# block 1

File: config.mk
export PLATFORM = sky130hd
export DESIGN_NAME = counter_bank
export DESIGN_NICKNAME = d
export VERILOG_FILES = /design/src/rtl/counter_bank_pkg.sv /design/src/rtl/counter_bank_chan.sv /design/src/rtl/counter_bank.sv
export SDC_FILE = /design/constraint.sdc
export NUM_CORES = 1
export LEC_CHECK = 0
export CORE_MARGIN = 2
export CORE_UTILIZATION = 50
export CTS_CLUSTER_SIZE = 28
export DETAILED_ROUTE_END_ITERATION = 10
export GPL_TIMING_DRIVEN = 0
export PLACE_DENSITY = 0.86
export SKIP_LAST_GASP = 1
export SYNTH_ARGS = -nofsm -noshare
export SYNTH_HDL_FRONTEND = slang
export SYNTH_SLANG_ARGS = --single-unit
File: constraint.sdc
create_clock -name clock -period 4.4 [get_ports clock]
set_input_delay 0.66 -clock clock [delete_from_list [all_inputs] [get_ports clock]]
set_output_delay 0.66 -clock clock [all_outputs]
set_load 0.01 [all_outputs]
File: src/rtl/counter_bank_pkg.sv
// rtl/counter_bank_pkg.sv - shared defaults and max-value helper for counter_bank
package counter_bank_pkg;

  localparam int DEF_WIDTH    = 4;
  localparam int DEF_CHANNELS = 4;

  function automatic logic [31:0] max_val(input int unsigned width);
    return (width >= 32) ? 32'hFFFF_FFFF : ((32'd1 << width) - 32'd1);
  endfunction

endpackage

File: src/rtl/counter_bank_chan.sv
// rtl/counter_bank_chan.sv - single up/down counter with clear, load, wrap/saturate and boundary pulse
module counter_bank_chan
  import counter_bank_pkg::*;
#(
  parameter int WIDTH = DEF_WIDTH
) (
  input  logic             clock,
  input  logic             reset,
  input  logic             en,
  input  logic             dir,
  input  logic             sat,
  input  logic             clr,
  input  logic             load,
  input  logic [WIDTH-1:0] load_val,
  output logic [WIDTH-1:0] count,
  output logic             ovf,
  output logic [WIDTH-1:0] next_count
);

  localparam logic [WIDTH-1:0] MAX = WIDTH'(max_val(WIDTH));

  logic step;
  logic bound;

  assign step  = en && !clr && !load;
  assign bound = step && (dir ? (count == MAX) : (count == '0));

  // next_count is exported so the top can register the read port in the same edge
  always_comb begin
    next_count = count;
    if (clr) begin
      next_count = '0;
    end else if (load) begin
      next_count = load_val;
    end else if (en) begin
      if (bound && sat) begin
        next_count = count;
      end else if (dir) begin
        next_count = count + WIDTH'(1);
      end else begin
        next_count = count - WIDTH'(1);
      end
    end
  end

  always_ff @(posedge clock) begin
    if (!reset) begin
      count <= '0;
      ovf   <= 1'b0;
    end else begin
      count <= next_count;
      ovf   <= bound;
    end
  end

endmodule

File: src/rtl/counter_bank.sv
// rtl/counter_bank.sv - bank of independent counters with a registered read port
module counter_bank
  import counter_bank_pkg::*;
#(
  parameter int WIDTH    = DEF_WIDTH,
  parameter int CHANNELS = DEF_CHANNELS,
  parameter int SELW     = 2
) (
  input  logic                      clock,
  input  logic                      reset,
  input  logic [CHANNELS-1:0]       en,
  input  logic [CHANNELS-1:0]       dir,
  input  logic [CHANNELS-1:0]       sat,
  input  logic [CHANNELS-1:0]       clr,
  input  logic [CHANNELS-1:0]       load,
  input  logic [CHANNELS*WIDTH-1:0] load_val,
  output logic [CHANNELS*WIDTH-1:0] count,
  output logic [CHANNELS-1:0]       ovf,
  input  logic [SELW-1:0]           rd_sel,
  output logic [WIDTH-1:0]          rd_data
);

  logic [CHANNELS*WIDTH-1:0] next_flat;
  logic [WIDTH-1:0]          rd_next;

  for (genvar g = 0; g < CHANNELS; g++) begin : g_chan
    counter_bank_chan #(.WIDTH(WIDTH)) u_chan (
      .clock      (clock),
      .reset      (reset),
      .en         (en[g]),
      .dir        (dir[g]),
      .sat        (sat[g]),
      .clr        (clr[g]),
      .load       (load[g]),
      .load_val   (load_val[g*WIDTH +: WIDTH]),
      .count      (count[g*WIDTH +: WIDTH]),
      .ovf        (ovf[g]),
      .next_count (next_flat[g*WIDTH +: WIDTH])
    );
  end

  // Selecting the post-update value keeps rd_data aligned with count; unmatched selectors read 0
  always_comb begin
    rd_next = '0;
    for (int i = 0; i < CHANNELS; i++) begin
      if (rd_sel == SELW'(i)) rd_next = next_flat[i*WIDTH +: WIDTH];
    end
  end

  always_ff @(posedge clock) begin
    if (!reset) rd_data <= '0;
    else        rd_data <= rd_next;
  end

endmodule

Fig. 1: block 1, wires at chosen ports, followed through buffers
(8 px per um)
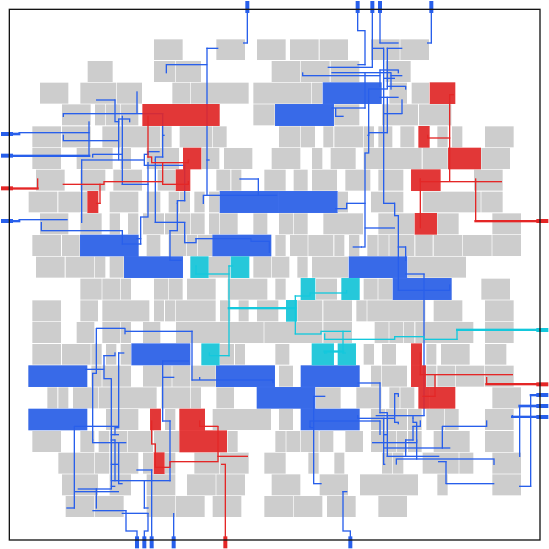
legend:
  red:
    port: `en`
    bits: 4
    direction: input
    end_cells: 17
    buffers: 4
    wire: 142 um
  blue:
    port: `count`
    bits: 16
    direction: output
    end_cells: 16
    buffers: 16
    wire: 753 um
  cyan:
    port: `reset`
    bits: 1
    direction: input
    end_cells: 8
    buffers: 1
    wire: 81.3 um

Fig. 2: block 1, met3 routing
(6 px per um) Cells faint in the background.
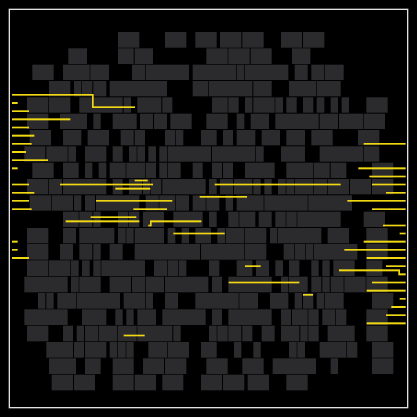
main direction: horizontal
share of all routed wire: 6.2%
wire length on this layer: 299 um
longest straight run: 20.7 um

==> job_summary.md <==
## Synthesis and layout report

| Metric | Value |
|---|---|
| Grt ovf | `0` |
| Post-synth top cells | `nor2_1 (25), dfxtp_1 (24), nand2_1 (22)` |
| Post-CTS Setup Repair Bufs | `0` |
| Mapped Nets | `292` |
| Commonest Layout Cell | `clkdlybuf4s50_1` |
| Mapped Area | `1930 um2` |
| I/O Pins | `64` |
| Avg Cell Area, Syn | `8.05 um2` |
| Worst R2R Path Depth | `6` |
| Top cells by area | `dfxtp_1 (25%), xnor2_1 (5.4%), ha_1 (5.2%)` |
| Cells after Synth | `240` |
| Hold Crit Class | `flop to flop` |
| Setup_tns | `0 ps` |
| CP startpoint | `clr[0]` |
| Actual slew at the worst max-slew pin | `547 ps` |
| Data buffer area share | `24.8%` |
| Clock slew at reported path FFs | `90 ps` |
| Sw frac | `28.3%` |
| Arrival time at the worst endpoint | `2950 ps` |
| Seq pwr | `241 uW` |
| Final net count | `359` |
| # DRC | `0` |
| Status | `complete, no violations` |
| Met1 Use GR | `31.3%` |
[flip-flops by register name, summed over array words and instances (netlist names)]
signal and count:
rd_data 4, g_chan.u_chan.ovf 4, g_chan.u_chan.count 16
[cells by family (layout without fill, tap and decap cells)]
family,Yosys count,count (layout),share of synthesized area (%)
buf+inv,25,91,5.70
fa+ha+maj,12,12,9.33
xor+xnor,12,12,5.44
mux,14,14,7.51
compound gates,57,57,21.1
simple gates,96,96,26.0
flops,24,24,24.9

# block 2

Fig. 3: block 2, placed cells, one color a class
(1 px per um)
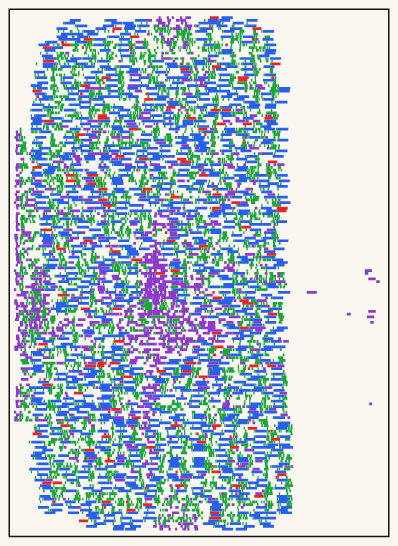
File: config.mk
export PLATFORM = sky130hd
export DESIGN_NAME = regfile_fwd_flat
export DESIGN_NICKNAME = d
export VERILOG_FILES = /design/src/rtl/regfile_fwd_pkg.sv /design/src/rtl/regfile_fwd_if.sv /design/src/rtl/regfile_array.sv /design/src/rtl/regfile_fwd.sv /design/src/flat_wrapper.sv
export SDC_FILE = /design/constraint.sdc
export NUM_CORES = 2
export LEC_CHECK = 0
export ABC_AREA = 1
export CAP_MARGIN = 20
export CORE_ASPECT_RATIO = 1.4
export CORE_MARGIN = 4
export CORE_UTILIZATION = 30
export DETAILED_ROUTE_END_ITERATION = 16
export HOLD_SLACK_MARGIN = 0.12
export PLACE_DENSITY = 0.51
export SLEW_MARGIN = 20
export SYNTH_ARGS = -nofsm -noshare
export SYNTH_HDL_FRONTEND = slang
export SYNTH_SLANG_ARGS = --single-unit
export TNS_END_PERCENT = 50
File: constraint.sdc
create_clock -name clk -period 3 [get_ports clk]
set_input_delay 0.6 -clock clk [delete_from_list [all_inputs] [get_ports clk]]
set_output_delay 0.6 -clock clk [all_outputs]
set_load 0.01 [all_outputs]
File: src/rtl/regfile_fwd_pkg.sv
// Shared constants and types for the decode-stage register file and its forwarding network.
// The ALU opcode set lives here so that execute and decode agree on one encoding.
package regfile_fwd_pkg;

    localparam int DATA_W   = 32;
    localparam int ADDR_W   = 5;
    localparam int NUM_REGS = 32;

    localparam logic [DATA_W-1:0] ZERO_WORD = '0;
    localparam logic [ADDR_W-1:0] REG_ZERO  = '0;

    typedef enum logic [3:0] {
        ALU_ADD  = 4'h0,
        ALU_SUB  = 4'h1,
        ALU_AND  = 4'h2,
        ALU_OR   = 4'h3,
        ALU_XOR  = 4'h4,
        ALU_SLL  = 4'h5,
        ALU_SRL  = 4'h6,
        ALU_SRA  = 4'h7,
        ALU_SLT  = 4'h8,
        ALU_SLTU = 4'h9,
        ALU_LUI  = 4'hA
    } alu_op_e;

    // True when a pipeline-stage write targets the register being read.
    function automatic logic stage_hit(input logic we,
                                       input logic [ADDR_W-1:0] waddr,
                                       input logic [ADDR_W-1:0] raddr);
        return we && (waddr == raddr);
    endfunction

endpackage

File: src/rtl/regfile_fwd_if.sv
// Decode read ports plus the EX/MEM/WB write-side signals seen by the register file.
// master drives requests (pipeline), slave is the register file.
interface regfile_fwd_if;
    import regfile_fwd_pkg::*;

    logic              re1_i;
    logic [ADDR_W-1:0] raddr1_i;
    logic              re2_i;
    logic [ADDR_W-1:0] raddr2_i;
    logic [DATA_W-1:0] rdata1_o;
    logic [DATA_W-1:0] rdata2_o;

    logic              ex_we_i;
    logic [ADDR_W-1:0] ex_waddr_i;
    logic [DATA_W-1:0] ex_wdata_i;
    logic              ex_is_load_i;

    logic              mem_we_i;
    logic [ADDR_W-1:0] mem_waddr_i;
    logic [DATA_W-1:0] mem_wdata_i;

    logic              wb_we_i;
    logic [ADDR_W-1:0] wb_waddr_i;
    logic [DATA_W-1:0] wb_wdata_i;

    logic              stall_req_o;

    modport master (
        output re1_i, raddr1_i, re2_i, raddr2_i,
        output ex_we_i, ex_waddr_i, ex_wdata_i, ex_is_load_i,
        output mem_we_i, mem_waddr_i, mem_wdata_i,
        output wb_we_i, wb_waddr_i, wb_wdata_i,
        input  rdata1_o, rdata2_o, stall_req_o
    );

    modport slave (
        input  re1_i, raddr1_i, re2_i, raddr2_i,
        input  ex_we_i, ex_waddr_i, ex_wdata_i, ex_is_load_i,
        input  mem_we_i, mem_waddr_i, mem_wdata_i,
        input  wb_we_i, wb_waddr_i, wb_wdata_i,
        output rdata1_o, rdata2_o, stall_req_o
    );

endinterface

File: src/rtl/regfile_array.sv
// Architectural register storage: one write port, two raw asynchronous read ports.
// Whole array clears on reset, so entries are never X; register 0 is never written.
module regfile_array
    import regfile_fwd_pkg::*;
(
    input  logic              clk,
    input  logic              rst,
    input  logic              we,
    input  logic [ADDR_W-1:0] waddr,
    input  logic [DATA_W-1:0] wdata,
    input  logic [ADDR_W-1:0] raddr1,
    input  logic [ADDR_W-1:0] raddr2,
    output logic [DATA_W-1:0] rdata1,
    output logic [DATA_W-1:0] rdata2
);

    if (NUM_REGS != (1 << ADDR_W)) begin : g_bad_num_regs
        $error("NUM_REGS must equal 2**ADDR_W");
    end

    logic [DATA_W-1:0] mem_reg [NUM_REGS];

    always_ff @(posedge clk) begin
        if (rst) begin
            for (int i = 0; i < NUM_REGS; i++) begin
                mem_reg[i] <= ZERO_WORD;
            end
        end else if (we && (waddr != REG_ZERO)) begin
            mem_reg[waddr] <= wdata;
        end
    end

    assign rdata1 = mem_reg[raddr1];
    assign rdata2 = mem_reg[raddr2];

endmodule

File: src/rtl/regfile_fwd.sv
// Decode-stage register file with EX/MEM/WB operand forwarding and load-use hazard detect.
// Reads are combinational; the youngest matching pipeline stage wins.
module regfile_fwd
    import regfile_fwd_pkg::*;
(
    input  logic         clk,
    input  logic         rst,
    regfile_fwd_if.slave bus
);

    logic [DATA_W-1:0] raw1;
    logic [DATA_W-1:0] raw2;
    logic [1:0]        load_hit;
    logic              ex_fwd_ok;
    logic              ex_load_pending;

    regfile_array u_array (
        .clk    (clk),
        .rst    (rst),
        .we     (bus.wb_we_i),
        .waddr  (bus.wb_waddr_i),
        .wdata  (bus.wb_wdata_i),
        .raddr1 (bus.raddr1_i),
        .raddr2 (bus.raddr2_i),
        .rdata1 (raw1),
        .rdata2 (raw2)
    );

    // A load in EX has no data yet: it never forwards, it only raises the hazard.
    assign ex_fwd_ok       = bus.ex_we_i && !bus.ex_is_load_i;
    assign ex_load_pending = bus.ex_we_i && bus.ex_is_load_i && (bus.ex_waddr_i != REG_ZERO);

    for (genvar gi = 0; gi < 2; gi++) begin : g_port
        logic              port_re;
        logic [ADDR_W-1:0] port_addr;
        logic [DATA_W-1:0] raw_data;
        logic [DATA_W-1:0] rd;

        assign port_re   = (gi == 0) ? bus.re1_i    : bus.re2_i;
        assign port_addr = (gi == 0) ? bus.raddr1_i : bus.raddr2_i;
        assign raw_data  = (gi == 0) ? raw1         : raw2;

        always_comb begin
            rd = ZERO_WORD;
            if (!rst && port_re && (port_addr != REG_ZERO)) begin
                if (stage_hit(ex_fwd_ok, bus.ex_waddr_i, port_addr)) begin
                    rd = bus.ex_wdata_i;
                end else if (stage_hit(bus.mem_we_i, bus.mem_waddr_i, port_addr)) begin
                    rd = bus.mem_wdata_i;
                end else if (stage_hit(bus.wb_we_i, bus.wb_waddr_i, port_addr)) begin
                    rd = bus.wb_wdata_i;
                end else begin
                    rd = raw_data;
                end
            end
        end

        assign load_hit[gi] = port_re && (port_addr == bus.ex_waddr_i);
    end

    assign bus.rdata1_o    = g_port[0].rd;
    assign bus.rdata2_o    = g_port[1].rd;
    assign bus.stall_req_o = !rst && ex_load_pending && (|load_hit);

endmodule
File: src/flat_wrapper.sv
// flat-port wrapper written by rule: the top's interface ports become plain ports
module regfile_fwd_flat import regfile_fwd_pkg::*;
  (clk, rst, bus_re1_i, bus_raddr1_i, bus_re2_i, bus_raddr2_i, bus_ex_we_i, bus_ex_waddr_i, bus_ex_wdata_i, bus_ex_is_load_i, bus_mem_we_i, bus_mem_waddr_i, bus_mem_wdata_i, bus_wb_we_i, bus_wb_waddr_i, bus_wb_wdata_i, bus_rdata1_o, bus_rdata2_o, bus_stall_req_o);
  regfile_fwd_if bus_i ();
  input  logic clk;
  input  logic rst;
  input wire logic [$bits(bus_i.re1_i)-1:0] bus_re1_i;
  input wire logic [$bits(bus_i.raddr1_i)-1:0] bus_raddr1_i;
  input wire logic [$bits(bus_i.re2_i)-1:0] bus_re2_i;
  input wire logic [$bits(bus_i.raddr2_i)-1:0] bus_raddr2_i;
  input wire logic [$bits(bus_i.ex_we_i)-1:0] bus_ex_we_i;
  input wire logic [$bits(bus_i.ex_waddr_i)-1:0] bus_ex_waddr_i;
  input wire logic [$bits(bus_i.ex_wdata_i)-1:0] bus_ex_wdata_i;
  input wire logic [$bits(bus_i.ex_is_load_i)-1:0] bus_ex_is_load_i;
  input wire logic [$bits(bus_i.mem_we_i)-1:0] bus_mem_we_i;
  input wire logic [$bits(bus_i.mem_waddr_i)-1:0] bus_mem_waddr_i;
  input wire logic [$bits(bus_i.mem_wdata_i)-1:0] bus_mem_wdata_i;
  input wire logic [$bits(bus_i.wb_we_i)-1:0] bus_wb_we_i;
  input wire logic [$bits(bus_i.wb_waddr_i)-1:0] bus_wb_waddr_i;
  input wire logic [$bits(bus_i.wb_wdata_i)-1:0] bus_wb_wdata_i;
  output wire logic [$bits(bus_i.rdata1_o)-1:0] bus_rdata1_o;
  output wire logic [$bits(bus_i.rdata2_o)-1:0] bus_rdata2_o;
  output wire logic [$bits(bus_i.stall_req_o)-1:0] bus_stall_req_o;
  assign bus_i.re1_i = bus_re1_i;
  assign bus_i.raddr1_i = bus_raddr1_i;
  assign bus_i.re2_i = bus_re2_i;
  assign bus_i.raddr2_i = bus_raddr2_i;
  assign bus_i.ex_we_i = bus_ex_we_i;
  assign bus_i.ex_waddr_i = bus_ex_waddr_i;
  assign bus_i.ex_wdata_i = bus_ex_wdata_i;
  assign bus_i.ex_is_load_i = bus_ex_is_load_i;
  assign bus_i.mem_we_i = bus_mem_we_i;
  assign bus_i.mem_waddr_i = bus_mem_waddr_i;
  assign bus_i.mem_wdata_i = bus_mem_wdata_i;
  assign bus_i.wb_we_i = bus_wb_we_i;
  assign bus_i.wb_waddr_i = bus_wb_waddr_i;
  assign bus_i.wb_wdata_i = bus_wb_wdata_i;
  assign bus_rdata1_o = bus_i.rdata1_o;
  assign bus_rdata2_o = bus_i.rdata2_o;
  assign bus_stall_req_o = bus_i.stall_req_o;
  regfile_fwd u_core (.clk(clk), .rst(rst), .bus(bus_i));
endmodule
==> job_summary.md <==
## Synthesis and layout report

| Metric | Value |
|---|---|
| Status | `finished with violations` |
| Violated checks | `negative setup slack` |
| Hold Path End | `u_core.u_array.mem_reg[0][27]$_SDFFCE_PN0P_` |
| Sw frac | `29.1%` |
| Comb. cell area | `24300 um2` |
| Seq pwr share | `45.9%` |
| RSZ-0062 raised after global routing | `true` |
| Power Dens Cells | `486 nW/um2` |
| Final core occ | `39.9%` |
| PnR worst setup slack | `-104 ps` |
| Adder-cell share of the synthesized area | `0%` |
| Post-DP Area | `68800 um2` |
| Gr busiest metal | `met2` |
| Final ANT Viol Nets | `0` |
| Met2 wire length | `137000 um` |
| Synth logic family | `simple AND/OR/NAND/NOR gates` |
| Port Buffers | `193` |
| Comb pwr share | `18.5%` |
| Crit-path max FO | `32` |
| FF/Latch Area | `30700 um2` |
| Commonest Layout Cell | `nor2_1` |
| Most common cell in the netlist | `nand2_1` |
| Final Setup Violations | `47` |
Notes on Fig. 3 above:
legend:
  blue:
    class: flops
    cells: 1024
    share_of_their_area: 42%
  green:
    class: combinational and other logic
    cells: 5571
    share_of_their_area: 35%
  red:
    class: clock drivers and dummy loads
    cells: 188
    share_of_their_area: 4.5%
  purple:
    class: other buffers and delay cells
    cells: 1057
    share_of_their_area: 18%
design area: 75800 um2
# rows: 189
Seq area share: 40.6%
Core ar.: 190000 um2

==> final cells by class <==
| type | instances | share of cell area (%) |
|---|---|---|
| inverter | 251 | 1.39 |
| multi-input combinational | 5320 | 32.1 |
| antenna | 10 | 0.0330 |
| clock inverter | 67 | 0.786 |
| sequential | 1024 | 40.6 |
| clock buffer | 121 | 3.49 |
| tap | 2483 | 4.10 |
| timing repair buffer | 1057 | 17.6 |
==> cells by family after synthesis <==
logic type / count (synthesis)
and+or+nand+nor: 3741
xor gates and xnor gates: 13
other: 1
AOI/OAI and AO/OA: 1534
buffers and inverters: 894
DFF: 1024

# block 3

===== src/rtl/csr_hpm_counter_array_if.sv =====
// ---------------------------------------------------------------------------
// csr_hpm_counter_array_if
//
// Groups the CSR command bus from the EX stage and the monitor debug port of
// the machine-mode counter CSR block.
//
// Signals (direction seen from the counter block, i.e. the slave side):
//   cmd_csr_ex      in   CSR instruction in EX
//   cpu_stat_ex     in   EX-stage execute qualifier
//   csr_ofs_ex      in   CSR address of the pipeline access
//   csr_op2_ex      in   funct3: [2] immediate, [1:0] 01 RW / 10 RS / 11 RC
//   csr_uimm_ex     in   zero-extended immediate operand
//   rs1_sel         in   register operand
//   csr_hit         out  selected address belongs to this block
//   csr_rd_data     out  registered pre-write CSR value
//   csr_radr_en_mon in   monitor read enable
//   csr_radr_mon    in   monitor read address
//   csr_we_mon      in   monitor write enable
//   csr_wadr_mon    in   monitor write address
//   csr_wdata_mon   in   monitor write data
//   csr_rdata_mon   out  combinational read of the selected address
// ---------------------------------------------------------------------------
interface csr_hpm_counter_array_if;
  logic        cmd_csr_ex;
  logic        cpu_stat_ex;
  logic [11:0] csr_ofs_ex;
  logic [2:0]  csr_op2_ex;
  logic [4:0]  csr_uimm_ex;
  logic [31:0] rs1_sel;
  logic        csr_hit;
  logic [31:0] csr_rd_data;
  logic        csr_radr_en_mon;
  logic [11:0] csr_radr_mon;
  logic        csr_we_mon;
  logic [11:0] csr_wadr_mon;
  logic [31:0] csr_wdata_mon;
  logic [31:0] csr_rdata_mon;

  modport master (
    output cmd_csr_ex, cpu_stat_ex, csr_ofs_ex, csr_op2_ex, csr_uimm_ex, rs1_sel,
    output csr_radr_en_mon, csr_radr_mon, csr_we_mon, csr_wadr_mon, csr_wdata_mon,
    input  csr_hit, csr_rd_data, csr_rdata_mon
  );

  modport slave (
    input  cmd_csr_ex, cpu_stat_ex, csr_ofs_ex, csr_op2_ex, csr_uimm_ex, rs1_sel,
    input  csr_radr_en_mon, csr_radr_mon, csr_we_mon, csr_wadr_mon, csr_wdata_mon,
    output csr_hit, csr_rd_data, csr_rdata_mon
  );
endinterface


===== src/rtl/csr_hpm_counter_array.sv =====
// ---------------------------------------------------------------------------
// csr_hpm_counter_array
//
// Machine-mode counter CSRs: mcycle, minstret and NUM_HPM programmable
// hardware performance counters with event selectors, mcountinhibit,
// read-only user shadows and a sticky overflow register driving an
// interrupt.
//
// Ports:
//   clk           clock
//   rst           asynchronous active-high reset
//   bus           CSR pipeline command + monitor port (slave modport)
//   inst_retire   one instruction retired this cycle
//   events_in     event pulses, one count per high cycle
//   cntr_ovf_int  registered OR of the overflow bits
//
// Counter storage slot k maps to CSR counter index cntIdx(k):
//   k = 0 -> 0 (mcycle), k = 1 -> 2 (minstret), k >= 2 -> k + 1 (mhpmcounterN)
// ---------------------------------------------------------------------------
module csr_hpm_counter_array #(
  parameter int NUM_HPM    = 4,
  parameter int CNT_WIDTH  = 64,
  parameter int NUM_EVENTS = 8
) (
  input  logic                    clk,
  input  logic                    rst,
  csr_hpm_counter_array_if.slave  bus,
  input  logic                    inst_retire,
  input  logic [NUM_EVENTS-1:0]   events_in,
  output logic                    cntr_ovf_int
);

  localparam int NC = NUM_HPM + 2;
  localparam int EW = $clog2(NUM_EVENTS + 1);
  localparam int HW = CNT_WIDTH - 32;

  function automatic int cntIdx(input int k);
    return (k == 0) ? 0 : k + 1;
  endfunction

  function automatic logic [31:0] implMask();
    logic [31:0] m;
    m = '0;
    for (int k = 0; k < NC; k++) m[5'(cntIdx(k))] = 1'b1;
    return m;
  endfunction

  // Implemented bit positions of mcountinhibit and mcntovf
  localparam logic [31:0] IMPL = implMask();

  logic [CNT_WIDTH-1:0] r_cnt [NC];
  logic [EW-1:0]        r_evt [NUM_HPM];
  logic [31:0]          r_inh;
  logic [31:0]          r_ovf;
  logic [31:0]          r_rdData;
  logic                 r_int;

  function automatic logic csrShadow(input logic [11:0] adr);
    logic s;
    s = 1'b0;
    for (int k = 0; k < NC; k++) begin
      if (adr == 12'hC00 + 12'(cntIdx(k)) || adr == 12'hC80 + 12'(cntIdx(k))) s = 1'b1;
    end
    return s;
  endfunction

  function automatic logic csrHit(input logic [11:0] adr);
    logic h;
    h = csrShadow(adr) || adr == 12'h320 || adr == 12'h7C0;
    for (int k = 0; k < NC; k++) begin
      if (adr == 12'hB00 + 12'(cntIdx(k)) || adr == 12'hB80 + 12'(cntIdx(k))) h = 1'b1;
    end
    for (int j = 0; j < NUM_HPM; j++) begin
      if (adr == 12'h323 + 12'(j)) h = 1'b1;
    end
    return h;
  endfunction

  function automatic logic [31:0] hiHalf(input logic [CNT_WIDTH-1:0] c);
    logic [31:0] h;
    h = '0;
    h[HW-1:0] = c[CNT_WIDTH-1:32];
    return h;
  endfunction

  // Read mux shared by the monitor port and the pipeline old-value capture;
  // unmapped addresses read as zero.
  function automatic logic [31:0] csrRead(input logic [11:0] adr);
    logic [31:0] d;
    d = '0;
    for (int k = 0; k < NC; k++) begin
      if (adr == 12'hB00 + 12'(cntIdx(k)) || adr == 12'hC00 + 12'(cntIdx(k)))
        d = r_cnt[k][31:0];
      if (adr == 12'hB80 + 12'(cntIdx(k)) || adr == 12'hC80 + 12'(cntIdx(k)))
        d = hiHalf(r_cnt[k]);
    end
    for (int j = 0; j < NUM_HPM; j++) begin
      if (adr == 12'h323 + 12'(j)) d = 32'(r_evt[j]);
    end
    if (adr == 12'h320) d = r_inh;
    if (adr == 12'h7C0) d = r_ovf;
    return d;
  endfunction

  logic [11:0] w_selAdr;
  logic        w_pipeHit;
  logic        w_pipeShadow;
  logic [31:0] w_pipeOld;
  logic        w_pipeStb;
  logic        w_monOk;
  logic [31:0] w_opnd;
  logic        w_wrEn;
  logic [11:0] w_wrAdr;
  logic [31:0] w_wrData;

  assign w_selAdr = bus.csr_radr_en_mon ? bus.csr_radr_mon :
                    bus.csr_we_mon      ? bus.csr_wadr_mon : bus.csr_ofs_ex;

  assign bus.csr_hit       = csrHit(w_selAdr);
  assign bus.csr_rdata_mon = csrRead(w_selAdr);
  assign bus.csr_rd_data   = r_rdData;
  assign cntr_ovf_int      = r_int;

  // The pipeline access decodes its own address so that a concurrent
  // monitor write to a different CSR cannot redirect it.
  assign w_pipeHit    = csrHit(bus.csr_ofs_ex);
  assign w_pipeShadow = csrShadow(bus.csr_ofs_ex);
  assign w_pipeOld    = csrRead(bus.csr_ofs_ex);
  assign w_pipeStb    = bus.cmd_csr_ex & bus.cpu_stat_ex & w_pipeHit;
  assign w_monOk      = bus.csr_we_mon & csrHit(bus.csr_wadr_mon) & ~csrShadow(bus.csr_wadr_mon);
  assign w_opnd       = bus.csr_op2_ex[2] ? {27'b0, bus.csr_uimm_ex} : bus.rs1_sel;

  // Single resolved write port: the pipeline wins, the monitor only writes
  // in cycles with no pipeline strobe. Shadow addresses are never written.
  always_comb begin
    w_wrEn   = 1'b0;
    w_wrAdr  = bus.csr_ofs_ex;
    w_wrData = w_pipeOld;
    if (w_pipeStb) begin
      w_wrEn = (bus.csr_op2_ex[1:0] != 2'b00) && !w_pipeShadow;
      case (bus.csr_op2_ex[1:0])
        2'b01:   w_wrData = w_opnd;
        2'b10:   w_wrData = w_pipeOld | w_opnd;
        2'b11:   w_wrData = w_pipeOld & ~w_opnd;
        default: w_wrData = w_pipeOld;
      endcase
    end else if (w_monOk) begin
      w_wrEn   = 1'b1;
      w_wrAdr  = bus.csr_wadr_mon;
      w_wrData = bus.csr_wdata_mon;
    end
  end

  logic        w_loWr [NC];
  logic        w_hiWr [NC];
  logic        w_inc  [NC];
  logic        w_evtHit [NUM_HPM];
  logic        w_evtWr  [NUM_HPM];
  logic [31:0] w_ovfSet;
  logic        w_inhWr;
  logic        w_ovfWr;

  // Event selection: a one-hot of the selector lined up against the events
  // shifted up by one, so selector 0 lands on a constant zero.
  always_comb begin
    for (int j = 0; j < NUM_HPM; j++) begin
      w_evtHit[j] = |({events_in, 1'b0} & ((NUM_EVENTS + 1)'(1) << r_evt[j]));
      w_evtWr[j]  = w_wrEn && (w_wrAdr == 12'h323 + 12'(j));
    end
  end

  // Per-counter write decode, increment enable and wrap detection; a write
  // to either half of a counter blocks that counter's increment.
  always_comb begin
    w_ovfSet = '0;
    for (int k = 0; k < NC; k++) begin
      w_loWr[k] = w_wrEn && (w_wrAdr == 12'hB00 + 12'(cntIdx(k)));
      w_hiWr[k] = w_wrEn && (w_wrAdr == 12'hB80 + 12'(cntIdx(k)));
      w_inc[k]  = !r_inh[5'(cntIdx(k))] && !w_loWr[k] && !w_hiWr[k] &&
                  ((k == 0) ? 1'b1 : (k == 1) ? inst_retire : w_evtHit[(k < 2) ? 0 : k - 2]);
      w_ovfSet[5'(cntIdx(k))] = w_inc[k] && (&r_cnt[k]);
    end
  end

  assign w_inhWr = w_wrEn && (w_wrAdr == 12'h320);
  assign w_ovfWr = w_wrEn && (w_wrAdr == 12'h7C0);

  // Counter registers
  always_ff @(posedge clk or posedge rst) begin
    if (rst) begin
      for (int k = 0; k < NC; k++) r_cnt[k] <= '0;
    end else begin
      for (int k = 0; k < NC; k++) begin
        if (w_loWr[k])      r_cnt[k][31:0]           <= w_wrData;
        else if (w_hiWr[k]) r_cnt[k][CNT_WIDTH-1:32] <= w_wrData[HW-1:0];
        else if (w_inc[k])  r_cnt[k]                 <= r_cnt[k] + CNT_WIDTH'(1);
      end
    end
  end

  // Event selectors: out-of-range selections store zero
  always_ff @(posedge clk or posedge rst) begin
    if (rst) begin
      for (int j = 0; j < NUM_HPM; j++) r_evt[j] <= '0;
    end else begin
      for (int j = 0; j < NUM_HPM; j++) begin
        if (w_evtWr[j])
          r_evt[j] <= (w_wrData > 32'(NUM_EVENTS)) ? '0 : w_wrData[EW-1:0];
      end
    end
  end

  // Inhibit, sticky overflow (set beats clear), read capture and interrupt
  always_ff @(posedge clk or posedge rst) begin
    if (rst) begin
      r_inh    <= '0;
      r_ovf    <= '0;
      r_rdData <= '0;
      r_int    <= 1'b0;
    end else begin
      if (w_inhWr) r_inh <= w_wrData & IMPL;
      r_ovf <= ((w_ovfWr ? w_wrData : r_ovf) & IMPL) | w_ovfSet;
      if (w_pipeStb) r_rdData <= w_pipeOld;
      r_int <= |r_ovf;
    end
  end

endmodule


===== src/flat_wrapper.sv =====
// flat-port wrapper written by rule: the top's interface ports become plain ports
module csr_hpm_counter_array_flat 
#(
  parameter int NUM_HPM    = 4,
  parameter int CNT_WIDTH  = 64,
  parameter int NUM_EVENTS = 8
)
  (clk, rst, inst_retire, events_in, cntr_ovf_int, bus_cmd_csr_ex, bus_cpu_stat_ex, bus_csr_ofs_ex, bus_csr_op2_ex, bus_csr_uimm_ex, bus_rs1_sel, bus_csr_radr_en_mon, bus_csr_radr_mon, bus_csr_we_mon, bus_csr_wadr_mon, bus_csr_wdata_mon, bus_csr_hit, bus_csr_rd_data, bus_csr_rdata_mon);
  csr_hpm_counter_array_if bus_i ();
  input  logic clk;
  input  logic rst;
  input  logic inst_retire;
  input  logic [NUM_EVENTS-1:0] events_in;
  output logic cntr_ovf_int;
  input wire logic [$bits(bus_i.cmd_csr_ex)-1:0] bus_cmd_csr_ex;
  input wire logic [$bits(bus_i.cpu_stat_ex)-1:0] bus_cpu_stat_ex;
  input wire logic [$bits(bus_i.csr_ofs_ex)-1:0] bus_csr_ofs_ex;
  input wire logic [$bits(bus_i.csr_op2_ex)-1:0] bus_csr_op2_ex;
  input wire logic [$bits(bus_i.csr_uimm_ex)-1:0] bus_csr_uimm_ex;
  input wire logic [$bits(bus_i.rs1_sel)-1:0] bus_rs1_sel;
  input wire logic [$bits(bus_i.csr_radr_en_mon)-1:0] bus_csr_radr_en_mon;
  input wire logic [$bits(bus_i.csr_radr_mon)-1:0] bus_csr_radr_mon;
  input wire logic [$bits(bus_i.csr_we_mon)-1:0] bus_csr_we_mon;
  input wire logic [$bits(bus_i.csr_wadr_mon)-1:0] bus_csr_wadr_mon;
  input wire logic [$bits(bus_i.csr_wdata_mon)-1:0] bus_csr_wdata_mon;
  output wire logic [$bits(bus_i.csr_hit)-1:0] bus_csr_hit;
  output wire logic [$bits(bus_i.csr_rd_data)-1:0] bus_csr_rd_data;
  output wire logic [$bits(bus_i.csr_rdata_mon)-1:0] bus_csr_rdata_mon;
  assign bus_i.cmd_csr_ex = bus_cmd_csr_ex;
  assign bus_i.cpu_stat_ex = bus_cpu_stat_ex;
  assign bus_i.csr_ofs_ex = bus_csr_ofs_ex;
  assign bus_i.csr_op2_ex = bus_csr_op2_ex;
  assign bus_i.csr_uimm_ex = bus_csr_uimm_ex;
  assign bus_i.rs1_sel = bus_rs1_sel;
  assign bus_i.csr_radr_en_mon = bus_csr_radr_en_mon;
  assign bus_i.csr_radr_mon = bus_csr_radr_mon;
  assign bus_i.csr_we_mon = bus_csr_we_mon;
  assign bus_i.csr_wadr_mon = bus_csr_wadr_mon;
  assign bus_i.csr_wdata_mon = bus_csr_wdata_mon;
  assign bus_csr_hit = bus_i.csr_hit;
  assign bus_csr_rd_data = bus_i.csr_rd_data;
  assign bus_csr_rdata_mon = bus_i.csr_rdata_mon;
  csr_hpm_counter_array #(.NUM_HPM(NUM_HPM), .CNT_WIDTH(CNT_WIDTH), .NUM_EVENTS(NUM_EVENTS)) u_core (.clk(clk), .rst(rst), .bus(bus_i), .inst_retire(inst_retire), .events_in(events_in), .cntr_ovf_int(cntr_ovf_int));
endmodule

===== config.mk =====
export PLATFORM = sky130hd
export DESIGN_NAME = csr_hpm_counter_array_flat
export DESIGN_NICKNAME = d
export VERILOG_FILES = /design/src/rtl/csr_hpm_counter_array_if.sv /design/src/rtl/csr_hpm_counter_array.sv /design/src/flat_wrapper.sv
export SDC_FILE = /design/constraint.sdc
export NUM_CORES = 2
export LEC_CHECK = 0
export CAP_MARGIN = 20
export CORE_UTILIZATION = 45
export CTS_CLUSTER_DIAMETER = 120
export DETAILED_ROUTE_END_ITERATION = 6
export HOLD_SLACK_MARGIN = 0.05
export PLACE_DENSITY = 0.69
export SETUP_SLACK_MARGIN = 0.4
export SLEW_MARGIN = 20
export SYNTH_ARGS = -nofsm -noshare
export SYNTH_HDL_FRONTEND = slang
export SYNTH_SLANG_ARGS = --single-unit

===== constraint.sdc =====
create_clock -name clk -period 41.7 [get_ports clk]
set_input_delay 8.34 -clock clk [delete_from_list [all_inputs] [get_ports clk]]
set_output_delay 8.34 -clock clk [all_outputs]
set_load 0.01 [all_outputs]

Fig. 4: block 3, met3 routing
(1.5 px per um) Cells faint in the background.
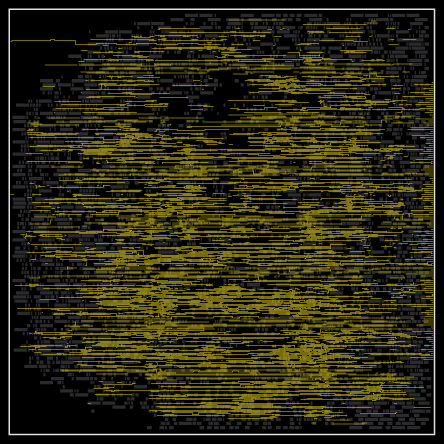
nets with wire on the layer: 1106
main direction: horizontal

Fig. 5: block 3, wires at chosen ports, followed through buffers
(1.5 px per um)
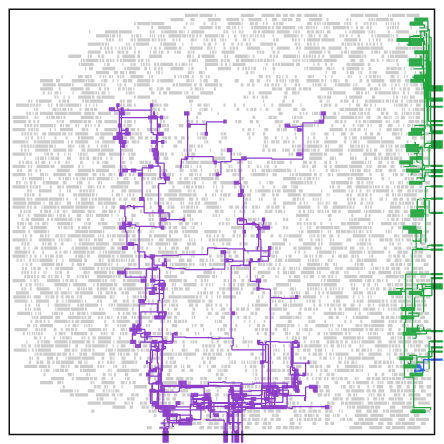
legend:
  purple:
    port: `bus_csr_ofs_ex`
    bits: 12
    direction: input
    end_cells: 193
    buffers: 17
    wire: 3960 um
  green:
    port: `bus_csr_rd_data`
    bits: 32
    direction: output
    end_cells: 32
    buffers: 32
    wire: 1240 um
  blue:
    port: `bus_cmd_csr_ex`
    bits: 1
    direction: input
    end_cells: 2
    buffers: 1
    wire: 27.8 um

Fig. 6: block 3, routed clock nets over the placement
(1.5 px per um)
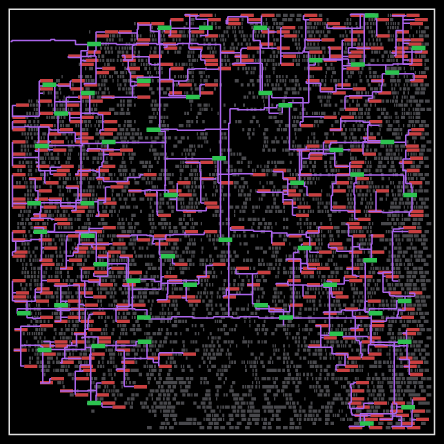
legend:
  green:
    item: clock drivers
    count: 53
  purple:
    item: clock wires
    length: 7180 um
  red:
    item: flip-flops
    count: 445
flops lie: spread over the die
clk pwr: 503 uW
Clk pwr share: 47.1%
Fin Clk Skew: 26.9 ps
worst skew pair latency: 660 ps

==> job_summary.md <==
## Synthesis and layout report

| Metric | Value |
|---|---|
| Status | `finished with violations` |
| Violated checks | `design-rule violations, max-capacitance violations, max-slew violations` |
| Synth mux share | `4.19%` |
| I/O Pins | `189` |
| Port Buffers | `188` |
| First DRT Iteration DRCs | `7868` |
| Max-cap viol count | `1` |
| Final Cycle Share | `54.0%` |
| FF/Latch Area | `11100 um2` |
| P_int | `759 uW` |
| Total CTS buffers | `53` |
| Initial antenna violation count | `16` |
| Most common cell on crit path | `nand2_1` |
| CP Capture Point | `bus_csr_rdata_mon[28]` |
| Fin. max-slew vios | `2` |
| Drt wl/cell | `34.1 um` |
| Cells after DPL | `5755` |
| Arrival time at the worst endpoint | `14160 ps` |
| Met1 Wirelength | `70100 um` |
| Total Routing Usage GR | `48.9%` |
| # DRC | `18` |
| Crit-path cells | `clkdlybuf4s50_1 > mux2i_1 > o21ai_0 > nor2_1 > nand2_1 > nor2_1 > nand2_1 > buf_4 > nand2_1 > a2111oi_0 > a2111oi_0 > a221o_1 > clkdlybuf4s50_1` |
## registers in the layout (all words and copies together) (netlist names)
register                cells
u_core.bus.csr_rd_data     32
u_core.cntr_ovf_int         1
u_core.r_cnt              384
u_core.r_evt               16
u_core.r_inh                6
u_core.r_ovf                6
## cells in the mapped netlist (37+ instances only)
cell,n
a21oi_1,568
a22oi_1,45
and3_1,87
clkbuf_1,291
dfrtp_1,445
inv_1,97
mux2_2,56
mux2i_1,76
nand2_1,613
nand3_1,195
nand4_1,90
nor2_1,427
nor3_1,134
nor4_1,37
o21ai_0,393
o22ai_1,154
xnor2_1,133
xor2_1,77

# block 4

Fig. 7: block 4, routed clock nets over the placement
(6 px per um)
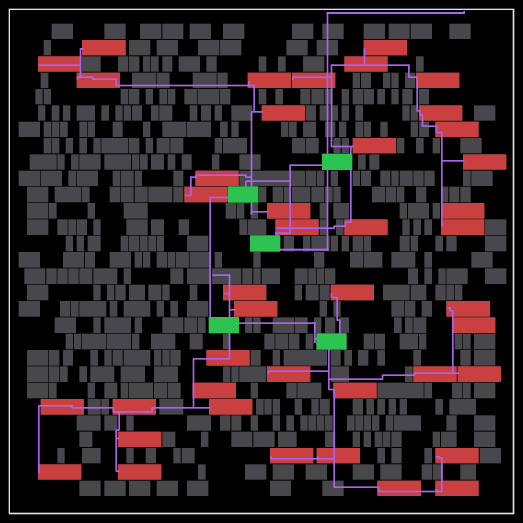
Fig. 8: block 4, clock routing
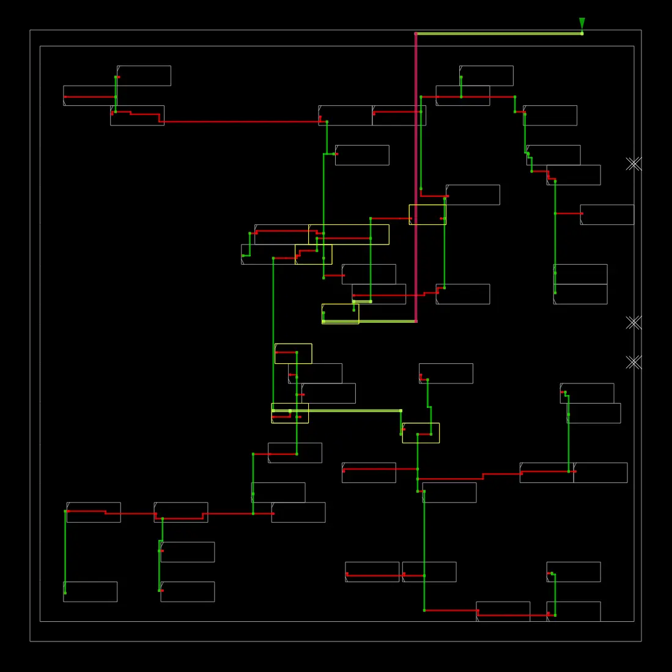
==> src/rtl/ctrl_pkg.sv <==
// rtl/ctrl_pkg.sv - shared encodings for the multicycle control unit
package ctrl_pkg;

    typedef enum logic [3:0] {
        ST_FETCH   = 4'd0,
        ST_DECODE  = 4'd1,
        ST_EXEC    = 4'd2,
        ST_ALU_WB  = 4'd3,
        ST_MEM_RD  = 4'd4,
        ST_MEM_WB  = 4'd5,
        ST_MEM_WR  = 4'd6,
        ST_BR_EVAL = 4'd7,
        ST_BR_RES  = 4'd8,
        ST_JMP     = 4'd9,
        ST_HALT    = 4'd10
    } state_t;

    typedef enum logic [3:0] {
        CLS_R, CLS_I, CLS_LW, CLS_SW, CLS_LUI, CLS_BR, CLS_JMP, CLS_HALT, CLS_ILL
    } class_t;

    localparam logic [5:0] OP_LW   = 6'b100000;
    localparam logic [5:0] OP_SW   = 6'b100001;
    localparam logic [5:0] OP_LUI  = 6'b100010;
    localparam logic [5:0] OP_JMP  = 6'b111000;
    localparam logic [5:0] OP_HALT = 6'b111111;

    localparam logic [3:0] ALU_ADD   = 4'b0000;
    localparam logic [3:0] ALU_SUB   = 4'b0001;
    localparam logic [3:0] ALU_AND   = 4'b0100;
    localparam logic [3:0] ALU_OR    = 4'b0101;
    localparam logic [3:0] ALU_XOR   = 4'b0110;
    localparam logic [3:0] ALU_PASSB = 4'b1111;

    localparam logic [1:0] SRCB_REG = 2'b00;
    localparam logic [1:0] SRCB_ONE = 2'b01;
    localparam logic [1:0] SRCB_SE  = 2'b10;
    localparam logic [1:0] SRCB_ZE  = 2'b11;

    localparam logic [1:0] PCS_ALU    = 2'b00;
    localparam logic [1:0] PCS_ALUREG = 2'b01;
    localparam logic [1:0] PCS_JUMP   = 2'b10;
    localparam logic [1:0] PCS_BRANCH = 2'b11;

    localparam logic [2:0] BT_NONE = 3'b000;

    function automatic logic is_retiring(input state_t s);
        return (s == ST_ALU_WB) || (s == ST_MEM_WB) || (s == ST_MEM_WR) ||
               (s == ST_BR_RES) || (s == ST_JMP);
    endfunction

endpackage

==> src/rtl/ctrl_decode.sv <==
// rtl/ctrl_decode.sv - combinational opcode classifier
module ctrl_decode
    import ctrl_pkg::*;
(
    input  logic [5:0] i_op,
    output class_t     o_class,
    output logic [3:0] o_aluop,
    output logic [1:0] o_ext_sel,
    output logic       o_illegal
);

    always_comb begin
        o_class   = CLS_ILL;
        o_aluop   = ALU_ADD;
        o_ext_sel = SRCB_REG;
        case (i_op[5:4])
            2'b00: begin
                o_class = CLS_R;
                o_aluop = i_op[3:0];
            end
            2'b01: begin
                o_class = CLS_I;
                o_aluop = i_op[3:0];
                // Logical immediates are zero-extended, arithmetic ones sign-extended
                if (i_op[3:0] == ALU_AND || i_op[3:0] == ALU_OR || i_op[3:0] == ALU_XOR)
                    o_ext_sel = SRCB_ZE;
                else
                    o_ext_sel = SRCB_SE;
            end
            2'b10: begin
                if (i_op == OP_LW) begin
                    o_class = CLS_LW;
                end else if (i_op == OP_SW) begin
                    o_class = CLS_SW;
                end else if (i_op == OP_LUI) begin
                    o_class   = CLS_LUI;
                    o_aluop   = ALU_PASSB;
                    o_ext_sel = SRCB_ZE;
                end
            end
            default: begin
                if (i_op[3] == 1'b0) begin
                    if (i_op[2:0] != BT_NONE)
                        o_class = CLS_BR;
                end else if (i_op == OP_JMP) begin
                    o_class = CLS_JMP;
                end else if (i_op == OP_HALT) begin
                    o_class = CLS_HALT;
                end
            end
        endcase
        o_illegal = (o_class == CLS_ILL);
    end

endmodule

==> src/rtl/control_fsm.sv <==
// rtl/control_fsm.sv - multicycle Moore control unit with retire counter
module control_fsm
    import ctrl_pkg::*;
#(
    parameter int RETIRE_W        = 32,
    parameter bit HALT_ON_ILLEGAL = 1'b0
) (
    input  logic                clk,
    input  logic                reset,
    input  logic [31:0]         IReg_out,
    input  logic                Branch,
    output logic                PCWrite,
    output logic                MemRead,
    output logic                MemWrite,
    output logic                IRWrite,
    output logic                MemtoReg,
    output logic                ALUSrcA,
    output logic                RegWrite,
    output logic                LUI,
    output logic                SWB,
    output logic [1:0]          PCSource,
    output logic [1:0]          ALUSrcB,
    output logic [2:0]          BranchType,
    output logic [3:0]          ALUOp,
    output logic [3:0]          state,
    output logic                halted,
    output logic                illegal_op,
    output logic [RETIRE_W-1:0] retired
);

    state_t                r_state;
    state_t                w_next;
    logic   [5:0]          r_op;
    logic   [5:0]          w_op;
    class_t                w_class;
    logic   [3:0]          w_aluop;
    logic   [1:0]          w_ext_sel;
    logic                  w_illegal;
    logic                  w_swb_cls;
    logic [RETIRE_W-1:0]   r_retired;
    logic                  w_unused;

    assign w_unused = ^IReg_out[25:0];

    // The IR is only guaranteed valid from DECODE on; later states use the latched copy
    assign w_op = (r_state == ST_DECODE) ? IReg_out[31:26] : r_op;

    ctrl_decode u_decode (
        .i_op      (w_op),
        .o_class   (w_class),
        .o_aluop   (w_aluop),
        .o_ext_sel (w_ext_sel),
        .o_illegal (w_illegal)
    );

    always_ff @(posedge clk) begin
        if (!reset) begin
            r_state   <= ST_FETCH;
            r_op      <= 6'd0;
            r_retired <= '0;
        end else begin
            r_state <= w_next;
            if (r_state == ST_DECODE)
                r_op <= IReg_out[31:26];
            if (is_retiring(r_state))
                r_retired <= r_retired + RETIRE_W'(1);
        end
    end

    always_comb begin
        w_next = r_state;
        case (r_state)
            ST_FETCH:  w_next = ST_DECODE;
            ST_DECODE: begin
                case (w_class)
                    CLS_R, CLS_I, CLS_LUI: w_next = ST_EXEC;
                    CLS_LW:                w_next = ST_MEM_RD;
                    CLS_SW:                w_next = ST_MEM_WR;
                    CLS_BR:                w_next = ST_BR_EVAL;
                    CLS_JMP:               w_next = ST_JMP;
                    CLS_HALT:              w_next = ST_HALT;
                    default:               w_next = HALT_ON_ILLEGAL ? ST_HALT : ST_FETCH;
                endcase
            end
            ST_EXEC:    w_next = ST_ALU_WB;
            ST_MEM_RD:  w_next = ST_MEM_WB;
            ST_BR_EVAL: w_next = ST_BR_RES;
            ST_HALT:    w_next = ST_HALT;
            default:    w_next = ST_FETCH;
        endcase
    end

    assign w_swb_cls = (w_class == CLS_SW) || (w_class == CLS_BR);

    // Every control is forced low while reset is held so an aborted cycle issues no write
    always_comb begin
        PCWrite    = 1'b0;
        MemRead    = 1'b0;
        MemWrite   = 1'b0;
        IRWrite    = 1'b0;
        MemtoReg   = 1'b0;
        ALUSrcA    = 1'b0;
        RegWrite   = 1'b0;
        LUI        = 1'b0;
        SWB        = 1'b0;
        PCSource   = PCS_ALU;
        ALUSrcB    = SRCB_REG;
        BranchType = BT_NONE;
        ALUOp      = ALU_ADD;
        halted     = 1'b0;
        illegal_op = 1'b0;
        if (reset) begin
            if (r_state != ST_FETCH && r_state != ST_HALT)
                SWB = w_swb_cls;
            case (r_state)
                ST_FETCH: begin
                    IRWrite  = 1'b1;
                    PCWrite  = 1'b1;
                    ALUSrcB  = SRCB_ONE;
                    ALUOp    = ALU_ADD;
                    PCSource = PCS_ALU;
                end
                ST_DECODE: illegal_op = w_illegal;
                ST_EXEC: begin
                    ALUSrcA = 1'b1;
                    ALUSrcB = w_ext_sel;
                    ALUOp   = w_aluop;
                end
                ST_ALU_WB: begin
                    ALUSrcA  = 1'b1;
                    ALUSrcB  = w_ext_sel;
                    ALUOp    = w_aluop;
                    RegWrite = 1'b1;
                    LUI      = (w_class == CLS_LUI);
                end
                ST_MEM_RD: MemRead = 1'b1;
                ST_MEM_WB: begin
                    RegWrite = 1'b1;
                    MemtoReg = 1'b1;
                end
                ST_MEM_WR:  MemWrite = 1'b1;
                ST_BR_EVAL: BranchType = w_op[2:0];
                ST_BR_RES: begin
                    BranchType = w_op[2:0];
                    PCSource   = PCS_BRANCH;
                    PCWrite    = Branch;
                end
                ST_JMP: begin
                    PCSource = PCS_JUMP;
                    PCWrite  = 1'b1;
                end
                ST_HALT: halted = 1'b1;
                default: ;
            endcase
        end
    end

    assign state   = r_state;
    assign retired = r_retired;

endmodule
==> config.mk <==
export PLATFORM = sky130hd
export DESIGN_NAME = control_fsm
export DESIGN_NICKNAME = d
export VERILOG_FILES = /design/src/rtl/ctrl_pkg.sv /design/src/rtl/ctrl_decode.sv /design/src/rtl/control_fsm.sv
export SDC_FILE = /design/constraint.sdc
export NUM_CORES = 1
export LEC_CHECK = 0
export ABC_AREA = 1
export ABC_CLOCK_PERIOD_IN_PS = 6600
export CORE_UTILIZATION = 45
export DETAILED_ROUTE_END_ITERATION = 6
export PLACE_DENSITY_LB_ADDON = 0.05
export REMOVE_ABC_BUFFERS = 1
export SLEW_MARGIN = 20
export SYNTH_ARGS = -nofsm -noshare
export SYNTH_HDL_FRONTEND = slang
export SYNTH_SLANG_ARGS = --single-unit
==> constraint.sdc <==
create_clock -name clk -period 6.6 [get_ports clk]
set_clock_uncertainty 0.2 [all_clocks]
set_input_delay 0.99 -clock clk [delete_from_list [all_inputs] [get_ports clk]]
set_output_delay 0.99 -clock clk [all_outputs]
set_load 0.005 [all_outputs]
==> job_summary.md <==
## Synthesis and layout report

| Metric | Value |
|---|---|
| Status | `finished with violations` |
| Violated checks | `design-rule violations` |
| Worst path bufs/invs | `4` |
| Largest net degree at the start of global routing | `38` |
| Cells after DPL | `582` |
| Tapcells | `77` |
| Slowest stage delay, CP | `520 ps` |
| P_int | `650 uW` |
| Ant. Diodes | `0` |
| Seq pwr share | `25.5%` |
| Clk buf depth | `2` |
| # DRC | `6` |
| Synth cell types | `41` |
| #FFs+latches synth | `42` |
| Worst R2R End | `state[0]$_SDFF_PN0_` |
| Seq area share | `21.9%` |
| First DRT Iteration DRCs | `99` |
| Vias | `2966` |
About Fig. 7:
legend:
  green:
    item: clock drivers
    count: 5
  red:
    item: flip-flops
    count: 42
  purple:
    item: clock wires
    length: 550 um
routed clock nets: 6
flops lie: spread over the die
Clk pwr share: 17.0%
clk pwr: 207 uW
worst skew pair latency: 290 ps

About Fig. 8:
Sinks on Clock Net: 42
clock buffer count: 6
FFs & Latches: 42
total CTS buffers: 5

==> routing by layer <==
metal	vias to the layer above	part of all wire [%]	GRT usage (%)
li1	1560	-	-
met1	1352	46	26.5
met2	50	50	39.9
met3	4	3.2	3.17
met4	0	0.80	4.70
met5	-	0	0
==> state kept, by name, indices dropped and copies added, names as in the netlist <==
name / cells
state: 4
r_op: 6
retired: 32
==> power groups by stage <==
stage	registers [mW]	clock network (mW)	logic [mW]
floorplan	0.311	0	0.529
global placement	0.314	0	0.687
detailed placement	0.315	0	0.696
CTS	0.309	0.213	0.700
global route	0.313	0.224	0.789
finish	0.309	0.207	0.697

# block 5

Fig. 9: block 5, clock routing
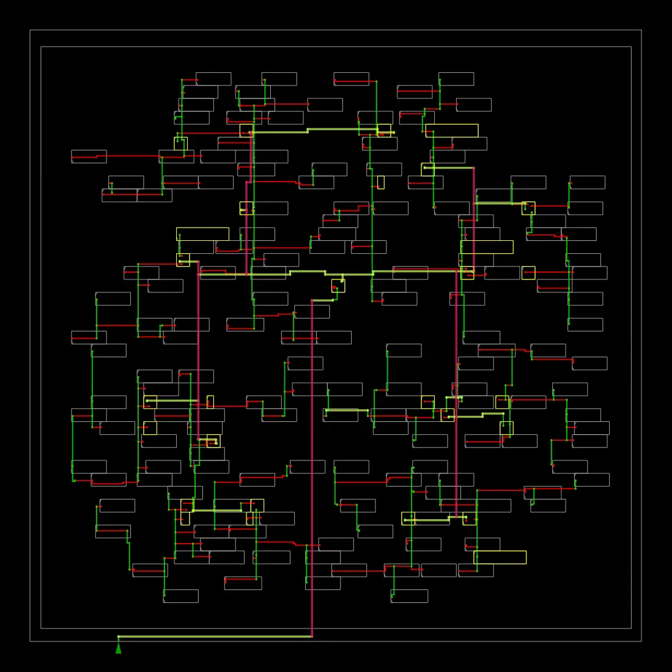
Fig. 10: block 5, placed cells, one color a class
(2 px per um)
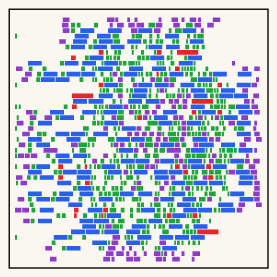
Fig. 11: block 5, wires at chosen ports, followed through buffers
(4 px per um)
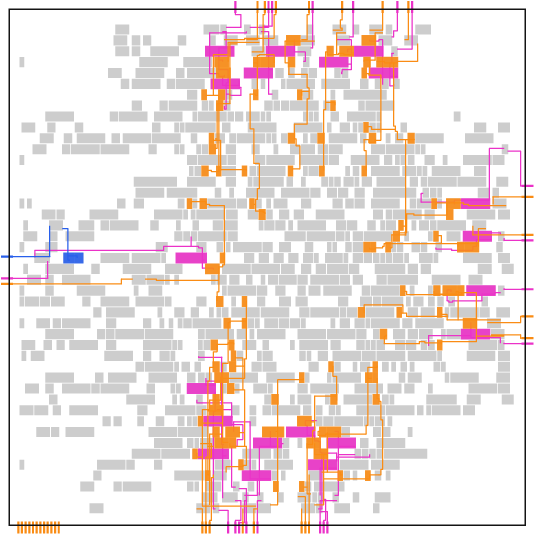
===== src/rtl/soc_gpio_pio_irq.sv =====
// soc_gpio_pio_irq: Avalon-MM GPIO bank with per-bit direction, set/clear output
// updates, input synchronisation, edge capture and a single masked level interrupt.
//
// Ports
//   clk         system clock
//   reset       synchronous, active-high reset
//   address     register index (0 DATA, 1 DIR, 2 MASK, 3 EDGE, 4 OUTSET, 5 OUTCLR)
//   chipselect  slave select
//   write_n     active-low write strobe
//   writedata   write data; bits at and above DATA_WIDTH are ignored
//   readdata    registered read data, one cycle after address, zero-extended
//   in_port     asynchronous pin inputs
//   out_port    data_out register
//   oe_port     dir register (1 = bit drives the pin)
//   irq         level interrupt, |(edge_cap & irqmask)
module soc_gpio_pio_irq #(
  parameter int unsigned            DATA_WIDTH  = 20,
  parameter int unsigned            SYNC_STAGES = 2,
  parameter int unsigned            EDGE_TYPE   = 0,
  parameter logic [DATA_WIDTH-1:0]  RESET_OUT   = '0,
  parameter logic [DATA_WIDTH-1:0]  RESET_DIR   = '0
) (
  input  logic                  clk,
  input  logic                  reset,
  input  logic [2:0]            address,
  input  logic                  chipselect,
  input  logic                  write_n,
  input  logic [31:0]           writedata,
  output logic [31:0]           readdata,
  input  logic [DATA_WIDTH-1:0] in_port,
  output logic [DATA_WIDTH-1:0] out_port,
  output logic [DATA_WIDTH-1:0] oe_port,
  output logic                  irq
);

  localparam logic [2:0] AddrData   = 3'd0;
  localparam logic [2:0] AddrDir    = 3'd1;
  localparam logic [2:0] AddrMask   = 3'd2;
  localparam logic [2:0] AddrEdge   = 3'd3;
  localparam logic [2:0] AddrOutSet = 3'd4;
  localparam logic [2:0] AddrOutClr = 3'd5;

  // Edge detection stays off until the synchroniser and sync_prev hold real
  // pin values, so pins already high at reset do not look like rising edges.
  localparam logic [2:0] ArmCnt = 3'(SYNC_STAGES + 1);

  typedef logic [DATA_WIDTH-1:0] word_t;

  word_t       data_out_q, data_out_d;
  word_t       dir_q,      dir_d;
  word_t       irqmask_q,  irqmask_d;
  word_t       edge_cap_q, edge_cap_d;
  word_t       sync_prev_q;
  word_t       sync_q [SYNC_STAGES];
  word_t       sync_d [SYNC_STAGES];
  logic [2:0]  arm_cnt_q,  arm_cnt_d;
  logic [31:0] readdata_q, readdata_d;

  word_t wd;
  word_t sync_in;
  word_t rise;
  word_t fall;
  word_t edge_det;
  word_t w1c;
  word_t rd_val;
  logic  wr_en;
  logic  armed;
  logic  unused_wd;

  assign wr_en     = chipselect & ~write_n;
  assign wd        = writedata[DATA_WIDTH-1:0];
  assign unused_wd = ^writedata;
  assign sync_in   = sync_q[SYNC_STAGES-1];
  assign armed     = (arm_cnt_q == ArmCnt);

  // Input synchroniser chain.
  always_comb begin
    sync_d[0] = in_port;
    for (int i = 1; i < SYNC_STAGES; i++) begin
      sync_d[i] = sync_q[i-1];
    end
  end

  always_comb begin
    arm_cnt_d = armed ? arm_cnt_q : arm_cnt_q + 3'd1;
  end

  // Edge detection on every bit regardless of direction.
  always_comb begin
    rise     = sync_in & ~sync_prev_q;
    fall     = ~sync_in & sync_prev_q;
    edge_det = '0;
    if (armed) begin
      case (EDGE_TYPE)
        0:       edge_det = rise;
        1:       edge_det = fall;
        default: edge_det = rise | fall;
      endcase
    end
  end

  // Register writes.
  always_comb begin
    data_out_d = data_out_q;
    dir_d      = dir_q;
    irqmask_d  = irqmask_q;
    w1c        = '0;
    if (wr_en) begin
      case (address)
        AddrData:   data_out_d = wd;
        AddrDir:    dir_d      = wd;
        AddrMask:   irqmask_d  = wd;
        AddrEdge:   w1c        = wd;
        AddrOutSet: data_out_d = data_out_q | wd;
        AddrOutClr: data_out_d = data_out_q & ~wd;
        default:    ;
      endcase
    end
    // A new edge wins over a simultaneous clear so it is never lost.
    edge_cap_d = (edge_cap_q & ~w1c) | edge_det;
  end

  // Read mux; registered every cycle irrespective of chipselect.
  always_comb begin
    rd_val = '0;
    case (address)
      AddrData: rd_val = (dir_q & data_out_q) | (~dir_q & sync_in);
      AddrDir:  rd_val = dir_q;
      AddrMask: rd_val = irqmask_q;
      AddrEdge: rd_val = edge_cap_q;
      default:  rd_val = '0;
    endcase
    readdata_d = 32'(rd_val);
  end

  always_ff @(posedge clk) begin
    if (reset) begin
      data_out_q  <= RESET_OUT;
      dir_q       <= RESET_DIR;
      irqmask_q   <= '0;
      edge_cap_q  <= '0;
      sync_prev_q <= '0;
      arm_cnt_q   <= '0;
      readdata_q  <= '0;
      for (int i = 0; i < SYNC_STAGES; i++) begin
        sync_q[i] <= '0;
      end
    end else begin
      data_out_q  <= data_out_d;
      dir_q       <= dir_d;
      irqmask_q   <= irqmask_d;
      edge_cap_q  <= edge_cap_d;
      sync_prev_q <= sync_in;
      arm_cnt_q   <= arm_cnt_d;
      readdata_q  <= readdata_d;
      for (int i = 0; i < SYNC_STAGES; i++) begin
        sync_q[i] <= sync_d[i];
      end
    end
  end

  assign readdata = readdata_q;
  assign out_port = data_out_q;
  assign oe_port  = dir_q;
  assign irq      = |(edge_cap_q & irqmask_q);

endmodule


===== config.mk =====
export PLATFORM = sky130hd
export DESIGN_NAME = soc_gpio_pio_irq
export DESIGN_NICKNAME = d
export VERILOG_FILES = /design/src/rtl/soc_gpio_pio_irq.sv
export SDC_FILE = /design/constraint.sdc
export NUM_CORES = 1
export LEC_CHECK = 0
export CELL_PAD_IN_SITES_DETAIL_PLACEMENT = 0
export CELL_PAD_IN_SITES_GLOBAL_PLACEMENT = 1
export CORE_MARGIN = 2
export CORE_UTILIZATION = 39
export CTS_BUF_LIST = sky130_fd_sc_hd__clkbuf_4
export CTS_CLUSTER_SIZE = 14
export DETAILED_ROUTE_END_ITERATION = 8
export HOLD_SLACK_MARGIN = 0.05
export PLACE_DENSITY = 0.91
export SLEW_MARGIN = 5
export SYNTH_ARGS = -nofsm -noshare
export SYNTH_HDL_FRONTEND = slang
export SYNTH_SLANG_ARGS = --single-unit

===== constraint.sdc =====
create_clock -name clk -period 1.7 [get_ports clk]
set_clock_uncertainty 0.05 [all_clocks]
set_input_delay 0.34 -clock clk [delete_from_list [all_inputs] [get_ports clk]]
set_output_delay 0.34 -clock clk [all_outputs]
set_load 0.02 [all_outputs]

==> job_summary.md <==
## Synthesis and layout report

| Metric | Value |
|---|---|
| Die area | `16500 um2` |
| Drt wl/cell | `16.6 um` |
| Sinks on Clock Net | `163` |
| CP Capture Point | `irq` |
| Comb gates | `467` |
| Worst R2R Start | `arm_cnt_q[0]$_SDFFE_PP0N_` |
| Number of flops mapped to enable cells by yosys | `0` |
| Worst R2R End | `edge_cap_q[11]$_SDFF_PP0_` |
| XORs/XNORs by Area | `0.289%` |
| Seq area share | `41.7%` |
| Final Setup Violations | `1` |
| Violated checks | `negative setup slack` |
| Fin cells | `1031` |
| Status | `finished with violations` |
| Worst R2R Path Depth | `7` |
| Clk pwr share | `34.3%` |
| Basic Gates by Area | `21.7%` |
| YS chip area | `6060 um2` |
| RSZ-0062 raised after global routing | `true` |
| Fillers | `1468` |
| Hold Path End | `irqmask_q[7]$_SDFFE_PP0P_` |
| PnR worst setup slack | `-574 ps` |
| # DRC | `0` |
| Vias | `5451` |
| Data buffer area share | `19.2%` |
| Psw | `1.66 mW` |
About Fig. 9:
clock buffer count: 21
worst skew pair latency: 570 ps
total CTS buffers: 17
FFs & Latches: 163

About Fig. 10:
legend:
  green:
    class: combinational and other logic
    cells: 469
    share_of_their_area: 33%
  blue:
    class: flops
    cells: 163
    share_of_their_area: 43%
  red:
    class: clock drivers and dummy loads
    cells: 29
    share_of_their_area: 3.9%
  purple:
    class: other buffers and delay cells
    cells: 181
    share_of_their_area: 20%

About Fig. 11:
legend:
  blue:
    port: `chipselect`
    bits: 1
    direction: input
    end_cells: 2
    buffers: 1
    wire: 29.4 um
  magenta:
    port: `out_port`
    bits: 20
    direction: output
    end_cells: 20
    buffers: 20
    wire: 718 um
  orange:
    port: `writedata`
    bits: 32
    direction: input
    end_cells: 100
    buffers: 21
    wire: 1300 um
Port Buffers: 107
I/O Pins: 132

-- placed cells by master (no fill, tap or decap), drive strengths merged --
cell	instances
a21oi	61
a221oi	4
a222oi	20
a22o	4
a22oi	2
a32o	20
and2	1
and2b	1
and3	2
and3b	1
buf	76
bufinv	4
clkbuf	48
clkdlybuf4s15	19
clkdlybuf4s50	44
clkinv	4
conb	12
dfxtp	163
diode	1
dlygate4sd2	15
ha	2
inv	2
mux2i	1
nand2	101
nand2b	22
nand3	21
nand4	1
nor2	65
nor2b	60
nor3	1
nor3b	1
nor4	1
o21ai	60
or2	1
xor2	2

# block 6

`src/rtl/ram_access_ctrl.sv`:
```
// CPU-side load/store initiator for a word-wide single-port RAM without byte enables.
// Handles sub-word extraction, sign/zero extension, alignment/range errors and RMW stores.
module ram_access_ctrl #(
  parameter int ADDR_W = 12,
  parameter int RD_LAT = 1
) (
  input  logic              clk,
  input  logic              rst,
  input  logic              req_valid,
  output logic              req_ready,
  input  logic              req_wen,
  input  logic [1:0]        req_size,
  input  logic              req_unsigned,
  input  logic [31:0]       req_addr,
  input  logic [31:0]       req_wdata,
  output logic              resp_valid,
  output logic [31:0]       resp_rdata,
  output logic              resp_err,
  output logic [ADDR_W-1:0] ram_addr,
  output logic [31:0]       ram_store,
  output logic              ram_wen,
  input  logic [31:0]       ram_load
);

  typedef enum logic [1:0] {IDLE, RD_WAIT, WRITE, RESP} state_t;

  localparam logic [1:0] SZ_BYTE = 2'b00;
  localparam logic [1:0] SZ_HALF = 2'b01;
  localparam logic [1:0] SZ_WORD = 2'b10;

  state_t            state, state_d;
  logic [1:0]        cnt, cnt_d;
  logic              op_wen, op_wen_d;
  logic              op_uns, op_uns_d;
  logic [1:0]        op_size, op_size_d;
  logic [1:0]        op_lane, op_lane_d;
  logic [31:0]       op_wdata, op_wdata_d;
  logic [ADDR_W-1:0] ram_addr_d;
  logic [31:0]       ram_store_d, resp_rdata_d;
  logic              ram_wen_d, resp_valid_d, resp_err_d;
  logic              handshake, req_err;

  function automatic logic [31:0] extract(input logic [31:0] word, input logic [1:0] size,
                                          input logic [1:0] lane, input logic uns);
    logic [7:0]  b;
    logic [15:0] h;
    case (lane)
      2'd0:    b = word[7:0];
      2'd1:    b = word[15:8];
      2'd2:    b = word[23:16];
      default: b = word[31:24];
    endcase
    h = lane[1] ? word[31:16] : word[15:0];
    case (size)
      SZ_BYTE: return {{24{b[7] & ~uns}}, b};
      SZ_HALF: return {{16{h[15] & ~uns}}, h};
      default: return word;
    endcase
  endfunction

  // Only the addressed lane is replaced; every other bit of the read word is kept as-is.
  function automatic logic [31:0] merge(input logic [31:0] word, input logic [1:0] size,
                                        input logic [1:0] lane, input logic [31:0] wd);
    logic [31:0] m;
    m = word;
    case (size)
      SZ_BYTE: begin
        case (lane)
          2'd0:    m[7:0]   = wd[7:0];
          2'd1:    m[15:8]  = wd[7:0];
          2'd2:    m[23:16] = wd[7:0];
          default: m[31:24] = wd[7:0];
        endcase
      end
      SZ_HALF: begin
        if (lane[1]) m[31:16] = wd[15:0];
        else         m[15:0]  = wd[15:0];
      end
      default: m = wd;
    endcase
    return m;
  endfunction

  assign req_ready = (state == IDLE) && !rst;
  assign handshake = req_valid && req_ready;
  assign req_err   = (req_size == 2'b11)
                   || (req_size == SZ_HALF && req_addr[0])
                   || (req_size == SZ_WORD && req_addr[1:0] != 2'b00)
                   || (req_addr[31:ADDR_W+2] != '0);

  always_comb begin
    // NOTE: every signal gets a default first so no latch is inferred on any path.
    state_d      = state;
    cnt_d        = cnt;
    op_wen_d     = op_wen;
    op_uns_d     = op_uns;
    op_size_d    = op_size;
    op_lane_d    = op_lane;
    op_wdata_d   = op_wdata;
    ram_addr_d   = ram_addr;
    ram_store_d  = ram_store;
    ram_wen_d    = 1'b0;
    resp_valid_d = 1'b0;
    resp_rdata_d = '0;
    resp_err_d   = 1'b0;

    case (state)
      IDLE: begin
        if (handshake) begin
          op_wen_d   = req_wen;
          op_uns_d   = req_unsigned;
          op_size_d  = req_size;
          op_lane_d  = req_addr[1:0];
          op_wdata_d = req_wdata;
          if (req_err) begin
            state_d      = RESP;
            resp_valid_d = 1'b1;
            resp_err_d   = 1'b1;
          end else begin
            ram_addr_d = req_addr[ADDR_W+1:2];
            if (req_wen && req_size == SZ_WORD) begin
              state_d      = WRITE;
              ram_store_d  = req_wdata;
              ram_wen_d    = 1'b1;
              resp_valid_d = 1'b1;
            end else begin
              // Loads and sub-word stores both start with a read of the whole word.
              state_d = RD_WAIT;
              cnt_d   = 2'(RD_LAT);
            end
          end
        end
      end
      RD_WAIT: begin
        if (cnt == 2'd0) begin
          resp_valid_d = 1'b1;
          if (op_wen) begin
            state_d     = WRITE;
            ram_store_d = merge(ram_load, op_size, op_lane, op_wdata);
            ram_wen_d   = 1'b1;
          end else begin
            state_d      = RESP;
            resp_rdata_d = extract(ram_load, op_size, op_lane, op_uns);
          end
        end else begin
          cnt_d = cnt - 2'd1;
        end
      end
      default: state_d = IDLE;
    endcase
  end

  always_ff @(posedge clk) begin
    if (rst) begin
      state      <= IDLE;
      cnt        <= '0;
      op_wen     <= 1'b0;
      op_uns     <= 1'b0;
      op_size    <= '0;
      op_lane    <= '0;
      op_wdata   <= '0;
      ram_addr   <= '0;
      ram_store  <= '0;
      ram_wen    <= 1'b0;
      resp_valid <= 1'b0;
      resp_rdata <= '0;
      resp_err   <= 1'b0;
    end else begin
      // NOTE: sequential state uses non-blocking assignments so all flops update together.
      state      <= state_d;
      cnt        <= cnt_d;
      op_wen     <= op_wen_d;
      op_uns     <= op_uns_d;
      op_size    <= op_size_d;
      op_lane    <= op_lane_d;
      op_wdata   <= op_wdata_d;
      ram_addr   <= ram_addr_d;
      ram_store  <= ram_store_d;
      ram_wen    <= ram_wen_d;
      resp_valid <= resp_valid_d;
      resp_rdata <= resp_rdata_d;
      resp_err   <= resp_err_d;
    end
  end

endmodule

```
`config.mk`:
```
export PLATFORM = sky130hd
export DESIGN_NAME = ram_access_ctrl
export DESIGN_NICKNAME = d
export VERILOG_FILES = /design/src/rtl/ram_access_ctrl.sv
export SDC_FILE = /design/constraint.sdc
export NUM_CORES = 1
export LEC_CHECK = 0
export CAP_MARGIN = 0
export CORE_UTILIZATION = 48
export DETAILED_ROUTE_END_ITERATION = 16
export PLACE_DENSITY_LB_ADDON = 0.1
export SYNTH_ARGS = -nofsm -noshare
export SYNTH_HDL_FRONTEND = slang
export SYNTH_SLANG_ARGS = --single-unit
```
`constraint.sdc`:
```
create_clock -name clk -period 2.35 [get_ports clk]
set_input_delay 0.5875 -clock clk [delete_from_list [all_inputs] [get_ports clk]]
set_output_delay 0.5875 -clock clk [all_outputs]
set_load 0.02 [all_outputs]
```
==> job_summary.md <==
## Synthesis and layout report

| Metric | Value |
|---|---|
| Arrival time at the worst endpoint | `2470 ps` |
| Die area | `13400 um2` |
| Seq pwr share | `36.2%` |
| Port Buffers | `182` |
| Cell type with the largest total area | `dfxtp_1` |
| Most common cell in the netlist | `dfxtp_1` |
| P_int | `4.58 mW` |
| Final net count | `978` |
| Hold Fails Final Rpt | `0` |
| Avg Cell Area, Syn | `8.94 um2` |
| Status | `complete, no violations` |
| Largest net degree at the start of global routing | `121` |
| Hold Path End | `op_wdata[17]$_SDFFE_PP0P_` |
| Post-CTS Resized | `0` |
| YS chip area | `6220 um2` |
| Clock slew at reported path FFs | `50 ps` |
| CP startpoint | `state[1]$_SDFFE_PP0P_` |
| Kind of critical path | `flop to flop` |
| Basic Gates by Area | `19.5%` |
| Fin. max-slew vios | `0` |
| XORs/XNORs by Area | `0%` |
| Vias per cell | `5.60` |
| Global-route wire length before repair | `29700 um` |
| Mapped Nets | `800` |
| Pre-Repair DR Iteration Count | `7` |
| Synth logic family | `simple AND/OR/NAND/NOR gates` |
| Worst EP required | `2600 ps` |
| Power Dens Cells | `710 nW/um2` |
==> cell type report <==
cell class | count | area [um2]
Timing Repair Buffer | 221 | 2160
Multi-Input combinational cell | 509 | 3510
Sequential cell | 121 | 2420
Clock buffer | 24 | 472
Tap cell | 172 | 215
Fill cell | 1024 | 3700
Inverter | 4 | 15.0
Clock inverter | 8 | 119
==> per-layer routing <==
metal	track usage, %	share of wire (%)	up-vias	wire, um
li1	-	-	2846	-
met1	35.7	41	2754	7770
met2	46.2	46	289	8760
met3	9.31	10	45	1900
met4	13.7	3.1	0	584
met5	0	0	-	0
Fig. 12: block 6, routed clock nets over the placement
(4 px per um)
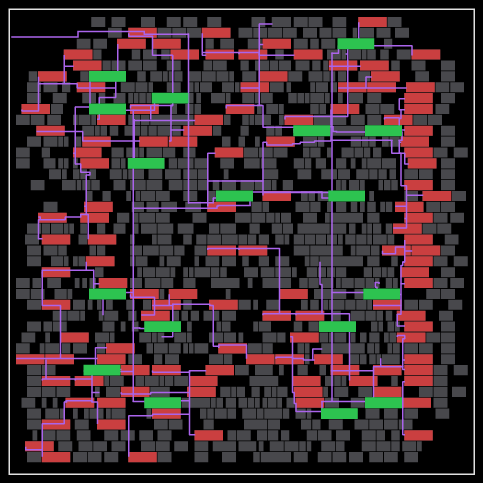
legend:
  red:
    item: flip-flops
    count: 121
  purple:
    item: clock wires
    length: 1580 um
  green:
    item: clock drivers
    count: 17
routed clock nets: 18
Fin Clk Skew: 13.2 ps
Clk pwr share: 41.5%
worst skew pair latency: 420 ps
clk pwr: 2.63 mW

Fig. 13: block 6, clock routing
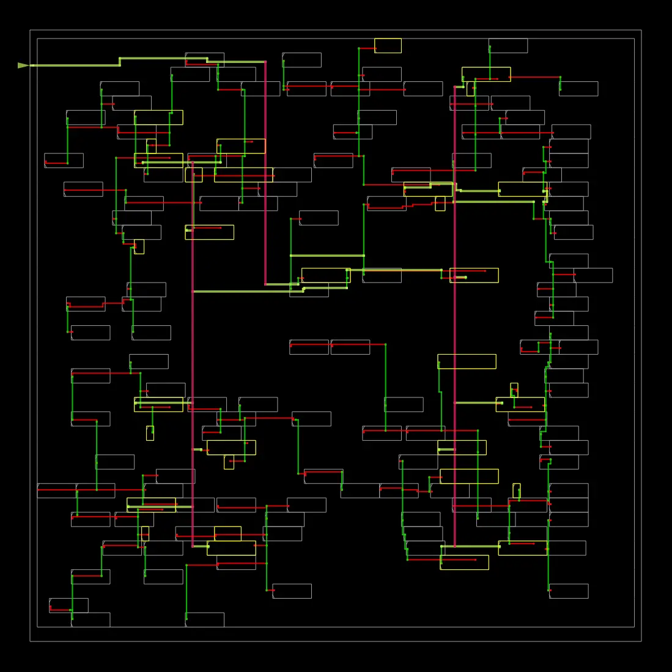
total CTS buffers: 17
Sinks on Clock Net: 121
clock buffer count: 24


# block 7

Fig. 14: block 7, met3 routing
(6 px per um) Cells faint in the background.
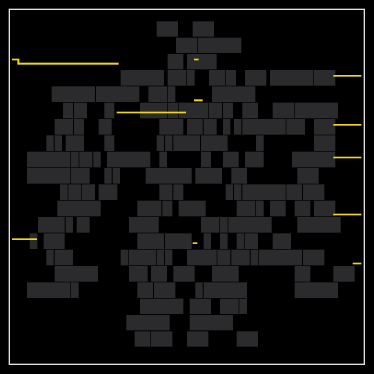
$ cat config.mk
export PLATFORM = sky130hd
export DESIGN_NAME = inc_comp_flat
export DESIGN_NICKNAME = d
export VERILOG_FILES = /design/src/rtl/inc_comp_pkg.sv /design/src/rtl/inc_comp_if.sv /design/src/rtl/inc_comp_up_counter.sv /design/src/rtl/inc_comp.sv /design/src/flat_wrapper.sv
export SDC_FILE = /design/constraint.sdc
export NUM_CORES = 1
export LEC_CHECK = 0
export CORE_UTILIZATION = 38
export CTS_BUF_LIST = sky130_fd_sc_hd__clkbuf_8
export DETAILED_ROUTE_END_ITERATION = 12
export GPL_TIMING_DRIVEN = 0
export SYNTH_ARGS = -nofsm -noshare
export SYNTH_HDL_FRONTEND = slang
export SYNTH_SLANG_ARGS = --single-unit
$ cat constraint.sdc
create_clock -name ck -period 2.65 [get_ports ck]
set_input_delay 0.53 -clock ck [delete_from_list [all_inputs] [get_ports ck]]
set_output_delay 0.53 -clock ck [all_outputs]
set_load 0.02 [all_outputs]
$ cat src/rtl/inc_comp_pkg.sv
// Shared constants and types for the dual increment-and-compare datapath.
package inc_comp_pkg;

  localparam int unsigned DEFAULT_WIDTH = 8;

  typedef logic [DEFAULT_WIDTH-1:0] count_t;

endpackage : inc_comp_pkg

$ cat src/rtl/inc_comp_if.sv
// Enable inputs and max-count output of inc_comp, grouped as one bus.
interface inc_comp_if #(
  parameter int unsigned WIDTH = inc_comp_pkg::DEFAULT_WIDTH
);

  logic             INCA;
  logic             INCB;
  logic [WIDTH-1:0] C;

  modport master (
    output INCA,
    output INCB,
    input  C
  );

  modport slave (
    input  INCA,
    input  INCB,
    output C
  );

endinterface : inc_comp_if

$ cat src/rtl/inc_comp_up_counter.sv
// Free-running modulo-2^WIDTH up-counter with synchronous reset and enable.
module up_counter #(
  parameter int unsigned WIDTH = inc_comp_pkg::DEFAULT_WIDTH
) (
  input  logic             ck,
  input  logic             rst,
  input  logic             en,
  output logic [WIDTH-1:0] q
);

  // Wraps naturally at 2^WIDTH; no carry out is kept.
  always_ff @(posedge ck) begin
    if (rst) begin
      q <= '0;
    end else if (en) begin
      q <= q + WIDTH'(1);
    end
  end

endmodule : up_counter

$ cat src/rtl/inc_comp.sv
// Two independent up-counters feeding a registered unsigned max comparator.
module inc_comp
  import inc_comp_pkg::*;
#(
  parameter int unsigned WIDTH = DEFAULT_WIDTH
) (
  input  logic       ck,
  input  logic       rst,
  inc_comp_if.slave  bus
);

  logic [WIDTH-1:0] cnt_a_q;
  logic [WIDTH-1:0] cnt_b_q;

  up_counter #(.WIDTH(WIDTH)) cnt_a (
    .ck  (ck),
    .rst (rst),
    .en  (bus.INCA),
    .q   (cnt_a_q)
  );

  up_counter #(.WIDTH(WIDTH)) cnt_b (
    .ck  (ck),
    .rst (rst),
    .en  (bus.INCB),
    .q   (cnt_b_q)
  );

  // Uses pre-update counts, so C trails the counters by one edge; ties pick A.
  always_ff @(posedge ck) begin
    if (rst) begin
      bus.C <= '0;
    end else begin
      bus.C <= (cnt_a_q >= cnt_b_q) ? cnt_a_q : cnt_b_q;
    end
  end

endmodule : inc_comp

$ cat src/flat_wrapper.sv
// flat-port wrapper written by rule: the top's interface ports become plain ports
module inc_comp_flat import inc_comp_pkg::*;
#(
  parameter int unsigned WIDTH = DEFAULT_WIDTH
)
  (ck, rst, bus_INCA, bus_INCB, bus_C);
  inc_comp_if #(.WIDTH(WIDTH)) bus_i ();
  input  logic ck;
  input  logic rst;
  input wire logic [$bits(bus_i.INCA)-1:0] bus_INCA;
  input wire logic [$bits(bus_i.INCB)-1:0] bus_INCB;
  output wire logic [$bits(bus_i.C)-1:0] bus_C;
  assign bus_i.INCA = bus_INCA;
  assign bus_i.INCB = bus_INCB;
  assign bus_C = bus_i.C;
  inc_comp #(.WIDTH(WIDTH)) u_core (.ck(ck), .rst(rst), .bus(bus_i));
endmodule
==> job_summary.md <==
## Synthesis and layout report

| Metric | Value |
|---|---|
| Hold Path End | `u_core.cnt_b.q[5]$_SDFFE_PP0P_` |
| Met2 wire length | `1030 um` |
| Peak VDD IR | `0.200 mV` |
| Largest registers | `u_core.bus.C: 8 flops, u_core.cnt_a.q: 8 flops, u_core.cnt_b.q: 8 flops` |
| Fillers | `321` |
| Status | `complete, no violations` |
| Comb pwr | `97.4 uW` |
| R2R Setup Slk | `620 ps` |
| Global-route wire length before repair | `3690 um` |
| YS chip area | `1230 um2` |
| Main synth FF type | `dfxtp_1` |
| Top area contributor share | `39.0%` |
| Number of flops mapped to enable cells by yosys | `0` |
| Most common cell in the netlist | `dfxtp_1` |
| Setup crit end kind | `flop` |
| Clock root buffer | `clkbuf_8` |
| Crit. path cell count | `6` |
| Die area | `3470 um2` |
| FF/Latch Area | `480 um2` |
| Power Dens Cells | `484 nW/um2` |
| GP Congestion | `0.744` |
| CP top delay family | `AND-OR/OR-AND gates` |
| Clk pwr share | `30.9%` |
| Final Setup Violations | `0` |
| Grt ovf | `0` |
| Core ar. | `3050 um2` |
Notes on Fig. 14 above:
longest straight run: 16.6 um
wire length on this layer: 53.6 um
share of all routed wire: 2.5%
main direction: horizontal
nets with wire on the layer: 8
Vias: 887
Routed Wire Length: 2130 um
met3 Usage GRT: 2.64%

## layout make-up
type	instances	share of cell area [%]
Timing Repair Buffer	10	7.01
Multi-Input combinational cell	93	48.9
Inverter	8	2.10
Sequential cell	24	33.7
Buffer	4	1.58
Clock buffer	3	2.89
Tap cell	44	3.86
## through the flow
stage               total power, mW  utilization (%)  std cells  hold WS, ps
detailed placement            0.489             45.4        183          494
finish                        0.692             46.8        186          502
CTS                           0.701             46.8        186          506
floorplan                     0.461                -        129          463
global placement              0.485             45.4        183          481
global route                  0.723             46.8        186          528

# block 8

Fig. 15: block 8, wires at chosen ports, followed through buffers
(3 px per um)
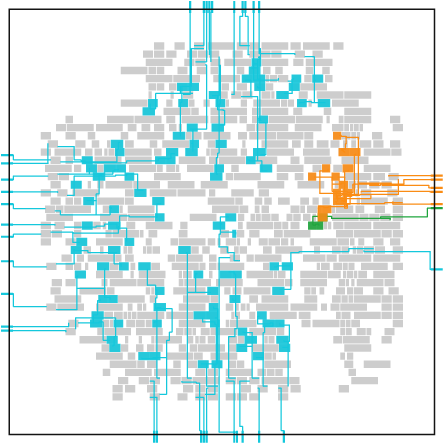
Fig. 16: block 8, routed clock nets over the placement
(3 px per um)
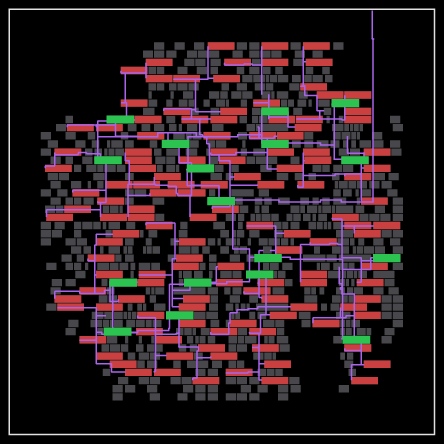
$ cat src/rtl/wb_arbiter.sv
// Write-back arbiter merging ALU and multiplier results into one register-file port.
// Losers of a same-cycle contest wait in a 2-entry FIFO that is drained oldest first.
module wb_arbiter #(
    parameter int DATA_W = 32,
    parameter int RD_W   = 5
) (
    input  logic              clk,
    input  logic              rst,
    input  logic              alu_valid,
    input  logic [RD_W-1:0]   alu_rd,
    input  logic [DATA_W-1:0] alu_data,
    input  logic              mul_valid,
    input  logic [RD_W-1:0]   mul_rd,
    input  logic [DATA_W-1:0] mul_data,
    input  logic              kill,
    output logic              stall_out,
    output logic              wb_en,
    output logic [RD_W-1:0]   wb_rd,
    output logic [DATA_W-1:0] wb_data,
    output logic [15:0]       conflict_cnt
);

    logic [RD_W-1:0]   f_rd   [2];
    logic [DATA_W-1:0] f_data [2];
    logic [1:0]        count;

    logic [RD_W-1:0]   n_rd   [2];
    logic [DATA_W-1:0] n_data [2];
    logic [1:0]        n_count;
    logic              sel_v;
    logic [RD_W-1:0]   sel_rd;
    logic [DATA_W-1:0] sel_data;
    logic              acc_m;
    logic              acc_a;

    assign stall_out = (count == 2'd2);

    // rd == 0 results are accepted but vanish here
    assign acc_m = mul_valid && !stall_out && !kill && (mul_rd != '0);
    assign acc_a = alu_valid && !stall_out && !kill && (alu_rd != '0);

    always_comb begin
        n_rd     = f_rd;
        n_data   = f_data;
        n_count  = count;
        sel_v    = 1'b0;
        sel_rd   = wb_rd;
        sel_data = wb_data;
        unique case (count)
            2'd0: begin
                if (acc_m) begin
                    sel_v    = 1'b1;
                    sel_rd   = mul_rd;
                    sel_data = mul_data;
                    if (acc_a) begin
                        n_rd[0]   = alu_rd;
                        n_data[0] = alu_data;
                        n_count   = 2'd1;
                    end
                end else if (acc_a) begin
                    sel_v    = 1'b1;
                    sel_rd   = alu_rd;
                    sel_data = alu_data;
                end
            end
            2'd1: begin
                sel_v    = 1'b1;
                sel_rd   = f_rd[0];
                sel_data = f_data[0];
                if (acc_m) begin
                    n_rd[0]   = mul_rd;
                    n_data[0] = mul_data;
                    if (acc_a) begin
                        n_rd[1]   = alu_rd;
                        n_data[1] = alu_data;
                        n_count   = 2'd2;
                    end
                end else if (acc_a) begin
                    n_rd[0]   = alu_rd;
                    n_data[0] = alu_data;
                end else begin
                    n_count = 2'd0;
                end
            end
            default: begin
                sel_v     = 1'b1;
                sel_rd    = f_rd[0];
                sel_data  = f_data[0];
                n_rd[0]   = f_rd[1];
                n_data[0] = f_data[1];
                n_count   = 2'd1;
            end
        endcase
    end

    always_ff @(posedge clk or posedge rst) begin
        if (rst) begin
            count        <= 2'd0;
            f_rd[0]      <= '0;
            f_rd[1]      <= '0;
            f_data[0]    <= '0;
            f_data[1]    <= '0;
            wb_en        <= 1'b0;
            wb_rd        <= '0;
            wb_data      <= '0;
            conflict_cnt <= 16'd0;
        end else if (kill) begin
            count <= 2'd0;
            wb_en <= 1'b0;
        end else begin
            count  <= n_count;
            f_rd   <= n_rd;
            f_data <= n_data;
            wb_en  <= sel_v;
            if (sel_v) begin
                wb_rd   <= sel_rd;
                wb_data <= sel_data;
            end
            if (acc_m && acc_a && conflict_cnt != 16'hFFFF)
                conflict_cnt <= conflict_cnt + 16'd1;
        end
    end

endmodule

$ cat config.mk
export PLATFORM = sky130hd
export DESIGN_NAME = wb_arbiter
export DESIGN_NICKNAME = d
export VERILOG_FILES = /design/src/rtl/wb_arbiter.sv
export SDC_FILE = /design/constraint.sdc
export NUM_CORES = 1
export LEC_CHECK = 0
export ABC_AREA = 0
export CORE_MARGIN = 10
export CORE_UTILIZATION = 45
export CTS_CLUSTER_DIAMETER = 60
export CTS_CLUSTER_SIZE = 25
export DETAILED_ROUTE_END_ITERATION = 8
export PLACE_DENSITY = 0.74
export SLEW_MARGIN = 20
export SYNTH_ARGS = -nofsm -noshare
export SYNTH_HDL_FRONTEND = slang
export SYNTH_SLANG_ARGS = --single-unit
$ cat constraint.sdc
create_clock -name clk -period 3.8 [get_ports clk]
set_input_delay 0.38 -clock clk [delete_from_list [all_inputs] [get_ports clk]]
set_output_delay 0.38 -clock clk [all_outputs]
set_load 0.005 [all_outputs]
==> job_summary.md <==
## Synthesis and layout report

| Metric | Value |
|---|---|
| Status | `complete, no violations` |
| Synth cell types | `56` |
| Seq area share | `37.3%` |
| Top Consumer | `sequential cells` |
| Sw frac | `26.9%` |
| Pre-Repair DR Iteration Count | `5` |
| Logic share of the area | `35.5%` |
| Core ar. | `14500 um2` |
| Most common cell in the netlist | `dfrtp_1` |
| Setup_tns | `0 ps` |
| CP startpoint | `count[1]$_DFFE_PP0P_` |
| Routed Wire Length | `19100 um` |
| XORs/XNORs by Area | `2.10%` |
| Max-cap viol count | `0` |
| Psw | `1.22 mW` |
| Basic Gates by Area | `11.7%` |
| CP Capture Point | `wb_data[13]$_DFFE_PP0P_` |
| Final ANT Viol Nets | `0` |
| Comb gates | `404` |
| # DRC | `0` |
About Fig. 15:
legend:
  cyan:
    port: `alu_data`
    bits: 32
    direction: input
    end_cells: 96
    buffers: 32
    wire: 1770 um
  orange:
    port: `mul_rd`
    bits: 5
    direction: input
    end_cells: 14
    buffers: 5
    wire: 320 um
  green:
    port: `mul_valid`
    bits: 1
    direction: input
    end_cells: 3
    buffers: 1
    wire: 53.9 um
Port Buffers: 133
I/O Pins: 134

About Fig. 16:
legend:
  red:
    item: flip-flops
    count: 130
  purple:
    item: clock wires
    length: 1680 um
  green:
    item: clock drivers
    count: 17
routed clock nets: 18
worst skew pair latency: 420 ps
Clk pwr share: 38.4%
Fin Clk Skew: 5.36 ps
clk pwr: 1.75 mW

-- per-layer routing --
| layer | routed length, um | up-vias | part of all wire [%] | global-route usage [%] |
|---|---|---|---|---|
| met5 | 0 | - | 0 | 0 |
| met3 | 1350 | 21 | 7.1 | 5.71 |
| met1 | 8170 | 2810 | 43 | 23.8 |
| met4 | 238 | 0 | 1.2 | 6.68 |
| met2 | 9320 | 213 | 49 | 30.7 |
| li1 | - | 2505 | - | - |
-- sequential cells by signal, indices dropped and copies added, names as in the netlist --
signal and cells:
f_data 64, wb_data 32, conflict_cnt 16, f_rd 10, wb_rd 5, count 2, wb_en 1

# block 9

Fig. 17: block 9, clock routing
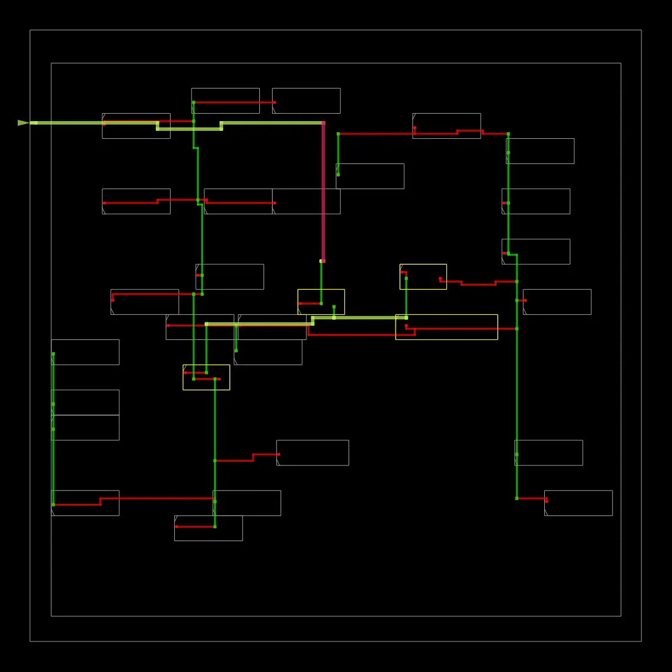
Fig. 18: block 9, wires at chosen ports, followed through buffers
(8 px per um)
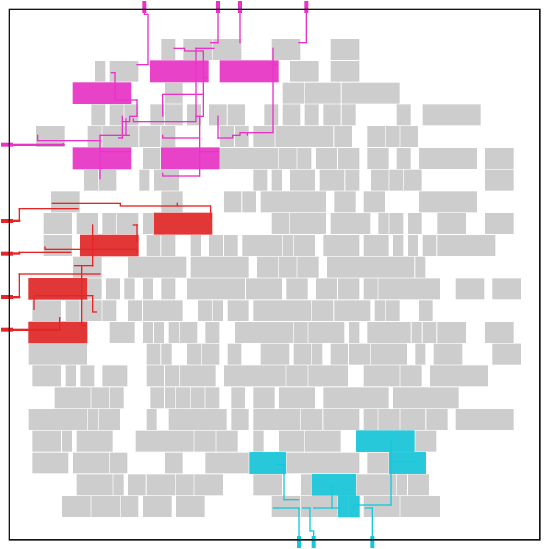
===== src/rtl/approx_adder_eval_ctrl.sv =====
// Sweeps all 2^IN_W input vectors through an external combinational approximate adder and scores it against the exact sum.
// Latency: each vector is held SETTLE_CYC+1 cycles, so done pulses 2^IN_W*(SETTLE_CYC+1) cycles after start is taken.
// No backpressure: start is honoured only in IDLE, and abort drops an in-flight sweep while keeping the partial results.
module approx_adder_eval_ctrl #(
    parameter int IN_W       = 4,
    parameter int OUT_W      = 3,
    parameter int SETTLE_CYC = 1
) (
    input  logic                    clk,
    input  logic                    rst_n,
    input  logic                    start,
    input  logic                    abort,
    output logic [IN_W-1:0]         pi,
    input  logic [OUT_W-1:0]        po,
    output logic                    busy,
    output logic                    done,
    output logic [IN_W:0]           err_count,
    output logic [IN_W+OUT_W-1:0]   abs_err_sum,
    output logic [OUT_W-1:0]        max_abs_err,
    output logic [IN_W-1:0]         first_err_vec,
    output logic                    first_err_valid
);

    localparam int HALF   = IN_W / 2;
    localparam int WAIT_W = $clog2(SETTLE_CYC + 1);

    localparam logic [WAIT_W-1:0] WAIT_INIT = WAIT_W'(SETTLE_CYC);
    localparam logic [WAIT_W-1:0] WAIT_ONE  = WAIT_W'(1);
    localparam logic [IN_W-1:0]   LAST_VEC  = '1;

    typedef enum logic [1:0] {
        S_IDLE   = 2'd0,
        S_SETTLE = 2'd1,
        S_SAMPLE = 2'd2,
        S_DONE   = 2'd3
    } state_t;

    state_t                  r_state;
    state_t                  w_next;
    logic [IN_W-1:0]         r_vec;
    logic [WAIT_W-1:0]       r_wait;
    logic [IN_W:0]           r_err_count;
    logic [IN_W+OUT_W-1:0]   r_abs_err_sum;
    logic [OUT_W-1:0]        r_max_abs_err;
    logic [IN_W-1:0]         r_first_err_vec;
    logic                    r_first_err_valid;

    logic                    w_clear;
    logic                    w_do_sample;
    logic [OUT_W-1:0]        w_exact;
    logic [OUT_W-1:0]        w_err;

    // Exact reference sum and unsigned distance of the adder output from it.
    // Zero-extending each operand by one bit gives the OUT_W-bit sum, which cannot overflow.
    always_comb begin
        w_exact = {1'b0, r_vec[HALF-1:0]} + {1'b0, r_vec[IN_W-1:HALF]};
        if (po >= w_exact) begin
            w_err = po - w_exact;
        end else begin
            w_err = w_exact - po;
        end
    end

    // State register.
    always_ff @(posedge clk) begin
        if (!rst_n) begin
            r_state <= S_IDLE;
        end else begin
            r_state <= w_next;
        end
    end

    // Next-state decode plus the qualifiers that drive the datapath; abort beats a coincident sample.
    always_comb begin
        w_next      = r_state;
        w_clear     = 1'b0;
        w_do_sample = 1'b0;
        case (r_state)
            S_IDLE: begin
                if (start) begin
                    w_next  = S_SETTLE;
                    w_clear = 1'b1;
                end
            end
            S_SETTLE: begin
                if (abort) begin
                    w_next = S_IDLE;
                end else if (r_wait <= WAIT_ONE) begin
                    w_next = S_SAMPLE;
                end
            end
            S_SAMPLE: begin
                if (abort) begin
                    w_next = S_IDLE;
                end else begin
                    w_do_sample = 1'b1;
                    w_next      = (r_vec == LAST_VEC) ? S_DONE : S_SETTLE;
                end
            end
            S_DONE: begin
                w_next = S_IDLE;
            end
            default: begin
                w_next = S_IDLE;
            end
        endcase
    end

    // Status outputs decoded from state; pi is forced to zero outside the sweep.
    always_comb begin
        busy = (r_state == S_SETTLE) || (r_state == S_SAMPLE);
        done = (r_state == S_DONE);
        pi   = busy ? r_vec : '0;
    end

    // Vector/wait counters and the error accumulators.
    always_ff @(posedge clk) begin
        if (!rst_n) begin
            r_vec             <= '0;
            r_wait            <= '0;
            r_err_count       <= '0;
            r_abs_err_sum     <= '0;
            r_max_abs_err     <= '0;
            r_first_err_vec   <= '0;
            r_first_err_valid <= 1'b0;
        end else begin
            if (w_clear) begin
                r_vec             <= '0;
                r_wait            <= WAIT_INIT;
                r_err_count       <= '0;
                r_abs_err_sum     <= '0;
                r_max_abs_err     <= '0;
                r_first_err_vec   <= '0;
                r_first_err_valid <= 1'b0;
            end
            if (r_state == S_SETTLE && !abort) begin
                r_wait <= r_wait - WAIT_ONE;
            end
            if (w_do_sample) begin
                if (w_err != '0) begin
                    r_err_count   <= r_err_count + (IN_W+1)'(1);
                    r_abs_err_sum <= r_abs_err_sum + {{IN_W{1'b0}}, w_err};
                    if (w_err > r_max_abs_err) begin
                        r_max_abs_err <= w_err;
                    end
                    if (!r_first_err_valid) begin
                        r_first_err_vec   <= r_vec;
                        r_first_err_valid <= 1'b1;
                    end
                end
                if (r_vec != LAST_VEC) begin
                    r_vec  <= r_vec + IN_W'(1);
                    r_wait <= WAIT_INIT;
                end
            end
        end
    end

    // Result ports.
    always_comb begin
        err_count       = r_err_count;
        abs_err_sum     = r_abs_err_sum;
        max_abs_err     = r_max_abs_err;
        first_err_vec   = r_first_err_vec;
        first_err_valid = r_first_err_valid;
    end

endmodule


===== config.mk =====
export PLATFORM = sky130hd
export DESIGN_NAME = approx_adder_eval_ctrl
export DESIGN_NICKNAME = d
export VERILOG_FILES = /design/src/rtl/approx_adder_eval_ctrl.sv
export SDC_FILE = /design/constraint.sdc
export NUM_CORES = 1
export LEC_CHECK = 0
export CORE_MARGIN = 2
export CORE_UTILIZATION = 45
export CTS_CLUSTER_DIAMETER = 150
export DETAILED_ROUTE_END_ITERATION = 6
export PLACE_DENSITY = 0.73
export SLEW_MARGIN = 20
export SYNTH_ARGS = -nofsm -noshare
export SYNTH_HDL_FRONTEND = slang
export SYNTH_SLANG_ARGS = --single-unit

===== constraint.sdc =====
create_clock -name clk -period 3.4 [get_ports clk]
set_input_delay 0.85 -clock clk [delete_from_list [all_inputs] [get_ports clk]]
set_output_delay 0.85 -clock clk [all_outputs]
set_load 0.01 [all_outputs]

==> job_summary.md <==
## Synthesis and layout report

| Metric | Value |
|---|---|
| Status | `complete, no violations` |
| Power Dens Cells | `282 nW/um2` |
| Cts hold-fix bufs | `0` |
| First DRT Iteration DRCs | `119` |
| Vias | `1686` |
| Adder-cell share of the synthesized area | `19.0%` |
| Routed Wire Length | `4200 um` |
| Clk buf depth | `2` |
| Synth warnings | `0` |
| Die area | `4380 um2` |
| Hold Fails Final Rpt | `0` |
| Overall Power | `690 uW` |
| Max Freq | `0.301 GHz` |
| Largest net degree at the start of global routing | `25` |
| HPWL after DPL | `2950 um` |
| P_int | `521 uW` |
| Worst R2R Path Depth | `14` |
| Slowest stage delay, CP | `570 ps` |
| Fin cells | `307` |
| Sw frac | `24.5%` |
| # DRC | `0` |
| Crit-path cells | `ha_2 > fa_1 > inv_2 > fa_1 > nor2b_4 > a211oi_2 > a31oi_2 > nand2_2 > ha_1 > nor2b_4 > and2_1 > a221oi_2 > a31oi_4 > mux2i_1` |
| XORs/XNORs by Area | `1.01%` |
| Vias in the first global route | `1547` |
| Top cell class by occupied area | `combinational gates` |
| Share of cells above drive strength 1 | `20.8%` |
Notes on Fig. 17 above:
Sinks on Clock Net: 26
FFs & Latches: 26
worst skew pair latency: 270 ps
clock buffer count: 3

Notes on Fig. 18 above:
legend:
  red:
    port: `first_err_vec`
    bits: 4
    direction: output
    end_cells: 4
    buffers: 4
    wire: 101 um
  magenta:
    port: `err_count`
    bits: 5
    direction: output
    end_cells: 5
    buffers: 5
    wire: 148 um
  cyan:
    port: `po`
    bits: 3
    direction: input
    end_cells: 6
    buffers: 3
    wire: 45.8 um
I/O Pins: 33
Port Buffers: 32

==> metal layers <==
layer,vias to the layer above,GRT usage [%],wire length [um]
met5,-,0,0
met4,0,5.87,67
met3,8,3.92,161
met2,41,30.6,2000
met1,797,26.5,1970
li1,840,-,-
==> stage by stage <==
step	util (%)	hold WS, ps	TNS, ps	cell area, um2
after floorplan	-	503	0	1740
after global placement	61.9	474	-1490	2280
after detailed placement	61.9	485	-2160	2280
after CTS	64.0	504	0	2360
after global routing	66.2	531	-64.7	2440
final	66.2	505	0	2440

# block 10

===== src/rtl/pipelined_cla_adder.sv =====
// pipelined_cla_adder: one carry-lookahead group per pipeline stage, valid/ready flow control; CLA_OVERFLOW_EN adds signed overflow
module pipelined_cla_adder #(
    parameter int DATA_WIDTH  = 16,
    parameter int GROUP_WIDTH = 4
) (
    input  logic                  clk,
    input  logic                  rst,
    input  logic [DATA_WIDTH-1:0] a,
    input  logic [DATA_WIDTH-1:0] b,
    input  logic                  cin,
    input  logic                  in_valid,
    output logic                  in_ready,
    output logic [DATA_WIDTH-1:0] sum,
    output logic                  cout,
    output logic                  ovf,
    output logic                  out_valid,
    input  logic                  out_ready
);
    localparam int NUM_GROUPS = DATA_WIDTH / GROUP_WIDTH;
    localparam int MSB        = DATA_WIDTH - 1;

    if (GROUP_WIDTH < 1 || GROUP_WIDTH > 8 || DATA_WIDTH < 1 || (DATA_WIDTH % GROUP_WIDTH) != 0) begin : g_bad_params
        $error("pipelined_cla_adder: DATA_WIDTH must be a nonzero multiple of GROUP_WIDTH, GROUP_WIDTH in 1..8");
    end

    // A held result freezes the whole pipeline; nothing moves until it is taken.
    logic stall;
    assign stall    = out_valid && !out_ready;
    assign in_ready = !stall;

    for (genvar k = 0; k < NUM_GROUPS; k++) begin : stage
        logic [DATA_WIDTH-1:0]  a_i, b_i, s_i, s_n, a_q, b_q, s_q;
        logic                   c_i, v_i, c_q, v_q;
        logic [GROUP_WIDTH-1:0] g, p;
        logic [GROUP_WIDTH:0]   c;
`ifdef CLA_OVERFLOW_EN
        logic sa_i, sb_i, sa_q, sb_q;
`endif
        if (k == 0) begin : src
            assign a_i = a;
            assign b_i = b;
            assign s_i = '0;
            assign c_i = cin;
            assign v_i = in_valid;
`ifdef CLA_OVERFLOW_EN
            assign sa_i = a[MSB];
            assign sb_i = b[MSB];
`endif
        end else begin : src
            assign a_i = stage[k-1].a_q;
            assign b_i = stage[k-1].b_q;
            assign s_i = stage[k-1].s_q;
            assign c_i = stage[k-1].c_q;
            assign v_i = stage[k-1].v_q;
`ifdef CLA_OVERFLOW_EN
            assign sa_i = stage[k-1].sa_q;
            assign sb_i = stage[k-1].sb_q;
`endif
        end

        assign g = a_i[k*GROUP_WIDTH +: GROUP_WIDTH] & b_i[k*GROUP_WIDTH +: GROUP_WIDTH];
        assign p = a_i[k*GROUP_WIDTH +: GROUP_WIDTH] ^ b_i[k*GROUP_WIDTH +: GROUP_WIDTH];

        // Lookahead carries flattened combinationally from the group carry-in; this group's sum slice is merged into the partial sum.
        always_comb begin
            c[0] = c_i;
            for (int i = 0; i < GROUP_WIDTH; i++) c[i+1] = g[i] | (p[i] & c[i]);
            s_n = s_i;
            s_n[k*GROUP_WIDTH +: GROUP_WIDTH] = p ^ c[GROUP_WIDTH-1:0];
        end

        // Stage register: partial sum, group carry-out, valid and skewed operands advance together unless stalled.
        always_ff @(posedge clk) begin
            if (rst) begin
                v_q <= 1'b0;
                c_q <= 1'b0;
                s_q <= '0;
`ifdef CLA_OVERFLOW_EN
                sa_q <= 1'b0;
                sb_q <= 1'b0;
`endif
            end else if (!stall) begin
                v_q <= v_i;
                c_q <= c[GROUP_WIDTH];
                s_q <= s_n;
                a_q <= a_i;
                b_q <= b_i;
`ifdef CLA_OVERFLOW_EN
                sa_q <= sa_i;
                sb_q <= sb_i;
`endif
            end
        end
    end

    assign out_valid = stage[NUM_GROUPS-1].v_q;
    assign sum       = stage[NUM_GROUPS-1].s_q;
    assign cout      = stage[NUM_GROUPS-1].c_q;
`ifdef CLA_OVERFLOW_EN
    assign ovf = (stage[NUM_GROUPS-1].sa_q == stage[NUM_GROUPS-1].sb_q) && (sum[MSB] != stage[NUM_GROUPS-1].sa_q);
`else
    assign ovf = 1'b0;
`endif
endmodule


===== config.mk =====
export PLATFORM = sky130hd
export DESIGN_NAME = pipelined_cla_adder
export DESIGN_NICKNAME = d
export VERILOG_FILES = /design/src/rtl/pipelined_cla_adder.sv
export SDC_FILE = /design/constraint.sdc
export NUM_CORES = 1
export LEC_CHECK = 0
export CORE_MARGIN = 1.5
export CORE_UTILIZATION = 57
export CTS_CLUSTER_DIAMETER = 30
export DETAILED_ROUTE_END_ITERATION = 6
export MAX_ROUTING_LAYER = met4
export PLACE_DENSITY = 0.83
export SYNTH_ARGS = -nofsm -noshare
export SYNTH_HDL_FRONTEND = slang
export SYNTH_SLANG_ARGS = --single-unit

===== constraint.sdc =====
create_clock -name clk -period 7.21 [get_ports clk]
set_input_delay 1.442 -clock clk [delete_from_list [all_inputs] [get_ports clk]]
set_output_delay 1.442 -clock clk [all_outputs]
set_load 0.005 [all_outputs]

Fig. 19: block 10, clock routing
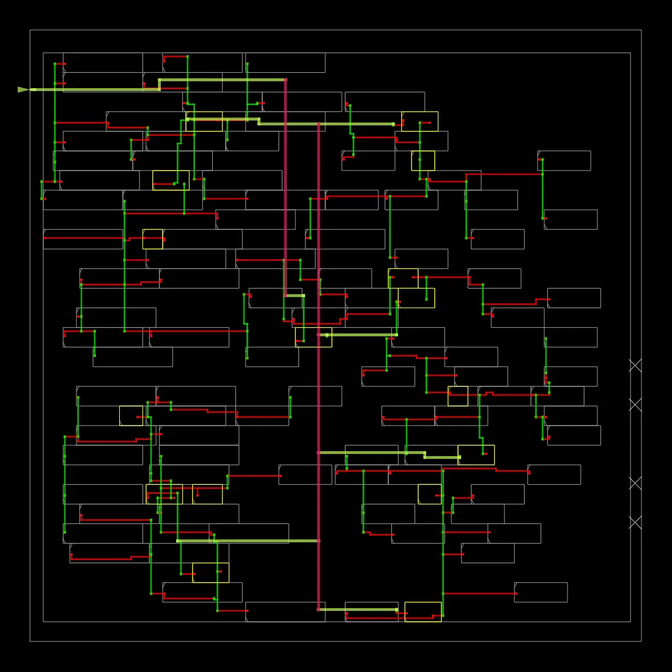
Sinks on Clock Net: 96
clk pwr: 332 uW
clock buffer count: 9

==> job_summary.md <==
## Synthesis and layout report

| Metric | Value |
|---|---|
| Synth cell types | `23` |
| Slowest stage delay, CP | `590 ps` |
| RSZ-0062 raised after global routing | `false` |
| Ant. Diodes | `0` |
| Max-cap viol count | `0` |
| Peak VDD IR | `0.184 mV` |
| Initial antenna violation count | `0` |
| Synth warnings | `0` |
| Kind of critical path | `input port to output port` |
| Grt ovf | `0` |
| R2R Setup Slk | `4720 ps` |
| Violated checks | `design-rule violations` |
| Top cells by area | `edfxtp_1 (38%), dfxtp_1 (25%), fa_1 (8.4%)` |
| PnR worst setup slack | `2550 ps` |
| Status | `finished with violations` |
| # DRC | `4` |
| First DRT Iteration DRCs | `150` |
| Minimum clock period after layout | `4660 ps` |
| Hold Fails Final Rpt | `0` |
| Seq pwr share | `59.1%` |
| Aoi share | `4.60%` |
| Psw | `261 uW` |
| Die area | `7190 um2` |
| Hold Path End | `stage[1].b_q[15]$_DFFE_PP_` |
[area by class of cell]
cell class                      count  area share [%]
Clock inverter                      7            1.40
Multi-Input combinational cell    129            26.4
Timing Repair Buffer               57            12.3
Tap cell                           77            2.11
Sequential cell                    96            52.7
Inverter                           30            2.47
Clock buffer                        9            2.72
[metal layers]
layer  vias to the layer above  share of wire [%]  GRT usage, %
met1                      1010                 44          22.6
met3                         7                4.0          5.90
li1                       1030                  -             -
met2                        46                 50          29.6
met5                         -                  0             -
met4                         0                1.7          7.60

# block 11

Fig. 20: block 11, wires at chosen ports, followed through buffers
(8 px per um)
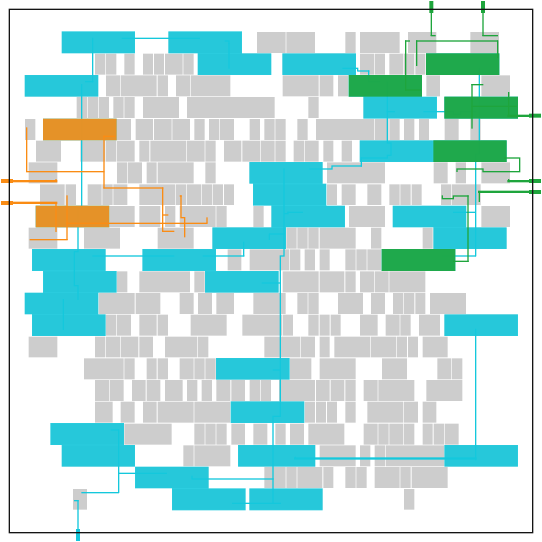
Fig. 21: block 11, placed cells, one color a class
(4 px per um)
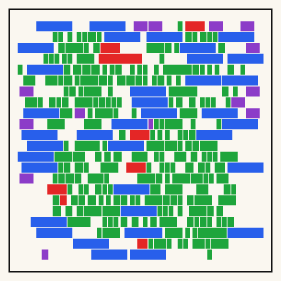
===== config.mk =====
export PLATFORM = sky130hd
export DESIGN_NAME = bar_width_sampler
export DESIGN_NICKNAME = d
export VERILOG_FILES = /design/src/rtl/bar_width_sampler.sv
export SDC_FILE = /design/constraint.sdc
export NUM_CORES = 1
export LEC_CHECK = 0
export ABC_AREA = 1
export ABC_CLOCK_PERIOD_IN_PS = 4000
export CAP_MARGIN = 10
export CORE_MARGIN = 1.5
export CORE_UTILIZATION = 59
export CTS_CLUSTER_SIZE = 8
export DETAILED_ROUTE_END_ITERATION = 10
export GPL_TIMING_DRIVEN = 0
export MAX_ROUTING_LAYER = met4
export PLACE_DENSITY = 0.79
export SYNTH_ARGS = -nofsm -noshare
export SYNTH_HDL_FRONTEND = slang
export SYNTH_SLANG_ARGS = --single-unit

===== constraint.sdc =====
create_clock -name clock -period 4 [get_ports clock]
set_clock_uncertainty 0.1 [all_clocks]
set_input_delay 1.2 -clock clock [delete_from_list [all_inputs] [get_ports clock]]
set_output_delay 1.2 -clock clock [all_outputs]
set_load 0.05 [all_outputs]

===== src/rtl/bar_width_sampler.sv =====
// bar_width_sampler
//   Front end of the bar-code reader. It synchronises the raw optical line and
//   measures each dark bar in clock cycles. Each bar is classified narrow/wide
//   against the first bar of the scan, and every five bars are packed into a
//   2-of-5 symbol word.
//
// Ports
//   clock     in   rising-edge clock
//   reset     in   asynchronous reset, active low
//   scan      in   raw optical line (async), 1 = dark bar
//   I         out  last completed symbol, first bar in bit 4
//   I_VALID   out  one-cycle strobe, new symbol in I
//   I_ERR     out  one-cycle strobe, popcount != 2, run saturation or partial symbol at timeout
//   END_SCAN  out  one-cycle strobe, quiet light run ended the scan
//   state     out  FSM state: IDLE=0, REF=1, BAR=2, GAP=3
module bar_width_sampler #(
    parameter int CW    = 8,
    parameter int QUIET = 64
) (
    input  logic       clock,
    input  logic       reset,
    input  logic       scan,
    output logic [4:0] I,
    output logic       I_VALID,
    output logic       I_ERR,
    output logic       END_SCAN,
    output logic [1:0] state
);

    typedef enum logic [1:0] {
        IDLE = 2'd0,
        REF  = 2'd1,
        BAR  = 2'd2,
        GAP  = 2'd3
    } state_e;

    localparam logic [CW-1:0] RUN_MAX = '1;
    localparam logic [CW-1:0] QUIET_C = CW'(QUIET);

    logic          sync1_q, scan_s_q, scan_p_q;
    logic [CW-1:0] run_q, run_d;
    logic [CW-1:0] ref_q, ref_d;
    // Only the four earlier bars are stored; the fifth goes straight into I.
    logic [3:0]    sr_q, sr_d;
    logic [2:0]    nb_q, nb_d;
    logic [4:0]    i_q, i_d;
    logic          ivld_q, ivld_d;
    logic          ierr_q, ierr_d;
    logic          end_q, end_d;
    state_e        st_q, st_d;

    logic          rise, fall, wide;
    logic [CW+1:0] two_w, three_r;
    logic [4:0]    sr_shift;

    assign rise = scan_s_q & ~scan_p_q;
    assign fall = ~scan_s_q & scan_p_q;

    // 2*w > 3*ref evaluated two bits wider than the counter so 3*ref cannot wrap.
    assign two_w    = {1'b0, run_q, 1'b0};
    assign three_r  = {2'b00, ref_q} + {1'b0, ref_q, 1'b0};
    assign wide     = two_w > three_r;
    assign sr_shift = {sr_q, wide};

    always_comb begin
        st_d   = st_q;
        ref_d  = ref_q;
        sr_d   = sr_q;
        nb_d   = nb_q;
        i_d    = i_q;
        ivld_d = 1'b0;
        ierr_d = 1'b0;
        end_d  = 1'b0;

        // The run counter restarts at 1 on every edge: the edge cycle is the first cycle of the new run.
        if (rise || fall)          run_d = CW'(1);
        else if (run_q == RUN_MAX) run_d = run_q;
        else                       run_d = run_q + CW'(1);

        case (st_q)
            IDLE: begin
                if (rise) st_d = REF;
            end
            REF: begin
                if (fall) begin
                    ref_d = run_q;
                    st_d  = GAP;
                end else if (run_q == RUN_MAX) begin
                    ierr_d = 1'b1;
                    nb_d   = '0;
                    st_d   = IDLE;
                end
            end
            BAR: begin
                if (fall) begin
                    sr_d = sr_shift[3:0];
                    st_d = GAP;
                    if (nb_q == 3'd4) begin
                        i_d    = sr_shift;
                        ivld_d = 1'b1;
                        ierr_d = ($countones(sr_shift) != 2);
                        nb_d   = '0;
                    end else begin
                        nb_d = nb_q + 3'd1;
                    end
                end else if (run_q == RUN_MAX) begin
                    ierr_d = 1'b1;
                    nb_d   = '0;
                    st_d   = IDLE;
                end
            end
            GAP: begin
                // A light run of exactly QUIET cycles ends the scan even if a bar starts that cycle.
                if (run_q == QUIET_C) begin
                    end_d  = 1'b1;
                    ierr_d = (nb_q != 3'd0);
                    nb_d   = '0;
                    st_d   = IDLE;
                end else if (rise) begin
                    st_d = BAR;
                end
            end
            default: st_d = IDLE;
        endcase
    end

    always_ff @(posedge clock or negedge reset) begin
        if (!reset) begin
            sync1_q  <= 1'b0;
            scan_s_q <= 1'b0;
            scan_p_q <= 1'b0;
            run_q    <= '0;
            ref_q    <= '0;
            sr_q     <= '0;
            nb_q     <= '0;
            i_q      <= '0;
            ivld_q   <= 1'b0;
            ierr_q   <= 1'b0;
            end_q    <= 1'b0;
            st_q     <= IDLE;
        end else begin
            sync1_q  <= scan;
            scan_s_q <= sync1_q;
            scan_p_q <= scan_s_q;
            run_q    <= run_d;
            ref_q    <= ref_d;
            sr_q     <= sr_d;
            nb_q     <= nb_d;
            i_q      <= i_d;
            ivld_q   <= ivld_d;
            ierr_q   <= ierr_d;
            end_q    <= end_d;
            st_q     <= st_d;
        end
    end

    assign I        = i_q;
    assign I_VALID  = ivld_q;
    assign I_ERR    = ierr_q;
    assign END_SCAN = end_q;
    assign state    = st_q;

endmodule


==> job_summary.md <==
## Synthesis and layout report

| Metric | Value |
|---|---|
| Status | `complete, no violations` |
| Worst R2R End | `I_ERR$_DFF_PN0_` |
| Cts hold-fix bufs | `0` |
| Most common cell on crit path | `nand2_1` |
| Minimum clock period after layout | `3680 ps` |
| Crit-path max FO | `6` |
| Comb pwr | `498 uW` |
| Post-CTS Resized | `0` |
| Final core occ | `69.8%` |
| Hold Path End | `scan_s_q$_DFF_PN0_` |
| Clock slew at reported path FFs | `80 ps` |
| Yosys Instances | `268` |
| Slowest stage delay, CP | `420 ps` |
| Overall Power | `1.28 mW` |
| Leak | `1.29 nW` |
| ClkCell Share | `4.33%` |
| FF/Latch Area | `902 um2` |
| RSZ-0062 raised after global routing | `false` |
| Final Setup Violations | `0` |
| Final Cycle Share | `92.0%` |
| Slew headroom | `47.3%` |
| Non-Clock Buffer Count | `14` |
| Most common cell in the netlist | `nand2_1` |
| Worst EP required | `4110 ps` |
| Worst path bufs/invs | `2` |
| Mapped Nets | `301` |
| Share of cells above drive strength 1 | `10.8%` |
| # DRC | `0` |
## Picture notes: Fig. 20
legend:
  green:
    port: `I`
    bits: 5
    direction: output
    end_cells: 5
    buffers: 5
    wire: 85.5 um
  cyan:
    port: `reset`
    bits: 1
    direction: input
    end_cells: 36
    buffers: 1
    wire: 266 um
  orange:
    port: `state`
    bits: 2
    direction: output
    end_cells: 2
    buffers: 2
    wire: 86.0 um

## Picture notes: Fig. 21
legend:
  blue:
    class: flops
    cells: 36
    share_of_their_area: 36%
  purple:
    class: other buffers and delay cells
    cells: 14
    share_of_their_area: 5.0%
  red:
    class: clock drivers and dummy loads
    cells: 8
    share_of_their_area: 4.4%
  green:
    class: combinational and other logic
    cells: 230
    share_of_their_area: 55%

routing by layer:
metal,vias up,track usage (%)
met5,-,-
met4,0,7.81
met3,5,5.48
met2,33,34.9
met1,830,30.2
li1,913,-
logic make-up after synthesis:
family / Yosys count / share of synthesized area, %
and+or+nand+nor: 108 / 22.2
AOI/OAI and AO/OA: 45 / 11.1
buffers and inverters: 41 / 6.90
DFF: 36 / 39.4
adders and majority gates: 30 / 17.4
xor gates and xnor gates: 8 / 3.06

# block 12

Fig. 22: block 12, placed cells, one color a class
(3 px per um)
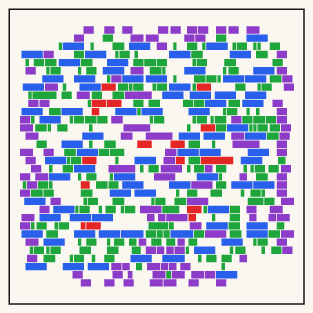
Fig. 23: block 12, met3 routing
(4 px per um) Cells faint in the background.
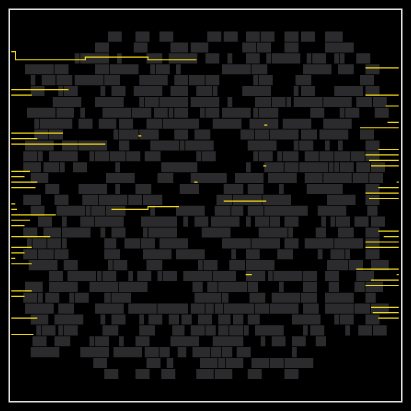
Fig. 24: block 12, wires at chosen ports, followed through buffers
(4 px per um)
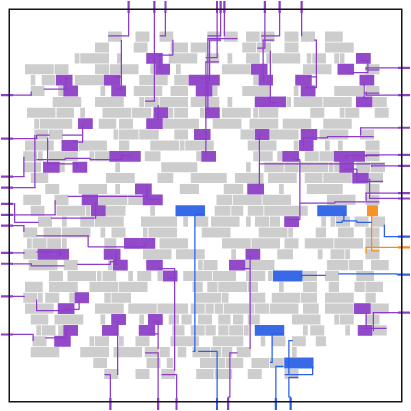
==> src/rtl/pipe_wb_stage_pkg.sv <==
// rtl/pipe_wb_stage_pkg.sv - shared config constants and write-back stage state encoding
package pipe_wb_stage_pkg;

    localparam int XLEN           = 32;
    localparam int XREG_ADDRWIDTH = 5;

    localparam logic RST_ENABLE = 1'b1;
    localparam logic FALSE      = 1'b0;

    localparam logic [XLEN-1:0]           ZERO_DATA = '0;
    localparam logic [XREG_ADDRWIDTH-1:0] ZERO_ADDR = '0;

    // Encoding doubles as the occupancy count.
    typedef enum logic [1:0] {
        ST_EMPTY = 2'd0,
        ST_ONE   = 2'd1,
        ST_TWO   = 2'd2
    } wb_state_e;

endpackage

==> src/rtl/pipe_wb_stage_if.sv <==
// rtl/pipe_wb_stage_if.sv - MEM-to-register-file write-back handshake bundle
interface pipe_wb_stage_if #(
    parameter int XLEN   = pipe_wb_stage_pkg::XLEN,
    parameter int REG_AW = pipe_wb_stage_pkg::XREG_ADDRWIDTH
);
    logic              flush;
    logic              in_valid;
    logic              in_ready;
    logic [XLEN-1:0]   rd_in;
    logic              rd_en_in;
    logic [REG_AW-1:0] rd_addr_in;
    logic              out_valid;
    logic              out_ready;
    logic [XLEN-1:0]   rd_out;
    logic              rd_en_out;
    logic [REG_AW-1:0] rd_addr_out;
    logic [1:0]        occupancy;

    modport master (
        output flush, in_valid, rd_in, rd_en_in, rd_addr_in, out_ready,
        input  in_ready, out_valid, rd_out, rd_en_out, rd_addr_out, occupancy
    );

    modport slave (
        input  flush, in_valid, rd_in, rd_en_in, rd_addr_in, out_ready,
        output in_ready, out_valid, rd_out, rd_en_out, rd_addr_out, occupancy
    );
endinterface

==> src/rtl/pipe_wb_stage_wb_slot.sv <==
// rtl/pipe_wb_stage_wb_slot.sv - load-enabled write-back payload register (data, en, addr)
module wb_slot #(
    parameter int XLEN   = pipe_wb_stage_pkg::XLEN,
    parameter int REG_AW = pipe_wb_stage_pkg::XREG_ADDRWIDTH
) (
    input  logic              clk,
    input  logic              rst,
    input  logic              load,
    input  logic [XLEN-1:0]   d_data,
    input  logic              d_en,
    input  logic [REG_AW-1:0] d_addr,
    output logic [XLEN-1:0]   q_data,
    output logic              q_en,
    output logic [REG_AW-1:0] q_addr
);
    import pipe_wb_stage_pkg::*;

    always_ff @(posedge clk) begin
        if (rst == RST_ENABLE) begin
            q_data <= '0;
            q_en   <= FALSE;
            q_addr <= '0;
        end else if (load) begin
            q_data <= d_data;
            q_en   <= d_en;
            q_addr <= d_addr;
        end
    end
endmodule

==> src/rtl/pipe_wb_stage.sv <==
// rtl/pipe_wb_stage.sv - two-entry skid buffer between MEM and the register-file write port
module pipe_wb_stage #(
    parameter int XLEN   = pipe_wb_stage_pkg::XLEN,
    parameter int REG_AW = pipe_wb_stage_pkg::XREG_ADDRWIDTH
) (
    input  logic           clk,
    input  logic           rst,
    pipe_wb_stage_if.slave bus
);
    import pipe_wb_stage_pkg::*;

    wb_state_e state, state_nxt;
    logic      in_ready_q, out_valid_q;
    logic      accept, deliver;
    logic      head_load, head_from_skid, skid_load;

    logic              in_en;
    logic [XLEN-1:0]   head_d_data, head_data, skid_data;
    logic              head_d_en, head_en, skid_en;
    logic [REG_AW-1:0] head_d_addr, head_addr, skid_addr;

    assign accept  = bus.in_valid && in_ready_q;
    assign deliver = out_valid_q && bus.out_ready;

    // Writes to x0 are kept as bubbles so ordering and data stay visible downstream.
    assign in_en = bus.rd_en_in && (bus.rd_addr_in != '0);

    always_comb begin
        state_nxt      = state;
        head_load      = 1'b0;
        head_from_skid = 1'b0;
        skid_load      = 1'b0;
        case (state)
            ST_EMPTY: begin
                if (accept) begin
                    state_nxt = ST_ONE;
                    head_load = 1'b1;
                end
            end
            ST_ONE: begin
                if (accept && deliver) begin
                    head_load = 1'b1;
                end else if (accept) begin
                    state_nxt = ST_TWO;
                    skid_load = 1'b1;
                end else if (deliver) begin
                    state_nxt = ST_EMPTY;
                end
            end
            ST_TWO: begin
                if (deliver) begin
                    state_nxt      = ST_ONE;
                    head_load      = 1'b1;
                    head_from_skid = 1'b1;
                end
            end
            default: state_nxt = ST_EMPTY;
        endcase
        // Flush drops everything; the head keeps its last value for display only.
        if (bus.flush) begin
            state_nxt = ST_EMPTY;
            head_load = 1'b0;
            skid_load = 1'b0;
        end
    end

    always_ff @(posedge clk) begin
        if (rst == RST_ENABLE) begin
            state       <= ST_EMPTY;
            in_ready_q  <= 1'b1;
            out_valid_q <= FALSE;
        end else begin
            state       <= state_nxt;
            in_ready_q  <= (state_nxt != ST_TWO);
            out_valid_q <= (state_nxt != ST_EMPTY);
        end
    end

    assign head_d_data = head_from_skid ? skid_data : bus.rd_in;
    assign head_d_en   = head_from_skid ? skid_en   : in_en;
    assign head_d_addr = head_from_skid ? skid_addr : bus.rd_addr_in;

    wb_slot #(.XLEN(XLEN), .REG_AW(REG_AW)) u_head (
        .clk    (clk),
        .rst    (rst),
        .load   (head_load),
        .d_data (head_d_data),
        .d_en   (head_d_en),
        .d_addr (head_d_addr),
        .q_data (head_data),
        .q_en   (head_en),
        .q_addr (head_addr)
    );

    wb_slot #(.XLEN(XLEN), .REG_AW(REG_AW)) u_skid (
        .clk    (clk),
        .rst    (rst),
        .load   (skid_load),
        .d_data (bus.rd_in),
        .d_en   (in_en),
        .d_addr (bus.rd_addr_in),
        .q_data (skid_data),
        .q_en   (skid_en),
        .q_addr (skid_addr)
    );

    assign bus.in_ready    = in_ready_q;
    assign bus.out_valid   = out_valid_q;
    assign bus.rd_out      = head_data;
    assign bus.rd_en_out   = head_en;
    assign bus.rd_addr_out = head_addr;
    assign bus.occupancy   = state;
endmodule
==> src/flat_wrapper.sv <==
// flat-port wrapper written by rule: the top's interface ports become plain ports
module pipe_wb_stage_flat import pipe_wb_stage_pkg::*;
#(
    parameter int XLEN   = pipe_wb_stage_pkg::XLEN,
    parameter int REG_AW = pipe_wb_stage_pkg::XREG_ADDRWIDTH
)
  (clk, rst, bus_flush, bus_in_valid, bus_rd_in, bus_rd_en_in, bus_rd_addr_in, bus_out_ready, bus_in_ready, bus_out_valid, bus_rd_out, bus_rd_en_out, bus_rd_addr_out, bus_occupancy);
  pipe_wb_stage_if #(.XLEN(XLEN), .REG_AW(REG_AW)) bus_i ();
  input  logic clk;
  input  logic rst;
  input wire logic [$bits(bus_i.flush)-1:0] bus_flush;
  input wire logic [$bits(bus_i.in_valid)-1:0] bus_in_valid;
  input wire logic [$bits(bus_i.rd_in)-1:0] bus_rd_in;
  input wire logic [$bits(bus_i.rd_en_in)-1:0] bus_rd_en_in;
  input wire logic [$bits(bus_i.rd_addr_in)-1:0] bus_rd_addr_in;
  input wire logic [$bits(bus_i.out_ready)-1:0] bus_out_ready;
  output wire logic [$bits(bus_i.in_ready)-1:0] bus_in_ready;
  output wire logic [$bits(bus_i.out_valid)-1:0] bus_out_valid;
  output wire logic [$bits(bus_i.rd_out)-1:0] bus_rd_out;
  output wire logic [$bits(bus_i.rd_en_out)-1:0] bus_rd_en_out;
  output wire logic [$bits(bus_i.rd_addr_out)-1:0] bus_rd_addr_out;
  output wire logic [$bits(bus_i.occupancy)-1:0] bus_occupancy;
  assign bus_i.flush = bus_flush;
  assign bus_i.in_valid = bus_in_valid;
  assign bus_i.rd_in = bus_rd_in;
  assign bus_i.rd_en_in = bus_rd_en_in;
  assign bus_i.rd_addr_in = bus_rd_addr_in;
  assign bus_i.out_ready = bus_out_ready;
  assign bus_in_ready = bus_i.in_ready;
  assign bus_out_valid = bus_i.out_valid;
  assign bus_rd_out = bus_i.rd_out;
  assign bus_rd_en_out = bus_i.rd_en_out;
  assign bus_rd_addr_out = bus_i.rd_addr_out;
  assign bus_occupancy = bus_i.occupancy;
  pipe_wb_stage #(.XLEN(XLEN), .REG_AW(REG_AW)) u_core (.clk(clk), .rst(rst), .bus(bus_i));
endmodule
==> config.mk <==
export PLATFORM = sky130hd
export DESIGN_NAME = pipe_wb_stage_flat
export DESIGN_NICKNAME = d
export VERILOG_FILES = /design/src/rtl/pipe_wb_stage_pkg.sv /design/src/rtl/pipe_wb_stage_if.sv /design/src/rtl/pipe_wb_stage_wb_slot.sv /design/src/rtl/pipe_wb_stage.sv /design/src/flat_wrapper.sv
export SDC_FILE = /design/constraint.sdc
export NUM_CORES = 1
export LEC_CHECK = 0
export CORE_MARGIN = 3
export CORE_UTILIZATION = 40
export CTS_CLUSTER_DIAMETER = 80
export DETAILED_ROUTE_END_ITERATION = 8
export PLACE_DENSITY_LB_ADDON = 0.15
export SKIP_CTS_REPAIR_TIMING = 1
export SYNTH_ARGS = -nofsm -noshare
export SYNTH_HDL_FRONTEND = slang
export SYNTH_HIERARCHICAL = 1
export SYNTH_SLANG_ARGS = --single-unit
==> constraint.sdc <==
create_clock -name clk -period 1.5 [get_ports clk]
set_input_delay 0.225 -clock clk [delete_from_list [all_inputs] [get_ports clk]]
set_output_delay 0.225 -clock clk [all_outputs]
set_load 0.01 [all_outputs]
==> job_summary.md <==
## Synthesis and layout report

| Metric | Value |
|---|---|
| Pre-Repair DR Iteration Count | `4` |
| Final Setup Violations | `68` |
| Violated checks | `negative setup slack` |
| Setup crit end kind | `flop` |
| Actual slew at the worst max-slew pin | `802 ps` |
| Worst R2R Path Depth | `6` |
| Non-Clock Inverter Count | `0` |
| GP Congestion | `0.737` |
| Top cells excl fill/tap | `dfxtp_1 (77), nor2_1 (76), mux2i_1 (75), clkdlybuf4s50_1 (60), mux2_2 (37)` |
| Seq area share | `32.8%` |
| RSZ-0062 raised after global routing | `true` |
| Peak VDD IR | `0.476 mV` |
| Grt met2 use | `22.8%` |
| Final Cycle Share | `105%` |
| First DRT Iteration DRCs | `72` |
| Mapped Area | `3370 um2` |
| Drt wl/cell | `14.9 um` |
| Cells after Synth | `307` |
| Setup WS pre-CTS | `-476 ps` |
| Leak | `2.13 nW` |
| Global-route wire length before repair | `11500 um` |
| Vias per cell | `4.82` |
| Post-synth ARST share | `0%` |
| Hold Crit Class | `input port to flop` |
| Gr busiest metal | `met2` |
| Fin. max-slew vios | `0` |
| Status | `finished with violations` |
| Setup crit start kind | `input port` |
| PnR worst setup slack | `-70.9 ps` |
| Most common cell on crit path | `buf_6` |
About Fig. 22:
legend:
  red:
    class: clock drivers and dummy loads
    cells: 16
    share_of_their_area: 4.3%
  green:
    class: combinational and other logic
    cells: 207
    share_of_their_area: 34%
  purple:
    class: other buffers and delay cells
    cells: 115
    share_of_their_area: 28%
  blue:
    class: flops
    cells: 80
    share_of_their_area: 34%

About Fig. 23:
nets with wire on the layer: 49
share of all routed wire: 4.7%
longest straight run: 23.2 um
main direction: horizontal
Vias: 2504
Routed Wire Length: 7770 um
met3 Usage GRT: 4.29%

About Fig. 24:
legend:
  purple:
    port: `bus_rd_in`
    bits: 32
    direction: input
    end_cells: 64
    buffers: 32
    wire: 884 um
  blue:
    port: `bus_rd_addr_out`
    bits: 5
    direction: output
    end_cells: 5
    buffers: 5
    wire: 141 um
  orange:
    port: `bus_rd_en_in`
    bits: 1
    direction: input
    end_cells: 1
    buffers: 1
    wire: 21.6 um
I/O Pins: 85
Port Buffers: 84

## kinds of logic after synthesis
| logic type | synth area share [%] |
|---|---|
| mux | 35.7 |
| simple gates | 10.5 |
| flops | 47.5 |
| buf+inv | 5.05 |
| compound gates | 1.26 |
## through the flow
stage | power (mW) | std cells
floorplan | 2.56 | 307
detailed placement | 2.85 | 491
global route | 4.67 | 520
CTS | 4.46 | 507
global placement | 2.84 | 491
finish | 4.47 | 520
## layer usage
layer / vias up / share of wire (%)
li1: 1263 / -
met1: 1177 / 48
met2: 55 / 47
met3: 9 / 4.7
met4: 0 / 1.1
met5: - / 0

# block 13

Fig. 25: block 13, wires at chosen ports, followed through buffers
(4 px per um)
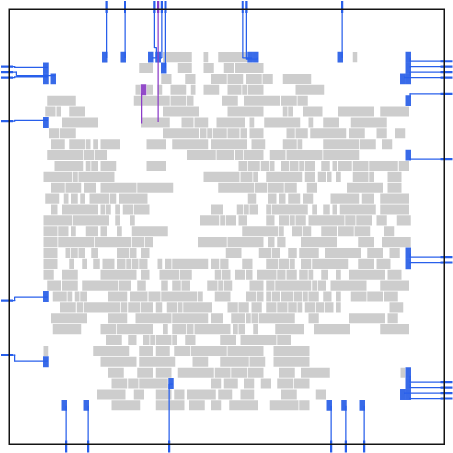
==> src/rtl/fetch_pc_unit.sv <==
// Fetch-stage PC generator: drives IM address/enable and the PC/valid/prediction sideband
// aligned with IM's registered Instruction. Optional BTB predictor enabled by FETCH_BTB_EN.
module fetch_pc_unit #(
    parameter logic [31:0] RESET_PC    = 32'h0000_0000,
    parameter int          BTB_ENTRIES = 16
) (
    input  logic        clk,
    input  logic        rst,
    input  logic        stall,
    input  logic        redirect_valid,
    input  logic [31:0] redirect_pc,
    input  logic        upd_valid,
    input  logic [31:0] upd_pc,
    input  logic        upd_taken,
    input  logic [31:0] upd_target,
    output logic [31:0] IMaddr,
    output logic        IMen,
    output logic [31:0] if_pc,
    output logic        if_valid,
    output logic        if_pred_taken,
    output logic [31:0] if_pred_target
);

    localparam logic [31:0] ALIGN_MASK = 32'hFFFF_FFFC;

    logic [31:0] pc_q;
    logic        pred_taken;
    logic [31:0] pred_target;

    // During a stall IM re-reads the held instruction so its output stays stable.
    assign IMaddr = (stall ? if_pc : pc_q) & ALIGN_MASK;
    assign IMen   = !rst && !redirect_valid;

`ifdef FETCH_BTB_EN
    localparam int IDX_W = $clog2(BTB_ENTRIES);
    localparam int TAG_W = 30 - IDX_W;

    logic [BTB_ENTRIES-1:0] btb_valid;
    logic [TAG_W-1:0]       btb_tag    [BTB_ENTRIES];
    logic [31:0]            btb_target [BTB_ENTRIES];
    logic [1:0]             btb_ctr    [BTB_ENTRIES];

    logic [IDX_W-1:0] lk_idx;
    logic [TAG_W-1:0] lk_tag;
    logic [IDX_W-1:0] up_idx;
    logic [TAG_W-1:0] up_tag;
    logic             up_hit;
    logic [1:0]       unused_bits;

    assign lk_idx = pc_q[2 +: IDX_W];
    assign lk_tag = pc_q[31:2+IDX_W];
    assign up_idx = upd_pc[2 +: IDX_W];
    assign up_tag = upd_pc[31:2+IDX_W];
    assign up_hit = btb_valid[up_idx] && (btb_tag[up_idx] == up_tag);
    assign unused_bits = upd_pc[1:0];

    // Lookup sees pre-edge contents; same-cycle updates are deliberately not bypassed.
    assign pred_taken  = btb_valid[lk_idx] && (btb_tag[lk_idx] == lk_tag) && btb_ctr[lk_idx][1];
    assign pred_target = pred_taken ? btb_target[lk_idx] : 32'd0;

    always_ff @(posedge clk or posedge rst) begin
        if (rst) begin
            btb_valid <= '0;
        end else if (upd_valid && !up_hit && upd_taken) begin
            btb_valid[up_idx] <= 1'b1;
        end
    end

    // Payload needs no reset: it is only observed through a set valid bit.
    always_ff @(posedge clk) begin
        if (upd_valid) begin
            if (up_hit) begin
                if (upd_taken) begin
                    btb_target[up_idx] <= upd_target & ALIGN_MASK;
                    if (btb_ctr[up_idx] != 2'b11) btb_ctr[up_idx] <= btb_ctr[up_idx] + 2'd1;
                end else if (btb_ctr[up_idx] != 2'b00) begin
                    btb_ctr[up_idx] <= btb_ctr[up_idx] - 2'd1;
                end
            end else if (upd_taken) begin
                btb_tag[up_idx]    <= up_tag;
                btb_target[up_idx] <= upd_target & ALIGN_MASK;
                btb_ctr[up_idx]    <= 2'b10;
            end
        end
    end
`else
    logic unused_upd;

    assign unused_upd  = ^{upd_valid, upd_pc, upd_taken, upd_target};
    assign pred_taken  = 1'b0;
    assign pred_target = 32'd0;
`endif

    always_ff @(posedge clk or posedge rst) begin
        if (rst) begin
            pc_q           <= RESET_PC & ALIGN_MASK;
            if_pc          <= 32'd0;
            if_valid       <= 1'b0;
            if_pred_taken  <= 1'b0;
            if_pred_target <= 32'd0;
        end else if (redirect_valid) begin
            pc_q           <= redirect_pc & ALIGN_MASK;
            if_valid       <= 1'b0;
            if_pred_taken  <= 1'b0;
            if_pred_target <= 32'd0;
        end else if (!stall) begin
            if_pc          <= pc_q;
            if_valid       <= 1'b1;
            if_pred_taken  <= pred_taken;
            if_pred_target <= pred_target;
            pc_q           <= pred_taken ? pred_target : pc_q + 32'd4;
        end
    end

endmodule

==> config.mk <==
export PLATFORM = sky130hd
export DESIGN_NAME = fetch_pc_unit
export DESIGN_NICKNAME = d
export VERILOG_FILES = /design/src/rtl/fetch_pc_unit.sv
export SDC_FILE = /design/constraint.sdc
export NUM_CORES = 1
export LEC_CHECK = 0
export CAP_MARGIN = 0
export CORE_MARGIN = 8
export CORE_UTILIZATION = 42
export DETAILED_ROUTE_END_ITERATION = 10
export PLACE_DENSITY = 0.86
export SYNTH_ARGS = -nofsm -noshare
export SYNTH_HDL_FRONTEND = slang
export SYNTH_SLANG_ARGS = --single-unit
==> constraint.sdc <==
create_clock -name clk -period 3.2 [get_ports clk]
set_input_delay 0.64 -clock clk [delete_from_list [all_inputs] [get_ports clk]]
set_output_delay 0.64 -clock clk [all_outputs]
set_load 0.1 [all_outputs]
==> job_summary.md <==
## Synthesis and layout report

| Metric | Value |
|---|---|
| Drt wl/cell | `17.6 um` |
| Fin cells | `557` |
| Overall Power | `3.57 mW` |
| Psw | `1.84 mW` |
| Avg Cell Area, Syn | `9.95 um2` |
| Crit-path max FO | `11` |
| Synth Seq Share | `42.6%` |
| Worst skew pair latency | `340 ps` |
| Total Routing Usage GR | `16.8%` |
| Logic share of the area | `36.8%` |
| Status | `complete, no violations` |
| Sw frac | `51.4%` |
| Aoi share | `8.56%` |
| Adder-cell share of the synthesized area | `0.349%` |
| Setup_tns | `0 ps` |
| P_int | `1.74 mW` |
| Final Setup Violations | `0` |
| Met3 Usage GRT | `6.07%` |
| Post-CTS Setup Repair Bufs | `0` |
| Commonest Layout Cell | `dfrtp_1` |
| CTS tree | `built` |
| Worst R2R Start | `pc_q[6]$_DFFE_PP0N_` |
Notes on Fig. 25 above:
legend:
  purple:
    port: `IMen`
    bits: 1
    direction: output
    end_cells: 1
    buffers: 1
    wire: 35.2 um
  blue:
    port: `if_pred_target`
    bits: 32
    direction: output
    end_cells: 32
    buffers: 0
    wire: 330 um
I/O Pins: 201
Port Buffers: 95

-- critical path: stages --
cell and delay, ps:
clkdlybuf4s50_1 680, nor2_1 310, buf_12 210
-- synth_stat cells, drive strengths merged (2+ instances only) --
master  instances
dfrtp          61
nand2          38
nand2b          3
inv             7
xor2            2
xnor2          11
buf            41
o41ai           2
o31ai           7
nor2           16
o211ai          3
o31a            2
mux2           53
and2            2
a31oi          11
clkbuf         17
nor4            9
or4            13
o21ai          21
or3             5
nand3          11
nand4b          2
nand4           9
-- flip-flops by register name, indices dropped and copies added, names as in the netlist --
name	count
if_pc	30
pc_q	30
if_valid	1

# block 14

Fig. 26: block 14, routed clock nets over the placement
(4 px per um)
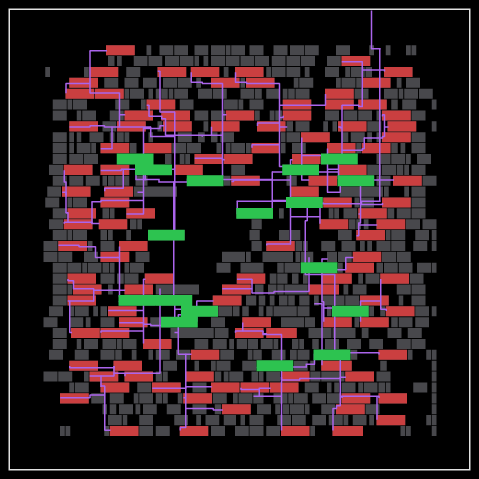
## config.mk

```make
export PLATFORM = sky130hd
export DESIGN_NAME = regfile_wb_arbiter
export DESIGN_NICKNAME = d
export VERILOG_FILES = /design/src/rtl/regfile_pkg.sv /design/src/rtl/wb_slot.sv /design/src/rtl/regfile_wb_arbiter.sv
export SDC_FILE = /design/constraint.sdc
export NUM_CORES = 1
export LEC_CHECK = 0
export CORE_MARGIN = 8
export CORE_UTILIZATION = 49
export CTS_BUF_LIST = sky130_fd_sc_hd__clkbuf_16
export CTS_CLUSTER_DIAMETER = 50
export DETAILED_ROUTE_END_ITERATION = 8
export MAX_ROUTING_LAYER = met4
export PLACE_DENSITY = 0.85
export RECOVER_POWER = 100
export SYNTH_ARGS = -nofsm -noshare
export SYNTH_HDL_FRONTEND = slang
export SYNTH_SLANG_ARGS = --single-unit
```

## constraint.sdc

```tcl
create_clock -name clk -period 2.6 [get_ports clk]
set_input_delay 0.52 -clock clk [delete_from_list [all_inputs] [get_ports clk]]
set_output_delay 0.52 -clock clk [all_outputs]
set_load 0.01 [all_outputs]
```

## src/rtl/regfile_pkg.sv

```systemverilog
// Shared definitions for the register-file writeback arbiter.
package regfile_pkg;
    localparam int ADDR_W   = 5;
    localparam int DATA_W   = 32;
    localparam int ZERO_REG = 0;

    typedef enum logic {
        GRANT_ALU = 1'b0,
        GRANT_MEM = 1'b1
    } grant_t;
endpackage

```

## src/rtl/wb_slot.sv

```systemverilog
// One-entry writeback holding slot with a valid/ready input and a pop from the arbiter.
module wb_slot #(
    parameter int ADDR_W = 5,
    parameter int DATA_W = 32
) (
    input  logic              clk,
    input  logic              rst,
    input  logic              in_valid,
    input  logic [ADDR_W-1:0] in_addr,
    input  logic [DATA_W-1:0] in_data,
    output logic              in_ready,
    input  logic              pop,
    output logic              full,
    output logic [ADDR_W-1:0] addr,
    output logic [DATA_W-1:0] data
);
    logic              full_q;
    logic [ADDR_W-1:0] addr_q;
    logic [DATA_W-1:0] data_q;

    // A slot being drained this cycle may be refilled on the same edge.
    assign in_ready = !full_q || pop;
    assign full     = full_q;
    assign addr     = addr_q;
    assign data     = data_q;

    // Fill on handshake, empty on pop; an accept on the pop edge keeps the slot full.
    always_ff @(posedge clk) begin
        if (!rst) begin
            full_q <= 1'b0;
            addr_q <= '0;
            data_q <= '0;
        end else if (in_valid && in_ready) begin
            full_q <= 1'b1;
            addr_q <= in_addr;
            data_q <= in_data;
        end else if (pop) begin
            full_q <= 1'b0;
        end
    end
endmodule

```

## src/rtl/regfile_wb_arbiter.sv

```systemverilog
// Round-robin arbiter sharing the register file write port between ALU and load writeback.
// Optional forwarding compare is built when REGFILE_WB_FWD_EN is defined.
module regfile_wb_arbiter
    import regfile_pkg::*;
#(
    parameter int ADDR_W = regfile_pkg::ADDR_W,
    parameter int DATA_W = regfile_pkg::DATA_W
) (
    input  logic              clk,
    input  logic              rst,
    input  logic              alu_valid,
    input  logic [ADDR_W-1:0] alu_addr,
    input  logic [DATA_W-1:0] alu_data,
    output logic              alu_ready,
    input  logic              mem_valid,
    input  logic [ADDR_W-1:0] mem_addr,
    input  logic [DATA_W-1:0] mem_data,
    output logic              mem_ready,
    output logic              wr_en,
    output logic [ADDR_W-1:0] wr_addr,
    output logic [DATA_W-1:0] wr_data,
    output logic              busy,
    input  logic [ADDR_W-1:0] rd_addr_a,
    input  logic [ADDR_W-1:0] rd_addr_b,
    output logic              fwd_hit_a,
    output logic              fwd_hit_b,
    output logic [DATA_W-1:0] fwd_data
);
    logic              alu_full, mem_full;
    logic [ADDR_W-1:0] alu_saddr, mem_saddr;
    logic [DATA_W-1:0] alu_sdata, mem_sdata;
    logic              gnt_alu, gnt_mem, same_addr;
    grant_t            last_grant_q, last_grant_d;
    logic              coll_pend_q, coll_pend_d;
    logic              wr_en_q;
    logic [ADDR_W-1:0] wr_addr_q;
    logic [DATA_W-1:0] wr_data_q;
    logic [ADDR_W-1:0] gnt_addr;
    logic [DATA_W-1:0] gnt_data;

    wb_slot #(.ADDR_W(ADDR_W), .DATA_W(DATA_W)) u_alu_slot (
        .clk(clk), .rst(rst),
        .in_valid(alu_valid), .in_addr(alu_addr), .in_data(alu_data), .in_ready(alu_ready),
        .pop(gnt_alu), .full(alu_full), .addr(alu_saddr), .data(alu_sdata)
    );

    wb_slot #(.ADDR_W(ADDR_W), .DATA_W(DATA_W)) u_mem_slot (
        .clk(clk), .rst(rst),
        .in_valid(mem_valid), .in_addr(mem_addr), .in_data(mem_data), .in_ready(mem_ready),
        .pop(gnt_mem), .full(mem_full), .addr(mem_saddr), .data(mem_sdata)
    );

    assign same_addr = alu_full && mem_full && (alu_saddr == mem_saddr);

    // Grant selection: a pending same-address ALU write goes first, then collision
    // ordering (older MEM value before younger ALU), then round-robin on contention.
    // last_grant only moves on contested grants and on the collision's ALU follow-up.
    always_comb begin
        gnt_alu      = 1'b0;
        gnt_mem      = 1'b0;
        last_grant_d = last_grant_q;
        coll_pend_d  = 1'b0;
        if (coll_pend_q) begin
            gnt_alu      = alu_full;
            last_grant_d = GRANT_ALU;
        end else if (alu_full && mem_full) begin
            if (same_addr) begin
                gnt_mem     = 1'b1;
                coll_pend_d = 1'b1;
            end else if (last_grant_q == GRANT_MEM) begin
                gnt_alu      = 1'b1;
                last_grant_d = GRANT_ALU;
            end else begin
                gnt_mem      = 1'b1;
                last_grant_d = GRANT_MEM;
            end
        end else begin
            gnt_alu = alu_full;
            gnt_mem = mem_full;
        end
        gnt_addr = gnt_alu ? alu_saddr : mem_saddr;
        gnt_data = gnt_alu ? alu_sdata : mem_sdata;
    end

    // Arbiter state and registered write port; writes to r0 are granted but suppressed.
    always_ff @(posedge clk) begin
        if (!rst) begin
            last_grant_q <= GRANT_MEM;
            coll_pend_q  <= 1'b0;
            wr_en_q      <= 1'b0;
            wr_addr_q    <= '0;
            wr_data_q    <= '0;
        end else begin
            last_grant_q <= last_grant_d;
            coll_pend_q  <= coll_pend_d;
            wr_en_q      <= (gnt_alu || gnt_mem) && (gnt_addr != ADDR_W'(ZERO_REG));
            if (gnt_alu || gnt_mem) begin
                wr_addr_q <= gnt_addr;
                wr_data_q <= gnt_data;
            end
        end
    end

    assign wr_en   = wr_en_q;
    assign wr_addr = wr_addr_q;
    assign wr_data = wr_data_q;
    assign busy    = alu_full || mem_full || wr_en_q;

`ifdef REGFILE_WB_FWD_EN
    // Read-during-write bypass: the register file commits wr_data at the end of this cycle.
    assign fwd_hit_a = wr_en_q && (wr_addr_q == rd_addr_a) && (rd_addr_a != ADDR_W'(ZERO_REG));
    assign fwd_hit_b = wr_en_q && (wr_addr_q == rd_addr_b) && (rd_addr_b != ADDR_W'(ZERO_REG));
    assign fwd_data  = wr_data_q;
`else
    logic unused_rd;
    assign unused_rd = ^{rd_addr_a, rd_addr_b};
    assign fwd_hit_a = 1'b0;
    assign fwd_hit_b = 1'b0;
    assign fwd_data  = '0;
`endif
endmodule

```

==> job_summary.md <==
## Synthesis and layout report

| Metric | Value |
|---|---|
| Status | `complete, no violations` |
| Main synth FF type | `dfxtp_1` |
| Clk buf depth | `2` |
| Final Setup Violations | `0` |
| Post-CTS Resized | `8` |
| # DRC | `0` |
| HPWL after DPL | `7960 um` |
| Comb pwr | `630 uW` |
| Initial antenna violation count | `1` |
| Post-CTS Setup Repair Bufs | `2` |
| Crit. path cell count | `7` |
| YS chip area | `4780 um2` |
| Final core occ | `68.1%` |
| Hold Path End | `wr_data[13]$_SDFFE_PN0P_` |
| Clk pwr | `2.40 mW` |
| Max Freq | `0.417 GHz` |
| Die area | `13200 um2` |
| Peak VDD IR | `0.507 mV` |
| Hold Worst Slack | `443 ps` |
| Yosys Instances | `481` |
| GP Congestion | `0.762` |
| Most common cell on crit path | `clkbuf_1` |
Notes on Fig. 26 above:
legend:
  red:
    item: flip-flops
    count: 116
  green:
    item: clock drivers
    count: 17
  purple:
    item: clock wires
    length: 1410 um
flops lie: spread over the die
routed clock nets: 18
Fin Clk Skew: 10.3 ps
worst skew pair latency: 400 ps
Clk pwr share: 48.0%

==> layout make-up <==
class | instances | area, um2
Fill cell | 784 | 3070
Sequential cell | 116 | 2330
Multi-Input combinational cell | 333 | 2200
Timing Repair Buffer | 130 | 1250
Clock buffer | 17 | 425
Clock inverter | 15 | 190
Tap cell | 133 | 166
Inverter | 2 | 7.51
Antenna cell | 1 | 2.50
==> cell families after synthesis <==
kind of cell,after synthesis,synth area share (%)
simple gates,129,11.2
other cells,1,0.0785
buf+inv,65,9.50
flops,116,48.6
mux,111,23.2
xor+xnor,6,1.10
compound gates,53,6.31

# block 15

### config.mk
export PLATFORM = sky130hd
export DESIGN_NAME = fetch_stage
export DESIGN_NICKNAME = d
export VERILOG_FILES = /design/src/rtl/cpu_pkg.sv /design/src/rtl/pc_reg.sv /design/src/rtl/fetch_stage.sv
export SDC_FILE = /design/constraint.sdc
export NUM_CORES = 1
export LEC_CHECK = 0
export ABC_AREA = 1
export CAP_MARGIN = 40
export CORE_ASPECT_RATIO = 0.7
export CORE_MARGIN = 3
export CORE_UTILIZATION = 42
export DETAILED_ROUTE_END_ITERATION = 8
export GPL_TIMING_DRIVEN = 0
export PLACE_DENSITY = 0.76
export REMOVE_ABC_BUFFERS = 1
export SYNTH_ARGS = -nofsm -noshare
export SYNTH_HDL_FRONTEND = slang
export SYNTH_SLANG_ARGS = --single-unit
### constraint.sdc
create_clock -name clk -period 1.5 [get_ports clk]
set_clock_uncertainty 0.1 [all_clocks]
set_input_delay 0.225 -clock clk [delete_from_list [all_inputs] [get_ports clk]]
set_output_delay 0.225 -clock clk [all_outputs]
set_load 0.02 [all_outputs]
### src/rtl/cpu_pkg.sv
// Shared widths, encodings and fetch FSM state type for the core front end.
package cpu_pkg;
    localparam int OP_WIDTH    = 4;
    localparam int FUNCT_WIDTH = 4;
    localparam int INSTR_WIDTH = 16;
    localparam int PC_WIDTH    = 16;

    localparam logic [OP_WIDTH-1:0]    OP_HALT  = 4'hF;
    localparam logic [INSTR_WIDTH-1:0] BUBBLE   = 16'h0000;
    localparam logic [PC_WIDTH-1:0]    PC_RESET = 16'h0000;

    typedef enum logic [1:0] {
        ST_FETCH    = 2'd0,
        ST_WAIT_MEM = 2'd1,
        ST_HALTED   = 2'd2
    } fetch_state_e;

    function automatic logic [PC_WIDTH-1:0] pc_inc(input logic [PC_WIDTH-1:0] pc);
        return pc + PC_WIDTH'(2);
    endfunction
endpackage

### src/rtl/pc_reg.sv
// Program counter with redirect/advance/hold next-PC selection.
module pc_reg
    import cpu_pkg::*;
(
    input  logic                clk,
    input  logic                rst_n,
    input  logic                pc_load,
    input  logic [PC_WIDTH-1:1] load_addr,
    input  logic                pc_adv,
    output logic [PC_WIDTH-1:0] pc,
    output logic [PC_WIDTH-1:0] pc_plus2
);
    logic [PC_WIDTH-1:0] pc_d, pc_q;

    always_comb begin
        pc_d = pc_q;
        if (pc_load) begin
            pc_d = {load_addr, 1'b0};
        end else if (pc_adv) begin
            pc_d = pc_inc(pc_q);
        end
    end

    always_ff @(posedge clk or negedge rst_n) begin
        if (!rst_n) begin
            pc_q <= PC_RESET;
        end else begin
            pc_q <= pc_d;
        end
    end

    assign pc       = pc_q;
    assign pc_plus2 = pc_inc(pc_q);
endmodule

### src/rtl/fetch_stage.sv
// Instruction fetch stage: PC, IF/ID pipeline register and fetch sequencing FSM.
//   state       | meaning
//   ST_FETCH    | last cycle accepted an instruction or was redirected
//   ST_WAIT_MEM | memory wait state, PC held, bubbles issued
//   ST_HALTED   | halt instruction reached decode; frozen until reset
module fetch_stage
    import cpu_pkg::*;
(
    input  logic                   clk,
    input  logic                   rst_n,
    output logic [PC_WIDTH-1:0]    imem_addr,
    input  logic [INSTR_WIDTH-1:0] imem_rdata,
    input  logic                   imem_valid,
    input  logic                   stall,
    input  logic                   if_flush,
    input  logic                   pc_src,
    input  logic [PC_WIDTH-1:0]    branch_target,
    output logic [INSTR_WIDTH-1:0] ifid_instr,
    output logic [PC_WIDTH-1:0]    ifid_pc_plus2,
    output logic                   ifid_valid,
    output logic [OP_WIDTH-1:0]    opcode,
    output logic [FUNCT_WIDTH-1:0] funct_code,
    output logic                   halted,
    output logic [15:0]            fetch_count
);
    fetch_state_e           state_d, state_q;
    logic [INSTR_WIDTH-1:0] instr_d, instr_q;
    logic [PC_WIDTH-1:0]    pp2_d, pp2_q;
    logic                   valid_d, valid_q;
    logic                   halted_d, halted_q;
    logic [15:0]            count_d, count_q;
    logic                   pc_load, pc_adv;
    logic [PC_WIDTH-1:0]    pc, pc_plus2;
    logic                   halt_hit;

    pc_reg u_pc_reg (
        .clk       (clk),
        .rst_n     (rst_n),
        .pc_load   (pc_load),
        .load_addr (branch_target[PC_WIDTH-1:1]),
        .pc_adv    (pc_adv),
        .pc        (pc),
        .pc_plus2  (pc_plus2)
    );

    assign halt_hit = valid_q && (instr_q[INSTR_WIDTH-1 -: OP_WIDTH] == OP_HALT);

    always_comb begin
        state_d  = state_q;
        instr_d  = instr_q;
        pp2_d    = pp2_q;
        valid_d  = valid_q;
        halted_d = halted_q;
        count_d  = count_q;
        pc_load  = 1'b0;
        pc_adv   = 1'b0;
        case (state_q)
            ST_FETCH, ST_WAIT_MEM: begin
                if (halt_hit) begin
                    state_d  = ST_HALTED;
                    halted_d = 1'b1;
                    instr_d  = BUBBLE;
                    valid_d  = 1'b0;
                end else if (pc_src) begin
                    pc_load = 1'b1;
                    state_d = ST_FETCH;
                    instr_d = BUBBLE;
                    valid_d = 1'b0;
                end else if (if_flush) begin
                    // a word arriving under flush is consumed and dropped
                    pc_adv  = imem_valid;
                    state_d = imem_valid ? ST_FETCH : ST_WAIT_MEM;
                    instr_d = BUBBLE;
                    valid_d = 1'b0;
                end else if (stall) begin
                    state_d = state_q;
                end else if (imem_valid) begin
                    pc_adv  = 1'b1;
                    state_d = ST_FETCH;
                    instr_d = imem_rdata;
                    pp2_d   = pc_plus2;
                    valid_d = 1'b1;
                    count_d = (count_q == 16'hFFFF) ? count_q : count_q + 16'd1;
                end else begin
                    state_d = ST_WAIT_MEM;
                    instr_d = BUBBLE;
                    valid_d = 1'b0;
                end
            end
            default: begin
                state_d  = ST_HALTED;
                halted_d = 1'b1;
            end
        endcase
    end

    always_ff @(posedge clk or negedge rst_n) begin
        if (!rst_n) begin
            state_q  <= ST_FETCH;
            instr_q  <= BUBBLE;
            pp2_q    <= PC_RESET;
            valid_q  <= 1'b0;
            halted_q <= 1'b0;
            count_q  <= 16'h0000;
        end else begin
            state_q  <= state_d;
            instr_q  <= instr_d;
            pp2_q    <= pp2_d;
            valid_q  <= valid_d;
            halted_q <= halted_d;
            count_q  <= count_d;
        end
    end

    assign imem_addr     = pc;
    assign ifid_instr    = instr_q;
    assign ifid_pc_plus2 = pp2_q;
    assign ifid_valid    = valid_q;
    assign opcode        = instr_q[INSTR_WIDTH-1 -: OP_WIDTH];
    assign funct_code    = instr_q[FUNCT_WIDTH-1:0];
    assign halted        = halted_q;
    assign fetch_count   = count_q;
endmodule

Fig. 27: block 15, wires at chosen ports, followed through buffers
(4 px per um)
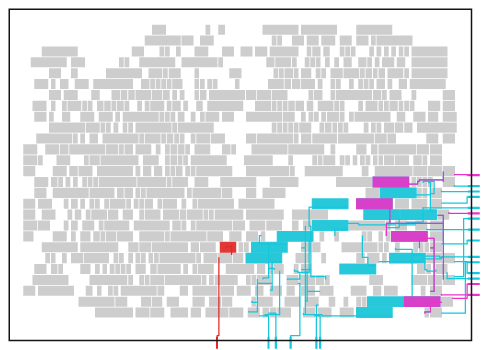
legend:
  red:
    port: `imem_valid`
    bits: 1
    direction: input
    end_cells: 1
    buffers: 1
    wire: 25.1 um
  cyan:
    port: `ifid_instr`
    bits: 16
    direction: output
    end_cells: 16
    buffers: 18
    wire: 523 um
  magenta:
    port: `funct_code`
    bits: 4
    direction: output
    end_cells: 4
    buffers: 4
    wire: 104 um

==> job_summary.md <==
## Synthesis and layout report

| Metric | Value |
|---|---|
| PnR worst setup slack | `-79.9 ps` |
| Violated checks | `negative setup slack` |
| Synth cell types | `27` |
| Die Y | `82.4 um` |
| Tool warnings | `28` |
| # rows | `27` |
| Setup WS pre-CTS | `-770 ps` |
| Crit. path cell count | `8` |
| Design area | `5700 um2` |
| Hold Worst Slack | `167 ps` |
| P_int | `3.66 mW` |
| Comb pwr share | `25.9%` |
| Worst R2R End | `u_pc_reg.pc[7]$_DFFE_PN0P_` |
| Overall Power | `5.40 mW` |
| XORs/XNORs by Area | `3.25%` |
| Yosys Instances | `474` |
| Psw | `1.74 mW` |
| R2R Setup Slk | `-80 ps` |
| Status | `finished with violations` |
| RSZ-0062 raised after global routing | `true` |
| Final Setup Violations | `49` |
| Number of flops mapped to enable cells by yosys | `0` |
| Final net count | `658` |
| Synth mux share | `0%` |
| Worst R2R Start | `ifid_instr[12]$_DFFE_PN0P_` |
| Die area | `9500 um2` |
| CP Capture Point | `u_pc_reg.pc[7]$_DFFE_PN0P_` |
| Basic Gates by Area | `39.9%` |
| Comb. cell area | `2090 um2` |
Fig. 28: block 15, placed cells, one color a class
(2 px per um)
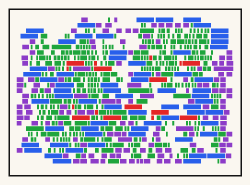
legend:
  red:
    class: clock drivers and dummy loads
    cells: 16
    share_of_their_area: 4.6%
  blue:
    class: flops
    cells: 65
    share_of_their_area: 29%
  purple:
    class: other buffers and delay cells
    cells: 146
    share_of_their_area: 25%
  green:
    class: combinational and other logic
    cells: 396
    share_of_their_area: 41%

[layer usage]
layer	global-route usage [%]	vias to the layer above	part of all wire (%)	wire length [um]
met1	26.9	1765	41	4670
met3	5.46	17	8.2	930
li1	-	1767	-	-
met4	4.57	0	1.1	130
met2	35.5	180	50	5630
met5	0	-	0	0
[layout make-up]
type	instances	area share (%)
Timing Repair Buffer	146	24.7
Sequential cell	65	28.7
Tap cell	101	2.22
Timing Repair inverter	1	0.285
Clock buffer	12	4.15
Clock inverter	4	0.351
Inverter	34	2.92
Multi-Input combinational cell	361	36.7

# block 16

**config.mk**
```make
export PLATFORM = sky130hd
export DESIGN_NAME = serial_adder_flat
export DESIGN_NICKNAME = d
export VERILOG_FILES = /design/src/rtl/serial_adder_if.sv /design/src/rtl/serial_adder.sv /design/src/flat_wrapper.sv
export SDC_FILE = /design/constraint.sdc
export NUM_CORES = 1
export LEC_CHECK = 0
export ABC_CLOCK_PERIOD_IN_PS = 3530
export CAP_MARGIN = 30
export CELL_PAD_IN_SITES_DETAIL_PLACEMENT = 2
export CELL_PAD_IN_SITES_GLOBAL_PLACEMENT = 2
export CORE_ASPECT_RATIO = 1.5
export CORE_MARGIN = 3
export CORE_UTILIZATION = 37
export DETAILED_ROUTE_END_ITERATION = 10
export HOLD_SLACK_MARGIN = 0.15
export PLACE_DENSITY = 0.89
export SYNTH_ARGS = -nofsm -noshare
export SYNTH_HDL_FRONTEND = slang
export SYNTH_SLANG_ARGS = --single-unit
```
**constraint.sdc**
```tcl
create_clock -name clk -period 3.53 [get_ports clk]
set_input_delay 0.8825 -clock clk [delete_from_list [all_inputs] [get_ports clk]]
set_output_delay 0.8825 -clock clk [all_outputs]
set_load 0.01 [all_outputs]
```
**src/rtl/serial_adder_if.sv**
```systemverilog
// Handshake and data bundle for serial_adder.
// The optional sub signal is present only when SERIAL_ADDER_SUB_EN is defined.
interface serial_adder_if #(
  parameter int unsigned WIDTH = 8
);
  logic             start;
  logic [WIDTH-1:0] a;
  logic [WIDTH-1:0] b;
  logic             cin;
`ifdef SERIAL_ADDER_SUB_EN
  logic             sub;
`endif
  logic             busy;
  logic             done;
  logic [WIDTH-1:0] sum;
  logic             cout;
  logic             overflow;

  modport master (
`ifdef SERIAL_ADDER_SUB_EN
    output sub,
`endif
    output start, a, b, cin,
    input  busy, done, sum, cout, overflow
  );

  modport slave (
`ifdef SERIAL_ADDER_SUB_EN
    input  sub,
`endif
    input  start, a, b, cin,
    output busy, done, sum, cout, overflow
  );
endinterface

```
**src/rtl/serial_adder.sv**
```systemverilog
// Bit-serial adder: one full-adder cell plus a carry flop, LSB first, one bit per clock.
// Define SERIAL_ADDER_SUB_EN to add the sub input (a - b via ~b and carry-in of 1).
module serial_adder #(
  parameter int unsigned WIDTH = 8
) (
  input  logic           clk,
  input  logic           rst_n,
  serial_adder_if.slave  bus
);
  localparam int unsigned CntW = $clog2(WIDTH + 1);

  typedef enum logic {StIdle, StRun} state_e;

  state_e           state_q, state_d;
  logic [WIDTH-1:0] a_q, a_d, b_q, b_d, r_q, r_d, sum_q, sum_d;
  logic             c_q, c_d, cout_q, cout_d, ovf_q, ovf_d, done_q, done_d;
  logic [CntW-1:0]  cnt_q, cnt_d;
  logic [WIDTH-1:0] b_load;
  logic             c_load;
  logic             s_bit, c_next;

  // Operand conditioning at accept: subtract is a + ~b + 1.
  always_comb begin
    b_load = bus.b;
    c_load = bus.cin;
`ifdef SERIAL_ADDER_SUB_EN
    if (bus.sub) begin
      b_load = ~bus.b;
      c_load = 1'b1;
    end
`endif
  end

  // Full-adder cell, next-state and completion logic.
  always_comb begin
    state_d = state_q;
    a_d     = a_q;
    b_d     = b_q;
    r_d     = r_q;
    c_d     = c_q;
    cnt_d   = cnt_q;
    sum_d   = sum_q;
    cout_d  = cout_q;
    ovf_d   = ovf_q;
    done_d  = 1'b0;
    s_bit   = a_q[0] ^ b_q[0] ^ c_q;
    c_next  = (a_q[0] & b_q[0]) | (a_q[0] & c_q) | (b_q[0] & c_q);
    unique case (state_q)
      StIdle: begin
        if (bus.start) begin
          a_d     = bus.a;
          b_d     = b_load;
          c_d     = c_load;
          cnt_d   = '0;
          state_d = StRun;
        end
      end
      StRun: begin
        // Shift form keeps WIDTH=1 legal (no zero-width slices).
        r_d   = (r_q >> 1) | (WIDTH'(s_bit) << (WIDTH - 1));
        a_d   = a_q >> 1;
        b_d   = b_q >> 1;
        c_d   = c_next;
        cnt_d = cnt_q + CntW'(1);
        if (cnt_q == CntW'(WIDTH - 1)) begin
          sum_d   = r_d;
          cout_d  = c_next;
          // c_q is the carry into the MSB on the final bit.
          ovf_d   = c_q ^ c_next;
          done_d  = 1'b1;
          state_d = StIdle;
        end
      end
      default: state_d = StIdle;
    endcase
  end

  // State and datapath registers, cleared asynchronously.
  always_ff @(posedge clk or negedge rst_n) begin
    if (!rst_n) begin
      state_q <= StIdle;
      a_q     <= '0;
      b_q     <= '0;
      r_q     <= '0;
      c_q     <= 1'b0;
      cnt_q   <= '0;
      sum_q   <= '0;
      cout_q  <= 1'b0;
      ovf_q   <= 1'b0;
      done_q  <= 1'b0;
    end else begin
      state_q <= state_d;
      a_q     <= a_d;
      b_q     <= b_d;
      r_q     <= r_d;
      c_q     <= c_d;
      cnt_q   <= cnt_d;
      sum_q   <= sum_d;
      cout_q  <= cout_d;
      ovf_q   <= ovf_d;
      done_q  <= done_d;
    end
  end

  assign bus.busy     = (state_q == StRun);
  assign bus.done     = done_q;
  assign bus.sum      = sum_q;
  assign bus.cout     = cout_q;
  assign bus.overflow = ovf_q;
endmodule

```
**src/flat_wrapper.sv**
```systemverilog
// flat-port wrapper written by rule: the top's interface ports become plain ports
module serial_adder_flat 
#(
  parameter int unsigned WIDTH = 8
)
  (clk, rst_n, bus_start, bus_a, bus_b, bus_cin, bus_busy, bus_done, bus_sum, bus_cout, bus_overflow);
  serial_adder_if #(.WIDTH(WIDTH)) bus_i ();
  input  logic clk;
  input  logic rst_n;
  input wire logic [$bits(bus_i.start)-1:0] bus_start;
  input wire logic [$bits(bus_i.a)-1:0] bus_a;
  input wire logic [$bits(bus_i.b)-1:0] bus_b;
  input wire logic [$bits(bus_i.cin)-1:0] bus_cin;
  output wire logic [$bits(bus_i.busy)-1:0] bus_busy;
  output wire logic [$bits(bus_i.done)-1:0] bus_done;
  output wire logic [$bits(bus_i.sum)-1:0] bus_sum;
  output wire logic [$bits(bus_i.cout)-1:0] bus_cout;
  output wire logic [$bits(bus_i.overflow)-1:0] bus_overflow;
  assign bus_i.start = bus_start;
  assign bus_i.a = bus_a;
  assign bus_i.b = bus_b;
  assign bus_i.cin = bus_cin;
  assign bus_busy = bus_i.busy;
  assign bus_done = bus_i.done;
  assign bus_sum = bus_i.sum;
  assign bus_cout = bus_i.cout;
  assign bus_overflow = bus_i.overflow;
  serial_adder #(.WIDTH(WIDTH)) u_core (.clk(clk), .rst_n(rst_n), .bus(bus_i));
endmodule
```
Fig. 29: block 16, placed cells, one color a class
(3 px per um)
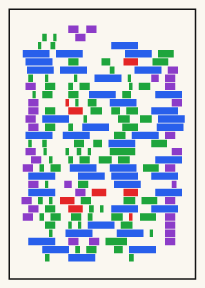
legend:
  green:
    class: combinational and other logic
    cells: 81
    share_of_their_area: 32%
  purple:
    class: other buffers and delay cells
    cells: 33
    share_of_their_area: 15%
  blue:
    class: flops
    cells: 40
    share_of_their_area: 48%
  red:
    class: clock drivers and dummy loads
    cells: 8
    share_of_their_area: 4.3%
# rows: 29
Seq area share: 47.0%
Core ar.: 4350 um2
final core occ: 48.9%
design area: 2130 um2

Fig. 30: block 16, wires at chosen ports, followed through buffers
(6 px per um)
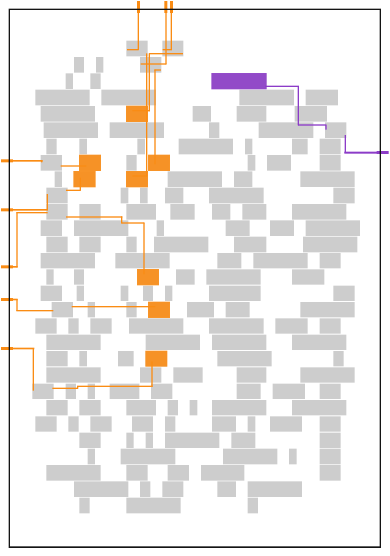
legend:
  purple:
    port: `bus_done`
    bits: 1
    direction: output
    end_cells: 1
    buffers: 1
    wire: 25.4 um
  orange:
    port: `bus_a`
    bits: 8
    direction: input
    end_cells: 8
    buffers: 8
    wire: 199 um

==> job_summary.md <==
## Synthesis and layout report

| Metric | Value |
|---|---|
| Synth Seq Share | `58.4%` |
| Status | `complete, no violations` |
| Crit-path max FO | `11` |
| HP Start | `u_core.bus.overflow$_DFFE_PN0P_` |
| Pre-Repair DR Iteration Count | `4` |
| PnR worst setup slack | `1440 ps` |
| Logic share of the area | `30.8%` |
| Kind of critical path | `input port to flop` |
| Final net count | `183` |
| Met2 wire length | `1960 um` |
| Non-Clock Buffer Count | `33` |
| Data buffer area share | `15.0%` |
| Avg Cell Area, Syn | `13.3 um2` |
| H-tree depth | `2` |
| Post-synth ARST share | `100%` |
| Top cell class by occupied area | `sequential cells` |
| Worst skew pair latency | `290 ps` |
| Number of flops mapped to enable cells by yosys | `0` |
| Setup crit end kind | `flop` |
| Post-DP Area | `2040 um2` |
| Cells after DPL | `200` |
| Worst path bufs/invs | `2` |
[logic make-up (layout without fill, tap and decap cells)]
kind of cell / after synthesis / in the layout / share of synthesized area (%)
xor gates and xnor gates: 3 / 3 / 1.53
buffers and inverters: 9 / 42 / 3.35
muxes: 34 / 34 / 22.6
DFF: 40 / 40 / 58.4
and+or+nand+nor: 22 / 22 / 6.05
AOI/OAI and AO/OA: 19 / 19 / 6.20
adders and majority gates: 2 / 2 / 1.90
[report_power, final]
group	internal, mW	switching, mW	total, mW
sequential	0.639	0.129	0.768
combinational	0.359	0.271	0.630
clock	0.159	0.152	0.311
total	1.16	0.552	1.71

# block 17

==> src/rtl/resp_frame_tx_pkg.sv <==
// resp_tx_pkg: shared state encoding and defaults for the response framer
package resp_tx_pkg;
  typedef enum logic [2:0] {
    S_IDLE  = 3'd0,
    S_SEND  = 3'd1,
    S_WAIT  = 3'd2,
    S_DONE  = 3'd3,
    S_REARM = 3'd4
  } state_t;
  localparam int DATA_W_DEF = 8;
endpackage

==> src/rtl/resp_frame_tx_if.sv <==
// resp_frame_tx_if: word handshake between the framer and uart_tx
interface resp_frame_tx_if import resp_tx_pkg::*; #(
  parameter int DATA_W = DATA_W_DEF
) ();
  logic [DATA_W-1:0] tx_data;
  logic              tx_start;
  logic              tx_done;
  modport master (output tx_data, output tx_start, input tx_done);
  modport slave  (input tx_data, input tx_start, output tx_done);
endinterface

==> src/rtl/resp_frame_tx_watchdog.sv <==
// tx_watchdog: counts cycles spent waiting for tx_done, flags the terminal count
module tx_watchdog #(
  parameter int TIMEOUT = 1024
) (
  input  logic clk,
  input  logic rst,
  input  logic clr,
  input  logic en,
  output logic expired
);
  generate
    if (TIMEOUT == 0) begin : g_off
      logic unused_wd;
      assign unused_wd = ^{clk, rst, clr, en};
      assign expired = 1'b0;
    end else begin : g_on
      localparam int CW = TIMEOUT > 1 ? $clog2(TIMEOUT) : 1;
      logic [CW-1:0] cnt;
      always_ff @(posedge clk or negedge rst)
        if (!rst) cnt <= '0;
        else if (clr) cnt <= '0;
        else if (en) cnt <= cnt + 1'b1;
      assign expired = en && cnt == CW'(TIMEOUT - 1);
    end
  endgenerate
endmodule

==> src/rtl/resp_frame_tx.sv <==
// resp_frame_tx: sends a header plus up to MAX_BYTES payload words once all sources are done
module resp_frame_tx import resp_tx_pkg::*; #(
  parameter int DATA_W    = DATA_W_DEF,
  parameter int MAX_BYTES = 4,
  parameter int NUM_SRC   = 2,
  parameter int TIMEOUT   = 1024,
  parameter int LEN_W     = $clog2(MAX_BYTES + 1)
) (
  input  logic                      clk,
  input  logic                      rst,
  input  logic [NUM_SRC-1:0]        src_done,
  input  logic [DATA_W-1:0]         hdr,
  input  logic [MAX_BYTES*DATA_W-1:0] payload,
  input  logic [LEN_W-1:0]          payload_len,
  input  logic                      stream_en,
  input  logic                      cnt_en_in,
  resp_frame_tx_if.master           tx,
  output logic                      busy,
  output logic                      frame_done,
  output logic                      cnt_en,
  output logic                      tx_err
);
  state_t st, st_n;
  logic [DATA_W-1:0] frm_q [MAX_BYTES+1];
  logic [DATA_W-1:0] frm_n [MAX_BYTES+1];
  logic [LEN_W-1:0] len_q, len_n, idx_q, idx_n;
  logic [DATA_W-1:0] data_n;
  logic start_n, busy_n, fd_n, cnt_n, err_n, wd_clr, wd_en, wd_exp, trig;
  assign trig = &src_done;
  tx_watchdog #(.TIMEOUT(TIMEOUT)) u_wd (
    .clk(clk), .rst(rst), .clr(wd_clr), .en(wd_en), .expired(wd_exp)
  );
  // frame slot 0 is the header, slots 1..MAX_BYTES the payload words
  always_comb begin
    st_n = st;
    frm_n = frm_q;
    len_n = len_q;
    idx_n = idx_q;
    data_n = tx.tx_data;
    start_n = 1'b0;
    busy_n = busy;
    fd_n = 1'b0;
    cnt_n = cnt_en;
    err_n = 1'b0;
    wd_clr = 1'b0;
    wd_en = 1'b0;
    case (st)
      S_IDLE: if (trig) begin
        frm_n[0] = hdr;
        for (int i = 0; i < MAX_BYTES; i++) frm_n[i+1] = payload[i*DATA_W +: DATA_W];
        len_n = payload_len > LEN_W'(MAX_BYTES) ? LEN_W'(MAX_BYTES) : payload_len;
        busy_n = 1'b1;
        st_n = S_SEND;
      end
      S_SEND: begin
        data_n = frm_q[idx_q];
        start_n = 1'b1;
        wd_clr = 1'b1;
        st_n = S_WAIT;
      end
      S_WAIT: begin
        wd_en = 1'b1;
        if (tx.tx_done) begin
          st_n = idx_q == len_q ? S_DONE : S_SEND;
          idx_n = idx_q == len_q ? idx_q : idx_q + 1'b1;
        end else if (wd_exp) begin
          err_n = 1'b1;
          busy_n = 1'b0;
          idx_n = '0;
          st_n = S_REARM;
        end
      end
      S_DONE: begin
        fd_n = 1'b1;
        cnt_n = cnt_en_in;
        busy_n = 1'b0;
        idx_n = '0;
        st_n = stream_en ? S_IDLE : S_REARM;
      end
      S_REARM: st_n = trig ? S_REARM : S_IDLE;
      default: st_n = S_IDLE;
    endcase
  end
  always_ff @(posedge clk or negedge rst)
    if (!rst) begin
      st <= S_IDLE;
      for (int i = 0; i <= MAX_BYTES; i++) frm_q[i] <= '0;
      len_q <= '0;
      idx_q <= '0;
      tx.tx_data <= '0;
      tx.tx_start <= 1'b0;
      busy <= 1'b0;
      frame_done <= 1'b0;
      cnt_en <= 1'b0;
      tx_err <= 1'b0;
    end else begin
      st <= st_n;
      frm_q <= frm_n;
      len_q <= len_n;
      idx_q <= idx_n;
      tx.tx_data <= data_n;
      tx.tx_start <= start_n;
      busy <= busy_n;
      frame_done <= fd_n;
      cnt_en <= cnt_n;
      tx_err <= err_n;
    end
endmodule
==> src/flat_wrapper.sv <==
// flat-port wrapper written by rule: the top's interface ports become plain ports
module resp_frame_tx_flat import resp_tx_pkg::*;
#(
  parameter int DATA_W    = DATA_W_DEF,
  parameter int MAX_BYTES = 4,
  parameter int NUM_SRC   = 2,
  parameter int TIMEOUT   = 1024,
  parameter int LEN_W     = $clog2(MAX_BYTES + 1)
)
  (clk, rst, src_done, hdr, payload, payload_len, stream_en, cnt_en_in, busy, frame_done, cnt_en, tx_err, tx_tx_data, tx_tx_start, tx_tx_done);
  resp_frame_tx_if #(.DATA_W(DATA_W)) tx_i ();
  input  logic clk;
  input  logic rst;
  input  logic [NUM_SRC-1:0] src_done;
  input  logic [DATA_W-1:0] hdr;
  input  logic [MAX_BYTES*DATA_W-1:0] payload;
  input  logic [LEN_W-1:0] payload_len;
  input  logic stream_en;
  input  logic cnt_en_in;
  output logic busy;
  output logic frame_done;
  output logic cnt_en;
  output logic tx_err;
  output wire logic [$bits(tx_i.tx_data)-1:0] tx_tx_data;
  output wire logic [$bits(tx_i.tx_start)-1:0] tx_tx_start;
  input wire logic [$bits(tx_i.tx_done)-1:0] tx_tx_done;
  assign tx_tx_data = tx_i.tx_data;
  assign tx_tx_start = tx_i.tx_start;
  assign tx_i.tx_done = tx_tx_done;
  resp_frame_tx #(.DATA_W(DATA_W), .MAX_BYTES(MAX_BYTES), .NUM_SRC(NUM_SRC), .TIMEOUT(TIMEOUT), .LEN_W(LEN_W)) u_core (.clk(clk), .rst(rst), .src_done(src_done), .hdr(hdr), .payload(payload), .payload_len(payload_len), .stream_en(stream_en), .cnt_en_in(cnt_en_in), .tx(tx_i), .busy(busy), .frame_done(frame_done), .cnt_en(cnt_en), .tx_err(tx_err));
endmodule
==> config.mk <==
export PLATFORM = sky130hd
export DESIGN_NAME = resp_frame_tx_flat
export DESIGN_NICKNAME = d
export VERILOG_FILES = /design/src/rtl/resp_frame_tx_pkg.sv /design/src/rtl/resp_frame_tx_if.sv /design/src/rtl/resp_frame_tx_watchdog.sv /design/src/rtl/resp_frame_tx.sv /design/src/flat_wrapper.sv
export SDC_FILE = /design/constraint.sdc
export NUM_CORES = 1
export LEC_CHECK = 0
export CELL_PAD_IN_SITES_DETAIL_PLACEMENT = 1
export CELL_PAD_IN_SITES_GLOBAL_PLACEMENT = 1
export CORE_MARGIN = 3
export CORE_UTILIZATION = 33
export CTS_CLUSTER_SIZE = 16
export DETAILED_ROUTE_END_ITERATION = 12
export PLACE_DENSITY_LB_ADDON = 0.1
export SLEW_MARGIN = 20
export SYNTH_ARGS = -nofsm -noshare
export SYNTH_HDL_FRONTEND = slang
export SYNTH_SLANG_ARGS = --single-unit
==> constraint.sdc <==
create_clock -name clk -period 2.1 [get_ports clk]
set_input_delay 0.315 -clock clk [delete_from_list [all_inputs] [get_ports clk]]
set_output_delay 0.315 -clock clk [all_outputs]
set_load 0.05 [all_outputs]
Fig. 31: block 17, routed clock nets over the placement
(4 px per um)
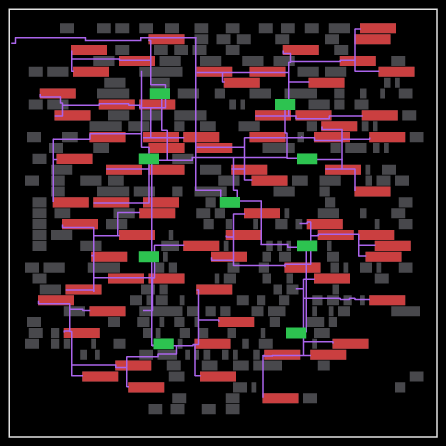
legend:
  green:
    item: clock drivers
    count: 9
  purple:
    item: clock wires
    length: 1060 um
  red:
    item: flip-flops
    count: 72
flops lie: spread over the die
Clk pwr share: 20.2%
clk pwr: 1.26 mW
worst skew pair latency: 350 ps
Fin Clk Skew: 8.61 ps

Fig. 32: block 17, met3 routing
(4 px per um) Cells faint in the background.
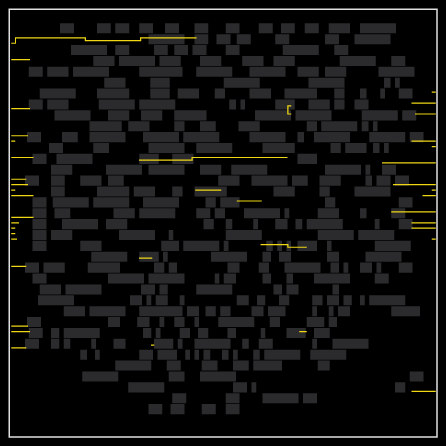
wire length on this layer: 249 um
longest straight run: 23.7 um
share of all routed wire: 3.4%
nets with wire on the layer: 35
main direction: horizontal
Routed Wire Length: 7320 um
Vias: 2095
met3 Usage GRT: 3.61%

==> job_summary.md <==
## Synthesis and layout report

| Metric | Value |
|---|---|
| Status | `complete, no violations` |
| Slowest stage delay, CP | `830 ps` |
| Worst EP required | `1780 ps` |
| Commonest Layout Cell | `dfrtp_1` |
| Cts hold-fix bufs | `1` |
| Setup_tns | `0 ps` |
| #FFs+latches synth | `72` |
| Non-Clock Buffer Count | `73` |
| Adder-cell share of the synthesized area | `0.750%` |
| Port Buffers | `62` |
| Cell type with the largest total area | `dfrtp_1` |
| Fin cells | `450` |
| Grt ovf | `0` |
| Pre-Repair DR Iteration Count | `4` |
| Setup crit end kind | `output port` |
| Post-synth top cells | `dfrtp_1 (72), mux2_4 (35), nor2_1 (22)` |
| CP Capture Point | `tx_tx_data[7]` |
| I/O Pins | `63` |
| Biggest register | `u_core.frm_q` |
| Logic share of the area | `32.8%` |
| Arrival time at the worst endpoint | `1550 ps` |
| Synth Seq Share | `54.0%` |
| Leak | `1.93 nW` |
| Total CTS buffers | `9` |
| Met2 wire length | `3360 um` |
| Synth cell types | `42` |
| Highest routed layer | `met4` |
## worst min path at each step
stage | start | end
2_1_floorplan | rst | u_core.busy$_DFFE_PN0P_
3_3_place_gp | rst | u_core.u_wd.g_on.cnt[1]$_DFFE_PN0P_
3_5_place_dp | rst | u_core.u_wd.g_on.cnt[0]$_DFFE_PN0P_
4_1_cts | rst | u_core.st[1]$_DFFE_PN0P_
5_1_grt | rst | u_core.st[1]$_DFFE_PN0P_
6_report | rst | u_core.st[1]$_DFFE_PN0P_

# block 18

Fig. 33: block 18, placed cells, one color a class
(2 px per um)
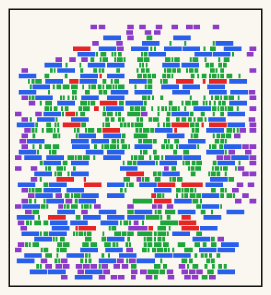
Fig. 34: block 18, routed clock nets over the placement
(3 px per um)
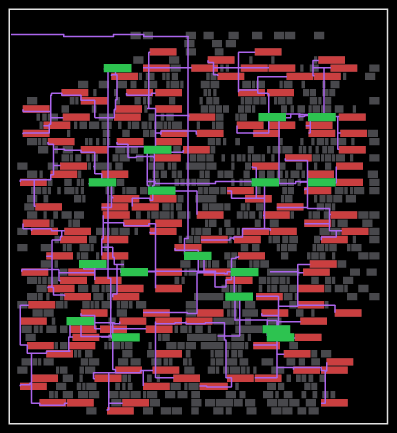
[config.mk]
export PLATFORM = sky130hd
export DESIGN_NAME = decode_skid_stage
export DESIGN_NICKNAME = d
export VERILOG_FILES = /design/src/rtl/decode_skid_stage.sv
export SDC_FILE = /design/constraint.sdc
export NUM_CORES = 1
export LEC_CHECK = 0
export CAP_MARGIN = 15
export CORE_ASPECT_RATIO = 1.1
export CORE_MARGIN = 2
export CORE_UTILIZATION = 45
export CTS_CLUSTER_SIZE = 28
export DETAILED_ROUTE_END_ITERATION = 10
export PLACE_DENSITY = 0.7
export SETUP_SLACK_MARGIN = 0.2
export SLEW_MARGIN = 20
export SYNTH_ARGS = -nofsm -noshare
export SYNTH_HDL_FRONTEND = slang
export SYNTH_HIERARCHICAL = 1
export SYNTH_SLANG_ARGS = --single-unit
[constraint.sdc]
create_clock -name clk -period 5.6 [get_ports clk]
set_input_delay 0.84 -clock clk [delete_from_list [all_inputs] [get_ports clk]]
set_output_delay 0.84 -clock clk [all_outputs]
set_load 0.02 [all_outputs]
[src/rtl/decode_skid_stage.sv]
// ---------------------------------------------------------------------------
// decoder
//   Purely combinational field decoder for the 16-bit instruction format
//   {opcode[15:12], rd[11:8], rs1[7:4], rs2[3:0]}.
//   Ports: instr (in)  raw instruction
//          opcode/alu_op/rd/rs1/rs2/imm_sel/wb_sel and single-bit control
//          flags (out), imm (out) sign/shift-formatted 16-bit immediate.
// ---------------------------------------------------------------------------
module decoder (
   input  logic [15:0] instr,
   output logic [3:0]  opcode,
   output logic [3:0]  alu_op,
   output logic [3:0]  rd,
   output logic [3:0]  rs1,
   output logic [3:0]  rs2,
   output logic [1:0]  imm_sel,
   output logic [1:0]  wb_sel,
   output logic        reg_write,
   output logic        mem_read,
   output logic        mem_write,
   output logic        branch,
   output logic        jump,
   output logic        use_imm,
   output logic        halt,
   output logic        illegal,
   output logic [15:0] imm
);
   always_comb begin
      opcode    = instr[15:12];
      rd        = instr[11:8];
      rs1       = instr[7:4];
      rs2       = instr[3:0];
      alu_op    = 4'h0;
      imm_sel   = 2'd0;
      wb_sel    = 2'd0;
      reg_write = 1'b0;
      mem_read  = 1'b0;
      mem_write = 1'b0;
      branch    = 1'b0;
      jump      = 1'b0;
      use_imm   = 1'b0;
      halt      = 1'b0;
      illegal   = 1'b0;
      case (instr[15:12])
         4'h0: ;                                                          // NOP
         4'h1: begin alu_op = 4'h1; reg_write = 1'b1; end                 // ADD
         4'h2: begin alu_op = 4'h2; reg_write = 1'b1; end                 // SUB
         4'h3: begin alu_op = 4'h3; reg_write = 1'b1; end                 // AND
         4'h4: begin alu_op = 4'h4; reg_write = 1'b1; end                 // OR
         4'h5: begin alu_op = 4'h5; reg_write = 1'b1; end                 // XOR
         4'h6: begin                                                      // ADDI
            alu_op = 4'h1; reg_write = 1'b1; use_imm = 1'b1; imm_sel = 2'd1;
         end
         4'h7: begin                                                      // LD
            alu_op = 4'h1; reg_write = 1'b1; mem_read = 1'b1; use_imm = 1'b1;
            imm_sel = 2'd1; wb_sel = 2'd1;
         end
         4'h8: begin                                                      // ST
            alu_op = 4'h1; mem_write = 1'b1; use_imm = 1'b1; imm_sel = 2'd1;
         end
         4'h9: begin alu_op = 4'h2; branch = 1'b1; imm_sel = 2'd2; end    // BEQ
         4'hA: begin                                                      // LUI
            reg_write = 1'b1; use_imm = 1'b1; imm_sel = 2'd3; wb_sel = 2'd3;
         end
         4'hB: begin                                                      // JMP (link)
            jump = 1'b1; reg_write = 1'b1; imm_sel = 2'd2; wb_sel = 2'd2;
         end
         4'hF: halt = 1'b1;
         default: illegal = 1'b1;
      endcase

      case (imm_sel)
         2'd1:    imm = {{12{instr[3]}}, instr[3:0]};
         2'd2:    imm = {{8{instr[7]}}, instr[7:0]};
         2'd3:    imm = {instr[7:0], 8'h00};
         default: imm = '0;
      endcase
   end
endmodule

// ---------------------------------------------------------------------------
// ctrl_encode
//   Packs decoded fields into the 33-bit control word:
//   [32] valid, [31:28] opcode, [27:24] alu_op, [23:20] rd, [19:16] rs1,
//   [15:12] rs2, [11:10] imm_sel, [9:8] wb_sel, [7] reg_write, [6] mem_read,
//   [5] mem_write, [4] branch, [3] jump, [2] use_imm, [1] halt, [0] illegal.
// ---------------------------------------------------------------------------
module ctrl_encode (
   input  logic [3:0]  opcode,
   input  logic [3:0]  alu_op,
   input  logic [3:0]  rd,
   input  logic [3:0]  rs1,
   input  logic [3:0]  rs2,
   input  logic [1:0]  imm_sel,
   input  logic [1:0]  wb_sel,
   input  logic        reg_write,
   input  logic        mem_read,
   input  logic        mem_write,
   input  logic        branch,
   input  logic        jump,
   input  logic        use_imm,
   input  logic        halt,
   input  logic        illegal,
   output logic [32:0] ctrl
);
   // Bit 32 set marks a real decoded instruction, so it never aliases a bubble.
   assign ctrl = {1'b1, opcode, alu_op, rd, rs1, rs2, imm_sel, wb_sel,
                  reg_write, mem_read, mem_write, branch, jump, use_imm,
                  halt, illegal};
endmodule

// ---------------------------------------------------------------------------
// decode_skid_stage
//   Registered decode stage between fetch and execute with ready/valid on
//   both sides, a one-entry skid buffer, synchronous flush and a saturating
//   back-pressure counter.
//   Ports: clk, rst (async, active high), flush (sync)
//          in_valid/in_ready/instr_in/pc_in      fetch side
//          out_valid/out_ready/control_signals_out/imm_out/pc_out  execute side
//          stall_cnt  cycles with out_valid && !out_ready (saturating)
// ---------------------------------------------------------------------------
module decode_skid_stage #(
   parameter int unsigned  PC_W     = 16,
   parameter logic [32:0]  NOP_CTRL = 33'h0,
   parameter int unsigned  CNT_W    = 8
) (
   input  logic             clk,
   input  logic             rst,
   input  logic             flush,
   input  logic             in_valid,
   output logic             in_ready,
   input  logic [15:0]      instr_in,
   input  logic [PC_W-1:0]  pc_in,
   output logic             out_valid,
   input  logic             out_ready,
   output logic [32:0]      control_signals_out,
   output logic [15:0]      imm_out,
   output logic [PC_W-1:0]  pc_out,
   output logic [CNT_W-1:0] stall_cnt
);
   typedef enum logic [1:0] {ST_EMPTY, ST_ONE, ST_TWO} state_t;

   localparam logic [CNT_W-1:0] CNT_MAX = '1;

   logic [3:0]  d_opcode, d_alu_op, d_rd, d_rs1, d_rs2;
   logic [1:0]  d_imm_sel, d_wb_sel;
   logic        d_reg_write, d_mem_read, d_mem_write, d_branch;
   logic        d_jump, d_use_imm, d_halt, d_illegal;
   logic [15:0] dec_imm;
   logic [32:0] dec_ctrl;

   decoder u_decoder (
      .instr     (instr_in),
      .opcode    (d_opcode),
      .alu_op    (d_alu_op),
      .rd        (d_rd),
      .rs1       (d_rs1),
      .rs2       (d_rs2),
      .imm_sel   (d_imm_sel),
      .wb_sel    (d_wb_sel),
      .reg_write (d_reg_write),
      .mem_read  (d_mem_read),
      .mem_write (d_mem_write),
      .branch    (d_branch),
      .jump      (d_jump),
      .use_imm   (d_use_imm),
      .halt      (d_halt),
      .illegal   (d_illegal),
      .imm       (dec_imm)
   );

   ctrl_encode u_ctrl_encode (
      .opcode    (d_opcode),
      .alu_op    (d_alu_op),
      .rd        (d_rd),
      .rs1       (d_rs1),
      .rs2       (d_rs2),
      .imm_sel   (d_imm_sel),
      .wb_sel    (d_wb_sel),
      .reg_write (d_reg_write),
      .mem_read  (d_mem_read),
      .mem_write (d_mem_write),
      .branch    (d_branch),
      .jump      (d_jump),
      .use_imm   (d_use_imm),
      .halt      (d_halt),
      .illegal   (d_illegal),
      .ctrl      (dec_ctrl)
   );

   state_t           state_q, state_d;
   logic             in_ready_q, in_ready_d;
   logic [32:0]      ctrl_q, ctrl_d;
   logic [15:0]      imm_q, imm_d;
   logic [PC_W-1:0]  pc_q, pc_d;
   logic [32:0]      skid_ctrl_q, skid_ctrl_d;
   logic [15:0]      skid_imm_q, skid_imm_d;
   logic [PC_W-1:0]  skid_pc_q, skid_pc_d;
   logic [CNT_W-1:0] stall_cnt_q, stall_cnt_d;

   logic accept, fire;

   assign out_valid           = (state_q != ST_EMPTY);
   assign in_ready            = in_ready_q;
   assign control_signals_out = ctrl_q;
   assign imm_out             = imm_q;
   assign pc_out              = pc_q;
   assign stall_cnt           = stall_cnt_q;

   assign accept = in_valid && in_ready_q;
   assign fire   = out_valid && out_ready;

   always_comb begin
      state_d     = state_q;
      ctrl_d      = ctrl_q;
      imm_d       = imm_q;
      pc_d        = pc_q;
      skid_ctrl_d = skid_ctrl_q;
      skid_imm_d  = skid_imm_q;
      skid_pc_d   = skid_pc_q;
      stall_cnt_d = stall_cnt_q;

      case (state_q)
         ST_EMPTY: begin
            if (accept) begin
               state_d = ST_ONE;
               ctrl_d  = dec_ctrl;
               imm_d   = dec_imm;
               pc_d    = pc_in;
            end
         end
         ST_ONE: begin
            if (accept && fire) begin
               ctrl_d = dec_ctrl;
               imm_d  = dec_imm;
               pc_d   = pc_in;
            end else if (accept) begin
               state_d     = ST_TWO;
               skid_ctrl_d = dec_ctrl;
               skid_imm_d  = dec_imm;
               skid_pc_d   = pc_in;
            end else if (fire) begin
               state_d = ST_EMPTY;
               ctrl_d  = NOP_CTRL;
            end
         end
         ST_TWO: begin
            if (fire) begin
               state_d     = ST_ONE;
               ctrl_d      = skid_ctrl_q;
               imm_d       = skid_imm_q;
               pc_d        = skid_pc_q;
               skid_ctrl_d = '0;
               skid_imm_d  = '0;
               skid_pc_d   = '0;
            end
         end
         default: state_d = ST_EMPTY;
      endcase

      // Flush overrides every transition; imm/pc keep their registered values
      // so any instruction loaded this cycle is dropped.
      if (flush) begin
         state_d     = ST_EMPTY;
         ctrl_d      = NOP_CTRL;
         imm_d       = imm_q;
         pc_d        = pc_q;
         skid_ctrl_d = '0;
         skid_imm_d  = '0;
         skid_pc_d   = '0;
      end

      // Registered ready derived from next state: no path from out_ready.
      in_ready_d = (state_d != ST_TWO);

      if (out_valid && !out_ready && (stall_cnt_q != CNT_MAX))
         stall_cnt_d = stall_cnt_q + CNT_W'(1);
   end

   always_ff @(posedge clk or posedge rst) begin
      if (rst) begin
         state_q     <= ST_EMPTY;
         in_ready_q  <= 1'b1;
         ctrl_q      <= NOP_CTRL;
         imm_q       <= '0;
         pc_q        <= '0;
         skid_ctrl_q <= '0;
         skid_imm_q  <= '0;
         skid_pc_q   <= '0;
         stall_cnt_q <= '0;
      end else begin
         state_q     <= state_d;
         in_ready_q  <= in_ready_d;
         ctrl_q      <= ctrl_d;
         imm_q       <= imm_d;
         pc_q        <= pc_d;
         skid_ctrl_q <= skid_ctrl_d;
         skid_imm_q  <= skid_imm_d;
         skid_pc_q   <= skid_pc_d;
         stall_cnt_q <= stall_cnt_d;
      end
   end
endmodule

==> job_summary.md <==
## Synthesis and layout report

| Metric | Value |
|---|---|
| Status | `complete, no violations` |
| Vias in the first global route | `5679` |
| Arrival time at the worst endpoint | `3400 ps` |
| Peak VDD IR | `0.207 mV` |
| Worst R2R Start | `state_q[1]$_DFF_PP0_` |
| Cts hold-fix bufs | `0` |
| Hold Worst Slack | `524 ps` |
| Adder-cell share of the synthesized area | `0.855%` |
| Yosys Instances | `771` |
| Post-CTS Resized | `0` |
| Overall Power | `3.74 mW` |
| CP Capture Point | `control_signals_out[10]$_DFFE_PP0P_` |
| H-tree depth | `4` |
| Gr busiest metal | `met2` |
| Kind of critical path | `flop to flop` |
| Slowest-stage cell, CP | `ha_2` |
| Worst path bufs/invs | `2` |
| XORs/XNORs by Area | `0.599%` |
| Max-cap viol count | `0` |
| Initial Util | `46.3%` |
Notes on Fig. 33 above:
legend:
  blue:
    class: flops
    cells: 141
    share_of_their_area: 42%
  red:
    class: clock drivers and dummy loads
    cells: 30
    share_of_their_area: 6.5%
  purple:
    class: other buffers and delay cells
    cells: 118
    share_of_their_area: 14%
  green:
    class: combinational and other logic
    cells: 517
    share_of_their_area: 38%

Notes on Fig. 34 above:
legend:
  green:
    item: clock drivers
    count: 17
  purple:
    item: clock wires
    length: 1850 um
  red:
    item: flip-flops
    count: 141
flops lie: spread over the die
routed clock nets: 18
clk pwr: 1.05 mW
Fin Clk Skew: 8.70 ps
Clk pwr share: 28.1%

## power groups by stage
stage                     Clock, mW  Sequential (mW)  Combinational (mW)
after global placement            0             1.39                1.29
after floorplan                   0             1.61               0.551
after detailed placement          0             1.39                1.31
after global routing           1.12             1.41                1.42
after CTS                      1.07             1.38                1.32
final                          1.05             1.38                1.31
## cell families (layout without fill, tap and decap cells)
family          count (synthesis)  count (layout)
compound gates                202             202
buf+inv                       122             157
fa+ha+maj                       5               5
simple gates                  261             261
other cells                     2               2
mux                            33              33
xor+xnor                        5               5
flops                         141             141

# block 19

Fig. 35: block 19, routed clock nets over the placement
(4 px per um)
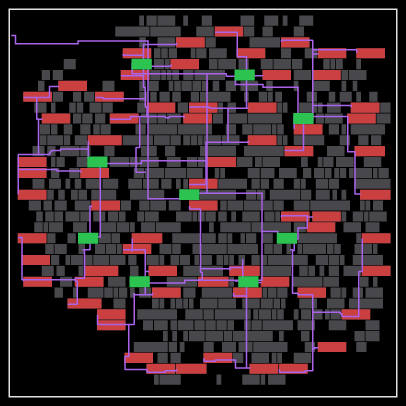
===== src/rtl/led_pkg.sv =====
// Shared constants and types for the LED fade stage that sits behind the 8-bit chaser.
package led_pkg;

    localparam int LED_W        = 8;
    localparam int PWM_BITS_DEF = 4;

    typedef logic [PWM_BITS_DEF-1:0] level_t;

    // Brightest level for a given PWM resolution; also the PWM period in cycles.
    function automatic int maxl(input int bits);
        return (1 << bits) - 1;
    endfunction

endpackage


===== src/rtl/led_fade_pwm_if.sv =====
// Pattern-in / LED-drive bundle between the chaser (master) and the fade stage (slave).
interface led_fade_pwm_if;
    import led_pkg::*;

    logic [LED_W-1:0] pat_in;
    logic [LED_W-1:0] led_out;
    logic             busy;

    modport master (
        output pat_in,
        input  led_out,
        input  busy
    );

    modport slave (
        input  pat_in,
        output led_out,
        output busy
    );

endinterface


===== src/rtl/fade_channel.sv =====
// One LED channel: a lit request loads full brightness, then each tick dims it by one step.
module fade_channel
    import led_pkg::*;
#(
    parameter int PWM_BITS = 4
) (
    input  logic                CLK,
    input  logic                rs,
    input  logic                pat_bit,
    input  logic                tick,
    input  logic [PWM_BITS-1:0] pwm_cnt,
    output logic                led_bit,
    output logic                active
);

    localparam logic [PWM_BITS-1:0] MAXL = PWM_BITS'(maxl(PWM_BITS));

    logic [PWM_BITS-1:0] level;

    // A request always wins over a coincident tick, so a re-trigger never dips.
    always_ff @(posedge CLK) begin
        if (rs) begin
            level   <= '0;
            led_bit <= 1'b0;
        end else begin
            if (pat_bit) begin
                level <= MAXL;
            end else if (tick && (level != '0)) begin
                level <= level - PWM_BITS'(1);
            end
            led_bit <= (pwm_cnt < level);
        end
    end

    assign active = (level != '0);

endmodule


===== src/rtl/led_fade_pwm.sv =====
// Fade stage top: shared step prescaler and PWM counter feeding eight fade channels.
module led_fade_pwm
    import led_pkg::*;
#(
    parameter int PWM_BITS = 4,
    parameter int STEP_DIV = 3_125_000
) (
    input  logic           CLK,
    input  logic           rs,
    led_fade_pwm_if.slave  bus
);

    localparam int                  DIV_W    = (STEP_DIV > 1) ? $clog2(STEP_DIV) : 1;
    localparam logic [DIV_W-1:0]    DIV_LAST = DIV_W'(STEP_DIV - 1);
    localparam logic [PWM_BITS-1:0] PWM_LAST = PWM_BITS'(maxl(PWM_BITS) - 1);

    logic [DIV_W-1:0]    div_cnt;
    logic [PWM_BITS-1:0] pwm_cnt;
    logic                tick;
    logic [LED_W-1:0]    led_bits;
    logic [LED_W-1:0]    active_bits;

    assign tick = (div_cnt == DIV_LAST);

    always_ff @(posedge CLK) begin
        if (rs || tick) begin
            div_cnt <= '0;
        end else begin
            div_cnt <= div_cnt + DIV_W'(1);
        end
    end

    // Period is MAXL cycles so level MAXL stays solidly on and level 0 solidly off.
    always_ff @(posedge CLK) begin
        if (rs || (pwm_cnt == PWM_LAST)) begin
            pwm_cnt <= '0;
        end else begin
            pwm_cnt <= pwm_cnt + PWM_BITS'(1);
        end
    end

    for (genvar i = 0; i < LED_W; i++) begin : g_ch
        fade_channel #(
            .PWM_BITS (PWM_BITS)
        ) u_ch (
            .CLK     (CLK),
            .rs      (rs),
            .pat_bit (bus.pat_in[i]),
            .tick    (tick),
            .pwm_cnt (pwm_cnt),
            .led_bit (led_bits[i]),
            .active  (active_bits[i])
        );
    end

    assign bus.led_out = led_bits;
    assign bus.busy    = |active_bits;

endmodule


===== src/flat_wrapper.sv =====
// flat-port wrapper written by rule: the top's interface ports become plain ports
module led_fade_pwm_flat import led_pkg::*;
#(
    parameter int PWM_BITS = 4,
    parameter int STEP_DIV = 3_125_000
)
  (CLK, rs, bus_pat_in, bus_led_out, bus_busy);
  led_fade_pwm_if bus_i ();
  input  logic CLK;
  input  logic rs;
  input wire logic [$bits(bus_i.pat_in)-1:0] bus_pat_in;
  output wire logic [$bits(bus_i.led_out)-1:0] bus_led_out;
  output wire logic [$bits(bus_i.busy)-1:0] bus_busy;
  assign bus_i.pat_in = bus_pat_in;
  assign bus_led_out = bus_i.led_out;
  assign bus_busy = bus_i.busy;
  led_fade_pwm #(.PWM_BITS(PWM_BITS), .STEP_DIV(STEP_DIV)) u_core (.CLK(CLK), .rs(rs), .bus(bus_i));
endmodule

===== config.mk =====
export PLATFORM = sky130hd
export DESIGN_NAME = led_fade_pwm_flat
export DESIGN_NICKNAME = d
export VERILOG_FILES = /design/src/rtl/led_pkg.sv /design/src/rtl/led_fade_pwm_if.sv /design/src/rtl/fade_channel.sv /design/src/rtl/led_fade_pwm.sv /design/src/flat_wrapper.sv
export SDC_FILE = /design/constraint.sdc
export NUM_CORES = 1
export LEC_CHECK = 0
export ABC_CLOCK_PERIOD_IN_PS = 1900
export CAP_MARGIN = 20
export CORE_UTILIZATION = 45
export DETAILED_ROUTE_END_ITERATION = 10
export GPL_TIMING_DRIVEN = 0
export HOLD_SLACK_MARGIN = 0.15
export PLACE_DENSITY = 0.65
export SYNTH_ARGS = -nofsm -noshare
export SYNTH_HDL_FRONTEND = slang
export SYNTH_SLANG_ARGS = --single-unit

===== constraint.sdc =====
create_clock -name CLK -period 1.9 [get_ports CLK]
set_input_delay 0.285 -clock CLK [delete_from_list [all_inputs] [get_ports CLK]]
set_output_delay 0.285 -clock CLK [all_outputs]
set_load 0.02 [all_outputs]

==> job_summary.md <==
## Synthesis and layout report

| Metric | Value |
|---|---|
| Sinks on Clock Net | `66` |
| Cell type with the largest total area | `dfxtp_1` |
| Post-synth ARST share | `0%` |
| Clock buffer count | `14` |
| # DRC | `1` |
| GP Congestion | `0.864` |
| Yosys Instances | `474` |
| Status | `finished with violations` |
| Share of cells above drive strength 1 | `34.7%` |
| Post-synth top cells | `dfxtp_1 (66), inv_1 (44), nor3_1 (37)` |
| Mapped Area | `4020 um2` |
| Fillers | `711` |
| Number of flops mapped to enable cells by yosys | `0` |
| Synth Seq Share | `32.9%` |
| Max-cap viol count | `0` |
| PnR worst setup slack | `-391 ps` |
| Final Setup Violations | `33` |
| Slowest-stage cell, CP | `or3b_4` |
| Kind of critical path | `flop to output port` |
| Non-Clock Inverter Count | `44` |
| Syn-to-layout area delta | `38.1%` |
| Most common cell in the netlist | `dfxtp_1` |
| Design area | `5550 um2` |
| Clock slew at reported path FFs | `70 ps` |
| Ant. Diodes | `0` |
| Die area | `9310 um2` |
| Adder-cell share of the synthesized area | `10.9%` |
| CP startpoint | `u_core.g_ch[7].u_ch.level[0]$_SDFFE_PP0P_` |
| Violated checks | `design-rule violations, negative setup slack` |
Notes on Fig. 35 above:
legend:
  green:
    item: clock drivers
    count: 9
  purple:
    item: clock wires
    length: 980 um
  red:
    item: flip-flops
    count: 66
routed clock nets: 10
flops lie: spread over the die
worst skew pair latency: 360 ps
Fin Clk Skew: 10.5 ps
Clk pwr share: 33.5%
clk pwr: 1.13 mW

[power by group through the flow]
stage | Sequential, mW | Combinational (mW) | Clock [mW]
after CTS | 1.55 | 0.636 | 1.14
after global placement | 1.58 | 0.513 | 0
after global routing | 1.57 | 0.748 | 1.21
after detailed placement | 1.59 | 0.532 | 0
final | 1.56 | 0.682 | 1.13
after floorplan | 1.56 | 0.405 | 0
[metal layers]
metal / track usage [%] / wire, um / vias to the layer above
li1: - / - / 1848
met1: 28.8 / 4840 / 1924
met2: 45.3 / 6310 / 102
met3: 5.79 / 621 / 23
met4: 13.0 / 257 / 0
met5: 0 / 0 / -

# block 20

===== config.mk =====
export PLATFORM = sky130hd
export DESIGN_NAME = instr_encoder
export DESIGN_NICKNAME = d
export VERILOG_FILES = /design/src/rtl/riscv_enc_pkg.sv /design/src/rtl/instr_pack.sv /design/src/rtl/instr_encoder.sv
export SDC_FILE = /design/constraint.sdc
export NUM_CORES = 1
export LEC_CHECK = 0
export ABC_AREA = 1
export CAP_MARGIN = 10
export CORE_ASPECT_RATIO = 0.6
export CORE_UTILIZATION = 38
export CTS_CLUSTER_DIAMETER = 50
export DETAILED_ROUTE_END_ITERATION = 10
export GPL_TIMING_DRIVEN = 0
export PLACE_DENSITY = 0.89
export SLEW_MARGIN = 20
export SYNTH_ARGS = -nofsm -noshare
export SYNTH_HDL_FRONTEND = slang
export SYNTH_SLANG_ARGS = --single-unit

===== constraint.sdc =====
create_clock -name clk -period 1.3 [get_ports clk]
set_input_delay 0.26 -clock clk [delete_from_list [all_inputs] [get_ports clk]]
set_output_delay 0.26 -clock clk [all_outputs]
set_load 0.01 [all_outputs]

===== src/rtl/riscv_enc_pkg.sv =====
// riscv_enc_pkg -- shared definitions for the instruction encoder.
//   * RV32I major opcodes for the four supported formats
//   * fmt_e: request format selector (matches the in_fmt encoding)
//   * enc_state_e: output-register occupancy state
//   * immediate range limits and a range-check helper
// The range-check helper is only used when INSTR_ENC_RANGE_CHECK_EN is defined.
package riscv_enc_pkg;

    localparam logic [6:0] OPC_LOAD   = 7'b0000011;
    localparam logic [6:0] OPC_OPIMM  = 7'b0010011;
    localparam logic [6:0] OPC_STORE  = 7'b0100011;
    localparam logic [6:0] OPC_BRANCH = 7'b1100011;

    typedef enum logic [1:0] {
        FMT_LOAD   = 2'd0,
        FMT_OPIMM  = 2'd1,
        FMT_STORE  = 2'd2,
        FMT_BRANCH = 2'd3
    } fmt_e;

    typedef enum logic {
        ST_EMPTY = 1'b0,
        ST_FULL  = 1'b1
    } enc_state_e;

    // 12-bit signed immediate (I/S) and 13-bit even byte offset (B).
    localparam logic signed [31:0] IMM_IS_MIN = -32'sd2048;
    localparam logic signed [31:0] IMM_IS_MAX =  32'sd2047;
    localparam logic signed [31:0] IMM_B_MIN  = -32'sd4096;
    localparam logic signed [31:0] IMM_B_MAX  =  32'sd4094;

    // True when imm cannot be represented exactly in the format's field.
    function automatic logic imm_out_of_range(input fmt_e fmt, input logic [31:0] imm);
        logic signed [31:0] s;
        s = signed'(imm);
        if (fmt == FMT_BRANCH) begin
            return (s < IMM_B_MIN) || (s > IMM_B_MAX) || imm[0];
        end
        return (s < IMM_IS_MIN) || (s > IMM_IS_MAX);
    endfunction

endpackage


===== src/rtl/instr_pack.sv =====
// instr_pack -- purely combinational RV32I field packer.
// Ports:
//   fmt    : request format (load / op-imm / store / branch)
//   rd     : destination register (I formats only)
//   rs1    : source register 1
//   rs2    : source register 2 (S/B formats only)
//   funct3 : funct3 field
//   imm    : low 13 immediate bits; higher bits never reach the encoding
//   instr  : packed 32-bit instruction word
module instr_pack
    import riscv_enc_pkg::*;
(
    input  fmt_e        fmt,
    input  logic [4:0]  rd,
    input  logic [4:0]  rs1,
    input  logic [4:0]  rs2,
    input  logic [2:0]  funct3,
    input  logic [12:0] imm,
    output logic [31:0] instr
);

    always_comb begin
        instr = '0;
        case (fmt)
            FMT_LOAD:   instr = {imm[11:0], rs1, funct3, rd, OPC_LOAD};
            FMT_OPIMM:  instr = {imm[11:0], rs1, funct3, rd, OPC_OPIMM};
            FMT_STORE:  instr = {imm[11:5], rs2, rs1, funct3, imm[4:0], OPC_STORE};
            // Branch offsets are scrambled; imm[0] is implicitly zero.
            FMT_BRANCH: instr = {imm[12], imm[10:5], rs2, rs1, funct3,
                                 imm[4:1], imm[11], OPC_BRANCH};
        endcase
    end

endmodule


===== src/rtl/instr_encoder.sv =====
// instr_encoder -- registers one encoded RV32I instruction per request and
// tags each emitted word with a sequential byte address.
// Optional feature macro: INSTR_ENC_RANGE_CHECK_EN
//   defined   : out-of-range immediates are accepted, dropped, and flagged on
//               err (one cycle later) and counted in err_count (saturating).
//   undefined : immediates are silently truncated; err/err_count are 0.
// Handshakes: a transfer happens on a rising edge where valid and ready are
// both 1. The producer must hold valid and its payload until that edge; ready
// may depend combinationally on the opposite side (in_ready follows out_ready).
// Ports:
//   clk, reset          : clock, synchronous active-high reset
//   in_valid/in_ready   : request handshake
//   in_fmt, in_rd, in_rs1, in_rs2, in_funct3, in_imm : request fields
//   out_valid/out_ready : output handshake
//   out_instr, out_addr : encoded word and its byte address
//   err, err_count      : rejection pulse and saturating rejection count
// The output register state is visible as out_valid (1 = FULL).
module instr_encoder
    import riscv_enc_pkg::*;
#(
    parameter int unsigned       ADDR_W    = 32,
    parameter logic [ADDR_W-1:0] BASE_ADDR = '0
) (
    input  logic              clk,
    input  logic              reset,
    input  logic              in_valid,
    output logic              in_ready,
    input  logic [1:0]        in_fmt,
    input  logic [4:0]        in_rd,
    input  logic [4:0]        in_rs1,
    input  logic [4:0]        in_rs2,
    input  logic [2:0]        in_funct3,
    input  logic [31:0]       in_imm,
    output logic              out_valid,
    input  logic              out_ready,
    output logic [31:0]       out_instr,
    output logic [ADDR_W-1:0] out_addr,
    output logic              err,
    output logic [7:0]        err_count
);

    enc_state_e        state_q, state_d;
    logic [31:0]       out_instr_q, out_instr_d;
    logic [ADDR_W-1:0] out_addr_q, out_addr_d;
    logic [31:0]       packed_instr;

    logic accept;     // request handshake this cycle
    logic reject;     // accepted but dropped for a bad immediate
    logic load;       // accepted and written into the output register
    logic handshake;  // output word consumed this cycle

    instr_pack u_pack (
        .fmt    (fmt_e'(in_fmt)),
        .rd     (in_rd),
        .rs1    (in_rs1),
        .rs2    (in_rs2),
        .funct3 (in_funct3),
        .imm    (in_imm[12:0]),
        .instr  (packed_instr)
    );

    assign accept    = in_valid && in_ready;
    assign load      = accept && !reject;
    assign handshake = out_valid && out_ready;

`ifdef INSTR_ENC_RANGE_CHECK_EN
    logic       err_q, err_d;
    logic [7:0] err_count_q, err_count_d;

    assign reject = accept && imm_out_of_range(fmt_e'(in_fmt), in_imm);

    always_comb begin
        err_d       = reject;
        err_count_d = err_count_q;
        if (reject && (err_count_q != 8'hFF)) begin
            err_count_d = err_count_q + 8'd1;
        end
    end

    always_ff @(posedge clk) begin
        if (reset) begin
            err_q       <= 1'b0;
            err_count_q <= '0;
        end else begin
            err_q       <= err_d;
            err_count_q <= err_count_d;
        end
    end

    assign err       = err_q;
    assign err_count = err_count_q;
`else
    // Bits above the widest encoded field only matter to the range check.
    logic imm_hi_unused;
    assign imm_hi_unused = ^in_imm[31:13];

    assign reject    = 1'b0;
    assign err       = 1'b0;
    assign err_count = '0;
`endif

    // FSM: state register
    always_ff @(posedge clk) begin
        if (reset) begin
            state_q <= ST_EMPTY;
        end else begin
            state_q <= state_d;
        end
    end

    // FSM: next state. A load wins over a handshake, so a simultaneous
    // consume-and-refill keeps the register FULL.
    always_comb begin
        state_d = state_q;
        if (load) begin
            state_d = ST_FULL;
        end else if (handshake) begin
            state_d = ST_EMPTY;
        end
    end

    // FSM: outputs. in_ready is forced low in reset so nothing is taken
    // while the register is being cleared.
    always_comb begin
        out_valid = (state_q == ST_FULL);
        in_ready  = !reset && ((state_q == ST_EMPTY) || out_ready);
    end

    // Datapath: the word only changes on a load, so it is stable under
    // backpressure. The address advances once per consumed word.
    always_comb begin
        out_instr_d = out_instr_q;
        out_addr_d  = out_addr_q;
        if (load) begin
            out_instr_d = packed_instr;
        end
        if (handshake) begin
            out_addr_d = out_addr_q + ADDR_W'(4);
        end
    end

    always_ff @(posedge clk) begin
        if (reset) begin
            out_instr_q <= '0;
            out_addr_q  <= BASE_ADDR;
        end else begin
            out_instr_q <= out_instr_d;
            out_addr_q  <= out_addr_d;
        end
    end

    assign out_instr = out_instr_q;
    assign out_addr  = out_addr_q;

endmodule


Fig. 36: block 20, wires at chosen ports, followed through buffers
(6 px per um)
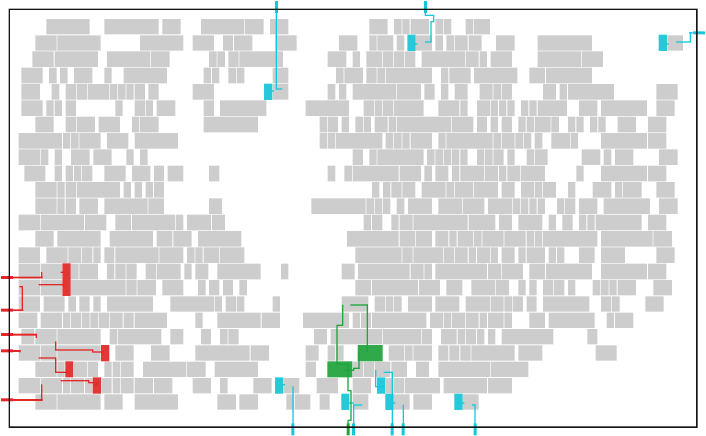
legend:
  red:
    port: `in_rs2`
    bits: 5
    direction: input
    end_cells: 5
    buffers: 5
    wire: 53.7 um
  green:
    port: `out_ready`
    bits: 1
    direction: input
    end_cells: 2
    buffers: 1
    wire: 39.5 um
  cyan:
    port: `err_count`
    bits: 8
    direction: output
    end_cells: 8
    buffers: 8
    wire: 61.1 um

==> job_summary.md <==
## Synthesis and layout report

| Metric | Value |
|---|---|
| Fin. max-slew vios | `0` |
| Clock buffer count | `15` |
| Final Cycle Share | `109%` |
| Cells after Synth | `416` |
| Tapcells | `104` |
| Clk buf depth | `2` |
| Leak | `2.18 nW` |
| Setup crit end kind | `flop` |
| Final Setup Violations | `15` |
| Status | `finished with violations` |
| Kind of critical path | `flop to flop` |
| Largest net degree at the start of global routing | `11` |
| Met1 Use GR | `26.1%` |
| Top Consumer | `clock` |
| PnR worst setup slack | `-120 ps` |
| Non-Clock Inverter Count | `48` |
| Top cell class by occupied area | `combinational gates` |
| Vias | `3283` |
| Violated checks | `negative setup slack` |
| Final core occ | `65.1%` |
| Worst skew pair latency | `340 ps` |
| Die area | `7940 um2` |
| Comb pwr share | `11.9%` |
| Top cells excl fill/tap | `nand2_1 (99), dlygate4sd2_1 (56), inv_1 (40), clkdlybuf4s50_1 (34), dfxtp_1 (33)` |
-- logic make-up (layout without fill, tap and decap cells) --
logic type | count (synthesis) | after routing | synth area share, %
compound gates | 51 | 51 | 9.61
fa+ha+maj | 1 | 1 | 0.435
flops | 60 | 60 | 41.7
xor+xnor | 6 | 6 | 1.83
buf+inv | 73 | 205 | 11.7
simple gates | 224 | 224 | 34.6
other cells | 1 | 13 | 0.130
-- worst max-delay path: stages, from the launching register on --
cell and delay, ps:
dfxtp_4 360, ha_4 140, inv_4 40, nor2_4 140, buf_12 120, buf_6 80
nand4_1 130, o21ai_1 200, a21oi_1 80

# block 21

Fig. 37: block 21, met3 routing
(1.5 px per um) Cells faint in the background.
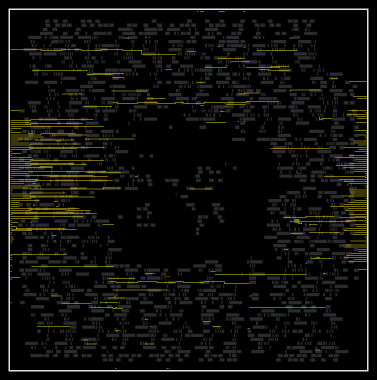
Fig. 38: block 21, placed cells, one color a class
(1 px per um)
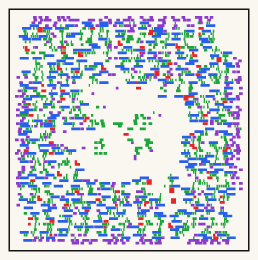
<file path="src/rtl/apb_regfile_slave.sv">
// APB completer with a parametrised bank of word-aligned registers, byte strobes,
// configurable wait states, read-only status registers and PSLVERR reporting.
module apb_regfile_slave #(
  parameter int unsigned         ADDR_WIDTH  = 8,
  parameter int unsigned         DATA_WIDTH  = 32,
  parameter int unsigned         NUM_REGS    = 8,
  parameter int unsigned         WAIT_STATES = 0,
  parameter logic [NUM_REGS-1:0] RO_MASK     = '0
) (
  input  logic                           clk,
  input  logic                           reset,
  input  logic                           psel,
  input  logic                           penable,
  input  logic                           pwrite,
  input  logic [ADDR_WIDTH-1:0]          paddr,
  input  logic [DATA_WIDTH-1:0]          pwdata,
  input  logic [DATA_WIDTH/8-1:0]        pstrb,
  output logic [DATA_WIDTH-1:0]          prdata,
  output logic                           pready,
  output logic                           pslverr,
  input  logic [NUM_REGS*DATA_WIDTH-1:0] status_in,
  output logic [NUM_REGS*DATA_WIDTH-1:0] reg_q,
  output logic [NUM_REGS-1:0]            wr_pulse
);

  localparam int unsigned NUM_LANES = DATA_WIDTH / 8;
  localparam int unsigned IDX_W     = ADDR_WIDTH - 2;
  localparam int unsigned SEL_W     = (NUM_REGS > 1) ? $clog2(NUM_REGS) : 1;

  typedef enum logic {IDLE, ACCESS} state_t;

  state_t                state;
  logic [3:0]            wait_cnt;
  logic [IDX_W-1:0]      idx_q;
  logic                  wr_q;
  logic                  err_q;
  logic [DATA_WIDTH-1:0] regs [NUM_REGS];

  logic [IDX_W-1:0]      setup_idx;
  logic                  in_range;
  logic                  setup_err;
  logic [SEL_W-1:0]      sel;
  logic                  commit;

  always_comb begin
    setup_idx = paddr[ADDR_WIDTH-1:2];
    in_range  = 32'(setup_idx) < NUM_REGS;
    setup_err = (paddr[1:0] != 2'b00) || !in_range ||
                (pwrite && RO_MASK[setup_idx[SEL_W-1:0]]);
  end

  assign sel     = idx_q[SEL_W-1:0];
  assign pready  = (state == ACCESS) && (32'(wait_cnt) == WAIT_STATES);
  assign pslverr = pready && err_q;
  assign commit  = pready && psel && penable;

  // An erroring access never reaches the regs[sel] path, so sel is always in range here.
  always_comb begin
    prdata = '0;
    if (pready && !err_q && !wr_q) begin
      if (RO_MASK[sel]) prdata = status_in[sel*DATA_WIDTH +: DATA_WIDTH];
      else              prdata = regs[sel];
    end
  end

  always_comb begin
    reg_q = '0;
    for (int unsigned i = 0; i < NUM_REGS; i++) begin
      if (!RO_MASK[i]) reg_q[i*DATA_WIDTH +: DATA_WIDTH] = regs[i];
    end
  end

  always_ff @(posedge clk or posedge reset) begin
    if (reset) begin
      state    <= IDLE;
      wait_cnt <= '0;
      idx_q    <= '0;
      wr_q     <= 1'b0;
      err_q    <= 1'b0;
      wr_pulse <= '0;
      for (int unsigned i = 0; i < NUM_REGS; i++) regs[i] <= '0;
    end else begin
      wr_pulse <= '0;
      case (state)
        IDLE: begin
          if (psel && !penable) begin
            idx_q    <= setup_idx;
            wr_q     <= pwrite;
            err_q    <= setup_err;
            wait_cnt <= '0;
            state    <= ACCESS;
          end
        end
        ACCESS: begin
          if (!psel) begin
            state <= IDLE;
          end else if (commit) begin
            state <= IDLE;
            if (wr_q && !err_q) begin
              wr_pulse[sel] <= 1'b1;
              for (int unsigned b = 0; b < NUM_LANES; b++) begin
                if (pstrb[b]) regs[sel][b*8 +: 8] <= pwdata[b*8 +: 8];
              end
            end
          end else if (32'(wait_cnt) < WAIT_STATES) begin
            wait_cnt <= wait_cnt + 4'd1;
          end
        end
        default: state <= IDLE;
      endcase
    end
  end

endmodule

</file>
<file path="config.mk">
export PLATFORM = sky130hd
export DESIGN_NAME = apb_regfile_slave
export DESIGN_NICKNAME = d
export VERILOG_FILES = /design/src/rtl/apb_regfile_slave.sv
export SDC_FILE = /design/constraint.sdc
export NUM_CORES = 1
export LEC_CHECK = 0
export ABC_AREA = 1
export ABC_CLOCK_PERIOD_IN_PS = 19660
export CAP_MARGIN = 20
export CORE_AREA = 5 5 233 235
export CTS_BUF_LIST = sky130_fd_sc_hd__clkbuf_2 sky130_fd_sc_hd__clkbuf_4 sky130_fd_sc_hd__clkbuf_8
export DETAILED_ROUTE_END_ITERATION = 7
export DIE_AREA = 0 0 238 240
export PLACE_DENSITY_LB_ADDON = 0.12
export REMOVE_ABC_BUFFERS = 1
export SLEW_MARGIN = 20
export SYNTH_ARGS = -nofsm -noshare
export SYNTH_HDL_FRONTEND = slang
export SYNTH_SLANG_ARGS = --single-unit
</file>
<file path="constraint.sdc">
create_clock -name clk -period 19.66 [get_ports clk]
set_input_delay 4.915 -clock clk [delete_from_list [all_inputs] [get_ports clk]]
set_output_delay 4.915 -clock clk [all_outputs]
set_load 0.03 [all_outputs]
</file>
==> job_summary.md <==
## Synthesis and layout report

| Metric | Value |
|---|---|
| Clock buffer count | `88` |
| Crit-path max FO | `73` |
| Commonest Layout Cell | `nand2_1` |
| Tool warnings | `281` |
| Post-CTS Setup Repair Bufs | `0` |
| First DRT Iteration DRCs | `735` |
| Vias per cell | `4.46` |
| Status | `complete, no violations` |
| Post-synth ARST share | `100%` |
| Setup crit end kind | `output port` |
| Top cell class by occupied area | `sequential cells` |
| Logic share of the area | `30.5%` |
| Sw frac | `28.2%` |
| Hold Fails Final Rpt | `0` |
| Comb. cell area | `5500 um2` |
| Initial Util | `24.7%` |
| Overall Power | `1.32 mW` |
| Comb pwr | `121 uW` |
| Post-synth top cells | `nand2_1 (959), dfrtp_1 (270), o21ai_1 (216)` |
| Yosys Instances | `1702` |
About Fig. 37:
wire length on this layer: 3760 um
share of all routed wire: 6.9%
nets with wire on the layer: 195
main direction: horizontal
longest straight run: 63.7 um

About Fig. 38:
legend:
  red:
    class: clock drivers and dummy loads
    cells: 99
    share_of_their_area: 6.9%
  purple:
    class: other buffers and delay cells
    cells: 357
    share_of_their_area: 21%
  blue:
    class: flops
    cells: 270
    share_of_their_area: 39%
  green:
    class: combinational and other logic
    cells: 1341
    share_of_their_area: 33%

[registers in the layout (all words and copies together), names as in the netlist]
name / flops
err_q: 1
idx_q: 3
reg_q: 256
state: 1
wr_pulse: 8
wr_q: 1
[routing by layer]
layer | vias to the layer above | part of all wire, % | global-route usage [%]
met5 | - | 0.024 | 0
met4 | 2 | 2.7 | 5.13
met3 | 91 | 6.9 | 5.60
met2 | 335 | 46 | 29.6
met1 | 5830 | 44 | 24.5
li1 | 6050 | - | -

# block 22

<file path="src/rtl/pwm_edge_sequencer.sv">
// pwm_edge_sequencer: single-channel PWM that orders two shadowed compare values into set/clear edges
// and applies them at period boundaries.
module pwm_find_smaller #(
  parameter int Resolution = 16
) (
  input  logic [Resolution-1:0] a,
  input  logic [Resolution-1:0] b,
  output logic [Resolution-1:0] lo,
  output logic [Resolution-1:0] hi
);
  assign lo = (a < b) ? a : b;
  assign hi = (a < b) ? b : a;
endmodule

module pwm_edge_sequencer #(
  parameter int Resolution = 16
) (
  input  logic                  clk,
  input  logic                  rst_n,
  input  logic                  enable,
  input  logic                  cfg_valid,
  output logic                  cfg_ready,
  input  logic [Resolution-1:0] cfg_period,
  input  logic [Resolution-1:0] cfg_cmp_a,
  input  logic [Resolution-1:0] cfg_cmp_b,
  output logic                  pwm_out,
  output logic [Resolution-1:0] counter_value,
  output logic                  period_start,
  output logic                  update_pending
);
  typedef enum logic [1:0] {IDLE, LOAD, RUN} state_t;
  state_t state_q, state_d;
  logic [Resolution-1:0] sh_per_q, sh_a_q, sh_b_q, sh_lo, sh_hi;
  logic [Resolution-1:0] per_q, per_d, lo_q, lo_d, hi_q, hi_d, cnt_q, cnt_d;
  logic pend_q, pend_d, pwm_q, pwm_d, ps_q, ps_d, xfer, apply, wrap;
  pwm_find_smaller #(.Resolution(Resolution)) u_order (
    .a (sh_a_q),
    .b (sh_b_q),
    .lo(sh_lo),
    .hi(sh_hi)
  );
  assign xfer = cfg_valid && !pend_q;
  assign wrap = cnt_q == per_q;
  // Outputs are computed from the next count and next edges so pwm_out and counter_value always agree.
  always_comb begin
    state_d = state_q;
    apply   = 1'b0;
    cnt_d   = '0;
    case (state_q)
      IDLE: state_d = enable ? LOAD : IDLE;
      LOAD: begin
        apply   = 1'b1;
        state_d = enable ? RUN : IDLE;
      end
      RUN: begin
        state_d = enable ? RUN : IDLE;
        apply   = enable && wrap && pend_q;
        cnt_d   = (enable && !wrap) ? cnt_q + Resolution'(1) : '0;
      end
      default: state_d = IDLE;
    endcase
    per_d  = apply ? sh_per_q : per_q;
    lo_d   = apply ? sh_lo : lo_q;
    hi_d   = apply ? sh_hi : hi_q;
    pend_d = xfer || (pend_q && !apply);
    pwm_d  = (state_d == RUN) && (lo_d <= cnt_d) && (cnt_d < hi_d);
    ps_d   = (state_d == RUN) && (cnt_d == '0);
  end
  always_ff @(posedge clk or negedge rst_n) begin
    if (!rst_n) begin
      state_q  <= IDLE;
      sh_per_q <= '0;
      sh_a_q   <= '0;
      sh_b_q   <= '0;
      per_q    <= '0;
      lo_q     <= '0;
      hi_q     <= '0;
      cnt_q    <= '0;
      pend_q   <= 1'b0;
      pwm_q    <= 1'b0;
      ps_q     <= 1'b0;
    end else begin
      state_q <= state_d;
      per_q   <= per_d;
      lo_q    <= lo_d;
      hi_q    <= hi_d;
      cnt_q   <= cnt_d;
      pend_q  <= pend_d;
      pwm_q   <= pwm_d;
      ps_q    <= ps_d;
      if (xfer) begin
        sh_per_q <= cfg_period;
        sh_a_q   <= cfg_cmp_a;
        sh_b_q   <= cfg_cmp_b;
      end
    end
  end
  assign cfg_ready      = !pend_q;
  assign update_pending = pend_q;
  assign pwm_out        = pwm_q;
  assign counter_value  = cnt_q;
  assign period_start   = ps_q;
endmodule

</file>
<file path="config.mk">
export PLATFORM = sky130hd
export DESIGN_NAME = pwm_edge_sequencer
export DESIGN_NICKNAME = d
export VERILOG_FILES = /design/src/rtl/pwm_edge_sequencer.sv
export SDC_FILE = /design/constraint.sdc
export NUM_CORES = 1
export LEC_CHECK = 0
export CORE_ASPECT_RATIO = 0.6
export CORE_MARGIN = 1.5
export CORE_UTILIZATION = 57
export CTS_CLUSTER_DIAMETER = 80
export DETAILED_ROUTE_END_ITERATION = 7
export GPL_TIMING_DRIVEN = 0
export PLACE_DENSITY = 0.88
export SETUP_SLACK_MARGIN = 0.1
export SLEW_MARGIN = 15
export SYNTH_ARGS = -nofsm -noshare
export SYNTH_HDL_FRONTEND = slang
export SYNTH_SLANG_ARGS = --single-unit
export TNS_END_PERCENT = 30
</file>
<file path="constraint.sdc">
create_clock -name clk -period 4.4 [get_ports clk]
set_input_delay 0.88 -clock clk [delete_from_list [all_inputs] [get_ports clk]]
set_output_delay 0.88 -clock clk [all_outputs]
set_load 0.05 [all_outputs]
</file>
Fig. 39: block 22, clock routing
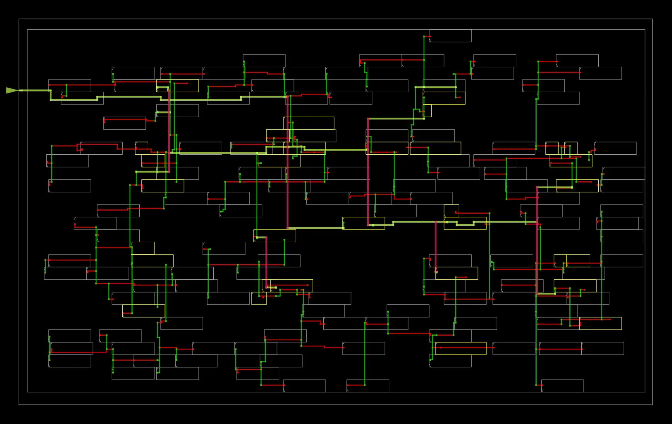
FFs & Latches: 117
total CTS buffers: 17
worst skew pair latency: 410 ps

Fig. 40: block 22, placed cells, one color a class
(3 px per um)
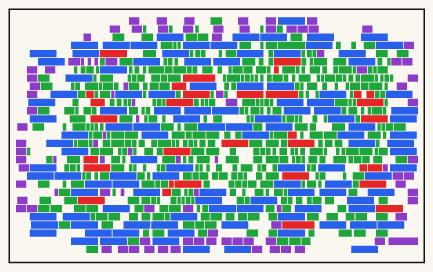
legend:
  blue:
    class: flops
    cells: 117
    share_of_their_area: 38%
  green:
    class: combinational and other logic
    cells: 450
    share_of_their_area: 42%
  purple:
    class: other buffers and delay cells
    cells: 97
    share_of_their_area: 11%
  red:
    class: clock drivers and dummy loads
    cells: 32
    share_of_their_area: 8.2%
Seq area share: 37.5%
# rows: 29
Core ar.: 10600 um2
final core occ: 73.7%

==> job_summary.md <==
## Synthesis and layout report

| Metric | Value |
|---|---|
| Hold Crit Class | `input port to asynchronous set/reset pin` |
| Clock buffer count | `21` |
| CTS tree | `built` |
| Seq pwr share | `31.0%` |
| Setup_tns | `0 ps` |
| Largest net degree at the start of global routing | `63` |
| Comb pwr | `2.60 mW` |
| Pre-Repair DR Iteration Count | `5` |
| Vias per cell | `5.83` |
| Non-Clock Inverter Count | `52` |
| Met2 wire length | `7210 um` |
| Setup WS pre-CTS | `-161 ps` |
| Minimum clock period after layout | `4080 ps` |
| Synth cell types | `44` |
| Vias in the first global route | `5026` |
| Psw | `2.25 mW` |
| Status | `complete, no violations` |
| Fin. max-slew vios | `0` |
| Power Dens Cells | `754 nW/um2` |
| Vias | `4866` |
| Slew headroom | `44.5%` |
| Die X | `138 um` |
| Synth Seq Share | `47.1%` |
| Global-route wire length before repair | `25700 um` |
| Grt ovf | `0` |
| Arrival time at the worst endpoint | `4400 ps` |
| Clock root buffer | `clkbuf_16` |
| Post-synth ARST share | `100%` |
Fig. 41: block 22, wires at chosen ports, followed through buffers
(4 px per um)
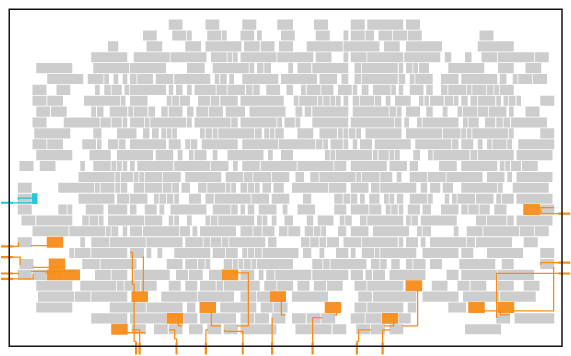
legend:
  cyan:
    port: `cfg_ready`
    bits: 1
    direction: output
    end_cells: 1
    buffers: 1
    wire: 9.70 um
  orange:
    port: `cfg_period`
    bits: 16
    direction: input
    end_cells: 16
    buffers: 16
    wire: 260 um
Port Buffers: 71
I/O Pins: 72

## what timing repair did
item                                    CTS  global route
endpoints found under the setup margin    1             1
resized                                   2             6
buffers inserted                          0             2
pin swaps                                 0             3
## layout by cell type, fill, tap and decap left out, types with 25 or more instances in the layout
master	n
dfrtp_1	117
clkdlybuf4s50_1	70
nor2_1	51
ha_1	50
mux2_2	49
nand2_1	40
inv_1	36
o21ai_0	35
xor2_1	26
a21oi_1	25
## worst reg2reg max path, delay by kind of cell, from the launching register on
family,cells,cell delay (ps)
buf+inv,2,390
compound gates,8,1590
simple gates,6,920
flops,1,420
fa+ha+maj,2,690

# block 23

Fig. 42: block 23, clock routing
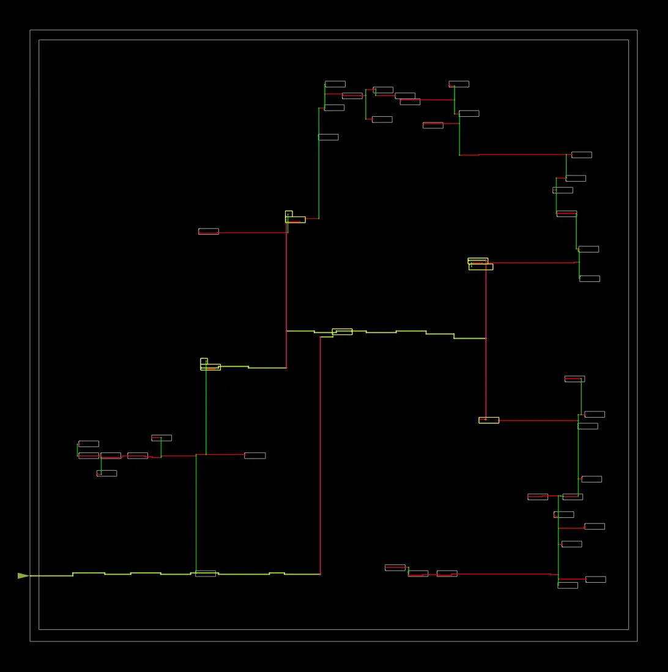
Fig. 43: block 23, routed clock nets over the placement
(1.5 px per um)
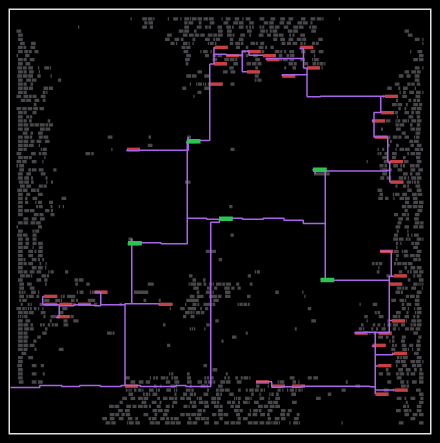
File: config.mk
export PLATFORM = sky130hd
export DESIGN_NAME = sysp_icb_router
export DESIGN_NICKNAME = d
export VERILOG_FILES = /design/src/rtl/sysp_icb_router_pkg.sv /design/src/rtl/sysp_slot_dec.sv /design/src/rtl/sysp_icb_router.sv
export SDC_FILE = /design/constraint.sdc
export NUM_CORES = 1
export LEC_CHECK = 0
export CAP_MARGIN = 10
export CORE_AREA = 4 4 276 278
export CTS_CLUSTER_DIAMETER = 40
export CTS_CLUSTER_SIZE = 40
export DETAILED_ROUTE_END_ITERATION = 6
export DIE_AREA = 0 0 280 282
export MAX_ROUTING_LAYER = met4
export SLEW_MARGIN = 20
export SYNTH_ARGS = -nofsm -noshare
export SYNTH_HDL_FRONTEND = slang
export SYNTH_SLANG_ARGS = --single-unit
File: constraint.sdc
create_clock -name clk -period 9.95 [get_ports clk]
set_input_delay 2.985 -clock clk [delete_from_list [all_inputs] [get_ports clk]]
set_output_delay 2.985 -clock clk [all_outputs]
set_load 0.01 [all_outputs]
File: src/rtl/sysp_icb_router_pkg.sv
// ----------------------------------------------------------------------------
// sysp_icb_router_pkg
// Shared definitions for the ICB peripheral-slot router:
//   - FSM state encoding (IDLE / RSP)
//   - default slot-select and per-slot offset widths
//   - the 16-slot peripheral map and the resulting populated-slot mask
// ----------------------------------------------------------------------------
package sysp_icb_router_pkg;

    localparam logic [0:0] ST_IDLE = 1'b0;
    localparam logic [0:0] ST_RSP  = 1'b1;

    localparam int DEF_SEL_W = 4;
    localparam int DEF_OFS_W = 8;

    localparam int SLOT_UART0  = 0;
    localparam int SLOT_UART1  = 1;
    localparam int SLOT_SPI0   = 2;
    localparam int SLOT_TIMER0 = 3;
    localparam int SLOT_FPIOA  = 15;

    localparam logic [15:0] DEF_SLOT_MAP = (16'h1 << SLOT_UART0)
                                         | (16'h1 << SLOT_UART1)
                                         | (16'h1 << SLOT_SPI0)
                                         | (16'h1 << SLOT_TIMER0)
                                         | (16'h1 << SLOT_FPIOA);

endpackage

File: src/rtl/sysp_slot_dec.sv
// ----------------------------------------------------------------------------
// sysp_slot_dec
// Decodes a slot index into a "populated" flag and a one-hot strobe vector.
// The one-hot vector is all zero for unpopulated slots.
// Ports:
//   slot      in  SEL_W      slot index
//   populated out 1          SLOT_MASK[slot]
//   onehot    out 2**SEL_W   one-hot of slot, gated by populated
// ----------------------------------------------------------------------------
module sysp_slot_dec
    import sysp_icb_router_pkg::*;
#(
    parameter int                    SEL_W     = DEF_SEL_W,
    parameter logic [(2**SEL_W)-1:0] SLOT_MASK = DEF_SLOT_MAP
) (
    input  logic [SEL_W-1:0]      slot,
    output logic                  populated,
    output logic [(2**SEL_W)-1:0] onehot
);

    always_comb begin
        populated = SLOT_MASK[slot];
        onehot    = '0;
        if (SLOT_MASK[slot]) begin
            onehot[slot] = 1'b1;
        end
    end

endmodule

File: src/rtl/sysp_icb_router.sv
// ----------------------------------------------------------------------------
// sysp_icb_router
// Routes single ICB transactions to one of 2**SEL_W peripheral slots selected
// by addr[OFS_W+SEL_W-1:OFS_W]. One outstanding transaction; response one
// cycle after accept; back-to-back accept during the response handshake.
// Optional feature macro: SYSP_ROUTER_ERR_RSP_EN -- when defined, accesses to
// unpopulated slots answer with icb_rsp_err = 1; otherwise icb_rsp_err is 0.
// Ports:
//   clk, rst                 clock, async active-high reset
//   icb_cmd_*                ICB command channel (valid/ready/addr/read/wdata/wmask)
//   icb_rsp_*                ICB response channel (valid/ready/err/rdata)
//   slot_waddr/slot_raddr    word-aligned offset shared by all slots
//   slot_wdata/slot_sel      write data / byte mask shared by all slots
//   slot_we/slot_rd          one-hot write/read strobes, accept cycle only
//   slot_rdata               packed read data, slot i at [i*DATA_W +: DATA_W]
// ----------------------------------------------------------------------------
module sysp_icb_router
    import sysp_icb_router_pkg::*;
#(
    parameter int                    ADDR_W    = 32,
    parameter int                    DATA_W    = 32,
    parameter int                    SEL_W     = DEF_SEL_W,
    parameter int                    OFS_W     = DEF_OFS_W,
    parameter logic [(2**SEL_W)-1:0] SLOT_MASK = DEF_SLOT_MAP
) (
    input  logic                         clk,
    input  logic                         rst,
    input  logic                         icb_cmd_valid,
    output logic                         icb_cmd_ready,
    input  logic [ADDR_W-1:0]            icb_cmd_addr,
    input  logic                         icb_cmd_read,
    input  logic [DATA_W-1:0]            icb_cmd_wdata,
    input  logic [DATA_W/8-1:0]          icb_cmd_wmask,
    output logic                         icb_rsp_valid,
    input  logic                         icb_rsp_ready,
    output logic                         icb_rsp_err,
    output logic [DATA_W-1:0]            icb_rsp_rdata,
    output logic [OFS_W-1:0]             slot_waddr,
    output logic [OFS_W-1:0]             slot_raddr,
    output logic [DATA_W-1:0]            slot_wdata,
    output logic [DATA_W/8-1:0]          slot_sel,
    output logic [(2**SEL_W)-1:0]        slot_we,
    output logic [(2**SEL_W)-1:0]        slot_rd,
    input  logic [(2**SEL_W)*DATA_W-1:0] slot_rdata
);

    localparam int SLOT_N = 2**SEL_W;

    logic [0:0]        state;
    logic              accept;
    logic [SEL_W-1:0]  cmd_slot;
    logic              cmd_pop;
    logic [SLOT_N-1:0] cmd_hit;
    logic [SEL_W-1:0]  rsp_slot;
    logic              rsp_pop;
    logic              rsp_is_read;
    logic              rsp_first;
    logic [DATA_W-1:0] live_rdata;
    logic [DATA_W-1:0] hold_rdata;

    assign cmd_slot      = icb_cmd_addr[OFS_W+SEL_W-1:OFS_W];
    assign icb_rsp_valid = (state == ST_RSP);
    assign icb_cmd_ready = (state == ST_IDLE) || (icb_rsp_valid && icb_rsp_ready);
    // Reset also suppresses strobes combinationally, not just the state.
    assign accept        = icb_cmd_valid && icb_cmd_ready && !rst;

    sysp_slot_dec #(
        .SEL_W     (SEL_W),
        .SLOT_MASK (SLOT_MASK)
    ) u_dec (
        .slot      (cmd_slot),
        .populated (cmd_pop),
        .onehot    (cmd_hit)
    );

    assign slot_we    = (accept && !icb_cmd_read) ? cmd_hit : '0;
    assign slot_rd    = (accept &&  icb_cmd_read) ? cmd_hit : '0;
    assign slot_waddr = {icb_cmd_addr[OFS_W-1:2], 2'b00};
    assign slot_raddr = {icb_cmd_addr[OFS_W-1:2], 2'b00};
    assign slot_wdata = icb_cmd_wdata;
    assign slot_sel   = icb_cmd_wmask;

    // Live data of the responding slot; zero for writes and unpopulated slots.
    always_comb begin
        live_rdata = '0;
        for (int unsigned i = 0; i < SLOT_N; i++) begin
            if (rsp_pop && rsp_is_read && (SEL_W'(i) == rsp_slot)) begin
                live_rdata = slot_rdata[i*DATA_W +: DATA_W];
            end
        end
    end

    // First RSP cycle passes slot data through; it is frozen in the hold
    // register at the end of that cycle so later slot changes are invisible.
    assign icb_rsp_rdata = rsp_first ? live_rdata : hold_rdata;

    always_ff @(posedge clk or posedge rst) begin
        if (rst) begin
            state       <= ST_IDLE;
            rsp_first   <= 1'b0;
            rsp_slot    <= '0;
            rsp_pop     <= 1'b0;
            rsp_is_read <= 1'b0;
            hold_rdata  <= '0;
        end else begin
            if (accept) begin
                state       <= ST_RSP;
                rsp_first   <= 1'b1;
                rsp_slot    <= cmd_slot;
                rsp_pop     <= cmd_pop;
                rsp_is_read <= icb_cmd_read;
            end else begin
                rsp_first <= 1'b0;
                if (icb_rsp_valid && icb_rsp_ready) begin
                    state <= ST_IDLE;
                end
            end
            if (rsp_first) begin
                hold_rdata <= live_rdata;
            end
        end
    end

`ifdef SYSP_ROUTER_ERR_RSP_EN
    logic err_q;

    always_ff @(posedge clk or posedge rst) begin
        if (rst) begin
            err_q <= 1'b0;
        end else if (accept) begin
            err_q <= !cmd_pop;
        end
    end

    assign icb_rsp_err = err_q;
`else
    assign icb_rsp_err = 1'b0;
`endif

endmodule

==> job_summary.md <==
## Synthesis and layout report

| Metric | Value |
|---|---|
| Status | `complete, no violations` |
| Peak VDD IR | `0.0585 mV` |
| I/O Pins | `704` |
| Die X | `280 um` |
| Actual slew at the worst max-slew pin | `1230 ps` |
| P_int | `659 uW` |
| Share of cells above drive strength 1 | `6.74%` |
| Comb pwr share | `60.8%` |
| Setup_tns | `0 ps` |
| Die Y | `282 um` |
| Grt ovf | `0` |
| Port Buffers | `564` |
| Top cells by area | `dfrtp_1 (16%), buf_4 (10%), a22oi_1 (5.7%)` |
| DR WL met3 | `5170 um` |
| Arrival time at the worst endpoint | `5570 ps` |
| Most common cell in the netlist | `buf_4` |
| YS chip area | `6160 um2` |
| # DRC | `0` |
| Worst R2R Path Depth | `6` |
| Tool warnings | `48` |
| Die area | `79000 um2` |
| Slowest stage delay, CP | `710 ps` |
| Post-synth ARST share | `100%` |
## Picture notes: Fig. 42
total CTS buffers: 5
Fin Clk Skew: 15.8 ps
clock buffer count: 5
worst skew pair latency: 340 ps

## Picture notes: Fig. 43
legend:
  green:
    item: clock drivers
    count: 5
  red:
    item: flip-flops
    count: 40
  purple:
    item: clock wires
    length: 1480 um
flops lie: spread over the die
clk pwr: 221 uW
Clk pwr share: 19.5%

[kinds of logic (layout without fill, tap and decap cells)]
group | after synthesis | after routing | synth area share (%)
AOI/OAI and AO/OA | 382 | 382 | 44.5
and+or+nand+nor | 260 | 260 | 22.3
buffers and inverters | 154 | 618 | 15.3
DFF | 40 | 40 | 16.3
muxes | 9 | 9 | 1.52
other | 1 | 35 | 0.0609
[routing by layer]
| metal | up-vias | GRT usage (%) |
|---|---|---|
| li1 | 4303 | - |
| met1 | 4646 | 21.2 |
| met2 | 628 | 27.3 |
| met3 | 119 | 4.63 |
| met4 | 0 | 6.82 |
| met5 | - | - |

# block 24

Fig. 44: block 24, routed clock nets over the placement
(4 px per um)
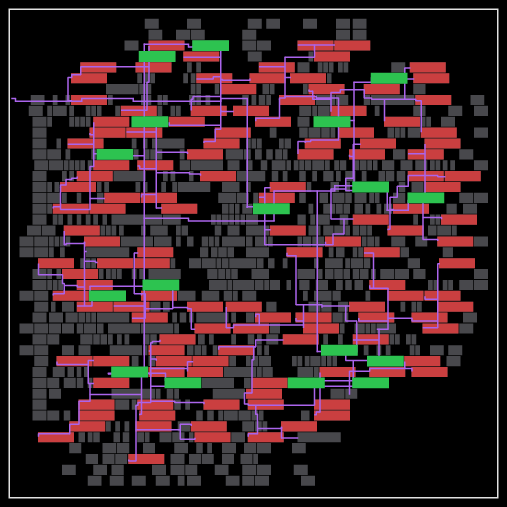
Fig. 45: block 24, met3 routing
(3 px per um) Cells faint in the background.
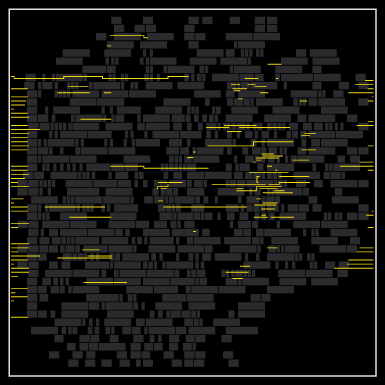
**config.mk**
```make
export PLATFORM = sky130hd
export DESIGN_NAME = seg_cla_addsub
export DESIGN_NICKNAME = d
export VERILOG_FILES = /design/src/rtl/cla_pkg.sv /design/src/rtl/cla_block.sv /design/src/rtl/seg_cla_addsub.sv
export SDC_FILE = /design/constraint.sdc
export NUM_CORES = 1
export LEC_CHECK = 0
export CORE_MARGIN = 2
export CORE_UTILIZATION = 45
export DETAILED_ROUTE_END_ITERATION = 16
export GPL_ROUTABILITY_DRIVEN = 0
export PLACE_DENSITY = 0.73
export SYNTH_ARGS = -nofsm -noshare
export SYNTH_HDL_FRONTEND = slang
export SYNTH_SLANG_ARGS = --single-unit
```
**constraint.sdc**
```tcl
create_clock -name clk -period 6.7 [get_ports clk]
set_input_delay 1.005 -clock clk [delete_from_list [all_inputs] [get_ports clk]]
set_output_delay 1.005 -clock clk [all_outputs]
set_load 0.02 [all_outputs]
```
**src/rtl/cla_pkg.sv**
```systemverilog
// Shared definitions for the segmented carry-lookahead adder/subtractor.
package cla_pkg;

  typedef enum logic {
    IDLE = 1'b0,
    BUSY = 1'b1
  } state_t;

  // Number of BLOCK-wide segments that make up a WIDTH-bit operand.
  function automatic int nseg_of(input int width, input int block);
    return width / block;
  endfunction

  // Width of the segment index; at least one bit even for a single segment.
  function automatic int seg_w_of(input int width, input int block);
    int n;
    n = width / block;
    return (n > 1) ? $clog2(n) : 1;
  endfunction

  // Legal parameter combinations: non-empty slice that tiles the operand exactly.
  function automatic bit params_ok(input int width, input int block);
    if (block < 1) return 1'b0;
    if (width < block) return 1'b0;
    return (width % block) == 0;
  endfunction

endpackage

```
**src/rtl/cla_block.sv**
```systemverilog
// Combinational BLOCK-bit carry-lookahead slice with flattened carry equations.
module cla_block #(
  parameter int BLOCK = 8
) (
  input  logic [BLOCK-1:0] x,
  input  logic [BLOCK-1:0] y,
  input  logic             ci,
  output logic [BLOCK-1:0] s,
  output logic             co,
  output logic             c_msb
);

  logic [BLOCK-1:0] p;
  logic [BLOCK-1:0] g;
  logic [BLOCK:0]   c;

  assign p = x ^ y;
  assign g = x & y;

  // Each carry is expanded into its full sum-of-products form so no carry waits on another.
  always_comb begin
    logic acc;
    logic prop;
    acc  = 1'b0;
    prop = 1'b1;
    c    = '0;
    c[0] = ci;
    for (int i = 0; i < BLOCK; i++) begin
      acc  = 1'b0;
      prop = 1'b1;
      for (int j = i; j >= 0; j--) begin
        acc  = acc | (prop & g[j]);
        prop = prop & p[j];
      end
      c[i+1] = acc | (prop & ci);
    end
  end

  assign s     = p ^ c[BLOCK-1:0];
  assign co    = c[BLOCK];
  assign c_msb = c[BLOCK-1];

endmodule

```
**src/rtl/seg_cla_addsub.sv**
```systemverilog
// Multi-cycle adder/subtractor: one BLOCK-bit lookahead segment per clock, carry kept in a register.
module seg_cla_addsub
  import cla_pkg::*;
#(
  parameter int WIDTH = 32,
  parameter int BLOCK = 8
) (
  input  logic             clk,
  input  logic             rst,
  input  logic             start,
  input  logic             sub,
  input  logic [WIDTH-1:0] a,
  input  logic [WIDTH-1:0] b,
  input  logic             cin,
  output logic             busy,
  output logic             done,
  output logic [WIDTH-1:0] sum,
  output logic             cout,
  output logic             overflow,
  output logic             zero
);

  localparam int NSEG  = nseg_of(WIDTH, BLOCK);
  localparam int SEG_W = seg_w_of(WIDTH, BLOCK);

  if (!params_ok(WIDTH, BLOCK)) begin : g_bad_params
    $error("seg_cla_addsub: WIDTH must be a non-zero multiple of BLOCK");
  end

  state_t           state_q, state_d;
  logic [SEG_W-1:0] seg_q, seg_d;
  logic [WIDTH-1:0] a_q, a_d;
  logic [WIDTH-1:0] b_q, b_d;
  logic [WIDTH-1:0] part_q, part_d;
  logic [WIDTH-1:0] sum_q, sum_d;
  logic             carry_q, carry_d;
  logic             busy_q, busy_d;
  logic             done_q, done_d;
  logic             cout_q, cout_d;
  logic             overflow_q, overflow_d;
  logic             zero_q, zero_d;

  logic [BLOCK-1:0] x_seg, y_seg, s_seg;
  logic             co_seg, cmsb_seg;
  logic [WIDTH-1:0] merged;

  cla_block #(.BLOCK(BLOCK)) u_slice (
    .x     (x_seg),
    .y     (y_seg),
    .ci    (carry_q),
    .s     (s_seg),
    .co    (co_seg),
    .c_msb (cmsb_seg)
  );

  // Pick the current segment of each operand and splice the slice result into the partial result.
  always_comb begin
    int               seg_off;
    logic [WIDTH-1:0] a_shift;
    logic [WIDTH-1:0] b_shift;
    logic [WIDTH-1:0] seg_mask;
    seg_off  = BLOCK * int'(seg_q);
    a_shift  = a_q >> seg_off;
    b_shift  = b_q >> seg_off;
    x_seg    = a_shift[BLOCK-1:0];
    y_seg    = b_shift[BLOCK-1:0];
    seg_mask = WIDTH'({BLOCK{1'b1}}) << seg_off;
    merged   = (part_q & ~seg_mask) | (WIDTH'(s_seg) << seg_off);
  end

  // Next-state logic: accept a request when idle, otherwise walk the segments and publish at the last one.
  always_comb begin
    state_d    = state_q;
    seg_d      = seg_q;
    a_d        = a_q;
    b_d        = b_q;
    part_d     = part_q;
    sum_d      = sum_q;
    carry_d    = carry_q;
    busy_d     = busy_q;
    done_d     = 1'b0;
    cout_d     = cout_q;
    overflow_d = overflow_q;
    zero_d     = zero_q;
    case (state_q)
      IDLE: begin
        if (start) begin
          a_d     = a;
          b_d     = sub ? ~b : b;
          carry_d = sub ? ~cin : cin;
          seg_d   = '0;
          part_d  = '0;
          busy_d  = 1'b1;
          state_d = BUSY;
        end
      end
      BUSY: begin
        part_d  = merged;
        carry_d = co_seg;
        if (seg_q == SEG_W'(NSEG - 1)) begin
          sum_d      = merged;
          cout_d     = co_seg;
          overflow_d = cmsb_seg ^ co_seg;
          zero_d     = (merged == '0);
          done_d     = 1'b1;
          busy_d     = 1'b0;
          seg_d      = '0;
          state_d    = IDLE;
        end else begin
          seg_d = seg_q + SEG_W'(1);
        end
      end
      default: begin
        state_d = IDLE;
        busy_d  = 1'b0;
      end
    endcase
  end

  // State and output registers; reset discards any in-flight operation.
  always_ff @(posedge clk or posedge rst) begin
    if (rst) begin
      state_q    <= IDLE;
      seg_q      <= '0;
      a_q        <= '0;
      b_q        <= '0;
      part_q     <= '0;
      sum_q      <= '0;
      carry_q    <= 1'b0;
      busy_q     <= 1'b0;
      done_q     <= 1'b0;
      cout_q     <= 1'b0;
      overflow_q <= 1'b0;
      zero_q     <= 1'b0;
    end else begin
      state_q    <= state_d;
      seg_q      <= seg_d;
      a_q        <= a_d;
      b_q        <= b_d;
      part_q     <= part_d;
      sum_q      <= sum_d;
      carry_q    <= carry_d;
      busy_q     <= busy_d;
      done_q     <= done_d;
      cout_q     <= cout_d;
      overflow_q <= overflow_d;
      zero_q     <= zero_d;
    end
  end

  assign busy     = busy_q;
  assign done     = done_q;
  assign sum      = sum_q;
  assign cout     = cout_q;
  assign overflow = overflow_q;
  assign zero     = zero_q;

endmodule

```
==> job_summary.md <==
## Synthesis and layout report

| Metric | Value |
|---|---|
| Top Consumer | `combinational cells` |
| CP startpoint | `seg_q[0]$_DFFE_PP0P_` |
| Yosys Instances | `640` |
| Die Y | `122 um` |
| Non-Clock Inverter Count | `20` |
| Worst R2R End | `zero$_DFFE_PP0P_` |
| Logic share of the area | `34.7%` |
| Top cells by area | `dfrtp_1 (52%), nand2_1 (11%), mux4_2 (5.8%)` |
| ClkCell Share | `7.90%` |
| Final core occ | `58.7%` |
| FF/Latch Area | `3230 um2` |
| Share of cells above drive strength 1 | `9.12%` |
| Setup_tns | `0 ps` |
| Crit-path cells | `buf_4 > mux4_2 > ha_1 > a21oi_2 > o2111ai_1 > xnor2_1 > nor4b_1 > o2111ai_1 > o31ai_1` |
| Clock slew at reported path FFs | `60 ps` |
| Cells after DPL | `894` |
| Post-synth ARST share | `100%` |
| Max Freq | `0.253 GHz` |
| Actual slew at the worst max-slew pin | `1000 ps` |
| Main synth FF type | `dfrtp_1` |
| Fin cells | `926` |
| FFs & Latches | `129` |
| Final Setup Violations | `0` |
| Status | `complete, no violations` |
| Design area | `8060 um2` |
Notes on Fig. 44 above:
legend:
  purple:
    item: clock wires
    length: 1600 um
  red:
    item: flip-flops
    count: 129
  green:
    item: clock drivers
    count: 17
flops lie: spread over the die
clk pwr: 990 uW
worst skew pair latency: 420 ps

Notes on Fig. 45 above:
wire length on this layer: 812 um
nets with wire on the layer: 103

-- per-layer routing --
metal  part of all wire [%]  track usage (%)  vias up  wire length, um
met2                     50             35.2      180             7420
li1                       -                -     2360                -
met1                     42             26.8     2440             6240
met4                    2.2             7.26        0              326
met5                      0                0        -                0
met3                    5.5             4.82       31              811
-- kinds of logic after synthesis --
group	Yosys count	synth area share, %
AOI/OAI and AO/OA	120	12.7
DFF	129	51.7
muxes	19	6.27
buffers and inverters	57	3.53
xor gates and xnor gates	38	5.57
adders and majority gates	14	2.93
and+or+nand+nor	263	17.2

# block 25

--- src/rtl/pulse_stretcher.sv ---
// rtl/pulse_stretcher.sv - stretches single-cycle shots into a level of programmable length
// Supports retrigger, a post-pulse hold-off window, and done/drop reporting.
module pulse_stretcher #(
    parameter int CNT_W   = 8,
    parameter int HOLDOFF = 2
) (
    input  logic             clk,
    input  logic             reset,
    input  logic             shot_i,
    input  logic [CNT_W-1:0] len_i,
    input  logic             retrig_i,
    output logic             level_o,
    output logic             busy_o,
    output logic             done_o,
    output logic             drop_o
);

    localparam logic [1:0] S_IDLE   = 2'd0;
    localparam logic [1:0] S_ACTIVE = 2'd1;
    localparam logic [1:0] S_HOLD   = 2'd2;

    localparam int             HW        = (HOLDOFF < 2) ? 1 : $clog2(HOLDOFF + 1);
    localparam logic [HW-1:0]  HOLD_INIT = HW'(HOLDOFF);
    localparam bit             HAS_HOLD  = (HOLDOFF > 0);

    logic [1:0]       state_q, state_d;
    logic [CNT_W-1:0] cnt_q, cnt_d;
    logic [HW-1:0]    hcnt_q, hcnt_d;
    logic             level_q, level_d;
    logic             busy_q, busy_d;
    logic             done_q, done_d;
    logic             drop_q, drop_d;
    logic [CNT_W-1:0] eff_len;

    // A zero length still produces a one-cycle level.
    assign eff_len = (len_i == '0) ? CNT_W'(1) : len_i;

    always_comb begin
        state_d = state_q;
        cnt_d   = cnt_q;
        hcnt_d  = hcnt_q;
        done_d  = 1'b0;
        drop_d  = 1'b0;
        case (state_q)
            S_IDLE: begin
                if (shot_i) begin
                    state_d = S_ACTIVE;
                    cnt_d   = eff_len;
                end
            end
            S_ACTIVE: begin
                if (shot_i && retrig_i) begin
                    cnt_d = eff_len;
                end else begin
                    drop_d = shot_i;
                    if (cnt_q <= CNT_W'(1)) begin
                        done_d = 1'b1;
                        cnt_d  = '0;
                        if (HAS_HOLD) begin
                            state_d = S_HOLD;
                            hcnt_d  = HOLD_INIT;
                        end else begin
                            state_d = S_IDLE;
                        end
                    end else begin
                        cnt_d = cnt_q - CNT_W'(1);
                    end
                end
            end
            S_HOLD: begin
                drop_d = shot_i;
                if (hcnt_q <= HW'(1)) begin
                    state_d = S_IDLE;
                    hcnt_d  = '0;
                end else begin
                    hcnt_d = hcnt_q - HW'(1);
                end
            end
            default: begin
                state_d = S_IDLE;
                cnt_d   = '0;
                hcnt_d  = '0;
            end
        endcase
        level_d = (state_d == S_ACTIVE);
        busy_d  = (state_d != S_IDLE);
    end

    always_ff @(posedge clk or posedge reset) begin
        if (reset) begin
            state_q <= S_IDLE;
            cnt_q   <= '0;
            hcnt_q  <= '0;
            level_q <= 1'b0;
            busy_q  <= 1'b0;
            done_q  <= 1'b0;
            drop_q  <= 1'b0;
        end else begin
            state_q <= state_d;
            cnt_q   <= cnt_d;
            hcnt_q  <= hcnt_d;
            level_q <= level_d;
            busy_q  <= busy_d;
            done_q  <= done_d;
            drop_q  <= drop_d;
        end
    end

    assign level_o = level_q;
    assign busy_o  = busy_q;
    assign done_o  = done_q;
    assign drop_o  = drop_q;

endmodule

--- config.mk ---
export PLATFORM = sky130hd
export DESIGN_NAME = pulse_stretcher
export DESIGN_NICKNAME = d
export VERILOG_FILES = /design/src/rtl/pulse_stretcher.sv
export SDC_FILE = /design/constraint.sdc
export NUM_CORES = 1
export LEC_CHECK = 0
export CORE_UTILIZATION = 52
export CTS_CLUSTER_DIAMETER = 40
export DETAILED_ROUTE_END_ITERATION = 16
export PLACE_DENSITY = 0.81
export SLEW_MARGIN = 30
export SYNTH_ARGS = -nofsm -noshare
export SYNTH_HDL_FRONTEND = slang
export SYNTH_SLANG_ARGS = --single-unit
--- constraint.sdc ---
create_clock -name clk -period 2.3 [get_ports clk]
set_input_delay 0.575 -clock clk [delete_from_list [all_inputs] [get_ports clk]]
set_output_delay 0.575 -clock clk [all_outputs]
set_load 0.1 [all_outputs]
Fig. 46: block 25, routed clock nets over the placement
(10 px per um)
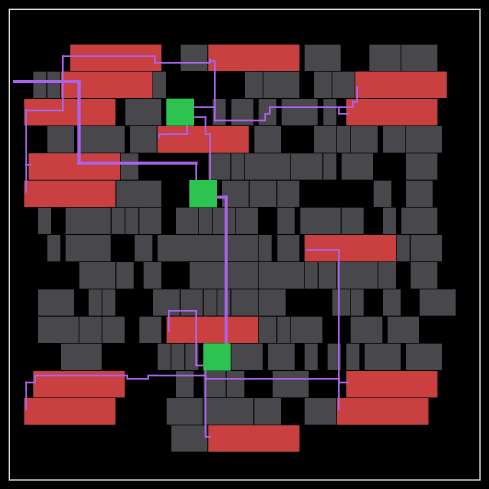
legend:
  purple:
    item: clock wires
    length: 204 um
  red:
    item: flip-flops
    count: 16
  green:
    item: clock drivers
    count: 3
flops lie: spread over the die
routed clock nets: 4
worst skew pair latency: 290 ps
clk pwr: 189 uW

Fig. 47: block 25, placed cells, one color a class
(6 px per um)
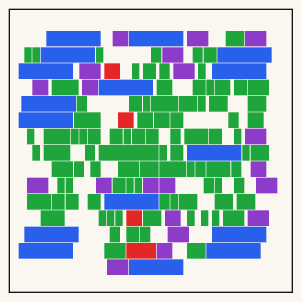
legend:
  red:
    class: clock drivers and dummy loads
    cells: 4
    share_of_their_area: 2.9%
  blue:
    class: flops
    cells: 16
    share_of_their_area: 32%
  green:
    class: combinational and other logic
    cells: 94
    share_of_their_area: 51%
  purple:
    class: other buffers and delay cells
    cells: 20
    share_of_their_area: 14%
Core ar.: 1800 um2
design area: 1270 um2

==> job_summary.md <==
## Synthesis and layout report

| Metric | Value |
|---|---|
| Clock slew at reported path FFs | `100 ps` |
| Tool warnings | `30` |
| Fin cells | `159` |
| Hold Worst Slack | `534 ps` |
| Worst R2R Path Depth | `4` |
| Synth Seq Share | `38.1%` |
| Peak VDD IR | `1.16 mV` |
| Flip-flop count of the largest register after layout | `8` |
| Post-CTS Resized | `0` |
| Ant. Diodes | `0` |
| Status | `complete, no violations` |
| # DRC | `0` |
| HPWL after DPL | `1870 um` |
| YS chip area | `1050 um2` |
| Clock buffer count | `4` |
| I/O Pins | `16` |
| #FFs+latches synth | `16` |
| Die X | `46.9 um` |
| Final core occ | `70.6%` |
| Initial antenna violation count | `0` |
| Hold Path Depth | `1` |
| Comb. cell area | `589 um2` |
| # rows | `15` |
| RSZ-0062 raised after global routing | `false` |
| Cts hold-fix bufs | `0` |
| Top area contributor share | `38.1%` |
| Main synth FF type | `dfrtp_1` |
| Seq pwr share | `32.5%` |
## cell families (layout without fill, tap and decap cells)
| family | Yosys count | count (layout) | synth area share [%] |
|---|---|---|---|
| simple gates | 38 | 38 | 18.2 |
| compound gates | 32 | 32 | 23.1 |
| flops | 16 | 16 | 38.1 |
| buf+inv | 15 | 34 | 5.72 |
| fa+ha+maj | 6 | 6 | 7.15 |
| mux | 5 | 5 | 5.12 |
| xor+xnor | 3 | 3 | 2.50 |
## layer usage
layer	global-route usage, %	vias to the layer above	routed length [um]
met4	10.3	0	24
met2	45.6	20	1310
met5	0	-	0
met1	31.5	470	1120
met3	2.31	4	67
li1	-	454	-


==> gallery <==
Clock routing.
Plate I
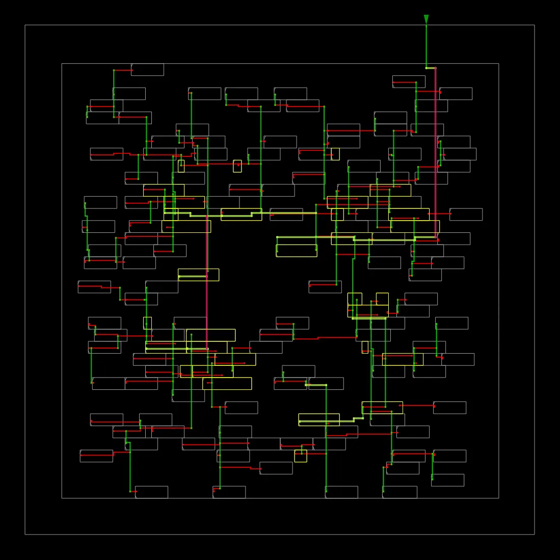
Plate II
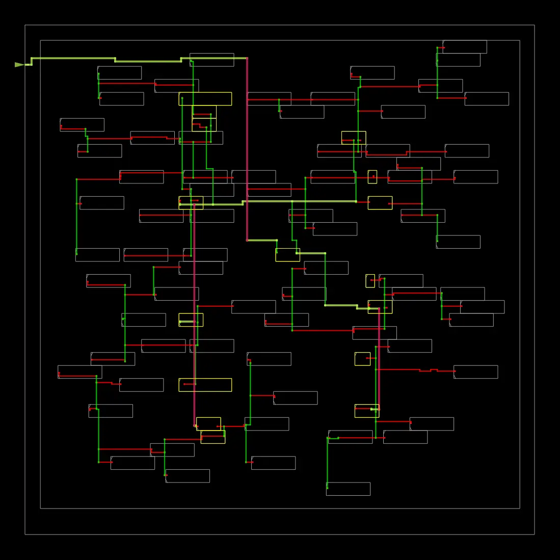
Plate III
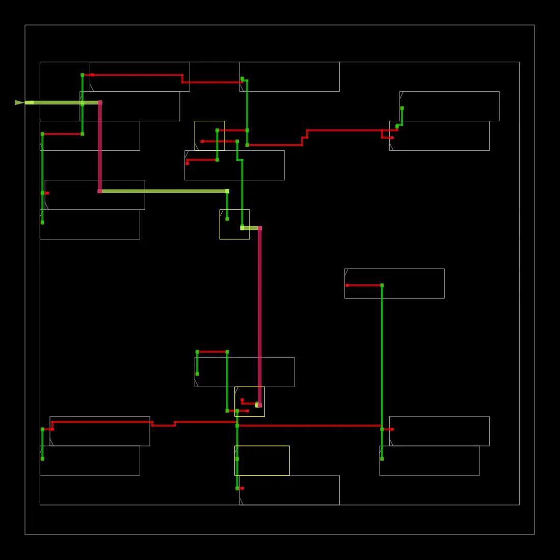
Plate IV
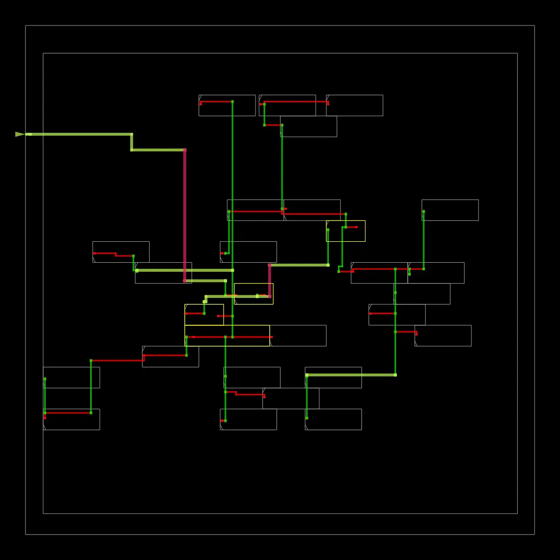
Plate V
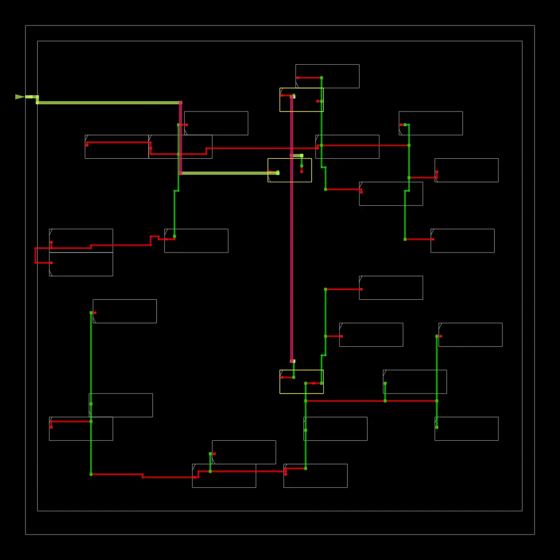
Plate VI
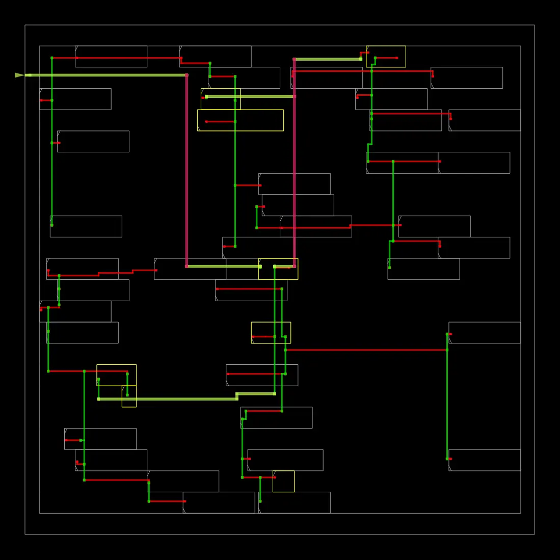
- fewest sequential cells: Plate III
Plate V -> block 7
Plate I -> block 14
Plate III -> block 25
Plate VI -> block 11
Plate II -> block 17
Plate IV -> block 1


==> layout pictures side by side <==
Placed cells, one color a class.
shot_01.png
(2 px per um)
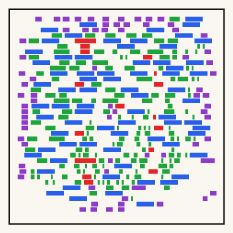
shot_02.png
(3 px per um)
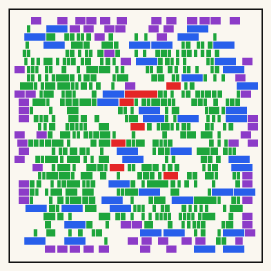
shot_03.png
(4 px per um)
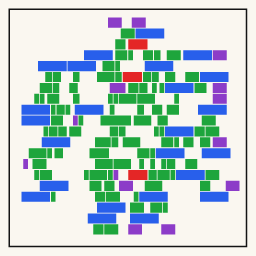
shot_04.png
(3 px per um)
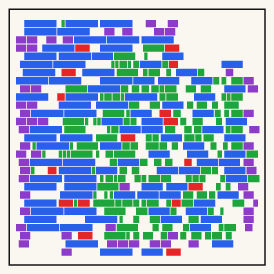
shot_05.png
(2 px per um)
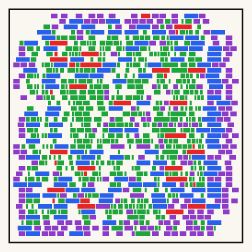
shot_06.png
(2 px per um)
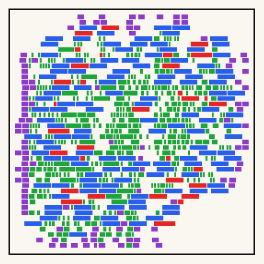
- smallest die: shot_03.png
- shot_05.png = block 6
- shot_01.png = block 17
- shot_02.png = block 4
- shot_04.png = block 10
- shot_03.png = block 7
- shot_06.png = block 24

Power and IR drop assume default switching activity.
